=== block 1 ===
==> block_1/port_nets.png <==
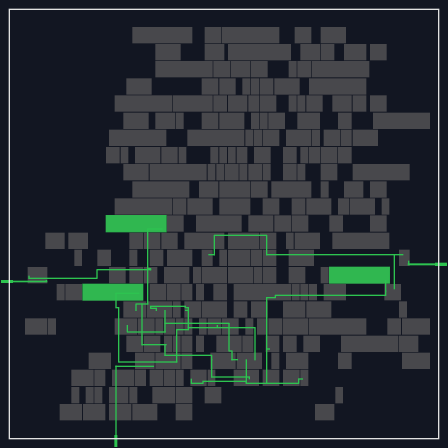

$ cat config.mk
export PLATFORM = sky130hd
export DESIGN_NAME = lbm_step_sequencer
export DESIGN_NICKNAME = d
export VERILOG_FILES = /design/src/rtl/lbm_step_sequencer.sv
export SDC_FILE = /design/constraint.sdc
export NUM_CORES = 1
export LEC_CHECK = 0
export ABC_AREA = 1
export CAP_MARGIN = 30
export CORE_UTILIZATION = 30
export CTS_BUF_LIST = sky130_fd_sc_hd__clkbuf_8
export CTS_CLUSTER_SIZE = 16
export DETAILED_ROUTE_END_ITERATION = 8
export PLACE_DENSITY = 0.57
export SYNTH_ARGS = -nofsm -noshare
export SYNTH_HDL_FRONTEND = slang
export SYNTH_SLANG_ARGS = --single-unit
$ cat constraint.sdc
create_clock -name clk_i -period 1.75 [get_ports clk_i]
set_input_delay 0.4375 -clock clk_i [delete_from_list [all_inputs] [get_ports clk_i]]
set_output_delay 0.4375 -clock clk_i [all_outputs]
set_load 0.03 [all_outputs]
$ cat src/rtl/lbm_step_sequencer.sv
// LBM time-step sequencer: runs collide -> stream -> boundary on the compute
// engines for each time step, then pulses the time-step counter's Enable.
// Stops when the counter reports MAX_TIME; a per-phase watchdog traps hung
// engines in a sticky error state.
module lbm_step_sequencer #(
   parameter int unsigned MAX_TIME         = 100,
   parameter int unsigned TIME_COUNT_WIDTH = $clog2(MAX_TIME),
   parameter int unsigned TIMEOUT_CYCLES   = 4096,
   parameter int unsigned WD_WIDTH         = $clog2(TIMEOUT_CYCLES + 1)
) (
   input  logic                        clk_i,
   input  logic                        rst_ni,
   input  logic                        start_i,
   input  logic                        abort_i,
   input  logic [TIME_COUNT_WIDTH:0]   time_count_i,
   input  logic                        collide_done_i,
   input  logic                        stream_done_i,
   input  logic                        boundary_done_i,
   output logic                        collide_start_o,
   output logic                        stream_start_o,
   output logic                        boundary_start_o,
   output logic                        step_enable_o,
   output logic                        busy_o,
   output logic                        sim_done_o,
   output logic                        timeout_err_o,
   output logic [2:0]                  phase_o
);

   typedef enum logic [2:0] {
      S_IDLE     = 3'd0,
      S_CHECK    = 3'd1,
      S_COLLIDE  = 3'd2,
      S_STREAM   = 3'd3,
      S_BOUNDARY = 3'd4,
      S_ADVANCE  = 3'd5,
      S_DONE     = 3'd6,
      S_ERROR    = 3'd7
   } state_e;

   // A zero-timeout build still needs a one-bit counter to exist.
   localparam int unsigned WDW = (WD_WIDTH < 1) ? 1 : WD_WIDTH;

   state_e         state_q, state_d;
   logic [WDW-1:0] wd_q, wd_d;
   logic           collide_start_q, collide_start_d;
   logic           stream_start_q, stream_start_d;
   logic           boundary_start_q, boundary_start_d;

   logic           phase_done;
   logic           wd_limit;
   logic           count_at_max;
   logic           next_in_phase;

   // Next-state, watchdog and start-pulse decode.
   always_comb begin
      state_d          = state_q;
      wd_d             = '0;
      collide_start_d  = 1'b0;
      stream_start_d   = 1'b0;
      boundary_start_d = 1'b0;
      phase_done       = 1'b0;
      next_in_phase    = 1'b0;

      // A done is honoured only in its own phase and never in the start cycle.
      unique case (state_q)
         S_COLLIDE:  phase_done = collide_done_i  & ~collide_start_q;
         S_STREAM:   phase_done = stream_done_i   & ~stream_start_q;
         S_BOUNDARY: phase_done = boundary_done_i & ~boundary_start_q;
         default:    phase_done = 1'b0;
      endcase

      wd_limit     = (TIMEOUT_CYCLES != 0) &&
                     ((32'(wd_q) + 32'd1) >= TIMEOUT_CYCLES);
      count_at_max = (32'(time_count_i) >= MAX_TIME);

      unique case (state_q)
         S_IDLE:     if (start_i) state_d = S_CHECK;
         S_CHECK:    state_d = count_at_max ? S_DONE : S_COLLIDE;
         S_COLLIDE:  if (phase_done) state_d = S_STREAM;
                     else if (wd_limit) state_d = S_ERROR;
         S_STREAM:   if (phase_done) state_d = S_BOUNDARY;
                     else if (wd_limit) state_d = S_ERROR;
         S_BOUNDARY: if (phase_done) state_d = S_ADVANCE;
                     else if (wd_limit) state_d = S_ERROR;
         S_ADVANCE:  state_d = S_CHECK;
         S_DONE:     state_d = S_DONE;
         S_ERROR:    state_d = S_ERROR;
         default:    state_d = S_IDLE;
      endcase

      if (abort_i) state_d = S_IDLE;

      next_in_phase = (state_d == S_COLLIDE) || (state_d == S_STREAM) ||
                      (state_d == S_BOUNDARY);

      // Watchdog restarts on phase entry and saturates instead of wrapping.
      if (next_in_phase) begin
         if (state_d != state_q) wd_d = '0;
         else if (wd_q == '1)    wd_d = wd_q;
         else                    wd_d = wd_q + WDW'(1);
      end

      collide_start_d  = (state_d == S_COLLIDE)  && (state_q != S_COLLIDE);
      stream_start_d   = (state_d == S_STREAM)   && (state_q != S_STREAM);
      boundary_start_d = (state_d == S_BOUNDARY) && (state_q != S_BOUNDARY);
   end

   // State, watchdog and start-pulse registers.
   always_ff @(posedge clk_i or negedge rst_ni) begin
      if (!rst_ni) begin
         state_q          <= S_IDLE;
         wd_q             <= '0;
         collide_start_q  <= 1'b0;
         stream_start_q   <= 1'b0;
         boundary_start_q <= 1'b0;
      end else begin
         state_q          <= state_d;
         wd_q             <= wd_d;
         collide_start_q  <= collide_start_d;
         stream_start_q   <= stream_start_d;
         boundary_start_q <= boundary_start_d;
      end
   end

   assign collide_start_o  = collide_start_q;
   assign stream_start_o   = stream_start_q;
   assign boundary_start_o = boundary_start_q;
   assign step_enable_o    = (state_q == S_ADVANCE);
   assign busy_o           = (state_q == S_CHECK)    || (state_q == S_COLLIDE) ||
                             (state_q == S_STREAM)   || (state_q == S_BOUNDARY) ||
                             (state_q == S_ADVANCE);
   assign sim_done_o       = (state_q == S_DONE);
   assign timeout_err_o    = (state_q == S_ERROR);
   assign phase_o          = state_q;

endmodule

=== block 2 ===
[src/rtl/pa_pkg.sv]
// Shared register-file parameters and write-back request type for the
// write-back controller slice.
package pa_pkg;

  localparam int unsigned REG_SIZE_DEF = 32;
  localparam int unsigned MEM_SIZE_DEF = 32;

  function automatic int unsigned addr_w(input int unsigned n);
    return (n > 1) ? $clog2(n) : 1;
  endfunction

  localparam int unsigned ADDR_W_DEF = addr_w(MEM_SIZE_DEF);

  typedef struct packed {
    logic [ADDR_W_DEF-1:0]   addr;
    logic [REG_SIZE_DEF-1:0] data;
  } wb_req_t;

endpackage

[src/rtl/rr_arbiter.sv]
// Round-robin arbiter: one-hot grant searching upward from an internal
// pointer, which moves past the winner whenever advance is asserted.
module rr_arbiter #(
  parameter int unsigned N = 2
) (
  input  logic         clk,
  input  logic         rst_n,
  input  logic [N-1:0] req,
  input  logic         advance,
  output logic [N-1:0] gnt
);

  localparam int unsigned PW = (N > 1) ? $clog2(N) : 1;

  logic [PW-1:0] ptr;
  logic [PW-1:0] gnt_idx;
  logic          gnt_any;

  // Winner is the requester with the smallest wrap-around distance from ptr.
  always_comb begin
    int unsigned best;
    int unsigned d;
    best    = N;
    d       = 0;
    gnt_idx = '0;
    for (int unsigned j = 0; j < N; j++) begin
      if (req[j]) begin
        d = (j + N - 32'(ptr)) % N;
        if (d < best) begin
          best    = d;
          gnt_idx = PW'(j);
        end
      end
    end
    gnt_any = (best < N);
    gnt     = '0;
    if (gnt_any) gnt[gnt_idx] = 1'b1;
  end

  always_ff @(posedge clk or negedge rst_n) begin
    if (!rst_n) begin
      ptr <= '0;
    end else if (advance && gnt_any) begin
      ptr <= (gnt_idx == PW'(N - 1)) ? '0 : gnt_idx + PW'(1);
    end
  end

endmodule

[src/rtl/regfile_wb_ctrl.sv]
// Register-file write-back controller: arbitrates the single write port,
// drives Din/WE from a registered stage and tracks pending writes.
module regfile_wb_ctrl
  import pa_pkg::*;
#(
  parameter  int unsigned reg_size = REG_SIZE_DEF,
  parameter  int unsigned mem_size = MEM_SIZE_DEF,
  parameter  int unsigned N_REQ    = 2,
  parameter  bit          ZERO_RO  = 1'b1,
  localparam int unsigned ADDR_W   = addr_w(mem_size)
) (
  input  logic                             clk,
  input  logic                             rst_n,
  input  logic [N_REQ-1:0]                 req_valid,
  input  logic [N_REQ-1:0][ADDR_W-1:0]     req_addr,
  input  logic [N_REQ-1:0][reg_size-1:0]   req_data,
  output logic [N_REQ-1:0]                 req_ready,
  output logic [reg_size-1:0]              rf_din,
  output logic [mem_size-1:0]              rf_we,
  input  logic                             rsv_valid,
  input  logic [ADDR_W-1:0]                rsv_addr,
  output logic                             rsv_ready,
  output logic [mem_size-1:0]              busy
);

  logic                hs;
  logic [ADDR_W-1:0]   sel_addr;
  logic [reg_size-1:0] sel_data;
  logic                wr_zero;
  logic                rsv_zero;
  logic [mem_size-1:0] dec;
  logic [mem_size-1:0] set_vec;
  logic [mem_size-1:0] we_q;
  logic [reg_size-1:0] din_q;
  logic [mem_size-1:0] busy_q;

  rr_arbiter #(.N(N_REQ)) u_arb (
    .clk     (clk),
    .rst_n   (rst_n),
    .req     (req_valid),
    .advance (hs),
    .gnt     (req_ready)
  );

  always_comb begin
    sel_addr = '0;
    sel_data = '0;
    for (int unsigned k = 0; k < N_REQ; k++) begin
      if (req_ready[k]) begin
        sel_addr = req_addr[k];
        sel_data = req_data[k];
      end
    end
    hs      = |req_ready;
    wr_zero = ZERO_RO && (sel_addr == '0);
    dec     = '0;
    dec[sel_addr] = 1'b1;
  end

  // A register committing this cycle may be re-reserved by a younger instruction.
  always_comb begin
    rsv_zero  = ZERO_RO && (rsv_addr == '0);
    rsv_ready = rsv_zero || !busy_q[rsv_addr] || we_q[rsv_addr];
    set_vec   = '0;
    if (rsv_valid && rsv_ready && !rsv_zero) set_vec[rsv_addr] = 1'b1;
  end

  always_ff @(posedge clk or negedge rst_n) begin
    if (!rst_n) begin
      we_q   <= '0;
      din_q  <= '0;
      busy_q <= '0;
    end else begin
      we_q <= '0;
      if (hs) begin
        din_q <= sel_data;
        if (!wr_zero) we_q <= dec;
      end
      busy_q <= (busy_q & ~we_q) | set_vec;
    end
  end

  assign rf_we  = we_q;
  assign rf_din = din_q;
  assign busy   = busy_q;

endmodule

[config.mk]
export PLATFORM = sky130hd
export DESIGN_NAME = regfile_wb_ctrl
export DESIGN_NICKNAME = d
export VERILOG_FILES = /design/src/rtl/pa_pkg.sv /design/src/rtl/rr_arbiter.sv /design/src/rtl/regfile_wb_ctrl.sv
export SDC_FILE = /design/constraint.sdc
export NUM_CORES = 1
export LEC_CHECK = 0
export ABC_AREA = 1
export CORE_MARGIN = 3
export CORE_UTILIZATION = 48
export CTS_CLUSTER_SIZE = 25
export DETAILED_ROUTE_END_ITERATION = 7
export GPL_TIMING_DRIVEN = 0
export MAX_ROUTING_LAYER = met4
export PLACE_DENSITY = 0.86
export SLEW_MARGIN = 20
export SYNTH_ARGS = -nofsm -noshare
export SYNTH_HDL_FRONTEND = slang
export SYNTH_SLANG_ARGS = --single-unit
[constraint.sdc]
create_clock -name clk -period 4.5 [get_ports clk]
set_clock_uncertainty 0.2 [all_clocks]
set_input_delay 1.35 -clock clk [delete_from_list [all_inputs] [get_ports clk]]
set_output_delay 1.35 -clock clk [all_outputs]
set_load 0.1 [all_outputs]
=== block 3 ===
[src/rtl/led_scan_controller.sv]
// led_scan_controller: column-scan sequencer for an NxN LED grid with double-buffered frames
module led_scan_controller #(
    parameter int N        = 8,
    parameter int PRESCALE = 1024,
    parameter int BLANK    = 1
) (
    input  logic                  clk,
    input  logic                  rst,
    input  logic                  ena,
    input  logic [N*N-1:0]        cells_in,
    input  logic                  cells_valid,
    output logic                  cells_ready,
    output logic [$clog2(N):0]    x,
    output logic [N*N-1:0]        cells_out,
    output logic                  disp_ena,
    output logic                  frame_done
);
    localparam int PW = $clog2(PRESCALE);
    localparam int XW = $clog2(N) + 1;
    localparam logic [PW-1:0] PMAX    = PW'(PRESCALE - 1);
    localparam logic [PW-1:0] BLANK_P = PW'(BLANK);
    localparam logic [XW-1:0] XMAX    = XW'(N - 1);

    logic [PW-1:0]  pcnt, pcnt_nxt;
    logic [XW-1:0]  x_nxt;
    logic [N*N-1:0] pend_buf;
    logic           pending, col_end, wrap, capture, swap;

    always_comb begin
        col_end  = ena && (pcnt == PMAX);
        wrap     = col_end && (x == XMAX);
        pcnt_nxt = !ena ? pcnt : (pcnt == PMAX ? '0 : pcnt + PW'(1));
        x_nxt    = col_end ? (x == XMAX ? '0 : x + XW'(1)) : x;
        capture  = cells_valid && !pending;
        // swap only at frame boundaries, or immediately while the display is idle
        swap     = pending && (wrap || !ena);
    end

    assign cells_ready = !pending;

    always_ff @(posedge clk or posedge rst) begin
        if (rst) begin
            pcnt       <= '0;
            x          <= '0;
            cells_out  <= '0;
            pend_buf   <= '0;
            pending    <= 1'b0;
            disp_ena   <= 1'b0;
            frame_done <= 1'b0;
        end else begin
            pcnt       <= pcnt_nxt;
            x          <= x_nxt;
            frame_done <= wrap;
            disp_ena   <= ena && (pcnt_nxt >= BLANK_P);
            pending    <= capture ? 1'b1 : (swap ? 1'b0 : pending);
            if (capture) pend_buf <= cells_in;
            if (swap) cells_out <= pend_buf;
        end
    end
endmodule

[config.mk]
export PLATFORM = sky130hd
export DESIGN_NAME = led_scan_controller
export DESIGN_NICKNAME = d
export VERILOG_FILES = /design/src/rtl/led_scan_controller.sv
export SDC_FILE = /design/constraint.sdc
export NUM_CORES = 1
export LEC_CHECK = 0
export ABC_CLOCK_PERIOD_IN_PS = 9260
export CORE_MARGIN = 2
export CORE_UTILIZATION = 53
export CTS_CLUSTER_SIZE = 24
export DETAILED_ROUTE_END_ITERATION = 8
export PLACE_DENSITY = 0.84
export SLEW_MARGIN = 20
export SYNTH_ARGS = -nofsm -noshare
export SYNTH_HDL_FRONTEND = slang
export SYNTH_SLANG_ARGS = --single-unit
[constraint.sdc]
create_clock -name clk -period 9.26 [get_ports clk]
set_input_delay 2.315 -clock clk [delete_from_list [all_inputs] [get_ports clk]]
set_output_delay 2.315 -clock clk [all_outputs]
set_load 0.005 [all_outputs]
==> block_2/met2.png <==
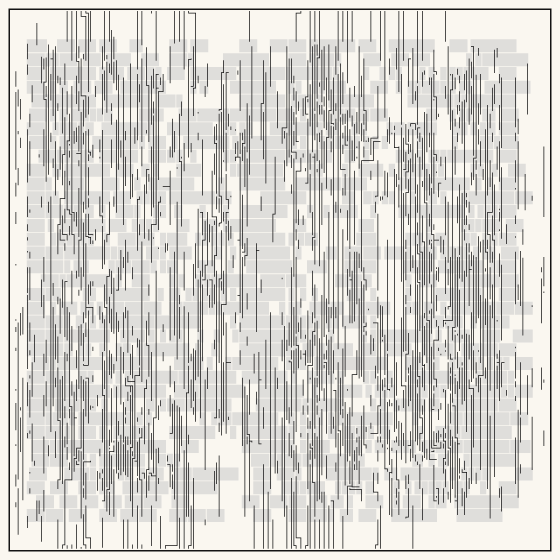
The longest straight run is 54.1 um. 745 nets have wire on it. The layer carries 8,130 um of wire. The wires run mostly vertical.
DRT Wirelength: 16.5 mm
global-route met2 utilization: 0.510
DR vias: 5,138

==> block_2/port_nets.png <==
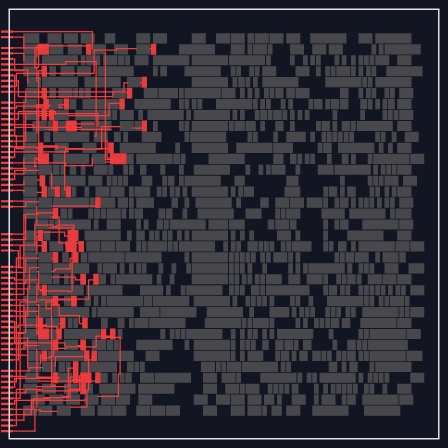
Red is `req_data`, direction input, end cells 64, buffers 64, wire 1,370 um.
Port Buffers: 180
Top-Level Pins: 183

==> qor.csv, block 2 <==
metric;value;unit
met1 Use GR;0.363;
Die W;106;um
Placer Congestion;1.00;
Worst Path Max Fanout;10;
highest routed layer;met4;
CP max-delay cell;clkdlybuf4s50_1;
Top logic family;simple AND/OR/NAND/NOR gates;
RSZ-0062 raised after global routing;true;
H-tree depth;3;
OpenROAD warnings;27;
Logic pwr share;0.541;
worst vdd rail ir drop;0.000354;V
Seq/Total Area, Yosys;0.502;
placed instance area;0.00682;mm^2
Clock Network Area Fraction;0.0269;
Syn. warnings;0;
setup violators final;0;
WHS Endpoint;busy[0]$_DFF_PN0_;
worst reg2reg setup slack;2590;ps
outcome;finished, final reports clean;
WL met3;1.39;mm
vias in the first global route;5237;
worst r2r dst;rf_we[18]$_DFF_PN0_;
1st-iter DRT viols;341;
aoi share;0.0184;
Design Area, Final;0.00707;mm^2
WP buf/inv;4;
Skew-Pair Late Insertion Delay;360;ps
min Tclk post-route;4430;ps
Rows;35;
fillers;753;
Adder Area Share;0;
top cells by count, synth;310 x nand2_1, 97 x dfrtp_1, 65 x nor2_1;
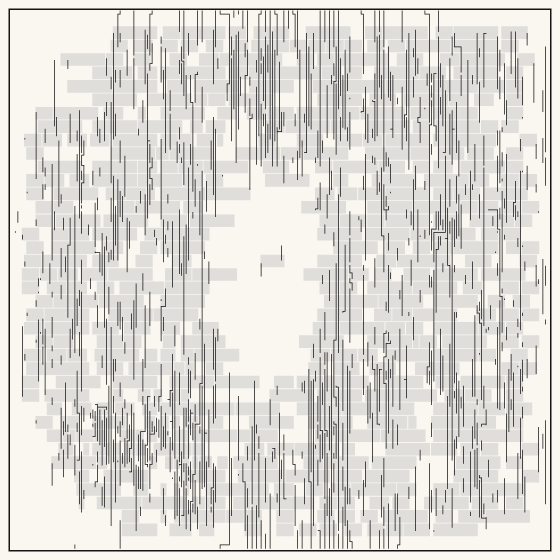
(block_3/met2.png)
The longest straight run is 49.0 um. 535 nets have wire on it. The wires run mostly vertical. The layer carries 5,560 um of wire. The layer holds 47% of the routed length.
DRT Wirelength: 11.8 mm
DR vias: 3,433
global-route met2 utilization: 0.306

==> qor.csv, block 3 <==
metric;value;unit
Core Util at FP;0.542;
ys flops;145;
most numerous logic cells after layout;145 x dfrtp_1, 138 x clkdlybuf4s50_1, 80 x mux2_2, 49 x mux2_4, 16 x clkbuf_16;
1st-iter DRT viols;80;
ANT nets after route;0;
Final Hold Slack;502;ps
Die W;109;um
Syn. warnings;0;
WP buf/inv;1;
Seq/Total Area, Yosys;0.618;
nets@finish;572;
leakage power;3.44;nW
Total Power;2.33;mW
Hold Buf Count CTS;0;
Finished Layout Cells;655;
Clock Network Area Fraction;0.0739;
XOR/XNOR Area Share;0.0134;
met3 Use GR;0.0557;
core footprint;0.0108;mm^2
CP cell instances;clkdlybuf4s50_1 > and4_4 > nand4_4 > o21ai_1 > nand2_8 > mux2_4;
Rows;38;
Worst Path Max Fanout;65;
num sequential;145;
Post-synth ARST share;1.00;
combinational gate area;0.00211;mm^2
Hold Crit Class;flip-flop to flip-flop;
sequential share of power;0.427;
internal power;1.72;mW
vias in the first global route;3549;
dominant kind of cell;registers;
root buf cell;clkbuf_8;
Startpoint Class;primary input;
max incr delay on CP;680;ps
RSZ-0062 raised after global routing;false;
CP max-delay cell;clkdlybuf4s50_1;
Top-Level Pins;139;
Max Root-Sink Buffers;2;
Worst EP required;9660;ps
Design Area, Final;0.00790;mm^2
worst r2r dst;cells_out[40]$_DFFE_PP0P_;
count leader, synth;dfrtp_1;
setup slack after layout;4840;ps
grt total ovfl;0;
Via density;5.24;
outcome;finished, final reports clean;
==> block_1/met2.png <==
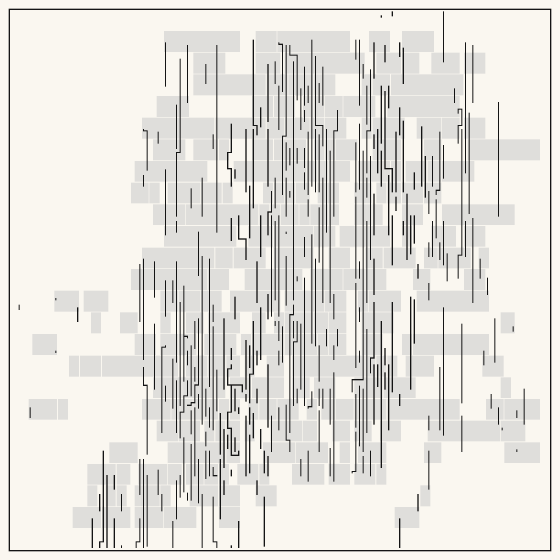
The layer carries 1,690 um of wire. The longest straight run is 29.9 um. The wires run mostly vertical.
global-route met2 utilization: 0.265
DRT Wirelength: 3.53 mm
DR vias: 1,338

About block_1/port_nets.png:
Green is `phase_o`, direction output, end cells 3, buffers 4, wire 283 um.
Port Buffers: 22
Top-Level Pins: 25

==> qor.csv, block 1 <==
metric;value;unit
outcome;finished with violations;
violated checks;negative setup slack;
Layout area overhead;69.3;%
Net Count, Synth;189;
top cells by count, synth;36 x nand2_1, 25 x inv_1, 20 x nor2_1;
highest routed layer;met4;
count leader, synth;nand2_1;
pwr dens;1110;mW/mm^2
setup violators final;16;
CP max-delay cell;dfrtp_2;
Largest Register;wd_q;
Adder Area Share;0.00961;
setup slack after layout;-182;ps
initial antenna violation count;0;
1st-pass router iterations;4;
Top cell excl fill/tap;buf_4;
combinational gate area;912;um^2
min Tclk post-route;1930;ps
Cell area leaders;dfrtp_1 37%, nand2_1 10%, inv_1 7.2%, nor2_2 6.7%, nor2_1 5.8%;
number of clock sinks;19;

=== block 4 ===
**src/rtl/pin_pattern_pkg.sv**
```systemverilog
`default_nettype none
`timescale 1ns/1ps
// ============================================================================
// Module  : pin_pattern_pkg
// Brief   : Shared types and sizing helpers for the pin pattern driver.
// Revision: 1.0 - initial release
// ============================================================================
package pin_pattern_pkg;

    localparam int DURW_DEF  = 8;
    localparam int DEPTH_DEF = 4;
    localparam int PTRW      = $clog2(DEPTH_DEF);

    typedef enum logic [0:0] {
        IDLE  = 1'b0,
        DRIVE = 1'b1
    } state_t;

    typedef struct packed {
        logic                level;
        logic [DURW_DEF-1:0] duration;
    } entry_t;

    // Pointer width for a FIFO of the given depth; never below one bit.
    function automatic int ptr_width(input int depth);
        return (depth <= 2) ? 1 : $clog2(depth);
    endfunction

endpackage
`default_nettype wire

```
**src/rtl/pin_pattern_driver_if.sv**
```systemverilog
`default_nettype none
`timescale 1ns/1ps
// ============================================================================
// Module  : pin_pattern_driver_if
// Brief   : Command handshake and pin/status bundle for the pattern driver.
// Revision: 1.0 - initial release
// ============================================================================
interface pin_pattern_driver_if #(
    parameter int DURW = 8
);
    logic            cmd_valid;
    logic            cmd_ready;
    logic            cmd_level;
    logic [DURW-1:0] cmd_duration;
    logic            pin;
    logic            positiveedge;
    logic            negativeedge;
    logic            busy;
    logic            empty;

    modport master (
        output cmd_valid, cmd_level, cmd_duration,
        input  cmd_ready, pin, positiveedge, negativeedge, busy, empty
    );

    modport slave (
        input  cmd_valid, cmd_level, cmd_duration,
        output cmd_ready, pin, positiveedge, negativeedge, busy, empty
    );
endinterface
`default_nettype wire

```
**src/rtl/cmd_fifo.sv**
```systemverilog
`default_nettype none
`timescale 1ns/1ps
// ============================================================================
// Module  : cmd_fifo
// Brief   : Synchronous power-of-two FIFO with occupancy count.
// Revision: 1.0 - initial release
// ============================================================================
module cmd_fifo
    import pin_pattern_pkg::*;
#(
    parameter int WIDTH = 9,
    parameter int DEPTH = 4
) (
    input  wire logic                          clk,
    input  wire logic                          reset_n,
    input  wire logic                          push_i,
    input  wire logic [WIDTH-1:0]              data_i,
    input  wire logic                          pop_i,
    output logic      [WIDTH-1:0]              data_o,
    output logic                               full_o,
    output logic                               empty_o,
    output logic      [ptr_width(DEPTH):0]     count_o
);
    localparam int PW = ptr_width(DEPTH);

    logic [WIDTH-1:0] mem_q [DEPTH];
    logic [PW-1:0]    wr_ptr_q, rd_ptr_q;
    logic [PW:0]      count_q, count_d;
    logic             do_push, do_pop;

    assign full_o  = (count_q == (PW+1)'(DEPTH));
    assign empty_o = (count_q == '0);
    assign count_o = count_q;
    assign data_o  = mem_q[rd_ptr_q];

    assign do_push = push_i && !full_o;
    assign do_pop  = pop_i  && !empty_o;

    always_comb begin
        count_d = count_q;
        case ({do_push, do_pop})
            2'b10:   count_d = count_q + 1'b1;
            2'b01:   count_d = count_q - 1'b1;
            default: count_d = count_q;
        endcase
    end

    // Pointers wrap naturally because DEPTH is a power of two.
    always_ff @(posedge clk or negedge reset_n) begin
        if (!reset_n) begin
            wr_ptr_q <= '0;
            rd_ptr_q <= '0;
            count_q  <= '0;
        end else begin
            if (do_push) wr_ptr_q <= wr_ptr_q + 1'b1;
            if (do_pop)  rd_ptr_q <= rd_ptr_q + 1'b1;
            count_q <= count_d;
        end
    end

    always_ff @(posedge clk) begin
        if (do_push) mem_q[wr_ptr_q] <= data_i;
    end

endmodule
`default_nettype wire

```
**src/rtl/pin_pattern_driver.sv**
```systemverilog
`default_nettype none
`timescale 1ns/1ps
// ============================================================================
// Module  : pin_pattern_driver
// Brief   : Plays queued {level, duration} commands onto a registered pin.
// Revision: 1.0 - initial release
// ============================================================================
module pin_pattern_driver
    import pin_pattern_pkg::*;
#(
    parameter int   DURW       = DURW_DEF,
    parameter int   DEPTH      = DEPTH_DEF,
    parameter int   MIN_HOLD   = 1,
    parameter logic IDLE_LEVEL = 1'b0
) (
    input  wire logic           clk,
    input  wire logic           reset_n,
    pin_pattern_driver_if.slave bus
);
    localparam int             EW         = DURW + 1;
    localparam int             CW         = ptr_width(DEPTH) + 1;
    localparam logic [DURW-1:0] MIN_HOLD_C = DURW'(MIN_HOLD);

    logic [EW-1:0]   wr_data, rd_data;
    logic            rd_level;
    logic [DURW-1:0] rd_dur, eff_dur;
    logic            push, pop, full, fifo_empty;
    logic [CW-1:0]   count;

    state_t          state_q, state_d;
    logic [DURW-1:0] cnt_q, cnt_d;
    logic            pin_q, pin_d;
    logic            pos_q, pos_d;
    logic            neg_q, neg_d;

    assign wr_data = {bus.cmd_level, bus.cmd_duration};
    assign push    = bus.cmd_valid && !full;

    cmd_fifo #(
        .WIDTH (EW),
        .DEPTH (DEPTH)
    ) u_cmd_fifo (
        .clk     (clk),
        .reset_n (reset_n),
        .push_i  (push),
        .data_i  (wr_data),
        .pop_i   (pop),
        .data_o  (rd_data),
        .full_o  (full),
        .empty_o (fifo_empty),
        .count_o (count)
    );

    assign rd_level = rd_data[DURW];
    assign rd_dur   = rd_data[DURW-1:0];
    assign eff_dur  = (rd_dur < MIN_HOLD_C) ? MIN_HOLD_C : rd_dur;

    // The counter holds the remaining cycles after the current one, so a
    // pop loads eff-1 and the next entry is taken on the edge it reaches 0.
    always_comb begin
        state_d = state_q;
        cnt_d   = cnt_q;
        pin_d   = pin_q;
        pop     = 1'b0;
        case (state_q)
            IDLE: begin
                if (!fifo_empty) begin
                    pop     = 1'b1;
                    pin_d   = rd_level;
                    cnt_d   = eff_dur - DURW'(1);
                    state_d = DRIVE;
                end
            end
            DRIVE: begin
                if (cnt_q != '0) begin
                    cnt_d = cnt_q - DURW'(1);
                end else if (!fifo_empty) begin
                    pop   = 1'b1;
                    pin_d = rd_level;
                    cnt_d = eff_dur - DURW'(1);
                end else begin
                    state_d = IDLE;
                end
            end
            default: state_d = IDLE;
        endcase
        pos_d = pin_d & ~pin_q;
        neg_d = ~pin_d & pin_q;
    end

    always_ff @(posedge clk or negedge reset_n) begin
        if (!reset_n) begin
            state_q <= IDLE;
            cnt_q   <= '0;
            pin_q   <= IDLE_LEVEL;
            pos_q   <= 1'b0;
            neg_q   <= 1'b0;
        end else begin
            state_q <= state_d;
            cnt_q   <= cnt_d;
            pin_q   <= pin_d;
            pos_q   <= pos_d;
            neg_q   <= neg_d;
        end
    end

    assign bus.cmd_ready    = !full;
    assign bus.pin          = pin_q;
    assign bus.positiveedge = pos_q;
    assign bus.negativeedge = neg_q;
    assign bus.busy         = (state_q == DRIVE) || (count != '0);
    assign bus.empty        = fifo_empty;

endmodule
`default_nettype wire

```
**src/flat_wrapper.sv**
```systemverilog
// flat-port wrapper written by rule: the top's interface ports become plain ports
module pin_pattern_driver_flat import pin_pattern_pkg::*;
#(
    parameter int   DURW       = DURW_DEF,
    parameter int   DEPTH      = DEPTH_DEF,
    parameter int   MIN_HOLD   = 1,
    parameter logic IDLE_LEVEL = 1'b0
)
  (clk, reset_n, bus_cmd_valid, bus_cmd_level, bus_cmd_duration, bus_cmd_ready, bus_pin, bus_positiveedge, bus_negativeedge, bus_busy, bus_empty);
  pin_pattern_driver_if #(.DURW(DURW)) bus_i ();
  input  wire logic clk;
  input  wire logic reset_n;
  input wire logic [$bits(bus_i.cmd_valid)-1:0] bus_cmd_valid;
  input wire logic [$bits(bus_i.cmd_level)-1:0] bus_cmd_level;
  input wire logic [$bits(bus_i.cmd_duration)-1:0] bus_cmd_duration;
  output wire logic [$bits(bus_i.cmd_ready)-1:0] bus_cmd_ready;
  output wire logic [$bits(bus_i.pin)-1:0] bus_pin;
  output wire logic [$bits(bus_i.positiveedge)-1:0] bus_positiveedge;
  output wire logic [$bits(bus_i.negativeedge)-1:0] bus_negativeedge;
  output wire logic [$bits(bus_i.busy)-1:0] bus_busy;
  output wire logic [$bits(bus_i.empty)-1:0] bus_empty;
  assign bus_i.cmd_valid = bus_cmd_valid;
  assign bus_i.cmd_level = bus_cmd_level;
  assign bus_i.cmd_duration = bus_cmd_duration;
  assign bus_cmd_ready = bus_i.cmd_ready;
  assign bus_pin = bus_i.pin;
  assign bus_positiveedge = bus_i.positiveedge;
  assign bus_negativeedge = bus_i.negativeedge;
  assign bus_busy = bus_i.busy;
  assign bus_empty = bus_i.empty;
  pin_pattern_driver #(.DURW(DURW), .DEPTH(DEPTH), .MIN_HOLD(MIN_HOLD), .IDLE_LEVEL(IDLE_LEVEL)) u_core (.clk(clk), .reset_n(reset_n), .bus(bus_i));
endmodule
```
**config.mk**
```make
export PLATFORM = sky130hd
export DESIGN_NAME = pin_pattern_driver_flat
export DESIGN_NICKNAME = d
export VERILOG_FILES = /design/src/rtl/pin_pattern_pkg.sv /design/src/rtl/pin_pattern_driver_if.sv /design/src/rtl/cmd_fifo.sv /design/src/rtl/pin_pattern_driver.sv /design/src/flat_wrapper.sv
export SDC_FILE = /design/constraint.sdc
export NUM_CORES = 1
export LEC_CHECK = 0
export CORE_MARGIN = 1
export CORE_UTILIZATION = 40
export DETAILED_ROUTE_END_ITERATION = 16
export GPL_TIMING_DRIVEN = 1
export HOLD_SLACK_MARGIN = 0.15
export PLACE_DENSITY = 0.66
export REMOVE_ABC_BUFFERS = 1
export SYNTH_ARGS = -nofsm -noshare
export SYNTH_HDL_FRONTEND = slang
export SYNTH_SLANG_ARGS = --single-unit
```
**constraint.sdc**
```tcl
create_clock -name clk -period 3.45 [get_ports clk]
set_clock_uncertainty 0.1 [all_clocks]
set_input_delay 0.5175 -clock clk [delete_from_list [all_inputs] [get_ports clk]]
set_output_delay 0.5175 -clock clk [all_outputs]
set_load 0.02 [all_outputs]
```
=== block 5 ===
===== src/rtl/noc_arb_pkg.sv =====
// Shared definitions for the NoC output-port arbiter: port names, arbiter states,
// and the rotating first-set-bit search used for round-robin selection.
package noc_arb_pkg;

    localparam int PORT_L = 0;
    localparam int PORT_N = 1;
    localparam int PORT_E = 2;
    localparam int PORT_W = 3;
    localparam int PORT_S = 4;

    localparam int HEADER_ID_DEF = 1;
    localparam int MAX_PORTS     = 32;

    typedef enum logic {
        ST_IDLE = 1'b0,
        ST_HOLD = 1'b1
    } arb_state_t;

    // First set bit of vec[n-1:0] at or after start (wrapping modulo n); -1 if none.
    // Walks downward so the closest position to start is the last one written.
    function automatic int rr_first(input logic [MAX_PORTS-1:0] vec, input int start, input int n);
        int idx;
        rr_first = -1;
        for (int k = MAX_PORTS - 1; k >= 0; k--) begin
            if (k < n) begin
                idx = start + k;
                if (idx >= n) idx = idx - n;
                if (vec[idx]) rr_first = idx;
            end
        end
    endfunction

endpackage


===== src/rtl/arb_timer.sv =====
// Per-port packet timer: latches the packet length on a header flit and counts
// cycles while its port holds the grant; timesup flags count == limit (limit 0 never expires).
module arb_timer #(
    parameter int LEN_W     = 12,
    parameter int FID_W     = 3,
    parameter int HEADER_ID = 1
) (
    input  logic             clk,
    input  logic             rst,
    input  logic [FID_W-1:0] flit_id,
    input  logic [LEN_W-1:0] length,
    input  logic             run,
    output logic             timesup
);

    logic [LEN_W-1:0] limit;
    logic [LEN_W-1:0] count;

    always_ff @(posedge clk) begin
        if (rst) begin
            limit <= '0;
            count <= '0;
        end else begin
            if (flit_id == FID_W'(HEADER_ID)) limit <= length;
            count <= run ? count + 1'b1 : '0;
        end
    end

    // A limit load in the same cycle only takes effect next cycle, so expiry sees the old limit.
    assign timesup = (limit != '0) && (count == limit);

endmodule


===== src/rtl/noc_rr_arbiter.sv =====
// Round-robin output-port arbiter: registered one-hot grant held while the winner
// requests and its packet timer has not expired; hand-over to the next requester has no idle gap.
module noc_rr_arbiter
    import noc_arb_pkg::*;
#(
    parameter int NPORTS    = 5,
    parameter int LEN_W     = 12,
    parameter int FID_W     = 3,
    parameter int HEADER_ID = HEADER_ID_DEF
) (
    input  logic                      clk,
    input  logic                      rst,
    input  logic [NPORTS-1:0]         req,
    input  logic [NPORTS*FID_W-1:0]   flit_id,
    input  logic [NPORTS*LEN_W-1:0]   length,
    output logic [NPORTS-1:0]         grant,
    output logic                      grant_valid,
    output logic [$clog2(NPORTS)-1:0] grant_idx,
    output logic                      timeout
);

    localparam int IDX_W = $clog2(NPORTS);

    arb_state_t           state;
    logic [IDX_W-1:0]     ptr;
    logic [NPORTS-1:0]    timesup;
    logic [NPORTS-1:0]    run;
    logic                 keep;
    logic [MAX_PORTS-1:0] cand;
    logic [NPORTS-1:0]    next_grant;
    int                   start;
    int                   winner;

    always_comb begin
        keep  = (state == ST_HOLD) && req[grant_idx] && !timesup[grant_idx];
        cand  = '0;
        cand[NPORTS-1:0] = req;
        start = int'(ptr);
        // On release the current holder sits out one search and the scan begins just past it.
        if (state == ST_HOLD) begin
            cand[grant_idx] = 1'b0;
            start = (int'(grant_idx) + 1 == NPORTS) ? 0 : int'(grant_idx) + 1;
        end
        winner     = rr_first(cand, start, NPORTS);
        next_grant = '0;
        if (winner >= 0) next_grant[IDX_W'(winner)] = 1'b1;
        run = keep ? grant : '0;
    end

    genvar gi;
    generate
        for (gi = 0; gi < NPORTS; gi++) begin : g_timer
            arb_timer #(
                .LEN_W     (LEN_W),
                .FID_W     (FID_W),
                .HEADER_ID (HEADER_ID)
            ) u_timer (
                .clk     (clk),
                .rst     (rst),
                .flit_id (flit_id[gi*FID_W +: FID_W]),
                .length  (length[gi*LEN_W +: LEN_W]),
                .run     (run[gi]),
                .timesup (timesup[gi])
            );
        end
    endgenerate

    always_ff @(posedge clk) begin
        if (rst) begin
            state       <= ST_IDLE;
            grant       <= '0;
            grant_valid <= 1'b0;
            grant_idx   <= '0;
            timeout     <= 1'b0;
            ptr         <= '0;
        end else begin
            timeout <= 1'b0;
            if (!keep) begin
                if (state == ST_HOLD) timeout <= req[grant_idx] && timesup[grant_idx];
                if (winner >= 0) begin
                    state       <= ST_HOLD;
                    grant       <= next_grant;
                    grant_valid <= 1'b1;
                    grant_idx   <= IDX_W'(winner);
                    ptr         <= (winner + 1 == NPORTS) ? '0 : IDX_W'(winner + 1);
                end else begin
                    state       <= ST_IDLE;
                    grant       <= '0;
                    grant_valid <= 1'b0;
                    grant_idx   <= '0;
                end
            end
        end
    end

endmodule


===== config.mk =====
export PLATFORM = sky130hd
export DESIGN_NAME = noc_rr_arbiter
export DESIGN_NICKNAME = d
export VERILOG_FILES = /design/src/rtl/noc_arb_pkg.sv /design/src/rtl/arb_timer.sv /design/src/rtl/noc_rr_arbiter.sv
export SDC_FILE = /design/constraint.sdc
export NUM_CORES = 1
export LEC_CHECK = 0
export ABC_AREA = 1
export CAP_MARGIN = 20
export CELL_PAD_IN_SITES_DETAIL_PLACEMENT = 1
export CELL_PAD_IN_SITES_GLOBAL_PLACEMENT = 1
export CORE_ASPECT_RATIO = 1.25
export CORE_UTILIZATION = 35
export CTS_BUF_LIST = sky130_fd_sc_hd__clkbuf_4
export DETAILED_ROUTE_END_ITERATION = 10
export PLACE_DENSITY_LB_ADDON = 0.1
export RECOVER_POWER = 50
export SETUP_SLACK_MARGIN = 0.02
export SLEW_MARGIN = 0
export SYNTH_ARGS = -nofsm -noshare
export SYNTH_HDL_FRONTEND = slang
export SYNTH_SLANG_ARGS = --single-unit
export TNS_END_PERCENT = 1

===== constraint.sdc =====
create_clock -name clk -period 13.84 [get_ports clk]
set_clock_uncertainty 0.15 [all_clocks]
set_input_delay 1.384 -clock clk [delete_from_list [all_inputs] [get_ports clk]]
set_output_delay 1.384 -clock clk [all_outputs]
set_load 0.005 [all_outputs]

=== block 6 ===
## config.mk

```make
export PLATFORM = sky130hd
export DESIGN_NAME = sram1rw_req_ctrl_flat
export DESIGN_NICKNAME = d
export VERILOG_FILES = /design/src/rtl/sram1rw_req_ctrl_pkg.sv /design/src/rtl/sram1rw_req_ctrl_if.sv /design/src/rtl/sram1rw_req_ctrl_rsp_fifo.sv /design/src/rtl/sram1rw_req_ctrl.sv /design/src/flat_wrapper.sv
export SDC_FILE = /design/constraint.sdc
export NUM_CORES = 1
export LEC_CHECK = 0
export CAP_MARGIN = 20
export CORE_MARGIN = 4
export CORE_UTILIZATION = 38
export DETAILED_ROUTE_END_ITERATION = 16
export PLACE_DENSITY = 0.79
export SYNTH_ARGS = -nofsm -noshare
export SYNTH_HDL_FRONTEND = slang
export SYNTH_HIERARCHICAL = 1
export SYNTH_SLANG_ARGS = --single-unit
export TNS_END_PERCENT = 100
```

## constraint.sdc

```tcl
create_clock -name CE -period 2.2 [get_ports CE]
set_input_delay 0.33 -clock CE [delete_from_list [all_inputs] [get_ports CE]]
set_output_delay 0.33 -clock CE [all_outputs]
set_load 0.005 [all_outputs]
```

## src/rtl/sram1rw_req_ctrl_pkg.sv

```systemverilog
// Shared types and defaults for the SRAM1RW request front-end.
// State encoding plus default macro geometry.
package sram1rw_req_ctrl_pkg;

  localparam int DEF_ADDR_W = 6;
  localparam int DEF_DATA_W = 20;
  localparam int DEF_DEPTH  = 1 << DEF_ADDR_W;

  typedef enum logic {
    INIT = 1'b0,
    RUN  = 1'b1
  } state_t;

endpackage

```

## src/rtl/sram1rw_req_ctrl_if.sv

```systemverilog
// Valid/ready request and response bus of the SRAM1RW front-end.
// master = requester side, slave = controller side.
interface sram1rw_req_ctrl_if
  import sram1rw_req_ctrl_pkg::*;
#(
  parameter int ADDR_W = DEF_ADDR_W,
  parameter int DATA_W = DEF_DATA_W
) ();

  logic              req_valid;
  logic              req_ready;
  logic              req_we;
  logic [ADDR_W-1:0] req_addr;
  logic [DATA_W-1:0] req_wdata;
  logic              rsp_valid;
  logic              rsp_ready;
  logic [DATA_W-1:0] rsp_rdata;

  modport master (
    output req_valid, req_we, req_addr,
    output req_wdata, rsp_ready,
    input  req_ready, rsp_valid, rsp_rdata
  );

  modport slave (
    input  req_valid, req_we, req_addr,
    input  req_wdata, rsp_ready,
    output req_ready, rsp_valid, rsp_rdata
  );

endinterface

```

## src/rtl/sram1rw_req_ctrl_rsp_fifo.sv

```systemverilog
// Small synchronous response FIFO; exports its fill count for credit checks.
// Push and pop may coincide at any fill level.
module sram1rw_req_ctrl_rsp_fifo #(
  parameter int DATA_W = 20,
  parameter int DEPTH  = 2
) (
  input  logic                       clk,
  input  logic                       rst_n,
  input  logic                       push,
  input  logic [DATA_W-1:0]          wdata,
  input  logic                       pop,
  output logic [DATA_W-1:0]          rdata,
  output logic                       valid,
  output logic [$clog2(DEPTH+1)-1:0] count
);

  localparam int PW = (DEPTH > 1) ? $clog2(DEPTH) : 1;
  localparam int CW = $clog2(DEPTH+1);

  logic [DATA_W-1:0] mem [DEPTH];
  logic [PW-1:0]     wr_ptr;
  logic [PW-1:0]     rd_ptr;

  function automatic logic [PW-1:0] nxt(
    input logic [PW-1:0] p
  );
    return (p == PW'(DEPTH-1)) ? '0 : p + PW'(1);
  endfunction

  always_ff @(posedge clk) begin
    if (!rst_n) begin
      wr_ptr <= '0;
      rd_ptr <= '0;
      count  <= '0;
    end else begin
      if (push) wr_ptr <= nxt(wr_ptr);
      if (pop)  rd_ptr <= nxt(rd_ptr);
      count <= count + CW'(push) - CW'(pop);
    end
  end

  always_ff @(posedge clk) begin
    if (push) mem[wr_ptr] <= wdata;
  end

  assign rdata = mem[rd_ptr];
  assign valid = (count != '0);

endmodule

```

## src/rtl/sram1rw_req_ctrl.sv

```systemverilog
// Valid/ready front-end for one SRAM1RW macro with a post-reset clear sweep.
// Reads return in order through a credit-guarded response FIFO.
module sram1rw_req_ctrl
  import sram1rw_req_ctrl_pkg::*;
#(
  parameter int          ADDR_W    = DEF_ADDR_W,
  parameter int          DATA_W    = DEF_DATA_W,
  parameter int          DEPTH     = 1 << ADDR_W,
  parameter int          RSP_DEPTH = 2,
  parameter bit          INIT_EN   = 1'b1,
  parameter logic [DATA_W-1:0] INIT_VAL = '0
) (
  input  logic               CE,
  input  logic               RSTB,
  sram1rw_req_ctrl_if.slave  bus,
  output logic               init_done,
  output logic [ADDR_W-1:0]  sram_a,
  output logic [DATA_W-1:0]  sram_i,
  output logic               sram_csb,
  output logic               sram_web,
  output logic               sram_oeb,
  input  logic [DATA_W-1:0]  sram_o
);

  localparam int CW = $clog2(RSP_DEPTH+1);

  state_t            state;
  state_t            state_nx;
  logic [ADDR_W-1:0] init_cnt;
  logic [ADDR_W-1:0] init_cnt_nx;
  logic              rd_inflight;
  logic [CW-1:0]     count;
  logic              fire;
  logic              pop;
  logic              credit_ok;

  assign pop  = bus.rsp_valid & bus.rsp_ready;
  assign fire = bus.req_valid & bus.req_ready;

  // Reserve a slot for every read still in the macro pipeline.
  assign credit_ok = (int'(count) + int'(rd_inflight)
                      - int'(pop)) < RSP_DEPTH;

  assign bus.req_ready = RSTB & (state == RUN) & credit_ok;
  assign init_done     = (state == RUN);

  always_ff @(posedge CE) begin
    if (!RSTB) begin
      state       <= INIT_EN ? INIT : RUN;
      init_cnt    <= '0;
      rd_inflight <= 1'b0;
    end else begin
      state       <= state_nx;
      init_cnt    <= init_cnt_nx;
      rd_inflight <= fire & ~bus.req_we;
    end
  end

  always_comb begin
    state_nx    = state;
    init_cnt_nx = init_cnt;
    sram_csb    = 1'b1;
    sram_web    = 1'b1;
    sram_oeb    = 1'b1;
    sram_a      = bus.req_addr;
    sram_i      = bus.req_wdata;
    unique case (state)
      INIT: begin
        sram_csb = 1'b0;
        sram_web = 1'b0;
        sram_a   = init_cnt;
        sram_i   = INIT_VAL;
        if (init_cnt == ADDR_W'(DEPTH-1)) begin
          state_nx = RUN;
        end else begin
          init_cnt_nx = init_cnt + ADDR_W'(1);
        end
      end
      RUN: begin
        sram_csb = ~fire;
        sram_web = ~(fire & bus.req_we);
        sram_oeb = ~(fire & ~bus.req_we);
      end
    endcase
    // No macro access may happen on a reset edge.
    if (!RSTB) begin
      sram_csb = 1'b1;
      sram_web = 1'b1;
      sram_oeb = 1'b1;
    end
  end

  sram1rw_req_ctrl_rsp_fifo #(
    .DATA_W (DATA_W),
    .DEPTH  (RSP_DEPTH)
  ) u_rsp_fifo (
    .clk   (CE),
    .rst_n (RSTB),
    .push  (rd_inflight),
    .wdata (sram_o),
    .pop   (pop),
    .rdata (bus.rsp_rdata),
    .valid (bus.rsp_valid),
    .count (count)
  );

endmodule

```

## src/flat_wrapper.sv

```systemverilog
// flat-port wrapper written by rule: the top's interface ports become plain ports
module sram1rw_req_ctrl_flat import sram1rw_req_ctrl_pkg::*;
#(
  parameter int          ADDR_W    = DEF_ADDR_W,
  parameter int          DATA_W    = DEF_DATA_W,
  parameter int          DEPTH     = 1 << ADDR_W,
  parameter int          RSP_DEPTH = 2,
  parameter bit          INIT_EN   = 1'b1,
  parameter logic [DATA_W-1:0] INIT_VAL = '0
)
  (CE, RSTB, init_done, sram_a, sram_i, sram_csb, sram_web, sram_oeb, sram_o, bus_req_valid, bus_req_we, bus_req_addr, bus_req_wdata, bus_rsp_ready, bus_req_ready, bus_rsp_valid, bus_rsp_rdata);
  sram1rw_req_ctrl_if #(.ADDR_W(ADDR_W), .DATA_W(DATA_W)) bus_i ();
  input  logic CE;
  input  logic RSTB;
  output logic init_done;
  output logic [ADDR_W-1:0] sram_a;
  output logic [DATA_W-1:0] sram_i;
  output logic sram_csb;
  output logic sram_web;
  output logic sram_oeb;
  input  logic [DATA_W-1:0] sram_o;
  input wire logic [$bits(bus_i.req_valid)-1:0] bus_req_valid;
  input wire logic [$bits(bus_i.req_we)-1:0] bus_req_we;
  input wire logic [$bits(bus_i.req_addr)-1:0] bus_req_addr;
  input wire logic [$bits(bus_i.req_wdata)-1:0] bus_req_wdata;
  input wire logic [$bits(bus_i.rsp_ready)-1:0] bus_rsp_ready;
  output wire logic [$bits(bus_i.req_ready)-1:0] bus_req_ready;
  output wire logic [$bits(bus_i.rsp_valid)-1:0] bus_rsp_valid;
  output wire logic [$bits(bus_i.rsp_rdata)-1:0] bus_rsp_rdata;
  assign bus_i.req_valid = bus_req_valid;
  assign bus_i.req_we = bus_req_we;
  assign bus_i.req_addr = bus_req_addr;
  assign bus_i.req_wdata = bus_req_wdata;
  assign bus_i.rsp_ready = bus_rsp_ready;
  assign bus_req_ready = bus_i.req_ready;
  assign bus_rsp_valid = bus_i.rsp_valid;
  assign bus_rsp_rdata = bus_i.rsp_rdata;
  sram1rw_req_ctrl #(.ADDR_W(ADDR_W), .DATA_W(DATA_W), .DEPTH(DEPTH), .RSP_DEPTH(RSP_DEPTH), .INIT_EN(INIT_EN), .INIT_VAL(INIT_VAL)) u_core (.CE(CE), .RSTB(RSTB), .bus(bus_i), .init_done(init_done), .sram_a(sram_a), .sram_i(sram_i), .sram_csb(sram_csb), .sram_web(sram_web), .sram_oeb(sram_oeb), .sram_o(sram_o));
endmodule
```

=== block 7 ===
`config.mk`:
```
export PLATFORM = sky130hd
export DESIGN_NAME = alu_ctrl_pipe
export DESIGN_NICKNAME = d
export VERILOG_FILES = /design/src/rtl/alu_ctrl_pipe.sv
export SDC_FILE = /design/constraint.sdc
export NUM_CORES = 1
export LEC_CHECK = 0
export CORE_AREA = 2 2 39 41
export DETAILED_ROUTE_END_ITERATION = 16
export DIE_AREA = 0 0 41 43
export HOLD_SLACK_MARGIN = 0.1
export PLACE_DENSITY_LB_ADDON = 0.05
export SLEW_MARGIN = 20
export SYNTH_ARGS = -nofsm -noshare
export SYNTH_HDL_FRONTEND = slang
export SYNTH_SLANG_ARGS = --single-unit
```
`constraint.sdc`:
```
create_clock -name clk -period 1 [get_ports clk]
set_input_delay 0.3 -clock clk [delete_from_list [all_inputs] [get_ports clk]]
set_output_delay 0.3 -clock clk [all_outputs]
set_load 0.05 [all_outputs]
```
`src/rtl/alu_ctrl_pipe.sv`:
```
// alu_ctrl_pipe: registered ALU control decode for the pipelined LEGv8 datapath.
// Decodes ALUOp + opcode into the 3-bit ALU control word held in the ID/EX
// register, honours stall/flush, and sequences a multi-cycle MUL.
// Optional feature macro: ALU_CTRL_MUL_EN (multi-cycle MUL support).
// When the macro is undefined, MUL decodes as illegal and busy is tied low.
module alu_ctrl_pipe #(
  parameter int OPC_W      = 11,
  parameter int MUL_CYCLES = 4
) (
  input  logic             clk,
  input  logic             reset_n,
  input  logic             in_valid,
  output logic             in_ready,
  input  logic [OPC_W-1:0] instr,
  input  logic [1:0]       alu_op,
  input  logic             stall,
  input  logic             flush,
  output logic             out_valid,
  output logic [2:0]       alu_ctrl,
  output logic             illegal,
  output logic             busy
);

  localparam logic [2:0] C_AND   = 3'b000;
  localparam logic [2:0] C_ORR   = 3'b001;
  localparam logic [2:0] C_ADD   = 3'b010;
  localparam logic [2:0] C_EOR   = 3'b011;
  localparam logic [2:0] C_MUL   = 3'b100;
  localparam logic [2:0] C_SUB   = 3'b110;
  localparam logic [2:0] C_PASSB = 3'b111;

  localparam logic [10:0] OP_ADD = 11'b10001011000;
  localparam logic [10:0] OP_SUB = 11'b11001011000;
  localparam logic [10:0] OP_AND = 11'b10001010000;
  localparam logic [10:0] OP_ORR = 11'b10101010000;
  localparam logic [10:0] OP_EOR = 11'b11001010000;
`ifdef ALU_CTRL_MUL_EN
  localparam logic [10:0] OP_MUL = 11'b10011011000;
`endif

  // Elaboration-time parameter sanity check.
  if (OPC_W < 11 || MUL_CYCLES < 1) begin : g_bad_param
    $error("alu_ctrl_pipe: OPC_W must be >= 11 and MUL_CYCLES >= 1");
  end

  logic [10:0] w_opc;
  logic [2:0]  w_dec_ctrl;
  logic        w_dec_ill;
  logic        w_busy;
  logic        w_load;

  logic        r_out_valid;
  logic [2:0]  r_alu_ctrl;
  logic        r_illegal;

  assign w_opc  = instr[OPC_W-1 -: 11];
  assign w_load = in_valid && !stall && !w_busy && !flush;

  // Combinational decode of ALUOp + opcode; alu_op[0] takes priority.
  always_comb begin
    w_dec_ctrl = C_ADD;
    w_dec_ill  = 1'b0;
    if (alu_op[0]) begin
      w_dec_ctrl = C_PASSB;
    end else if (alu_op[1]) begin
      case (w_opc)
        OP_ADD:  w_dec_ctrl = C_ADD;
        OP_SUB:  w_dec_ctrl = C_SUB;
        OP_AND:  w_dec_ctrl = C_AND;
        OP_ORR:  w_dec_ctrl = C_ORR;
        OP_EOR:  w_dec_ctrl = C_EOR;
`ifdef ALU_CTRL_MUL_EN
        OP_MUL:  w_dec_ctrl = C_MUL;
`endif
        default: begin
          w_dec_ctrl = C_ADD;
          w_dec_ill  = 1'b1;
        end
      endcase
    end
  end

  // ID/EX register: flush clears, load captures decode, otherwise hold.
  always_ff @(posedge clk or negedge reset_n) begin
    if (!reset_n) begin
      r_out_valid <= 1'b0;
      r_alu_ctrl  <= C_ADD;
      r_illegal   <= 1'b0;
    end else if (flush) begin
      r_out_valid <= 1'b0;
      r_alu_ctrl  <= C_ADD;
      r_illegal   <= 1'b0;
    end else if (w_load) begin
      r_out_valid <= 1'b1;
      r_alu_ctrl  <= w_dec_ctrl;
      r_illegal   <= w_dec_ill;
    end
  end

`ifdef ALU_CTRL_MUL_EN
  localparam int CW = $clog2(MUL_CYCLES + 1);

  typedef enum logic {
    S_RUN,
    S_MUL
  } state_t;

  state_t        r_state;
  logic [CW-1:0] r_cnt;

  assign w_busy = (r_state == S_MUL);

  // MUL occupancy FSM: counter runs down regardless of stall; flush aborts.
  always_ff @(posedge clk or negedge reset_n) begin
    if (!reset_n) begin
      r_state <= S_RUN;
      r_cnt   <= '0;
    end else if (flush) begin
      r_state <= S_RUN;
      r_cnt   <= '0;
    end else begin
      case (r_state)
        S_RUN: begin
          if (w_load && (w_dec_ctrl == C_MUL) && (MUL_CYCLES > 1)) begin
            r_state <= S_MUL;
            r_cnt   <= CW'(MUL_CYCLES - 1);
          end
        end
        S_MUL: begin
          if (r_cnt <= CW'(1)) begin
            r_state <= S_RUN;
            r_cnt   <= '0;
          end else begin
            r_cnt <= r_cnt - CW'(1);
          end
        end
        default: begin
          r_state <= S_RUN;
          r_cnt   <= '0;
        end
      endcase
    end
  end
`else
  assign w_busy = 1'b0;
`endif

  assign busy      = w_busy;
  assign in_ready  = !w_busy;
  assign out_valid = r_out_valid;
  assign alu_ctrl  = r_alu_ctrl;
  assign illegal   = r_illegal;

endmodule
```
==> block_7/port_nets.png <==
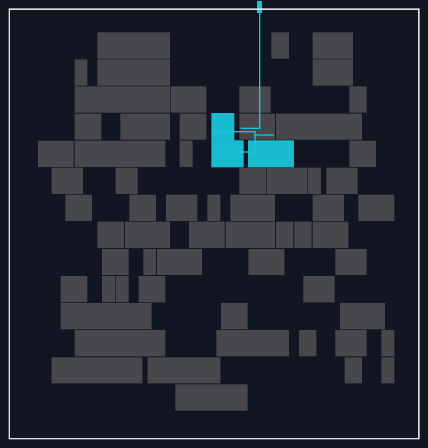
Cyan is `stall`, direction input, end cells 3, buffers 1, wire 25.5 um.
Port Buffers: 22
Top-Level Pins: 25

==> qor.csv, block 7 <==
metric;value;unit
Critical Path Sink Type;primary output;
min Tclk post-route;1210;ps
Setup TNS;-629;ps
Crit. Startpoint;alu_ctrl[1]$_DFFE_PN1P_;
outcome;finished with violations;
1st-iter DRT viols;3;
Adder Area Share;0;
Mux area share;0.0632;
Reg2Reg Depth;2;
WP buf/inv;1;
wire per inst;11.6;um
root buf cell;clkbuf_4;
critical path arrival;910;ps
Layout area overhead;109;%
Clock Network Area Fraction;0.0374;
worst reg2reg setup slack;90;ps
OpenROAD warnings;29;
Tcrit/Tclk final;1.21;
wire length on met2;463;um
Seq/Total Area, Yosys;0.375;
non-clk buf share;0.433;
violated checks;negative setup slack;
DR vias;371;
internal power;478;uW
CP max-delay cell;dfstp_2;
leakage power;0.321;nW
tally of unique sky130hd cells used after synthesis;22;
setup slack after layout;-214;ps
switching power;178;uW
top power group;registers;
Die W;41;um
nets@finish;84;
and+or+nand+nor area frac;0.368;
Max Cap Viol;0;
count leader, synth;nor2_1;
setup violators final;8;
ANT nets after route;0;
Switching Fraction;0.271;
==> block_4/final_placement.png <==
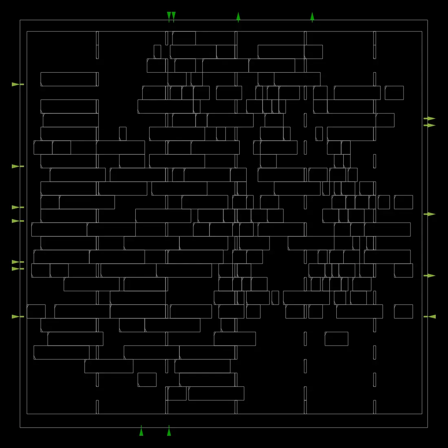
# Taps: 75
core footprint: 0.00599 mm^2
Finished Layout Cells: 262

==> qor.csv, block 4 <==
metric;value;unit
Rows;28;
GRT Total Usage;0.151;
flop share of the area;0.546;
Reg clk slew, reported paths;90;ps
Die Ht;81.2;um
Dominant flop cell;edfxtp_1;
wire per inst;16.7;um
Design Area, Final;0.00285;mm^2
sequential power;1.04;mW
internal power;1.43;mW
outcome;finished, final reports clean;
Critical Path Sink Type;flip-flop;
layout cells sized above 1;0.107;
Met1 Wirelength;1.90;mm
Non-clk invs;12;
vias in the first global route;1462;
Worst Path Max Fanout;5;
r2r startpoint;u_core.cnt_q[1]$_DFF_PN0_;
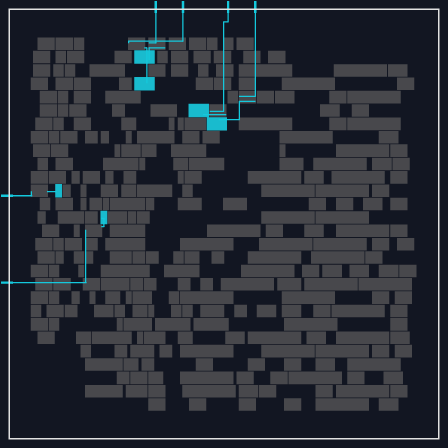
(block_6/port_nets.png)
Cyan is `bus_req_addr`, direction input, end cells 6, buffers 6, wire 133 um.
Top-Level Pins: 103
Port Buffers: 102

==> block_6/cell_classes.png <==
Fill, decap, tap and diode cells in grey.
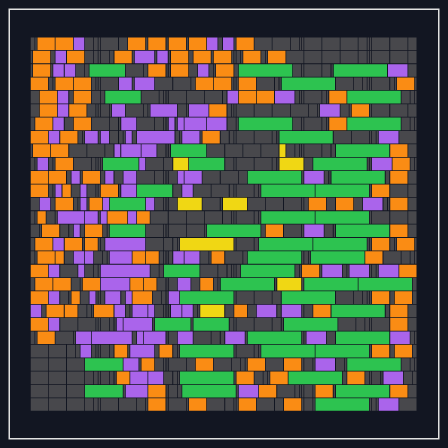
Orange is other buffers and delay cells, cells 120. Yellow is clock drivers and dummy loads, cells 8. Purple is all other logic, cells 109. Green is flip-flops, cells 53.
Rows: 28
flop share of the area: 0.390

==> qor.csv, block 6 <==
metric;value;unit
CTS Buf Count;5;
XOR/XNOR Area Share;0.0168;
setup violators final;4;
tally of unique sky130hd cells used after synthesis;43;
Finished Layout Cells;365;
CP max-delay cell;fa_2;
Worst Hold Launch;u_core/init_cnt[1]$_SDFFE_PN0P_;
ys flops;53;
syn avg cell area;14.2;um^2
max incr delay on CP;540;ps
non-clk buf share;0.306;
count leader, synth;edfxtp_1;
Final Hold Vio Count;0;
worst r2r dst;u_core/rd_inflight$_SDFF_PN0_;
aoi share;0.0511;
Final Hold Slack;512;ps
Design Area, Final;0.00375;mm^2
Reg2Reg Depth;8;
Clock Network Area Fraction;0.0297;
Dominant flop cell;edfxtp_1;
min Tclk post-route;2850;ps
yosys stat cell total;168;
dominant kind of cell;registers;
outcome;finished with violations;
Syn. warnings;6;
Max Root-Sink Buffers;2;
met1 Use GR;0.168;
Area leader share;0.505;
violated checks;negative setup slack;
DRC Markers;0;
setup slack after layout;-649;ps
Worst EP required;1870;ps
==> block_5/final_placement.png <==
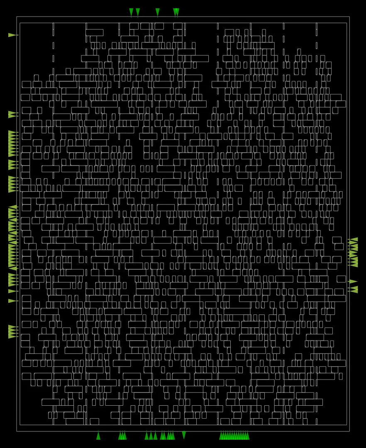
# Taps: 288
flop share of the area: 0.274
Rows: 62

==> qor.csv, block 5 <==
metric;value;unit
outcome;finished with violations;
violated checks;max-capacitance violations, max-slew violations;
CTS tree;built;
internal power;1.01;mW
Design Area, Final;0.00973;mm^2
Crit. Startpoint;grant_idx[0]$_SDFFE_PP0N_;
syn avg cell area;6.61;um^2
Mapped Cells;1253;
Via density;5.11;
Syn. warnings;0;
Slew Limit Fails;69;
non-clk buf share;0.0936;
Crit. path cell count;35;
Dominant flop cell;dfxtp_1;
global-route met2 utilization;0.398;
Startpoint Class;flip-flop;
Skew-Pair Late Insertion Delay;570;ps
Max Cap Viol;1;
aoi share;0.142;
1st-pass router iterations;5;
switching power;1.20;mW
yosys stat cell total;1253;
Top logic family;simple AND/OR/NAND/NOR gates;
Worst Max-Slew Pin Slew;1820;ps
r2r startpoint;grant_idx[0]$_SDFFE_PP0N_;
Hold Crit Class;flip-flop to flip-flop;
Worst EP required;14110;ps
Reg clk slew, reported paths;120;ps
tally of unique sky130hd cells used after synthesis;51;
nets@finish;1443;
combinational gate area;0.00477;mm^2
Port Buffers;91;
highest routed layer;met4;
worst vdd rail ir drop;0.000115;V
Final Hold Vio Count;0;
Mux area share;0;
dominant kind of cell;multi-input combinational cells;
Crit Path Class;flip-flop to flip-flop;
WP buf/inv;5;
setup violators final;0;
wire per inst;15.9;um
Chip Area, Yosys;0.00828;mm^2

=== block 8 ===
==> block_8/port_nets.png <==
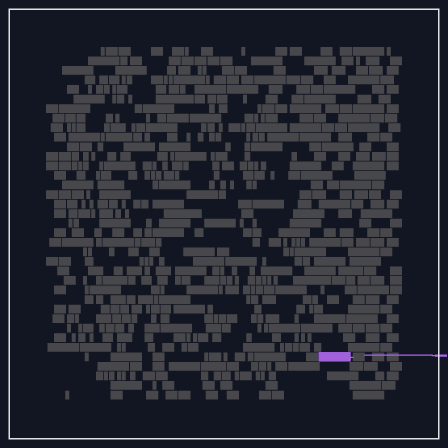

===== config.mk =====
export PLATFORM = sky130hd
export DESIGN_NAME = ahb_lite_master
export DESIGN_NICKNAME = d
export VERILOG_FILES = /design/src/rtl/ahb_lite_master.sv
export SDC_FILE = /design/constraint.sdc
export NUM_CORES = 1
export LEC_CHECK = 0
export CORE_MARGIN = 10
export CORE_UTILIZATION = 44
export CTS_BUF_LIST = sky130_fd_sc_hd__clkbuf_16
export DETAILED_ROUTE_END_ITERATION = 6
export PLACE_DENSITY_LB_ADDON = 0.08
export SYNTH_ARGS = -nofsm -noshare
export SYNTH_HDL_FRONTEND = slang
export SYNTH_SLANG_ARGS = --single-unit

===== constraint.sdc =====
create_clock -name HCLK -period 3.9 [get_ports HCLK]
set_input_delay 0.975 -clock HCLK [delete_from_list [all_inputs] [get_ports HCLK]]
set_output_delay 0.975 -clock HCLK [all_outputs]
set_load 0.05 [all_outputs]

===== src/rtl/ahb_lite_master.sv =====
// ahb_lite_master: AHB-Lite initiator that turns one command into an incrementing transfer sequence.
// Define AHB_LITE_MASTER_ERR_ADDR_EN to add err_addr, the address of the beat that took an ERROR response.
module ahb_lite_master #(
    parameter int AW = 32,
    parameter int LW = 8
) (
    input  logic          HCLK,
    input  logic          HRESETn,
    input  logic          cmd_valid,
    output logic          cmd_ready,
    input  logic          cmd_write,
    input  logic [AW-1:0] cmd_addr,
    input  logic [LW-1:0] cmd_len,
    input  logic [2:0]    cmd_size,
    input  logic          wdata_valid,
    output logic          wdata_ready,
    input  logic [31:0]   wdata,
    output logic          rdata_valid,
    output logic [31:0]   rdata,
    output logic          done,
    output logic          err,
`ifdef AHB_LITE_MASTER_ERR_ADDR_EN
    output logic [AW-1:0] err_addr,
`endif
    output logic [AW-1:0] HADDR,
    output logic [1:0]    HTRANS,
    output logic [2:0]    HSIZE,
    output logic [2:0]    HBURST,
    output logic          HWRITE,
    output logic [3:0]    HPROT,
    output logic [31:0]   HWDATA,
    input  logic          HREADY,
    input  logic          HRESP,
    input  logic [31:0]   HRDATA
);
    typedef enum logic [1:0] {IDLE, ADDR, LAST} state_t;
    localparam logic [1:0] TR_IDLE = 2'b00, TR_BUSY = 2'b01, TR_NONSEQ = 2'b10, TR_SEQ = 2'b11;

    state_t        state_q, state_d;
    logic [AW-1:0] addr_q, addr_d;
    logic [LW-1:0] len_q, len_d;
    logic [2:0]    size_q, size_d, burst_q, burst_d;
    logic [31:0]   hwdata_q, hwdata_d;
    logic          write_q, write_d, first_q, first_d, dphase_q, dphase_d;
    logic          done_q, done_d, err_q, err_d;
    logic          issue, err_now;
`ifdef AHB_LITE_MASTER_ERR_ADDR_EN
    logic [AW-1:0] daddr_q, daddr_d, err_addr_q, err_addr_d;
`endif

    always_comb begin
        state_d  = state_q;
        addr_d   = addr_q;
        len_d    = len_q;
        size_d   = size_q;
        burst_d  = burst_q;
        hwdata_d = hwdata_q;
        write_d  = write_q;
        first_d  = first_q;
        dphase_d = dphase_q;
        done_d   = 1'b0;
        err_d    = 1'b0;
`ifdef AHB_LITE_MASTER_ERR_ADDR_EN
        daddr_d    = daddr_q;
        err_addr_d = err_addr_q;
`endif
        err_now   = dphase_q & HRESP;
        cmd_ready = (state_q == IDLE);
        // An ERROR in the data phase cancels whatever address phase would otherwise be presented
        HTRANS = TR_IDLE;
        if (state_q == ADDR && !err_now)
            HTRANS = (write_q && !wdata_valid) ? (first_q ? TR_IDLE : TR_BUSY)
                   : (first_q || addr_q[9:0] == 10'd0) ? TR_NONSEQ : TR_SEQ;
        issue       = HTRANS[1] & HREADY;
        wdata_ready = issue & write_q;
        rdata_valid = dphase_q & HREADY & ~HRESP & ~write_q;
        if (HREADY)
            dphase_d = issue;
        if (cmd_valid && cmd_ready) begin
            state_d = ADDR;
            addr_d  = cmd_addr;
            len_d   = cmd_len;
            size_d  = (cmd_size > 3'd2) ? 3'd2 : cmd_size;
            burst_d = (cmd_len == '0) ? 3'b000 : 3'b001;
            write_d = cmd_write;
            first_d = 1'b1;
`ifdef AHB_LITE_MASTER_ERR_ADDR_EN
            err_addr_d = '0;
`endif
        end
        if (issue) begin
            addr_d  = addr_q + (AW'(1) << size_q);
            first_d = 1'b0;
            if (write_q)
                hwdata_d = wdata;
            if (len_q == '0)
                state_d = LAST;
            else
                len_d = len_q - LW'(1);
`ifdef AHB_LITE_MASTER_ERR_ADDR_EN
            daddr_d = addr_q;
`endif
        end
        if (state_q == LAST && dphase_q && HREADY) begin
            state_d = IDLE;
            done_d  = 1'b1;
            err_d   = HRESP;
        end
        if (err_now && HREADY) begin
            state_d = IDLE;
            done_d  = 1'b1;
            err_d   = 1'b1;
        end
`ifdef AHB_LITE_MASTER_ERR_ADDR_EN
        if (err_now)
            err_addr_d = daddr_q;
`endif
    end

    always_ff @(posedge HCLK or negedge HRESETn) begin
        if (!HRESETn) begin
            state_q  <= IDLE;
            addr_q   <= '0;
            len_q    <= '0;
            size_q   <= '0;
            burst_q  <= '0;
            hwdata_q <= '0;
            write_q  <= 1'b0;
            first_q  <= 1'b0;
            dphase_q <= 1'b0;
            done_q   <= 1'b0;
            err_q    <= 1'b0;
`ifdef AHB_LITE_MASTER_ERR_ADDR_EN
            daddr_q    <= '0;
            err_addr_q <= '0;
`endif
        end else begin
            state_q  <= state_d;
            addr_q   <= addr_d;
            len_q    <= len_d;
            size_q   <= size_d;
            burst_q  <= burst_d;
            hwdata_q <= hwdata_d;
            write_q  <= write_d;
            first_q  <= first_d;
            dphase_q <= dphase_d;
            done_q   <= done_d;
            err_q    <= err_d;
`ifdef AHB_LITE_MASTER_ERR_ADDR_EN
            daddr_q    <= daddr_d;
            err_addr_q <= err_addr_d;
`endif
        end
    end

    assign HADDR  = addr_q;
    assign HSIZE  = size_q;
    assign HBURST = burst_q;
    assign HWRITE = write_q;
    assign HPROT  = 4'b0011;
    assign HWDATA = hwdata_q;
    assign rdata  = HRDATA;
    assign done   = done_q;
    assign err    = err_q;
`ifdef AHB_LITE_MASTER_ERR_ADDR_EN
    assign err_addr = err_addr_q;
`endif
endmodule


=== block 9 ===
## src/rtl/pixel_map_scanner_pkg.sv

```systemverilog
// pixel_map_scanner_pkg: bitmap geometry, output geometry and the scanner state type.
// Output geometry follows SCANNER_SCALE2X_EN (2x replication when defined).
package pixel_map_scanner_pkg;

    localparam int GLYPH_DIM = 12;
    localparam int MAP_ROWS  = GLYPH_DIM;
    localparam int MAP_COLS  = 120;
    localparam int MAP_BITS  = MAP_ROWS * MAP_COLS;

`ifdef SCANNER_SCALE2X_EN
    localparam int SCALE_SHIFT = 1;
`else
    localparam int SCALE_SHIFT = 0;
`endif

    localparam int OUT_COLS = MAP_COLS << SCALE_SHIFT;
    localparam int OUT_ROWS = MAP_ROWS << SCALE_SHIFT;

    localparam int X_W   = 8;
    localparam int Y_W   = 5;
    localparam int IDX_W = 11;

    typedef enum logic [1:0] {
        IDLE = 2'd0,
        SCAN = 2'd1,
        DONE = 2'd2
    } scan_state_e;

    // Row 0 / column 0 lives in the MSB of the map, so the index counts down.
    function automatic logic [IDX_W-1:0] src_bit_index(input logic [X_W-1:0] x,
                                                       input logic [Y_W-1:0] y);
        logic [IDX_W-1:0] row;
        logic [IDX_W-1:0] col;
        row = IDX_W'(y >> SCALE_SHIFT);
        col = IDX_W'(x >> SCALE_SHIFT);
        return IDX_W'(MAP_BITS - 1) - (row * IDX_W'(MAP_COLS) + col);
    endfunction

endpackage

```

## src/rtl/pixel_map_scanner.sv

```systemverilog
// pixel_map_scanner: captures a 12x120 bitmap on load and streams it out row-major.
// Define SCANNER_SCALE2X_EN to replicate every source pixel 2x2 (240x24 output).
module pixel_map_scanner
    import pixel_map_scanner_pkg::*;
(
    input  logic                Clk,
    input  logic                Reset,
    input  logic                load,
    input  logic [MAP_BITS-1:0] pixel_map,
    output logic                busy,
    output logic                pix_valid,
    input  logic                pix_ready,
    output logic                pix_data,
    output logic [X_W-1:0]      pix_x,
    output logic [Y_W-1:0]      pix_y,
    output logic                pix_last,
    output logic                frame_done,
    output scan_state_e         state_dbg
);

    localparam logic [X_W-1:0] X_MAX = X_W'(OUT_COLS - 1);
    localparam logic [Y_W-1:0] Y_MAX = Y_W'(OUT_ROWS - 1);

    scan_state_e         state_q, state_d;
    logic [MAP_BITS-1:0] map_q, map_d;
    logic [X_W-1:0]      x_q, x_d;
    logic [Y_W-1:0]      y_q, y_d;
    logic                data_q, data_d;
    logic                last_q, last_d;
    logic                valid_q, valid_d;
    logic                busy_q, busy_d;
    logic                done_q, done_d;

    always_ff @(posedge Clk or posedge Reset) begin
        if (Reset) begin
            state_q <= IDLE;
            map_q   <= '0;
            x_q     <= '0;
            y_q     <= '0;
            data_q  <= 1'b0;
            last_q  <= 1'b0;
            valid_q <= 1'b0;
            busy_q  <= 1'b0;
            done_q  <= 1'b0;
        end else begin
            state_q <= state_d;
            map_q   <= map_d;
            x_q     <= x_d;
            y_q     <= y_d;
            data_q  <= data_d;
            last_q  <= last_d;
            valid_q <= valid_d;
            busy_q  <= busy_d;
            done_q  <= done_d;
        end
    end

    // Handshake: a beat moves on a rising edge where pix_valid && pix_ready; while
    // pix_valid is high and pix_ready low, data/x/y/last are held unchanged.
    always_comb begin
        state_d = state_q;
        map_d   = map_q;
        x_d     = x_q;
        y_d     = y_q;
        data_d  = data_q;
        last_d  = last_q;
        valid_d = valid_q;
        busy_d  = busy_q;
        done_d  = 1'b0;

        unique case (state_q)
            IDLE: begin
                if (load) begin
                    state_d = SCAN;
                    map_d   = pixel_map;
                    x_d     = '0;
                    y_d     = '0;
                    data_d  = pixel_map[MAP_BITS-1];
                    last_d  = 1'b0;
                    valid_d = 1'b1;
                    busy_d  = 1'b1;
                end
            end
            SCAN: begin
                if (pix_ready) begin
                    if (x_q == X_MAX && y_q == Y_MAX) begin
                        state_d = DONE;
                        x_d     = '0;
                        y_d     = '0;
                        data_d  = 1'b0;
                        last_d  = 1'b0;
                        valid_d = 1'b0;
                        done_d  = 1'b1;
                    end else begin
                        if (x_q == X_MAX) begin
                            x_d = '0;
                            y_d = y_q + 1'b1;
                        end else begin
                            x_d = x_q + 1'b1;
                        end
                        data_d = map_q[src_bit_index(x_d, y_d)];
                        last_d = (x_d == X_MAX);
                    end
                end
            end
            DONE: begin
                state_d = IDLE;
                busy_d  = 1'b0;
            end
            default: begin
                state_d = IDLE;
                valid_d = 1'b0;
                busy_d  = 1'b0;
            end
        endcase
    end

    assign busy       = busy_q;
    assign pix_valid  = valid_q;
    assign pix_data   = data_q;
    assign pix_x      = x_q;
    assign pix_y      = y_q;
    assign pix_last   = last_q;
    assign frame_done = done_q;
    assign state_dbg  = state_q;

endmodule
```

## config.mk

```make
export PLATFORM = sky130hd
export DESIGN_NAME = pixel_map_scanner
export DESIGN_NICKNAME = d
export VERILOG_FILES = /design/src/rtl/pixel_map_scanner_pkg.sv /design/src/rtl/pixel_map_scanner.sv
export SDC_FILE = /design/constraint.sdc
export NUM_CORES = 2
export LEC_CHECK = 0
export CAP_MARGIN = 20
export CORE_AREA = 10 10 564 566
export DETAILED_ROUTE_END_ITERATION = 8
export DIE_AREA = 0 0 574 576
export GPL_TIMING_DRIVEN = 0
export PLACE_DENSITY = 0.49
export REMOVE_ABC_BUFFERS = 1
export SYNTH_ARGS = -nofsm -noshare
export SYNTH_HDL_FRONTEND = slang
export SYNTH_SLANG_ARGS = --single-unit
```

## constraint.sdc

```tcl
create_clock -name Clk -period 92 [get_ports Clk]
set_input_delay 9.2 -clock Clk [delete_from_list [all_inputs] [get_ports Clk]]
set_output_delay 9.2 -clock Clk [all_outputs]
set_load 0.005 [all_outputs]
```

=== block 10 ===
**config.mk**
```make
export PLATFORM = sky130hd
export DESIGN_NAME = secuencia_ctrl_flat
export DESIGN_NICKNAME = d
export VERILOG_FILES = /design/src/rtl/secuencia_ctrl_pkg.sv /design/src/rtl/secuencia_ctrl_if.sv /design/src/rtl/secuencia_ctrl_piso_shift.sv /design/src/rtl/secuencia_ctrl.sv /design/src/flat_wrapper.sv
export SDC_FILE = /design/constraint.sdc
export NUM_CORES = 1
export LEC_CHECK = 0
export CORE_MARGIN = 2
export CORE_UTILIZATION = 40
export CTS_CLUSTER_SIZE = 10
export DETAILED_ROUTE_END_ITERATION = 7
export PLACE_DENSITY = 0.73
export SYNTH_ARGS = -nofsm -noshare
export SYNTH_HDL_FRONTEND = slang
export SYNTH_SLANG_ARGS = --single-unit
export TNS_END_PERCENT = 10
```
**constraint.sdc**
```tcl
create_clock -name clk -period 1.7 [get_ports clk]
set_clock_uncertainty 0.1 [all_clocks]
set_input_delay 0.34 -clock clk [delete_from_list [all_inputs] [get_ports clk]]
set_output_delay 0.34 -clock clk [all_outputs]
set_load 0.02 [all_outputs]
```
**src/rtl/secuencia_ctrl_pkg.sv**
```systemverilog
// Shared types for the sequence-detector test controller.
package secuencia_ctrl_pkg;

    typedef enum logic [2:0] {
        S_IDLE  = 3'd0,
        S_LOAD  = 3'd1,
        S_SHIFT = 3'd2,
        S_DRAIN = 3'd3,
        S_DONE  = 3'd4
    } state_t;

    function automatic int unsigned max_u(input int unsigned a, input int unsigned b);
        return (a > b) ? a : b;
    endfunction

endpackage

```
**src/rtl/secuencia_ctrl_if.sv**
```systemverilog
// Trigger-side and detector-side signals of the sequence test controller.
interface secuencia_ctrl_if #(
    parameter int unsigned N     = 8,
    parameter int unsigned CNT_W = 4
);
    logic             start;
    logic [N-1:0]     data;
    logic             lsb_first;
    logic             z;
    logic             w;
    logic             det_rst;
    logic             busy;
    logic             done;
    logic [CNT_W-1:0] match_cnt;
    logic             hit;

    modport master (
        output start, data, lsb_first, z,
        input  w, det_rst, busy, done, match_cnt, hit
    );

    modport slave (
        input  start, data, lsb_first, z,
        output w, det_rst, busy, done, match_cnt, hit
    );
endinterface

```
**src/rtl/secuencia_ctrl_piso_shift.sv**
```systemverilog
// Parallel-in serial-out shifter; bit order chosen at load, serial bit always from sr[0].
module piso_shift #(
    parameter int unsigned N = 8
) (
    input  logic         clk,
    input  logic         rst_n,
    input  logic         load,
    input  logic         shift,
    input  logic         lsb_first,
    input  logic [N-1:0] data,
    output logic         sout
);

    logic [N-1:0] sr;
    logic [N-1:0] rev;

    always_comb begin
        rev = '0;
        for (int i = 0; i < int'(N); i++) begin
            rev[i] = data[N-1-i];
        end
    end

    // Zeros shift in behind the word, so sout idles at 0 once the word is out.
    always_ff @(posedge clk or negedge rst_n) begin
        if (!rst_n) begin
            sr <= '0;
        end else if (load) begin
            sr <= lsb_first ? data : rev;
        end else if (shift) begin
            sr <= sr >> 1;
        end
    end

    assign sout = sr[0];

endmodule

```
**src/rtl/secuencia_ctrl.sv**
```systemverilog
// Test controller: loads a word, clears the detector, shifts the word onto w, counts z hits.
module secuencia_ctrl
    import secuencia_ctrl_pkg::*;
#(
    parameter int unsigned N     = 8,
    parameter int unsigned DRAIN = 2,
    parameter int unsigned CNT_W = 4
) (
    input logic             clk,
    input logic             reset,
    secuencia_ctrl_if.slave bus
);

    localparam int unsigned CW         = $clog2(max_u(N, DRAIN) + 1);
    localparam int unsigned DRAIN_LAST = (DRAIN > 0) ? DRAIN - 1 : 0;

    state_t           state_q, state_d;
    logic [CW-1:0]    cnt_q, cnt_d;
    logic [CNT_W-1:0] match_cnt_q, match_cnt_d;
    logic             hit_q, hit_d;
    logic             busy_q, busy_d;
    logic             det_rst_q, det_rst_d;
    logic             done_q, done_d;
    logic             load;
    logic             shift;

    always_ff @(posedge clk or negedge reset) begin
        if (!reset) begin
            state_q     <= S_IDLE;
            cnt_q       <= '0;
            match_cnt_q <= '0;
            hit_q       <= 1'b0;
            busy_q      <= 1'b0;
            det_rst_q   <= 1'b1;
            done_q      <= 1'b0;
        end else begin
            state_q     <= state_d;
            cnt_q       <= cnt_d;
            match_cnt_q <= match_cnt_d;
            hit_q       <= hit_d;
            busy_q      <= busy_d;
            det_rst_q   <= det_rst_d;
            done_q      <= done_d;
        end
    end

    // Next state, shared bit/drain counter, match counter and next-cycle flags.
    always_comb begin
        state_d     = state_q;
        cnt_d       = cnt_q;
        match_cnt_d = match_cnt_q;
        load        = 1'b0;
        shift       = 1'b0;

        case (state_q)
            S_IDLE: begin
                if (bus.start) state_d = S_LOAD;
            end
            S_LOAD: begin
                load        = 1'b1;
                cnt_d       = '0;
                match_cnt_d = '0;
                state_d     = S_SHIFT;
            end
            S_SHIFT: begin
                shift = 1'b1;
                cnt_d = cnt_q + CW'(1);
                if (cnt_q == CW'(N - 1)) begin
                    cnt_d   = '0;
                    state_d = (DRAIN > 0) ? S_DRAIN : S_DONE;
                end
            end
            S_DRAIN: begin
                cnt_d = cnt_q + CW'(1);
                if (cnt_q == CW'(DRAIN_LAST)) begin
                    cnt_d   = '0;
                    state_d = S_DONE;
                end
            end
            S_DONE: begin
                state_d = S_IDLE;
            end
            default: begin
                state_d = S_IDLE;
            end
        endcase

        if ((state_q == S_SHIFT || state_q == S_DRAIN) && bus.z && (match_cnt_q != '1)) begin
            match_cnt_d = match_cnt_q + CNT_W'(1);
        end

        hit_d     = (match_cnt_d != '0);
        busy_d    = (state_d == S_LOAD) || (state_d == S_SHIFT) || (state_d == S_DRAIN);
        det_rst_d = (state_d == S_IDLE) || (state_d == S_LOAD) || (state_d == S_DONE);
        done_d    = (state_d == S_DONE);
    end

    piso_shift #(.N(N)) u_piso (
        .clk       (clk),
        .rst_n     (reset),
        .load      (load),
        .shift     (shift),
        .lsb_first (bus.lsb_first),
        .data      (bus.data),
        .sout      (bus.w)
    );

    assign bus.det_rst   = det_rst_q;
    assign bus.busy      = busy_q;
    assign bus.done      = done_q;
    assign bus.match_cnt = match_cnt_q;
    assign bus.hit       = hit_q;

endmodule

```
**src/flat_wrapper.sv**
```systemverilog
// flat-port wrapper written by rule: the top's interface ports become plain ports
module secuencia_ctrl_flat import secuencia_ctrl_pkg::*;
#(
    parameter int unsigned N     = 8,
    parameter int unsigned DRAIN = 2,
    parameter int unsigned CNT_W = 4
)
  (clk, reset, bus_start, bus_data, bus_lsb_first, bus_z, bus_w, bus_det_rst, bus_busy, bus_done, bus_match_cnt, bus_hit);
  secuencia_ctrl_if #(.N(N), .CNT_W(CNT_W)) bus_i ();
  input logic clk;
  input logic reset;
  input wire logic [$bits(bus_i.start)-1:0] bus_start;
  input wire logic [$bits(bus_i.data)-1:0] bus_data;
  input wire logic [$bits(bus_i.lsb_first)-1:0] bus_lsb_first;
  input wire logic [$bits(bus_i.z)-1:0] bus_z;
  output wire logic [$bits(bus_i.w)-1:0] bus_w;
  output wire logic [$bits(bus_i.det_rst)-1:0] bus_det_rst;
  output wire logic [$bits(bus_i.busy)-1:0] bus_busy;
  output wire logic [$bits(bus_i.done)-1:0] bus_done;
  output wire logic [$bits(bus_i.match_cnt)-1:0] bus_match_cnt;
  output wire logic [$bits(bus_i.hit)-1:0] bus_hit;
  assign bus_i.start = bus_start;
  assign bus_i.data = bus_data;
  assign bus_i.lsb_first = bus_lsb_first;
  assign bus_i.z = bus_z;
  assign bus_w = bus_i.w;
  assign bus_det_rst = bus_i.det_rst;
  assign bus_busy = bus_i.busy;
  assign bus_done = bus_i.done;
  assign bus_match_cnt = bus_i.match_cnt;
  assign bus_hit = bus_i.hit;
  secuencia_ctrl #(.N(N), .DRAIN(DRAIN), .CNT_W(CNT_W)) u_core (.clk(clk), .reset(reset), .bus(bus_i));
endmodule
```
=== block 11 ===
[config.mk]
export PLATFORM = sky130hd
export DESIGN_NAME = alu_exec_stage
export DESIGN_NICKNAME = d
export VERILOG_FILES = /design/src/rtl/alu_exec_stage.sv
export SDC_FILE = /design/constraint.sdc
export NUM_CORES = 1
export LEC_CHECK = 0
export CORE_MARGIN = 3
export CORE_UTILIZATION = 40
export DETAILED_ROUTE_END_ITERATION = 12
export HOLD_SLACK_MARGIN = 0.03
export PLACE_DENSITY_LB_ADDON = 0.12
export SYNTH_ARGS = -nofsm -noshare
export SYNTH_HDL_FRONTEND = slang
export SYNTH_SLANG_ARGS = --single-unit
[constraint.sdc]
create_clock -name clk_i -period 2.2 [get_ports clk_i]
set_clock_uncertainty 0.1 [all_clocks]
set_input_delay 0.44 -clock clk_i [delete_from_list [all_inputs] [get_ports clk_i]]
set_output_delay 0.44 -clock clk_i [all_outputs]
set_load 0.005 [all_outputs]
[src/rtl/alu_exec_stage.sv]
`default_nettype none
// ============================================================================
// Module   : alu_exec_stage
// Purpose  : Registered ALU execute stage (AND/OR/ADD/SUB) with a 2-entry
//            in-order result queue decoupling decode from a stalling consumer.
// Revision : 1.0 - initial release
// ============================================================================
module alu_exec_stage #(
  parameter int WIDTH = 32
) (
  input  logic             clk_i,
  input  logic             rst_ni,
  input  logic             in_valid_i,
  output logic             in_ready_o,
  input  logic [3:0]       alu_control_op_i,
  input  logic [WIDTH-1:0] operand_a_i,
  input  logic [WIDTH-1:0] operand_b_i,
  input  logic             flush_i,
  output logic             out_valid_o,
  input  logic             out_ready_i,
  output logic [WIDTH-1:0] result_o,
  output logic             zero_o,
  output logic             illegal_o
);

  localparam logic [3:0] C_OP_AND = 4'b0000;
  localparam logic [3:0] C_OP_OR  = 4'b0001;
  localparam logic [3:0] C_OP_ADD = 4'b0010;
  localparam logic [3:0] C_OP_SUB = 4'b0110;
  localparam logic [1:0] C_DEPTH  = 2'd2;

  // Queue storage: result, zero flag and illegal flag per entry
  logic [WIDTH-1:0] r_result  [2];
  logic             r_zero    [2];
  logic             r_illegal [2];
  logic             r_wptr;
  logic             r_rptr;
  logic [1:0]       r_count;

  logic [WIDTH-1:0] w_alu_result;
  logic             w_alu_illegal;
  logic             w_push;
  logic             w_pop;

  // Handshake status depends only on the registered occupancy count
  assign in_ready_o  = (r_count != C_DEPTH);
  assign out_valid_o = (r_count != 2'd0);
  assign w_push      = in_valid_i && in_ready_o;
  assign w_pop       = out_valid_o && out_ready_i;

  // ALU datapath; unsupported codes yield zero and raise the illegal flag
  always_comb begin
    w_alu_result  = '0;
    w_alu_illegal = 1'b0;
    case (alu_control_op_i)
      C_OP_AND: w_alu_result = operand_a_i & operand_b_i;
      C_OP_OR:  w_alu_result = operand_a_i | operand_b_i;
      C_OP_ADD: w_alu_result = operand_a_i + operand_b_i;
      C_OP_SUB: w_alu_result = operand_a_i - operand_b_i;
      default:  w_alu_illegal = 1'b1;
    endcase
  end

  // Write the accepted result into the slot at the write pointer
  always_ff @(posedge clk_i or negedge rst_ni) begin
    if (!rst_ni) begin
      for (int i = 0; i < 2; i++) begin
        r_result[i]  <= '0;
        r_zero[i]    <= 1'b0;
        r_illegal[i] <= 1'b0;
      end
    end else if (w_push && !flush_i) begin
      r_result[r_wptr]  <= w_alu_result;
      r_zero[r_wptr]    <= (w_alu_result == '0);
      r_illegal[r_wptr] <= w_alu_illegal;
    end
  end

  // Pointer and count bookkeeping; flush overrides any push/pop this cycle
  always_ff @(posedge clk_i or negedge rst_ni) begin
    if (!rst_ni) begin
      r_wptr  <= 1'b0;
      r_rptr  <= 1'b0;
      r_count <= 2'd0;
    end else if (flush_i) begin
      r_wptr  <= 1'b0;
      r_rptr  <= 1'b0;
      r_count <= 2'd0;
    end else begin
      if (w_push) r_wptr <= ~r_wptr;
      if (w_pop)  r_rptr <= ~r_rptr;
      case ({w_push, w_pop})
        2'b10:   r_count <= r_count + 2'd1;
        2'b01:   r_count <= r_count - 2'd1;
        default: r_count <= r_count;
      endcase
    end
  end

  // Head entry presented to the consumer; forced to zero while empty
  always_comb begin
    result_o  = '0;
    zero_o    = 1'b0;
    illegal_o = 1'b0;
    if (out_valid_o) begin
      result_o  = r_result[r_rptr];
      zero_o    = r_zero[r_rptr];
      illegal_o = r_illegal[r_rptr];
    end
  end

endmodule
`default_nettype wire

=== block 12 ===
### config.mk
export PLATFORM = sky130hd
export DESIGN_NAME = instr_dispatch_ctrl
export DESIGN_NICKNAME = d
export VERILOG_FILES = /design/src/rtl/instr_dispatch_ctrl.sv
export SDC_FILE = /design/constraint.sdc
export NUM_CORES = 1
export LEC_CHECK = 0
export CAP_MARGIN = 20
export CORE_MARGIN = 1.5
export CORE_UTILIZATION = 41
export CTS_BUF_LIST = sky130_fd_sc_hd__clkbuf_8
export DETAILED_ROUTE_END_ITERATION = 10
export HOLD_SLACK_MARGIN = 0.06
export PLACE_DENSITY_LB_ADDON = 0.25
export SLEW_MARGIN = 40
export SYNTH_ARGS = -nofsm -noshare
export SYNTH_HDL_FRONTEND = slang
export SYNTH_SLANG_ARGS = --single-unit
### constraint.sdc
create_clock -name clock -period 2.3 [get_ports clock]
set_clock_uncertainty 0.1 [all_clocks]
set_input_delay 0.46 -clock clock [delete_from_list [all_inputs] [get_ports clock]]
set_output_delay 0.46 -clock clock [all_outputs]
set_load 0.05 [all_outputs]
### src/rtl/instr_dispatch_ctrl.sv
// Dispatches decoded instructions to per-opcode FSMs and arbitrates the shared data bus.
// Optional WAIT-state watchdog is compiled in when DISPATCH_TIMEOUT_EN is defined.
module instr_dispatch_ctrl #(
  parameter int NUM_FSM     = 4,
  parameter int OPCODE_W    = 4,
  parameter int TIMEOUT_CYC = 64
) (
  input  logic                clock,
  input  logic                reset,
  input  logic                instr_valid,
  output logic                instr_ready,
  input  logic [OPCODE_W-1:0] instr_opcode,
  input  logic [5:0]          instr_source,
  input  logic [5:0]          instr_dest,
  output logic [NUM_FSM-1:0]  fsm_start,
  input  logic [NUM_FSM-1:0]  fsm_done,
  output logic [5:0]          fsm_source,
  output logic [5:0]          fsm_dest,
  output logic [NUM_FSM-1:0]  bus_grant,
  output logic                busy,
  output logic                illegal_op,
  output logic                timeout_err
);

  localparam int IDX_W = (NUM_FSM > 1) ? $clog2(NUM_FSM) : 1;

  typedef enum logic [1:0] {
    S_IDLE,
    S_LAUNCH,
    S_WAIT,
    S_RETIRE
  } state_t;

  state_t             r_state;
  state_t             w_next;
  logic [IDX_W-1:0]   r_idx;
  logic [5:0]         r_source;
  logic [5:0]         r_dest;
  logic               r_illegal;
  logic               w_accept;
  logic               w_legal;
  logic [NUM_FSM-1:0] w_onehot;

  assign w_accept = instr_valid && (r_state == S_IDLE);
  assign w_legal  = {1'b0, instr_opcode} < (OPCODE_W + 1)'(NUM_FSM);
  assign w_onehot = NUM_FSM'(1) << r_idx;

`ifdef DISPATCH_TIMEOUT_EN
  localparam int CNT_W = $clog2(TIMEOUT_CYC + 1);

  logic [CNT_W-1:0] r_cnt;
  logic             r_timeout;
  logic             w_expire;
`endif

  always_comb begin
    w_next = r_state;
`ifdef DISPATCH_TIMEOUT_EN
    w_expire = 1'b0;
`endif
    case (r_state)
      S_IDLE:   if (w_accept && w_legal) w_next = S_LAUNCH;
      S_LAUNCH: w_next = S_WAIT;
      S_WAIT: begin
        if (fsm_done[r_idx]) begin
          w_next = S_RETIRE;
        end
`ifdef DISPATCH_TIMEOUT_EN
        // Done in the expiry cycle wins, so the watchdog only fires without it.
        else if (r_cnt == CNT_W'(TIMEOUT_CYC - 1)) begin
          w_expire = 1'b1;
          w_next   = S_RETIRE;
        end
`endif
      end
      S_RETIRE: w_next = S_IDLE;
      default:  w_next = S_IDLE;
    endcase
  end

  always_ff @(posedge clock) begin
    if (reset) begin
      r_state   <= S_IDLE;
      r_idx     <= '0;
      r_source  <= '0;
      r_dest    <= '0;
      r_illegal <= 1'b0;
    end else begin
      r_state   <= w_next;
      r_illegal <= w_accept && !w_legal;
      if (w_accept) begin
        r_idx    <= instr_opcode[IDX_W-1:0];
        r_source <= instr_source;
        r_dest   <= instr_dest;
      end
    end
  end

`ifdef DISPATCH_TIMEOUT_EN
  // Counter restarts in LAUNCH so the first WAIT cycle sees zero.
  always_ff @(posedge clock) begin
    if (reset) begin
      r_cnt     <= '0;
      r_timeout <= 1'b0;
    end else begin
      r_timeout <= w_expire;
      if (r_state == S_LAUNCH) begin
        r_cnt <= '0;
      end else if (r_state == S_WAIT) begin
        r_cnt <= r_cnt + CNT_W'(1);
      end
    end
  end

  assign timeout_err = r_timeout;
`else
  assign timeout_err = 1'b0;
`endif

  assign instr_ready = (r_state == S_IDLE);
  assign busy        = (r_state != S_IDLE);
  assign fsm_start   = (r_state == S_LAUNCH) ? w_onehot : '0;
  assign bus_grant   = ((r_state == S_LAUNCH) || (r_state == S_WAIT)) ? w_onehot : '0;
  assign fsm_source  = r_source;
  assign fsm_dest    = r_dest;
  assign illegal_op  = r_illegal;

endmodule

==> block_9/port_nets.png <==
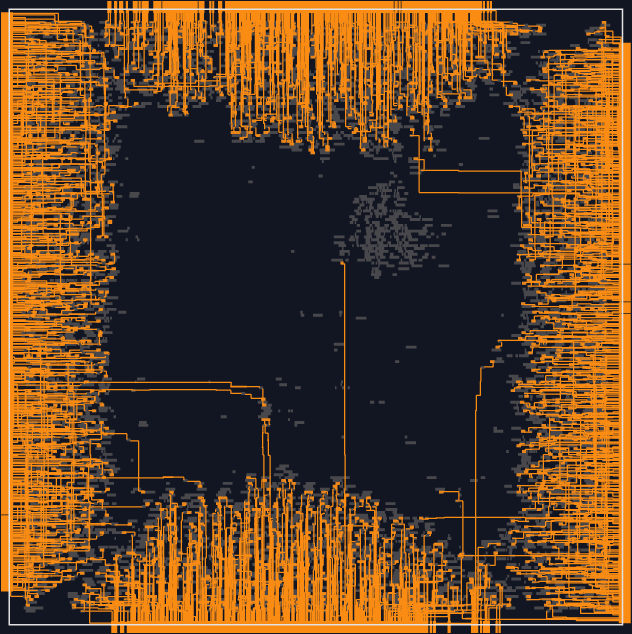
Orange is `pixel_map`, direction input, end cells 1,441, buffers 1,440, wire 105 mm.
Port Buffers: 1,463
Top-Level Pins: 1,464

==> qor.csv, block 9 <==
metric;value;unit
fillers;30896;
top cells by count, synth;1,460 x dfrtp_1, 1,447 x mux2_2, 327 x nand2_1;
Via density;4.53;
Die W;574;um
multi-input gates;2899;
Worst EP required;92720;ps
Clk pwr share;0.205;
Mapped Cells;4733;
Logic pwr share;0.502;
CTS tree;built;
Top logic family;multiplexers;
layout cells sized above 1;0.343;
wire per inst;29.4;um
outcome;finished, final reports clean;
Hold Crit Class;flip-flop to flip-flop;
worst vdd rail ir drop;0.0000433;V
Cell area leaders;dfrtp_1 55%, mux2_2 24%, mux4_2 6.3%, nand2_1 1.8%, mux2i_1 1.8%;
1st-pass router iterations;5;
met1 Use GR;0.214;
Placer Congestion;0.815;
Antenna Cells;100;
Reg clk slew, reported paths;60;ps
Final Hold Vio Count;0;
min Tclk post-route;14180;ps
clk_buf instances;264;
highest routed layer;met5;
Clock Network Area Fraction;0.0610;
# resized after CTS;0;
post-DP HPWL;250;mm
Seq/Total Area, Yosys;0.548;
final core occ;0.311;
DRC Markers;0;
count leader, synth;dfrtp_1;
Critical Path Sink Type;flip-flop;
root buf cell;clkbuf_16;
Reg2Reg Depth;25;
1st-iter DRT viols;2767;
worst r2r dst;pix_data$_DFFE_PP0P_;
Met1 Wirelength;124;mm
Layout area overhead;43.2;%
Non-clock buffers;1730;
Area leader share;0.548;
yosys stat cell total;4733;
setup slack after layout;77820;ps
post-synth top area cell;dfrtp_1;
Startpoint Class;primary input;
Worst Max-Slew Pin Slew;1240;ps
Slew Limit Fails;0;
Crit. path cell count;24;
flop share of the area;0.383;
dominant kind of cell;registers;
Crit Path Class;primary input to flip-flop;
Post-synth EDFFs;0;
critical path arrival;14900;ps
non-clk buf share;0.198;
top power group;combinational logic;
r2r startpoint;pix_x[0]$_DFFE_PP0P_;
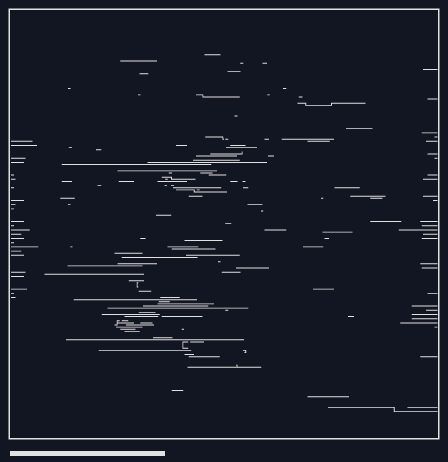
(block_11/met3.png)
Bar = 50 um.
The layer holds 4.6% of the routed length. The wires run mostly horizontal. 132 nets have wire on it. The longest straight run is 57.0 um.
DRT Wirelength: 26.9 mm
DR vias: 8,187

==> block_11/cell_classes.png <==
Fill, decap, tap and diode cells in grey.
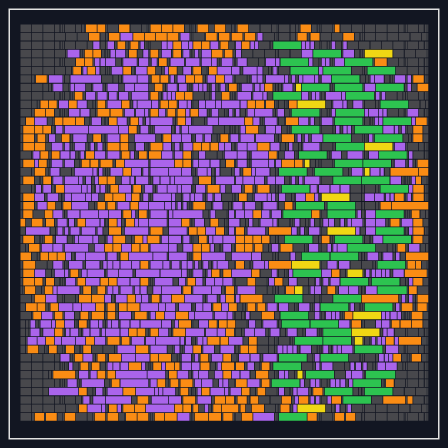
Yellow is clock drivers and dummy loads, cells 16. Green is flip-flops, cells 72. Orange is other buffers and delay cells, cells 408. Purple is all other logic, cells 748.
Design Area, Final: 0.0119 mm^2
Rows: 47

==> qor.csv, block 11 <==
metric;value;unit
Total Power;5.79;mW
RSZ-0062 raised after global routing;true;
Non-clk invs;19;
wire per inst;18.4;um
post-synth top area cell;dfrtp_1;
Placer Congestion;0.945;
setup violators final;60;
CP delay by family, top;simple AND/OR/NAND/NOR gates;
Met1 Wirelength;12.0;mm
Critical Path Sink Type;flip-flop;
1st-iter DRT viols;551;
tally of unique sky130hd cells used after synthesis;80;
violated checks;negative setup slack;
Post CTS Setup Buffer Count;36;
critical path arrival;4320;ps
relative slew slack;0.586;
Mapped Cells;872;
# resized after CTS;209;
Reg area;0.00180;mm^2
outcome;finished with violations;
Hold Crit Class;primary input to asynchronous set/reset pin;
Adder Area Share;0.103;
setup slack after layout;-1980;ps
num sequential;72;
pre-CTS setup slack;-2680;ps
DRC Markers;0;
multi-input gates;729;
aoi share;0.270;
Reg2Reg Depth;5;
Max Cap Viol;0;
Mux area share;0.0580;
sequential power;1.52;mW
GRT Total Usage;0.271;
Cell area leaders;dfrtp_1 26%, nand2_1 6.4%, ha_1 6.1%, mux2i_1 5.5%, nor2_1 5.0%;
min Tclk post-route;4180;ps
Startpoint Class;primary input;
Die W;138;um
internal power;3.74;mW
clk_buf instances;10;
sequential share of power;0.263;
==> block_12/cell_classes.png <==
Fill, decap, tap and diode cells in grey.
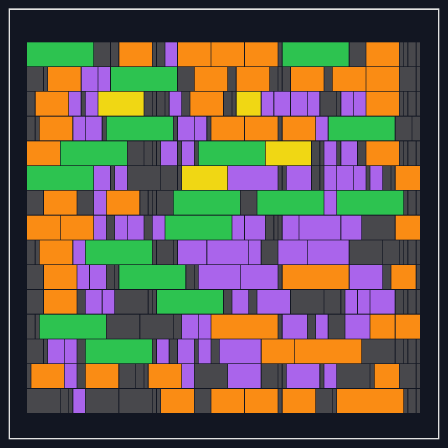
Orange is other buffers and delay cells, cells 45. Green is flip-flops, cells 17. Purple is all other logic, cells 75. Yellow is clock drivers and dummy loads, cells 4.
core footprint: 0.00176 mm^2
Rows: 15
Design Area, Final: 0.00132 mm^2
final core occ: 0.746

==> block_12/met3.png <==
Bar = 10 um.
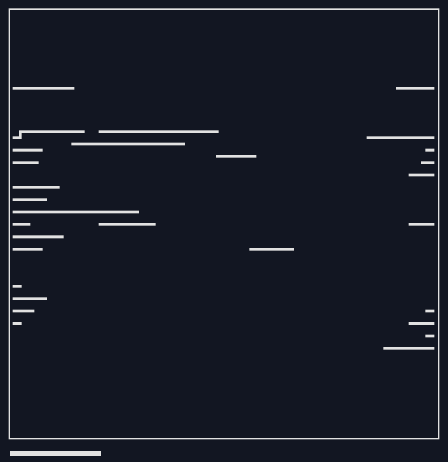
The layer holds 7.0% of the routed length. 27 nets have wire on it.
met3 Use GR: 0.0692
DR vias: 789
DRT Wirelength: 1.78 mm

==> qor.csv, block 12 <==
metric;value;unit
outcome;finished, final reports clean;
# resized after CTS;0;
wire length on met2;857;um
1st-iter DRT viols;16;
Worst Max-Slew Pin Slew;638;ps
dominant kind of cell;buffers;
Skew-Pair Late Insertion Delay;250;ps
Non-clk invs;3;
Dominant flop cell;dfxtp_1;
Net Count, Synth;126;
WHS Endpoint;fsm_source[4]$_SDFFE_PP0P_;
worst r2r dst;fsm_dest[4]$_SDFFE_PP0P_;
worst reg2reg setup slack;730;ps
wire per inst;10.7;um
Layout area overhead;65.7;%
first-pass GRT wire length;2.84;mm
Top-Level Pins;47;
logic share of the area;0.311;
CP max-delay cell;ha_1;
vias in the first global route;684;
Final Hold Slack;358;ps
Critical Path Sink Type;primary output;
pre-CTS setup slack;407;ps
combinational gate area;409;um^2
Post-synth ARST share;0;
placed instance area;0.00127;mm^2
Crit Path Class;flip-flop to primary output;
DRC Markers;0;
number of clock sinks;17;
1st-pass router iterations;4;
Crit. path cell count;4;
Switching Fraction;0.476;
die area;0.00221;mm^2
WP buf/inv;2;
Area leader share;0.428;
r2r startpoint;r_state[0]$_SDFFE_PP0P_;
Final Hold Vio Count;0;
Chip Area, Yosys;795;um^2
Placer Congestion;0.715;
Antenna Cells;0;
relative slew slack;0.573;
Max Root-Sink Buffers;2;
Startpoint Class;flip-flop;
Met1 Wirelength;794;um
yosys stat cell total;99;
Clk pwr share;0.145;
Die W;47.0;um
Worst Hold Launch;fsm_source[4]$_SDFFE_PP0P_;
non-clk buf share;0.361;
CP cell instances;inv_1 > ha_1 > nor3b_2 > buf_12;
top power group;combinational logic;
pwr dens;1180;mW/mm^2
Clock Power;226;uW
Clock Network Area Fraction;0.0371;
XOR/XNOR Area Share;0;
multi-input gates;72;
WL met3;125;um
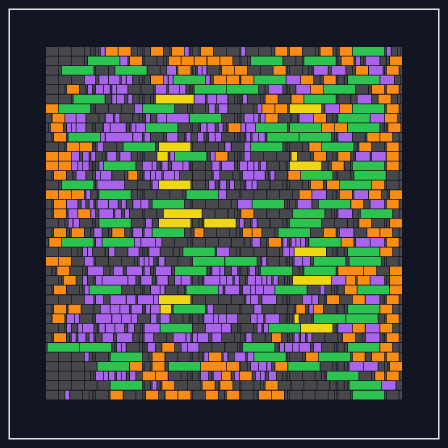
(block_8/cell_classes.png)
Fill, decap, tap and diode cells in grey.
Purple is all other logic, cells 326. Yellow is clock drivers and dummy loads, cells 16. Orange is other buffers and delay cells, cells 164. Green is flip-flops, cells 83.
Rows: 37
flop share of the area: 0.326
core footprint: 0.0102 mm^2
final core occ: 0.623
Design Area, Final: 0.00637 mm^2

Notes on block_8/port_nets.png above:
Purple is `err`, direction output, end cells 1, buffers 1, wire 22.3 um.
Top-Level Pins: 228
Port Buffers: 157

==> qor.csv, block 8 <==
metric;value;unit
outcome;finished, final reports clean;
Reg area;0.00208;mm^2
Core Util at FP;0.447;
Hold Buf Count CTS;0;
most numerous logic cells after layout;152 x clkdlybuf4s50_1, 83 x dfrtp_1, 46 x nand2_1, 40 x nor2_1, 32 x mux2_2;
Syn. warnings;0;
OpenROAD warnings;27;
tally of unique sky130hd cells used after synthesis;58;
Crit Path Class;primary input to primary output;
setup violators final;0;
Die Ht;122;um
Met1 Wirelength;5.80;mm
Placer Congestion;0.865;
Clock Power;960;uW
Hold Crit Class;flip-flop to flip-flop;
setup slack after layout;642;ps
Cell area leaders;dfrtp_1 45%, mux2_2 7.9%, buf_4 6.2%, nand2_1 3.8%, nor2_1 3.3%;
logic share of the area;0.329;
Logic pwr share;0.566;
Tcrit/Tclk final;0.835;
ys flops;83;
yosys stat cell total;461;
Adder Area Share;0.0318;
non-clk buf share;0.257;
WHS Endpoint;first_q$_DFFE_PN0P_;
sequential share of power;0.274;
leakage power;2.64;nW
Crit. Startpoint;wdata_valid;
root buf cell;clkbuf_16;
wire per inst;18.3;um
CP delay by family, top;buffers and inverters;
count leader, synth;dfrtp_1;
XOR/XNOR Area Share;0.00958;
hold depth;2;
Worst Path Max Fanout;2;
placed instance area;0.00603;mm^2
Clock Network Area Fraction;0.0536;
pre-CTS setup slack;634;ps
met1 Use GR;0.226;
post-synth top area cell;dfrtp_1;
Top logic family;simple AND/OR/NAND/NOR gates;
Post CTS Setup Buffer Count;0;
Worst Max-Slew Pin Slew;1060;ps
Die W;122;um
DRT Wirelength;13.3;mm
placed cell count;709;
==> block_10/met2.png <==
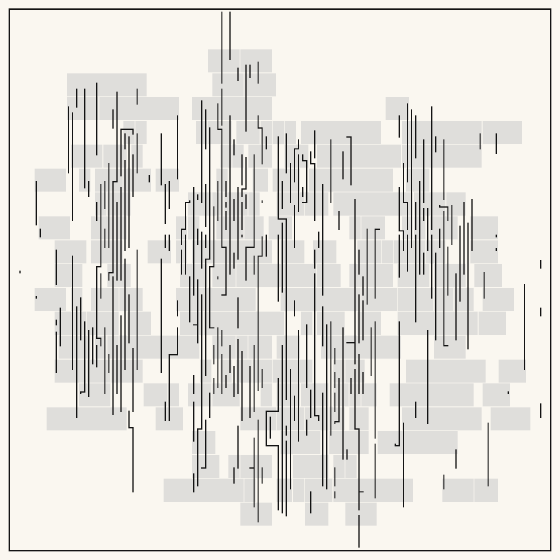
The layer holds 50% of the routed length. 152 nets have wire on it. The wires run mostly vertical. The layer carries 1,460 um of wire.
global-route met2 utilization: 0.296
DR vias: 1,160
DRT Wirelength: 2.91 mm

==> qor.csv, block 10 <==
metric;value;unit
sequential power;956;uW
internal power;1.58;mW
root buf cell;clkbuf_4;
Core Util at FP;0.427;
Setup TNS;-53.5;ps
Fmax achieved;0.570;GHz
clk_buf instances;3;
CP delay by family, top;simple AND/OR/NAND/NOR gates;
Dominant flop cell;dfrtp_1;
OpenROAD warnings;29;
initial antenna violation count;0;
post-synth top area cell;dfrtp_1;
setup slack after layout;-53.5;ps
final core occ;0.562;
Worst EP required;1780;ps
setup violators final;1;
CP cell instances;or3b_4 > and3_4 > or4_1;
violated checks;negative setup slack;
syn avg cell area;9.40;um^2
outcome;finished with violations;
yosys stat cell total;141;
combinational gate area;726;um^2
number of clock sinks;23;
Worst Path Max Fanout;4;
# resized after CTS;9;
pre-CTS setup slack;-237;ps
top power group;combinational logic;
placed cell count;210;
Top logic family;AND-OR/OR-AND gates;
relative slew slack;0.763;
num sequential;23;
Syn. warnings;0;
placed instance area;0.00168;mm^2
Clock Power;250;uW
Adder Area Share;0.0283;
fillers;297;
leakage power;0.848;nW
first-pass GRT wire length;4.72;mm
CTS tree;built;
Max Cap Viol;0;
Top cell excl fill/tap;nand2_1;
Non-clock buffers;38;
dominant kind of cell;multi-input combinational cells;
Mux area share;0.0831;
Net Count, Synth;157;
Clk pwr share;0.093;

==> notes/layouts.md <==
Pictures saved along the way, in no particular order.

Placement view.
(a)
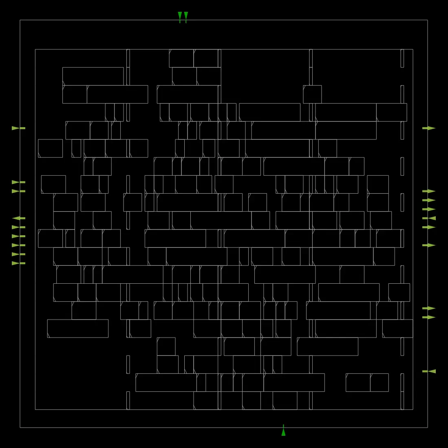
(b)
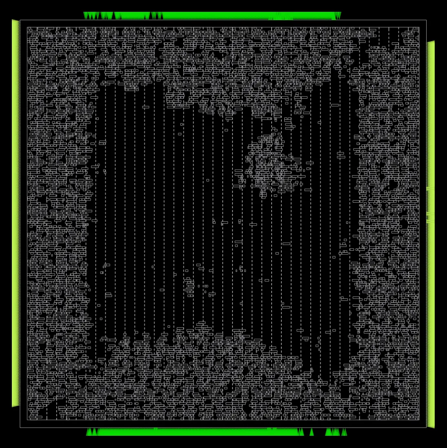
(c)
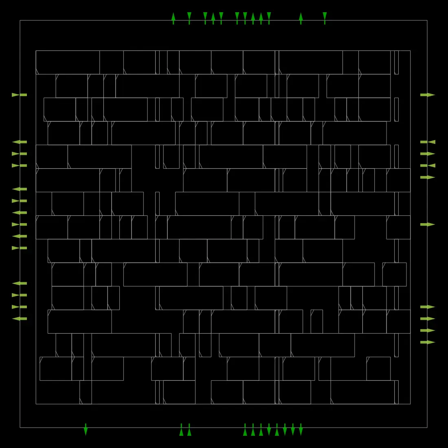
(d)
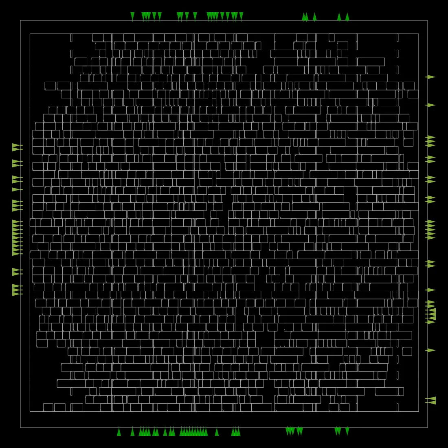
(e)
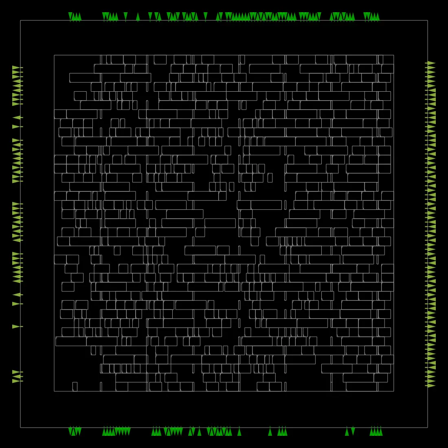
For block 8, see (e).
For block 11, see (d).
For block 10, see (a).
For block 9, see (b).
For block 12, see (c).
The one with the fewest cells is (c).


=== block 13 ===
==> block_13/cell_classes.png <==
Fill, decap, tap and diode cells in grey.
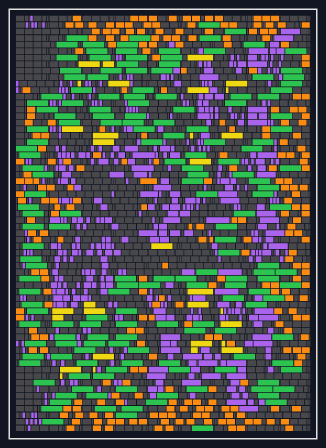

### config.mk
export PLATFORM = sky130hd
export DESIGN_NAME = dmem_lsu_flat
export DESIGN_NICKNAME = d
export VERILOG_FILES = /design/src/rtl/dmem_lsu_pkg.sv /design/src/rtl/dmem_lsu_if.sv /design/src/rtl/dmem_lsu_lane_rotate.sv /design/src/rtl/dmem_lsu.sv /design/src/flat_wrapper.sv
export SDC_FILE = /design/constraint.sdc
export NUM_CORES = 1
export LEC_CHECK = 0
export ABC_CLOCK_PERIOD_IN_PS = 3900
export CAP_MARGIN = 10
export CELL_PAD_IN_SITES_DETAIL_PLACEMENT = 0
export CELL_PAD_IN_SITES_GLOBAL_PLACEMENT = 1
export CORE_AREA = 2 2 126 177
export CTS_CLUSTER_DIAMETER = 120
export DETAILED_ROUTE_END_ITERATION = 7
export DIE_AREA = 0 0 128 179
export PLACE_DENSITY_LB_ADDON = 0.1
export SYNTH_ARGS = -nofsm -noshare
export SYNTH_HDL_FRONTEND = slang
export SYNTH_SLANG_ARGS = --single-unit
### constraint.sdc
create_clock -name clk -period 3.9 [get_ports clk]
set_input_delay 0.78 -clock clk [delete_from_list [all_inputs] [get_ports clk]]
set_output_delay 0.78 -clock clk [all_outputs]
set_load 0.02 [all_outputs]
### src/rtl/dmem_lsu_pkg.sv
// Shared encodings and helpers for the data-memory load/store unit.
package dmem_pkg;

  typedef enum logic [1:0] {
    SIZE_B   = 2'b00,
    SIZE_H   = 2'b01,
    SIZE_W   = 2'b10,
    SIZE_BAD = 2'b11
  } size_e;

  typedef enum logic {
    IDLE   = 1'b0,
    ACCESS = 1'b1
  } state_e;

  // Number of bytes touched by an access of the given size (0 for the illegal code).
  function automatic logic [2:0] size_bytes(size_e size);
    case (size)
      SIZE_B:  return 3'd1;
      SIZE_H:  return 3'd2;
      SIZE_W:  return 3'd4;
      default: return 3'd0;
    endcase
  endfunction

  // Lanes touched by an access: the contiguous byte mask rotated up by the byte offset.
  function automatic logic [3:0] lane_mask(size_e size, logic [1:0] off);
    logic [3:0] base;
    logic [7:0] doubled;
    case (size)
      SIZE_B:  base = 4'b0001;
      SIZE_H:  base = 4'b0011;
      SIZE_W:  base = 4'b1111;
      default: base = 4'b0000;
    endcase
    doubled = {base, base} << off;
    return doubled[7:4];
  endfunction

endpackage

### src/rtl/dmem_lsu_if.sv
// Core-side request/response bus of the load/store unit.
interface dmem_lsu_if #(
  parameter int ADDR_WIDTH = 13
);

  logic                  req_valid;
  logic                  req_ready;
  logic                  req_we;
  logic [1:0]            req_size;
  logic                  req_unsigned;
  logic [ADDR_WIDTH-1:0] req_addr;
  logic [31:0]           req_wdata;
  logic                  rsp_valid;
  logic                  rsp_err;
  logic [31:0]           rsp_rdata;

  modport master (
    output req_valid, req_we, req_size, req_unsigned, req_addr, req_wdata,
    input  req_ready, rsp_valid, rsp_err, rsp_rdata
  );

  modport slave (
    input  req_valid, req_we, req_size, req_unsigned, req_addr, req_wdata,
    output req_ready, rsp_valid, rsp_err, rsp_rdata
  );

endinterface

### src/rtl/dmem_lsu_lane_rotate.sv
// Byte rotator between access byte order and lane order.
// GATHER=0 scatters access byte k onto lane (off+k) mod 4 (stores);
// GATHER=1 pulls lane (off+k) mod 4 back into byte k (loads).
module dmem_lane_rotate #(
  parameter bit GATHER = 1'b0
) (
  input  logic [31:0] data,
  input  logic [1:0]  off,
  output logic [31:0] rotated
);

  // Pure byte rotation; the two directions only differ for offsets 1 and 3.
  always_comb begin
    rotated = data;
    case (off)
      2'd1:    rotated = GATHER ? {data[7:0], data[31:8]}   : {data[23:0], data[31:24]};
      2'd2:    rotated = {data[15:0], data[31:16]};
      2'd3:    rotated = GATHER ? {data[23:0], data[31:24]} : {data[7:0], data[31:8]};
      default: rotated = data;
    endcase
  end

endmodule

### src/rtl/dmem_lsu.sv
// Load/store front end for a data memory made of four byte-lane BRAMs.
// One request is in flight at a time: accept in IDLE, lanes strobed for one
// cycle in ACCESS, response pulses on the edge that returns to IDLE.
module dmem_lsu
  import dmem_pkg::*;
#(
  parameter int ADDR_WIDTH       = 13,
  parameter bit ALLOW_MISALIGNED = 1'b1
) (
  input  logic                    clk,
  input  logic                    rst_n,
  dmem_lsu_if.slave               bus,
  output logic [4*ADDR_WIDTH-1:0] mem_r_addr,
  output logic [4*ADDR_WIDTH-1:0] mem_w_addr,
  output logic [3:0]              mem_re,
  output logic [3:0]              mem_we,
  output logic [31:0]             mem_din,
  input  logic [31:0]             mem_dout
);

  localparam int WW = ADDR_WIDTH - 2;
  localparam logic [WW-1:0] W_ONE = WW'(1);
  localparam logic [WW-1:0] W_MAX = '1;

  state_e state_q, state_d;

  logic [1:0] off_q, off_d;
  size_e      size_q, size_d;
  logic       uns_q, uns_d;
  logic       we_q, we_d;
  logic       err_q, err_d;

  logic                    req_ready_d;
  logic                    rsp_valid_d;
  logic                    rsp_err_d;
  logic [31:0]             rsp_rdata_d;
  logic [3:0]              mem_re_d;
  logic [3:0]              mem_we_d;
  logic [4*ADDR_WIDTH-1:0] mem_r_addr_d;
  logic [4*ADDR_WIDTH-1:0] mem_w_addr_d;
  logic [31:0]             mem_din_d;

  logic                    accept;
  size_e                   req_size;
  logic [1:0]              off;
  logic [WW-1:0]           w_lo;
  logic [WW-1:0]           w_hi;
  logic [3:0]              end_byte;
  logic                    straddle;
  logic                    misaligned;
  logic                    req_err;
  logic [3:0]              used_lanes;
  logic [31:0]             byte_mask;
  logic [4*ADDR_WIDTH-1:0] lane_addr;
  logic [31:0]             store_lanes;
  logic [31:0]             load_gather;
  logic [31:0]             load_fmt;
  logic                    fill_bit;

  assign accept = bus.req_valid & bus.req_ready;

  dmem_lane_rotate #(.GATHER(1'b0)) u_scatter (
    .data    (bus.req_wdata),
    .off     (off),
    .rotated (store_lanes)
  );

  dmem_lane_rotate #(.GATHER(1'b1)) u_gather (
    .data    (mem_dout),
    .off     (off_q),
    .rotated (load_gather)
  );

  // Decode the incoming request: lanes used, per-lane word address and error causes.
  always_comb begin
    req_size   = size_e'(bus.req_size);
    off        = bus.req_addr[1:0];
    w_lo       = bus.req_addr[ADDR_WIDTH-1:2];
    w_hi       = w_lo + W_ONE;
    end_byte   = {2'b00, off} + {1'b0, size_bytes(req_size)};
    straddle   = end_byte > 4'd4;
    used_lanes = lane_mask(req_size, off);
    misaligned = !ALLOW_MISALIGNED &&
                 (((req_size == SIZE_H) && off[0]) ||
                  ((req_size == SIZE_W) && (off != 2'b00)));
    req_err    = (req_size == SIZE_BAD) || misaligned || (straddle && (w_lo == W_MAX));
    byte_mask  = '0;
    lane_addr  = '0;
    for (int l = 0; l < 4; l++) begin
      byte_mask[l*8 +: 8] = {8{used_lanes[l]}};
      if (used_lanes[l]) begin
        lane_addr[l*ADDR_WIDTH +: ADDR_WIDTH] = {((l < int'(off)) ? w_hi : w_lo), 2'b00};
      end
    end
  end

  // Sign- or zero-extend the gathered load bytes above the access width.
  always_comb begin
    load_fmt = load_gather;
    fill_bit = 1'b0;
    case (size_q)
      SIZE_B: begin
        fill_bit       = !uns_q && load_gather[7];
        load_fmt[31:8] = {24{fill_bit}};
      end
      SIZE_H: begin
        fill_bit        = !uns_q && load_gather[15];
        load_fmt[31:16] = {16{fill_bit}};
      end
      default: load_fmt = load_gather;
    endcase
  end

  // Next state: a single ACCESS cycle follows every accepted request.
  always_comb begin
    state_d = state_q;
    case (state_q)
      IDLE:    if (accept) state_d = ACCESS;
      ACCESS:  state_d = IDLE;
      default: state_d = IDLE;
    endcase
  end

  // Next output values: lane strobes on accept, response during ACCESS.
  always_comb begin
    req_ready_d  = (state_d == IDLE);
    rsp_valid_d  = 1'b0;
    rsp_err_d    = 1'b0;
    rsp_rdata_d  = '0;
    mem_re_d     = '0;
    mem_we_d     = '0;
    mem_r_addr_d = '0;
    mem_w_addr_d = '0;
    mem_din_d    = '0;
    off_d        = off_q;
    size_d       = size_q;
    uns_d        = uns_q;
    we_d         = we_q;
    err_d        = err_q;
    if ((state_q == IDLE) && accept) begin
      off_d  = off;
      size_d = req_size;
      uns_d  = bus.req_unsigned;
      we_d   = bus.req_we;
      err_d  = req_err;
      if (!req_err) begin
        if (bus.req_we) begin
          mem_we_d     = used_lanes;
          mem_w_addr_d = lane_addr;
          mem_din_d    = store_lanes & byte_mask;
        end else begin
          mem_re_d     = used_lanes;
          mem_r_addr_d = lane_addr;
        end
      end
    end
    if (state_q == ACCESS) begin
      rsp_valid_d = 1'b1;
      rsp_err_d   = err_q;
      rsp_rdata_d = (err_q || we_q) ? 32'h0 : load_fmt;
    end
  end

  // State and every output are registered; reset clears them immediately.
  always_ff @(posedge clk or negedge rst_n) begin
    if (!rst_n) begin
      state_q       <= IDLE;
      off_q         <= '0;
      size_q        <= SIZE_B;
      uns_q         <= 1'b0;
      we_q          <= 1'b0;
      err_q         <= 1'b0;
      bus.req_ready <= 1'b0;
      bus.rsp_valid <= 1'b0;
      bus.rsp_err   <= 1'b0;
      bus.rsp_rdata <= '0;
      mem_re        <= '0;
      mem_we        <= '0;
      mem_r_addr    <= '0;
      mem_w_addr    <= '0;
      mem_din       <= '0;
    end else begin
      state_q       <= state_d;
      off_q         <= off_d;
      size_q        <= size_d;
      uns_q         <= uns_d;
      we_q          <= we_d;
      err_q         <= err_d;
      bus.req_ready <= req_ready_d;
      bus.rsp_valid <= rsp_valid_d;
      bus.rsp_err   <= rsp_err_d;
      bus.rsp_rdata <= rsp_rdata_d;
      mem_re        <= mem_re_d;
      mem_we        <= mem_we_d;
      mem_r_addr    <= mem_r_addr_d;
      mem_w_addr    <= mem_w_addr_d;
      mem_din       <= mem_din_d;
    end
  end

endmodule

### src/flat_wrapper.sv
// flat-port wrapper written by rule: the top's interface ports become plain ports
module dmem_lsu_flat import dmem_pkg::*;
#(
  parameter int ADDR_WIDTH       = 13,
  parameter bit ALLOW_MISALIGNED = 1'b1
)
  (clk, rst_n, mem_r_addr, mem_w_addr, mem_re, mem_we, mem_din, mem_dout, bus_req_valid, bus_req_we, bus_req_size, bus_req_unsigned, bus_req_addr, bus_req_wdata, bus_req_ready, bus_rsp_valid, bus_rsp_err, bus_rsp_rdata);
  dmem_lsu_if #(.ADDR_WIDTH(ADDR_WIDTH)) bus_i ();
  input  logic clk;
  input  logic rst_n;
  output logic [4*ADDR_WIDTH-1:0] mem_r_addr;
  output logic [4*ADDR_WIDTH-1:0] mem_w_addr;
  output logic [3:0] mem_re;
  output logic [3:0] mem_we;
  output logic [31:0] mem_din;
  input  logic [31:0] mem_dout;
  input wire logic [$bits(bus_i.req_valid)-1:0] bus_req_valid;
  input wire logic [$bits(bus_i.req_we)-1:0] bus_req_we;
  input wire logic [$bits(bus_i.req_size)-1:0] bus_req_size;
  input wire logic [$bits(bus_i.req_unsigned)-1:0] bus_req_unsigned;
  input wire logic [$bits(bus_i.req_addr)-1:0] bus_req_addr;
  input wire logic [$bits(bus_i.req_wdata)-1:0] bus_req_wdata;
  output wire logic [$bits(bus_i.req_ready)-1:0] bus_req_ready;
  output wire logic [$bits(bus_i.rsp_valid)-1:0] bus_rsp_valid;
  output wire logic [$bits(bus_i.rsp_err)-1:0] bus_rsp_err;
  output wire logic [$bits(bus_i.rsp_rdata)-1:0] bus_rsp_rdata;
  assign bus_i.req_valid = bus_req_valid;
  assign bus_i.req_we = bus_req_we;
  assign bus_i.req_size = bus_req_size;
  assign bus_i.req_unsigned = bus_req_unsigned;
  assign bus_i.req_addr = bus_req_addr;
  assign bus_i.req_wdata = bus_req_wdata;
  assign bus_req_ready = bus_i.req_ready;
  assign bus_rsp_valid = bus_i.rsp_valid;
  assign bus_rsp_err = bus_i.rsp_err;
  assign bus_rsp_rdata = bus_i.rsp_rdata;
  dmem_lsu #(.ADDR_WIDTH(ADDR_WIDTH), .ALLOW_MISALIGNED(ALLOW_MISALIGNED)) u_core (.clk(clk), .rst_n(rst_n), .bus(bus_i), .mem_r_addr(mem_r_addr), .mem_w_addr(mem_w_addr), .mem_re(mem_re), .mem_we(mem_we), .mem_din(mem_din), .mem_dout(mem_dout));
endmodule
=== block 14 ===
[src/rtl/cw_pkg.sv]
// cw_pkg: control-word field positions, Psel encodings and sequencer states.
package cw_pkg;
  localparam int CW_W    = 31;
  localparam int PSEL_HI = 30;
  localparam int PSEL_LO = 29;
  localparam int REGW    = 8;
  localparam int RAMW    = 7;
  localparam int EN_MEM  = 6;
  localparam int EN_ALU  = 5;
  localparam int EN_B    = 4;
  localparam int EN_PC   = 3;
  localparam int BSEL    = 2;
  localparam int PCSEL   = 1;
  localparam int SL      = 0;
  localparam logic [CW_W-1:0] STROBE_MASK = 31'h0000_01F8;
  typedef enum logic [1:0] {PSEL_HOLD = 2'b00, PSEL_INC = 2'b01, PSEL_REL = 2'b10, PSEL_ABS = 2'b11} psel_t;
  typedef enum logic [1:0] {S_FETCH = 2'b00, S_CAP = 2'b01, S_EXE = 2'b10} fsm_t;
endpackage

[src/rtl/pc_unit.sv]
// pc_unit: program counter with Psel/PCsel update mux.
module pc_unit
  import cw_pkg::*;
#(
  parameter logic [63:0] RESET_PC = 64'd0,
  parameter logic [63:0] PC_STEP  = 64'd4
) (
  input  logic        clk,
  input  logic        rst,
  input  logic        i_en,
  input  psel_t       i_psel,
  input  logic        i_pcsel,
  input  logic [63:0] i_a_bus,
  input  logic [63:0] i_k,
  output logic [63:0] o_pc
);
  logic [63:0] w_op, w_next;
  always_comb begin
    w_op   = i_pcsel ? i_a_bus : i_k;
    w_next = i_psel == PSEL_INC ? o_pc + PC_STEP :
             i_psel == PSEL_REL ? o_pc + w_op :
             i_psel == PSEL_ABS ? w_op : o_pc;
  end
  always_ff @(posedge clk or posedge rst)
    if (rst) o_pc <= RESET_PC;
    else if (i_en) o_pc <= w_next;
endmodule

[src/rtl/control_sequencer.sv]
// control_sequencer: fetches instructions, registers decoder control words and
// sequences micro-states, gating datapath strobes outside the execute phase.
module control_sequencer
  import cw_pkg::*;
#(
  parameter logic [63:0] RESET_PC = 64'd0,
  parameter logic [63:0] PC_STEP  = 64'd4
) (
  input  logic        clock,
  input  logic        reset,
  output logic        imem_req,
  output logic [63:0] imem_addr,
  input  logic        imem_ack,
  input  logic [31:0] imem_data,
  output logic [31:0] instruction,
  output logic [1:0]  state,
  input  logic [30:0] cw_in,
  input  logic [1:0]  next_state_in,
  input  logic [63:0] k_in,
  input  logic [63:0] a_bus,
  input  logic        dp_stall,
  output logic [63:0] pc,
  output logic [30:0] cw_out,
  output logic [63:0] k_out,
  output logic        executing
);
  fsm_t        r_fsm, w_nxt;
  logic        r_started;
  logic [31:0] r_ir;
  logic [1:0]  r_state, r_ns;
  logic [30:0] r_cw;
  logic [63:0] r_k;
  logic        w_take, w_step, w_exec;
  always_comb begin
    w_take = r_fsm == S_FETCH && r_started && imem_ack;
    w_step = r_fsm != S_FETCH && !dp_stall;
    w_exec = r_fsm == S_EXE && !dp_stall;
    w_nxt  = w_take ? S_CAP : !w_step ? r_fsm :
             r_fsm == S_CAP ? S_EXE : r_ns != 2'd0 ? S_CAP : S_FETCH;
  end
  always_ff @(posedge clock or posedge reset)
    if (reset) r_fsm <= S_FETCH;
    else r_fsm <= w_nxt;
  // cw/K/nextState recapture on every advancing edge; the capture cycle's edge lands the decode of the current instruction/state
  always_ff @(posedge clock or posedge reset)
    if (reset) begin
      r_started <= 1'b0;
      r_ir      <= '0;
      r_state   <= '0;
      r_ns      <= '0;
      r_cw      <= '0;
      r_k       <= '0;
    end else begin
      r_started <= 1'b1;
      if (w_take) begin
        r_ir    <= imem_data;
        r_state <= 2'd0;
      end
      if (w_exec) r_state <= r_ns;
      if (w_take || w_step) begin
        r_cw <= cw_in;
        r_k  <= k_in;
        r_ns <= next_state_in;
      end
    end
  pc_unit #(.RESET_PC(RESET_PC), .PC_STEP(PC_STEP)) u_pc (
    .clk    (clock),
    .rst    (reset),
    .i_en   (w_exec),
    .i_psel (psel_t'(r_cw[PSEL_HI:PSEL_LO])),
    .i_pcsel(r_cw[PCSEL]),
    .i_a_bus(a_bus),
    .i_k    (r_k),
    .o_pc   (pc)
  );
  always_comb begin
    imem_req    = r_fsm == S_FETCH && r_started;
    imem_addr   = pc;
    instruction = r_ir;
    state       = r_state;
    cw_out      = r_fsm == S_EXE ? r_cw : r_cw & ~STROBE_MASK;
    k_out       = r_k;
    executing   = r_fsm != S_FETCH;
  end
endmodule

[config.mk]
export PLATFORM = sky130hd
export DESIGN_NAME = control_sequencer
export DESIGN_NICKNAME = d
export VERILOG_FILES = /design/src/rtl/cw_pkg.sv /design/src/rtl/pc_unit.sv /design/src/rtl/control_sequencer.sv
export SDC_FILE = /design/constraint.sdc
export NUM_CORES = 1
export LEC_CHECK = 0
export ABC_AREA = 1
export CORE_MARGIN = 5
export CORE_UTILIZATION = 35
export CTS_CLUSTER_SIZE = 16
export DETAILED_ROUTE_END_ITERATION = 16
export GPL_TIMING_DRIVEN = 0
export PLACE_DENSITY = 0.64
export SYNTH_ARGS = -nofsm -noshare
export SYNTH_HDL_FRONTEND = slang
export SYNTH_HIERARCHICAL = 1
export SYNTH_SLANG_ARGS = --single-unit
export TNS_END_PERCENT = 20
[constraint.sdc]
create_clock -name clock -period 11.4 [get_ports clock]
set_clock_uncertainty 0.15 [all_clocks]
set_input_delay 1.14 -clock clock [delete_from_list [all_inputs] [get_ports clock]]
set_output_delay 1.14 -clock clock [all_outputs]
set_load 0.05 [all_outputs]
=== block 15 ===
==> src/rtl/exp_arbiter.sv <==
// exp_arbiter: four-requester round-robin front end for a single shared
// Exponential unit. One transaction at a time flows IDLE -> START -> WAIT ->
// RESP -> IDLE. In IDLE the arbiter picks a requester and latches its
// operand. In START it pulses exp_start. In WAIT it waits for exp_done. In
// RESP it holds the result until the owning requester acknowledges it.
//
// Optional feature: define EXP_ARB_TIMEOUT_EN to abort a WAIT that lasts
// TIMEOUT cycles. An aborted transaction returns 18'h3FFFF with err = 1.
// Without the macro, WAIT waits indefinitely and err is tied low.

module exp_arbiter #(
  parameter int TIMEOUT = 255
) (
  input  logic        clk,
  input  logic        rst,        // asynchronous, active low
  input  logic [3:0]  req,
  input  logic [63:0] req_x,
  output logic [3:0]  gnt,
  output logic [3:0]  rsp_valid,
  output logic [17:0] rsp_data,
  input  logic [3:0]  rsp_ack,
  output logic        exp_start,
  output logic [15:0] exp_x,
  input  logic        exp_done,
  input  logic [1:0]  exp_int,
  input  logic [15:0] exp_frac,
  output logic        busy,
  output logic        err
);

  typedef enum logic [1:0] {
    ST_IDLE  = 2'd0,
    ST_START = 2'd1,
    ST_WAIT  = 2'd2,
    ST_RESP  = 2'd3
  } state_e;

  // The WAIT counter is 8 bits wide, so a larger TIMEOUT could never be reached.
  if (TIMEOUT < 1 || TIMEOUT > 255) begin : g_bad_timeout
    $error("exp_arbiter: TIMEOUT must be in 1..255");
  end

  // Binary index of a one-hot owner vector.
  function automatic logic [1:0] onehot_idx(input logic [3:0] oh);
    logic [1:0] idx;
    idx = 2'd0;
    case (oh)
      4'b0010: idx = 2'd1;
      4'b0100: idx = 2'd2;
      4'b1000: idx = 2'd3;
      default: idx = 2'd0;
    endcase
    return idx;
  endfunction

  state_e      state_q, state_d;
  logic [3:0]  owner_q, owner_d;
  logic [1:0]  ptr_q, ptr_d;
  logic [17:0] result_q, result_d;
  logic [15:0] exp_x_q, exp_x_d;
  logic [3:0]  gnt_q, gnt_d;
  logic        exp_start_q, exp_start_d;
  logic [3:0]  rsp_valid_q, rsp_valid_d;

`ifdef EXP_ARB_TIMEOUT_EN
  localparam logic [7:0] TimeoutCnt = 8'(TIMEOUT);
  logic [7:0]  cnt_q, cnt_d;
  logic [7:0]  cnt_inc;
  logic        err_q, err_d;
`endif

  // Round-robin selection: the first asserted request, scanning from ptr.
  logic        sel_found;
  logic [1:0]  sel_idx;
  logic [1:0]  scan_idx;

  // Scan the four requesters, starting at the round-robin pointer.
  always_comb begin
    sel_found = 1'b0;
    sel_idx   = ptr_q;
    scan_idx  = ptr_q;
    for (int k = 0; k < 4; k++) begin
      scan_idx = ptr_q + 2'(k);
      if (!sel_found && req[scan_idx]) begin
        sel_found = 1'b1;
        sel_idx   = scan_idx;
      end
    end
  end

  // Next-state logic for the transaction FSM and its registered outputs.
  always_comb begin
    // NOTE: every signal driven here gets its hold or idle value first, so no
    // path leaves a signal unassigned and no latch is inferred.
    state_d     = state_q;
    owner_d     = owner_q;
    ptr_d       = ptr_q;
    result_d    = result_q;
    exp_x_d     = exp_x_q;
    gnt_d       = 4'b0000;
    exp_start_d = 1'b0;
    rsp_valid_d = rsp_valid_q;
`ifdef EXP_ARB_TIMEOUT_EN
    cnt_d       = cnt_q;
    cnt_inc     = cnt_q + 8'd1;
    err_d       = err_q;
`endif

    case (state_q)
      ST_IDLE: begin
        if (sel_found) begin
          owner_d     = 4'b0001 << sel_idx;
          gnt_d       = 4'b0001 << sel_idx;
          exp_x_d     = req_x[{sel_idx, 4'h0} +: 16];
          exp_start_d = 1'b1;
          state_d     = ST_START;
        end
      end

      ST_START: begin
`ifdef EXP_ARB_TIMEOUT_EN
        cnt_d   = 8'd0;
`endif
        state_d = ST_WAIT;
      end

      ST_WAIT: begin
`ifdef EXP_ARB_TIMEOUT_EN
        cnt_d = cnt_inc;
`endif
        // A done in the same cycle as the timeout takes priority.
        if (exp_done) begin
          result_d    = {exp_int, exp_frac};
          rsp_valid_d = owner_q;
`ifdef EXP_ARB_TIMEOUT_EN
          err_d       = 1'b0;
`endif
          state_d     = ST_RESP;
        end
`ifdef EXP_ARB_TIMEOUT_EN
        else if (cnt_inc == TimeoutCnt) begin
          result_d    = 18'h3FFFF;
          rsp_valid_d = owner_q;
          err_d       = 1'b1;
          state_d     = ST_RESP;
        end
`endif
      end

      ST_RESP: begin
        // Only the owner's acknowledge ends the transaction.
        if ((rsp_ack & owner_q) != 4'b0000) begin
          ptr_d       = onehot_idx(owner_q) + 2'd1;
          owner_d     = 4'b0000;
          rsp_valid_d = 4'b0000;
`ifdef EXP_ARB_TIMEOUT_EN
          err_d       = 1'b0;
`endif
          state_d     = ST_IDLE;
        end
      end

      default: state_d = ST_IDLE;
    endcase
  end

  // State and output registers; reset abandons any in-flight transaction.
  always_ff @(posedge clk or negedge rst) begin
    if (!rst) begin
      state_q     <= ST_IDLE;
      owner_q     <= 4'b0000;
      ptr_q       <= 2'd0;
      result_q    <= 18'd0;
      exp_x_q     <= 16'd0;
      gnt_q       <= 4'b0000;
      exp_start_q <= 1'b0;
      rsp_valid_q <= 4'b0000;
`ifdef EXP_ARB_TIMEOUT_EN
      cnt_q       <= 8'd0;
      err_q       <= 1'b0;
`endif
    end else begin
      // NOTE: non-blocking assignments here, so every register samples the
      // pre-edge values computed above regardless of statement order.
      state_q     <= state_d;
      owner_q     <= owner_d;
      ptr_q       <= ptr_d;
      result_q    <= result_d;
      exp_x_q     <= exp_x_d;
      gnt_q       <= gnt_d;
      exp_start_q <= exp_start_d;
      rsp_valid_q <= rsp_valid_d;
`ifdef EXP_ARB_TIMEOUT_EN
      cnt_q       <= cnt_d;
      err_q       <= err_d;
`endif
    end
  end

  assign gnt       = gnt_q;
  assign exp_start = exp_start_q;
  assign exp_x     = exp_x_q;
  assign rsp_valid = rsp_valid_q;
  assign rsp_data  = (rsp_valid_q != 4'b0000) ? result_q : 18'd0;
  assign busy      = (state_q != ST_IDLE);
`ifdef EXP_ARB_TIMEOUT_EN
  assign err       = err_q;
`else
  assign err       = 1'b0;
`endif

endmodule

==> config.mk <==
export PLATFORM = sky130hd
export DESIGN_NAME = exp_arbiter
export DESIGN_NICKNAME = d
export VERILOG_FILES = /design/src/rtl/exp_arbiter.sv
export SDC_FILE = /design/constraint.sdc
export NUM_CORES = 1
export LEC_CHECK = 0
export CAP_MARGIN = 25
export CORE_MARGIN = 1.5
export CORE_UTILIZATION = 45
export CTS_BUF_LIST = sky130_fd_sc_hd__clkbuf_8 sky130_fd_sc_hd__clkbuf_16
export DETAILED_ROUTE_END_ITERATION = 7
export HOLD_SLACK_MARGIN = 0.1
export PLACE_DENSITY = 0.86
export SYNTH_ARGS = -nofsm -noshare
export SYNTH_HDL_FRONTEND = slang
export SYNTH_SLANG_ARGS = --single-unit
export TNS_END_PERCENT = 30
==> constraint.sdc <==
create_clock -name clk -period 3.5 [get_ports clk]
set_input_delay 0.35 -clock clk [delete_from_list [all_inputs] [get_ports clk]]
set_output_delay 0.35 -clock clk [all_outputs]
set_load 0.03 [all_outputs]
=== block 16 ===
## src/rtl/sat_event_pkg.sv

```systemverilog
// Shared types for the clause event collector: event codes, FSM states and
// the clause-count / clause-index width defaults.
package sat_event_pkg;

  typedef enum logic [1:0] {
    EVT_IMPLY    = 2'd0,
    EVT_CONFLICT = 2'd1,
    EVT_ALLSAT   = 2'd2,
    EVT_NONE     = 2'd3
  } evt_type_e;

  typedef enum logic [1:0] {
    StIdle = 2'd0,
    StEval = 2'd1,
    StEmit = 2'd2,
    StDone = 2'd3
  } state_e;

  localparam int unsigned NumCDefault     = 8;
  localparam int unsigned WidthCidDefault = 3;

  // A clause index must be able to address every clause in the array.
  function automatic bit cid_width_ok(int unsigned num_c, int unsigned width_cid);
    return width_cid >= $clog2(num_c);
  endfunction

endpackage

```

## src/rtl/clause_prio_enc.sv

```systemverilog
// Lowest-index-first priority encoder over a clause mask.
module clause_prio_enc #(
  parameter int unsigned NUM_C     = 8,
  parameter int unsigned WIDTH_CID = 3
) (
  input  logic [NUM_C-1:0]     mask_i,
  output logic                 any_o,
  output logic [WIDTH_CID-1:0] idx_o
);

  always_comb begin
    any_o = |mask_i;
    idx_o = '0;
    // Scan downwards so the lowest set bit is the last (winning) assignment.
    for (int i = NUM_C - 1; i >= 0; i--) begin
      if (mask_i[i]) begin
        idx_o = WIDTH_CID'(i);
      end
    end
  end

endmodule

```

## src/rtl/clause_event_collector.sv

```systemverilog
// Snapshots the clause array terminal lines on start and reports conflict,
// all-satisfied, implication or no-event outcomes over a valid/ready channel.
module clause_event_collector
  import sat_event_pkg::*;
#(
  parameter int unsigned NUM_C     = NumCDefault,
  parameter int unsigned WIDTH_LVL = 16,
  parameter int unsigned WIDTH_CID = WidthCidDefault
) (
  input  logic                       clk,
  input  logic                       rst,
  input  logic                       start_i,
  input  logic [NUM_C-1:0]           imp_drv_i,
  input  logic [NUM_C-1:0]           conflict_c_drv_i,
  input  logic [NUM_C-1:0]           csat_drv_i,
  input  logic [NUM_C*WIDTH_LVL-1:0] cmax_lvl_i,
  output logic                       busy_o,
  output logic                       evt_valid_o,
  input  logic                       evt_ready_i,
  output logic [1:0]                 evt_type_o,
  output logic [WIDTH_CID-1:0]       evt_cid_o,
  output logic [WIDTH_LVL-1:0]       evt_lvl_o,
  output logic                       done_o
);

  if (!cid_width_ok(NUM_C, WIDTH_CID)) begin : gen_cfg_err
    $error("WIDTH_CID too narrow for NUM_C");
  end

  state_e                     state_q, state_d;
  logic [NUM_C-1:0]           conf_q, conf_d;
  logic [NUM_C-1:0]           sat_q, sat_d;
  logic [NUM_C-1:0]           pend_q, pend_d;
  logic [NUM_C*WIDTH_LVL-1:0] lvl_q, lvl_d;
  logic                       busy_q, busy_d;
  logic                       valid_q, valid_d;
  logic                       done_q, done_d;
  evt_type_e                  type_q, type_d;
  logic [WIDTH_CID-1:0]       cid_q, cid_d;
  logic [WIDTH_LVL-1:0]       elvl_q, elvl_d;

  logic [NUM_C-1:0]     clr_mask, pend_look;
  logic                 conf_any, pend_any;
  logic [WIDTH_CID-1:0] conf_idx, pend_idx;
  logic [WIDTH_LVL-1:0] conf_lvl, pend_lvl;
  logic                 hs;

  // While an implication is on the channel, look ahead past it so the next
  // one can be loaded on the same handshake edge.
  always_comb begin
    clr_mask = '0;
    if (state_q == StEmit && type_q == EVT_IMPLY) begin
      clr_mask[cid_q] = 1'b1;
    end
  end

  assign pend_look = pend_q & ~clr_mask;

  clause_prio_enc #(
    .NUM_C     (NUM_C),
    .WIDTH_CID (WIDTH_CID)
  ) u_conf_enc (
    .mask_i (conf_q),
    .any_o  (conf_any),
    .idx_o  (conf_idx)
  );

  clause_prio_enc #(
    .NUM_C     (NUM_C),
    .WIDTH_CID (WIDTH_CID)
  ) u_pend_enc (
    .mask_i (pend_look),
    .any_o  (pend_any),
    .idx_o  (pend_idx)
  );

  assign conf_lvl = lvl_q[int'(conf_idx)*WIDTH_LVL +: WIDTH_LVL];
  assign pend_lvl = lvl_q[int'(pend_idx)*WIDTH_LVL +: WIDTH_LVL];
  assign hs       = valid_q & evt_ready_i;

  always_comb begin
    state_d = state_q;
    conf_d  = conf_q;
    sat_d   = sat_q;
    pend_d  = pend_q;
    lvl_d   = lvl_q;
    busy_d  = busy_q;
    valid_d = valid_q;
    done_d  = done_q;
    type_d  = type_q;
    cid_d   = cid_q;
    elvl_d  = elvl_q;

    unique case (state_q)
      StIdle: begin
        if (start_i) begin
          conf_d  = conflict_c_drv_i;
          sat_d   = csat_drv_i;
          pend_d  = imp_drv_i & ~csat_drv_i;
          lvl_d   = cmax_lvl_i;
          busy_d  = 1'b1;
          state_d = StEval;
        end
      end
      StEval: begin
        valid_d = 1'b1;
        state_d = StEmit;
        if (conf_any) begin
          type_d = EVT_CONFLICT;
          cid_d  = conf_idx;
          elvl_d = conf_lvl;
        end else if (&sat_q) begin
          type_d = EVT_ALLSAT;
          cid_d  = '0;
          elvl_d = '0;
        end else if (pend_any) begin
          type_d = EVT_IMPLY;
          cid_d  = pend_idx;
          elvl_d = pend_lvl;
        end else begin
          type_d = EVT_NONE;
          cid_d  = '0;
          elvl_d = '0;
        end
      end
      StEmit: begin
        if (hs) begin
          if (type_q == EVT_IMPLY) begin
            pend_d = pend_look;
          end
          if (type_q == EVT_IMPLY && pend_any) begin
            cid_d  = pend_idx;
            elvl_d = pend_lvl;
          end else begin
            valid_d = 1'b0;
            type_d  = EVT_IMPLY;
            cid_d   = '0;
            elvl_d  = '0;
            done_d  = 1'b1;
            state_d = StDone;
          end
        end
      end
      StDone: begin
        done_d  = 1'b0;
        busy_d  = 1'b0;
        state_d = StIdle;
      end
      default: state_d = StIdle;
    endcase
  end

  always_ff @(posedge clk or negedge rst) begin
    if (!rst) begin
      state_q <= StIdle;
      conf_q  <= '0;
      sat_q   <= '0;
      pend_q  <= '0;
      lvl_q   <= '0;
      busy_q  <= 1'b0;
      valid_q <= 1'b0;
      done_q  <= 1'b0;
      type_q  <= EVT_IMPLY;
      cid_q   <= '0;
      elvl_q  <= '0;
    end else begin
      state_q <= state_d;
      conf_q  <= conf_d;
      sat_q   <= sat_d;
      pend_q  <= pend_d;
      lvl_q   <= lvl_d;
      busy_q  <= busy_d;
      valid_q <= valid_d;
      done_q  <= done_d;
      type_q  <= type_d;
      cid_q   <= cid_d;
      elvl_q  <= elvl_d;
    end
  end

  assign busy_o      = busy_q;
  assign evt_valid_o = valid_q;
  assign evt_type_o  = type_q;
  assign evt_cid_o   = cid_q;
  assign evt_lvl_o   = elvl_q;
  assign done_o      = done_q;

endmodule
```

## config.mk

```make
export PLATFORM = sky130hd
export DESIGN_NAME = clause_event_collector
export DESIGN_NICKNAME = d
export VERILOG_FILES = /design/src/rtl/sat_event_pkg.sv /design/src/rtl/clause_prio_enc.sv /design/src/rtl/clause_event_collector.sv
export SDC_FILE = /design/constraint.sdc
export NUM_CORES = 1
export LEC_CHECK = 0
export CORE_ASPECT_RATIO = 1.1
export CORE_MARGIN = 4
export CORE_UTILIZATION = 24
export CTS_BUF_LIST = sky130_fd_sc_hd__clkbuf_4
export CTS_CLUSTER_DIAMETER = 150
export DETAILED_ROUTE_END_ITERATION = 12
export DONT_BUFFER_PORTS = 1
export SYNTH_ARGS = -nofsm -noshare
export SYNTH_HDL_FRONTEND = slang
export SYNTH_SLANG_ARGS = --single-unit
export TNS_END_PERCENT = 5
```

## constraint.sdc

```tcl
create_clock -name clk -period 6.1 [get_ports clk]
set_clock_uncertainty 0.15 [all_clocks]
set_input_delay 1.22 -clock clk [delete_from_list [all_inputs] [get_ports clk]]
set_output_delay 1.22 -clock clk [all_outputs]
set_load 0.02 [all_outputs]
```

==> block_15/met3.png <==
Bar = 20 um.
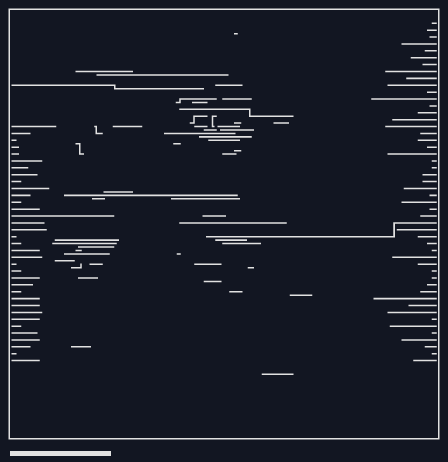
The wires run mostly horizontal. The longest straight run is 37.0 um. The layer carries 771 um of wire.
DR vias: 3,057
DRT Wirelength: 9.58 mm
met3 Use GR: 0.0501

==> qor.csv, block 15 <==
metric;value;unit
outcome;finished, final reports clean;
Crit. Startpoint;req[2];
combinational gate area;0.00157;mm^2
CTS tree;built;
count leader, synth;dfrtp_1;
Worst EP required;3710;ps
CP delay by family, top;simple AND/OR/NAND/NOR gates;
Skew-Pair Late Insertion Delay;310;ps
largest net degree at the start of global routing;30;
critical path arrival;2590;ps
Final Hold Vio Count;0;
multi-input gates;222;
Rows;29;
Non-clock buffers;145;
grt total ovfl;0;
Startpoint Class;primary input;
Top-Level Pins;138;
Core Util at FP;0.469;
ANT nets after route;0;
post-route clock skew;5.40;ps
Die W;84.6;um
Met1 Wirelength;3.98;mm
relative slew slack;0.495;
Reg clk slew, reported paths;90;ps
Design Area, Final;0.00451;mm^2
Largest register FFs;18;
Top logic family;AND-OR/OR-AND gates;
Reg area;0.00128;mm^2
post-synth top area cell;dfrtp_1;
Area leader share;0.426;
Finished Layout Cells;512;
tally of unique sky130hd cells used after synthesis;49;
Worst Path Max Fanout;18;
Post CTS Setup Buffer Count;0;
Worst Max-Slew Pin Slew;756;ps
first-pass GRT wire length;15.3;mm
global-route met2 utilization;0.459;
clk_buf instances;5;
ys flops;51;
num sequential;51;
Post-synth ARST share;1.00;
Adder Area Share;0.0125;
CP max-delay cell;or4_1;
Chip Area, Yosys;0.00299;mm^2
1st-pass router iterations;5;
dominant kind of cell;multi-input combinational cells;
Seq/Total Area, Yosys;0.426;
syn avg cell area;9.66;um^2
worst reg2reg setup slack;1380;ps
Clock Network Area Fraction;0.0236;
Worst Hold Launch;result_q[7]$_DFFE_PN0P_;
and+or+nand+nor area frac;0.181;
placed instance area;0.00440;mm^2
layout cells sized above 1;0.106;
number of clock sinks;51;
# resized after CTS;0;
placed cell count;504;
Hold Buf Count CTS;1;
min Tclk post-route;2380;ps
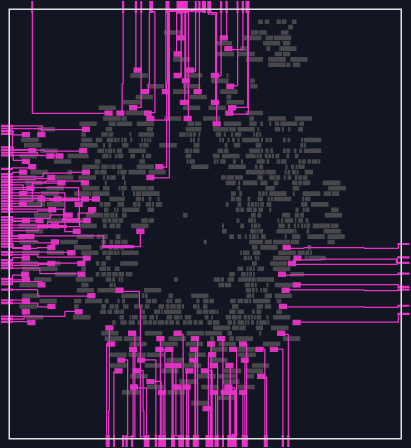
(block_16/port_nets.png)
Magenta is `cmax_lvl_i`, direction input, end cells 128, buffers 0, wire 4,790 um.
Top-Level Pins: 180
Port Buffers: 0

==> qor.csv, block 16 <==
metric;value;unit
Dominant flop cell;dfrtp_1;
Design Area, Final;0.0103;mm^2
Net Count, Synth;997;
max incr delay on CP;680;ps
pre-CTS setup slack;1950;ps
DR vias;6901;
Netlist Area Pre-Place;0.00951;mm^2
worst r2r dst;evt_lvl_o[11]$_DFFE_PN0P_;
grt total ovfl;0;
min Tclk post-route;4200;ps
logic share of the area;0.461;
Final Hold Vio Count;0;
GRT Total Usage;0.141;
Adder Area Share;0.00526;
Reg clk slew, reported paths;180;ps
placed instance area;0.00994;mm^2
outcome;finished, final reports clean;
# resized after CTS;0;
Slew Limit Fails;0;
non-clk buf share;0.00415;
DRC Markers;0;
tally of unique sky130hd cells used after synthesis;65;
ANT nets after route;0;
Die Ht;217;um
count leader, synth;dfrtp_1;
placed cell count;1295;
highest routed layer;met5;
setup slack after layout;1900;ps
Post CTS Setup Buffer Count;0;
top cells by count, synth;178 x dfrtp_1, 148 x mux2_2, 83 x nand2_1;
Finished Layout Cells;1330;
Top logic family;multiplexers;
Max Cap Viol;0;
OpenROAD warnings;32;
initial antenna violation count;5;
wire length on met2;15.4;mm
Worst Path Max Fanout;59;
Reg area;0.00445;mm^2
Placer Congestion;0.830;
WL met3;2.58;mm
worst reg2reg setup slack;1900;ps
CTS Buf Count;17;
critical path arrival;4600;ps
Tcrit/Tclk final;0.688;
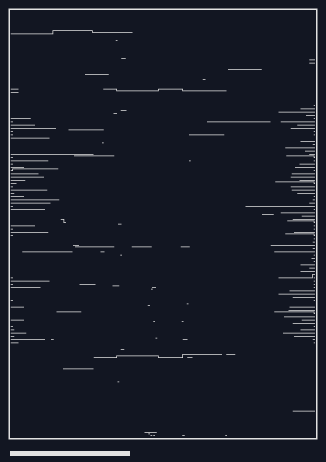
(block_13/met3.png)
Bar = 50 um.
The layer holds 5.2% of the routed length. The wires run mostly horizontal. The layer carries 1,190 um of wire. The longest straight run is 34.3 um. 144 nets have wire on it.
DR vias: 6,238
met3 Use GR: 0.0454
DRT Wirelength: 23.1 mm

About block_13/cell_classes.png:
Orange is other buffers and delay cells, cells 265. Green is flip-flops, cells 171. Purple is all other logic, cells 473. Yellow is clock drivers and dummy loads, cells 31.
Design Area, Final: 0.0114 mm^2
core footprint: 0.0215 mm^2
flop share of the area: 0.377
Rows: 64
final core occ: 0.529

==> qor.csv, block 13 <==
metric;value;unit
Final Hold Slack;418;ps
aoi share;0.0869;
GRT Total Usage;0.207;
Dominant flop cell;dfrtp_1;
worst reg2reg setup slack;1500;ps
Top-Level Pins;263;
tally of unique sky130hd cells used after synthesis;56;
Clock Network Area Fraction;0.0524;
outcome;finished, final reports clean;
logic share of the area;0.306;
combinational gate area;0.00347;mm^2
Crit. path cell count;10;
wire per inst;19.2;um
CP delay by family, top;adder cells;
GR peak layer;met2;
Die W;128;um
Max Cap Viol;0;
Startpoint Class;primary input;
critical path arrival;3500;ps
Crit Path Class;primary input to flip-flop;
CP max-delay cell;o311ai_4;
num sequential;171;
Placer Congestion;0.791;
layout cells sized above 1;0.138;
Syn. warnings;0;
Top logic family;simple AND/OR/NAND/NOR gates;
Crit. Startpoint;bus_req_size[1];
Met1 Wirelength;8.54;mm
Chip Area, Yosys;0.00816;mm^2
Worst EP required;4200;ps
Worst Max-Slew Pin Slew;830;ps
1st-pass router iterations;5;
clk_buf instances;24;
Via density;5.18;
Finished Layout Cells;1205;
wire length on met2;12.7;mm
Mux area share;0.140;
initial antenna violation count;0;
post-synth top area cell;dfrtp_1;
Worst Path Max Fanout;8;
Non-clock buffers;265;
Post-synth ARST share;1.00;
and+or+nand+nor area frac;0.151;
number of clock sinks;171;
setup violators final;0;
Slew Limit Fails;0;
Max Root-Sink Buffers;2;
Non-clk invs;18;
ys flops;171;
top cells by count, synth;171 x dfrtp_1, 114 x nor2_1, 41 x nor3_1;
Post CTS Setup Buffer Count;0;
Area leader share;0.524;
Die Ht;179;um
==> block_14/cell_classes.png <==
Fill, decap, tap and diode cells in grey.
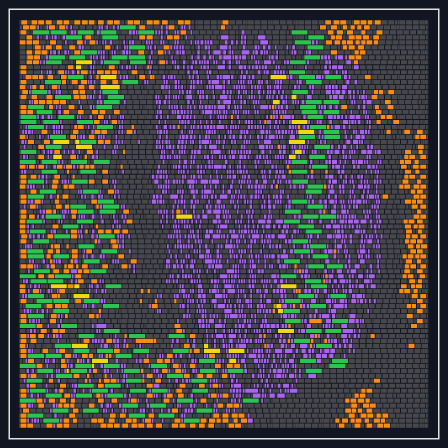
Purple is all other logic, cells 2,512. Orange is other buffers and delay cells, cells 633. Yellow is clock drivers and dummy loads, cells 32. Green is flip-flops, cells 198.
Rows: 82
Design Area, Final: 0.0236 mm^2
final core occ: 0.473

==> qor.csv, block 14 <==
metric;value;unit
Mux area share;0.000570;
met3 Use GR;0.0656;
Top cell excl fill/tap;nand2_1;
critical path's most frequent cell;nand2_1;
flop share of the area;0.210;
critical path arrival;4300;ps
first-pass GRT wire length;118;mm
Final Hold Vio Count;0;
Worst Max-Slew Pin Slew;952;ps
pre-CTS setup slack;7190;ps
outcome;finished, final reports clean;
fillers;5358;
Die W;234;um
non-clk buf share;0.240;
Setup TNS;0;ps
Mapped Cells;2886;
Netlist Area Pre-Place;0.0176;mm^2
hold depth;2;
dominant kind of cell;multi-input combinational cells;
Fmax achieved;0.245;GHz
Port Buffers;455;
ANT nets after route;0;
die area;0.0547;mm^2
wire per inst;20.1;um
CP max-delay cell;clkbuf_1;
Max Cap Viol;0;
GRT Total Usage;0.288;
Slew Limit Fails;0;
WL met3;7.37;mm
# Taps;672;
nets@finish;3624;
CTS Buf Count;17;
most numerous logic cells after layout;1,076 x nand2_1, 455 x clkdlybuf4s50_1, 389 x inv_1, 238 x nor2_1, 207 x nand3_1;
highest routed layer;met5;
Placer Congestion;1.06;
Non-clock buffers;633;
root buf cell;clkbuf_16;
Area leader share;0.282;
Worst EP required;11610;ps
syn avg cell area;6.08;um^2
# resized after CTS;0;
Critical Path Sink Type;flip-flop;
DR vias;20406;
1st-pass router iterations;6;
Crit Path Class;flip-flop to flip-flop;
WP buf/inv;3;
XOR/XNOR Area Share;0.0339;
Dominant flop cell;dfrtp_1;
Crit. Startpoint;r_cw[1]$_DFFE_PP0P_;
CTS tree;built;
Reg2Reg Depth;19;
Die Ht;234;um
core footprint;0.0499;mm^2
Net Count, Synth;3148;
Worst Hold Launch;instruction[5]$_DFFE_PP0P_;
Reg area;0.00495;mm^2
count leader, synth;nand2_1;
Post-synth ARST share;1.00;
Post-synth EDFFs;0;
num sequential;198;
worst r2r dst;u_pc/o_pc[58]$_DFFE_PP0P_;
Clock Network Area Fraction;0.0246;


==> screenshots <==
Cells coloured by class.
Fill, decap, tap and diode cells in grey.
shot_01.png
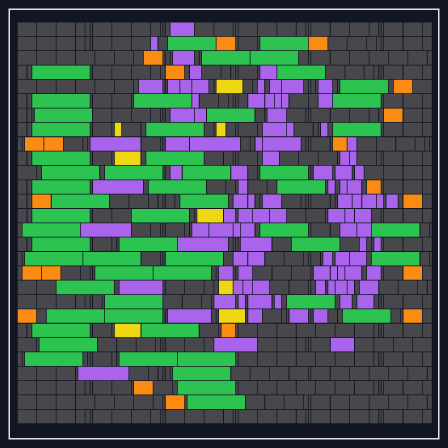
shot_02.png
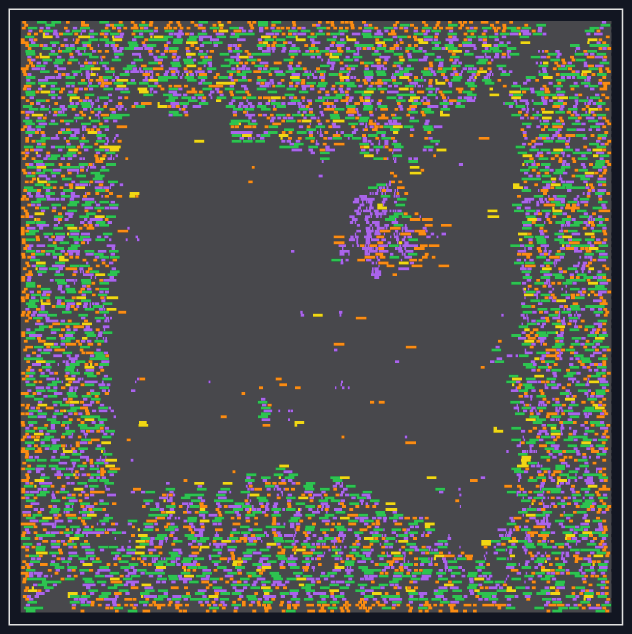
shot_03.png
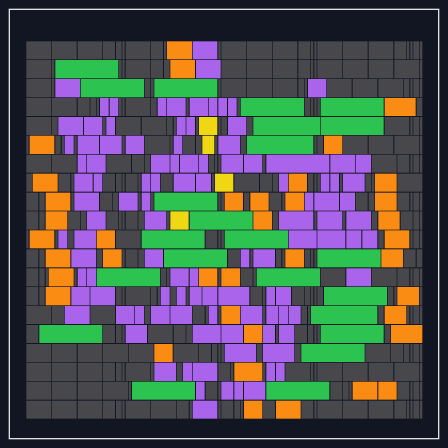
shot_04.png
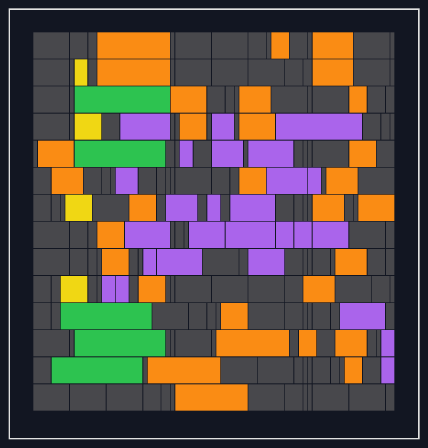
shot_05.png
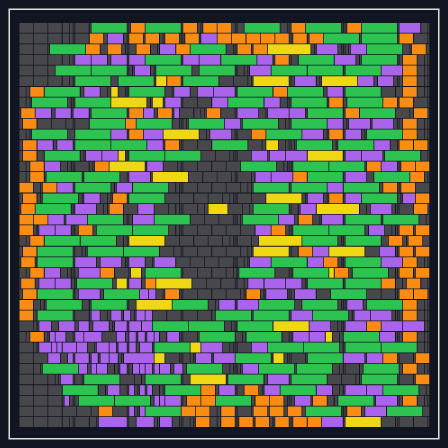
shot_06.png
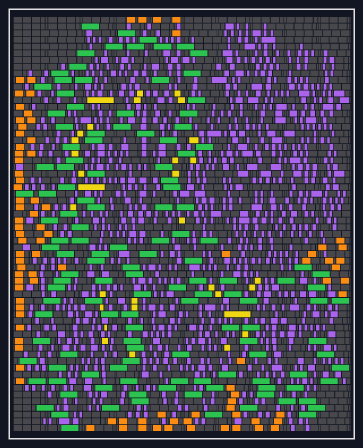
Of these, fewest sequential cells: shot_04.png
Of these, most sequential cells: shot_02.png
shot_02.png is block 9.
shot_04.png is block 7.
shot_03.png is block 10.
shot_05.png is block 3.
shot_06.png is block 5.
shot_01.png is block 4.


==> notes/layouts.md <==
Pictures saved along the way, in no particular order.

Nets reached from selected ports.
panel A
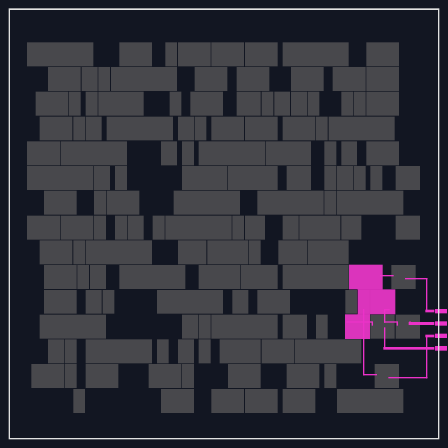
panel B
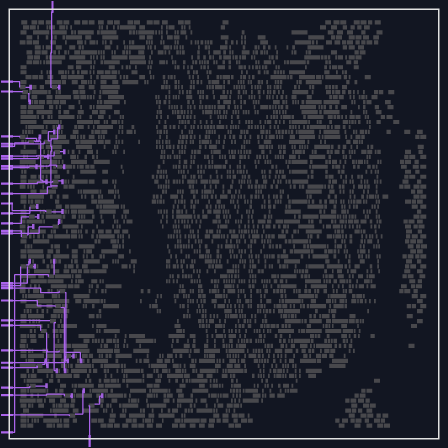
panel C
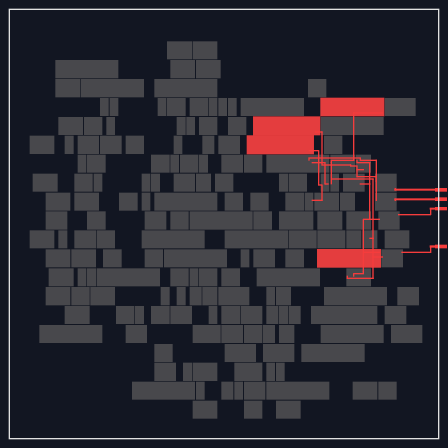
panel D
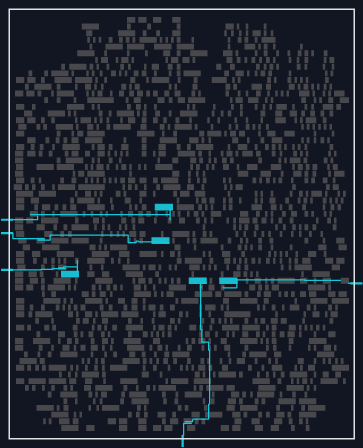
panel E
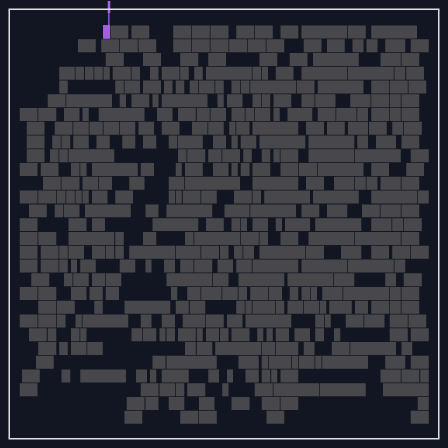
panel F
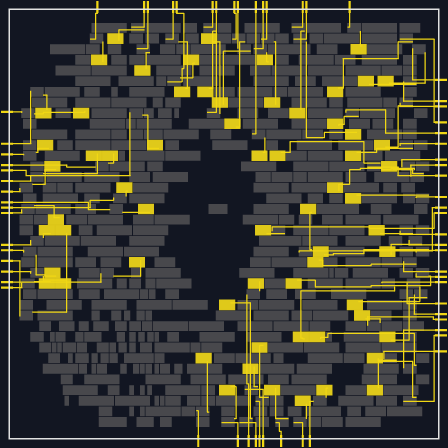
Block 15 is panel E.
Block 12 is panel A.
Block 10 is panel C.
Block 3 is panel F.
Block 14 is panel B.
Block 5 is panel D.
Of these, fewest cells: panel A

Key to panel D:
Cyan is `grant`, direction output, end cells 5, buffers 5, wire 322 um.

Power figures rest on the tool's default switching activity, not on a simulated workload.
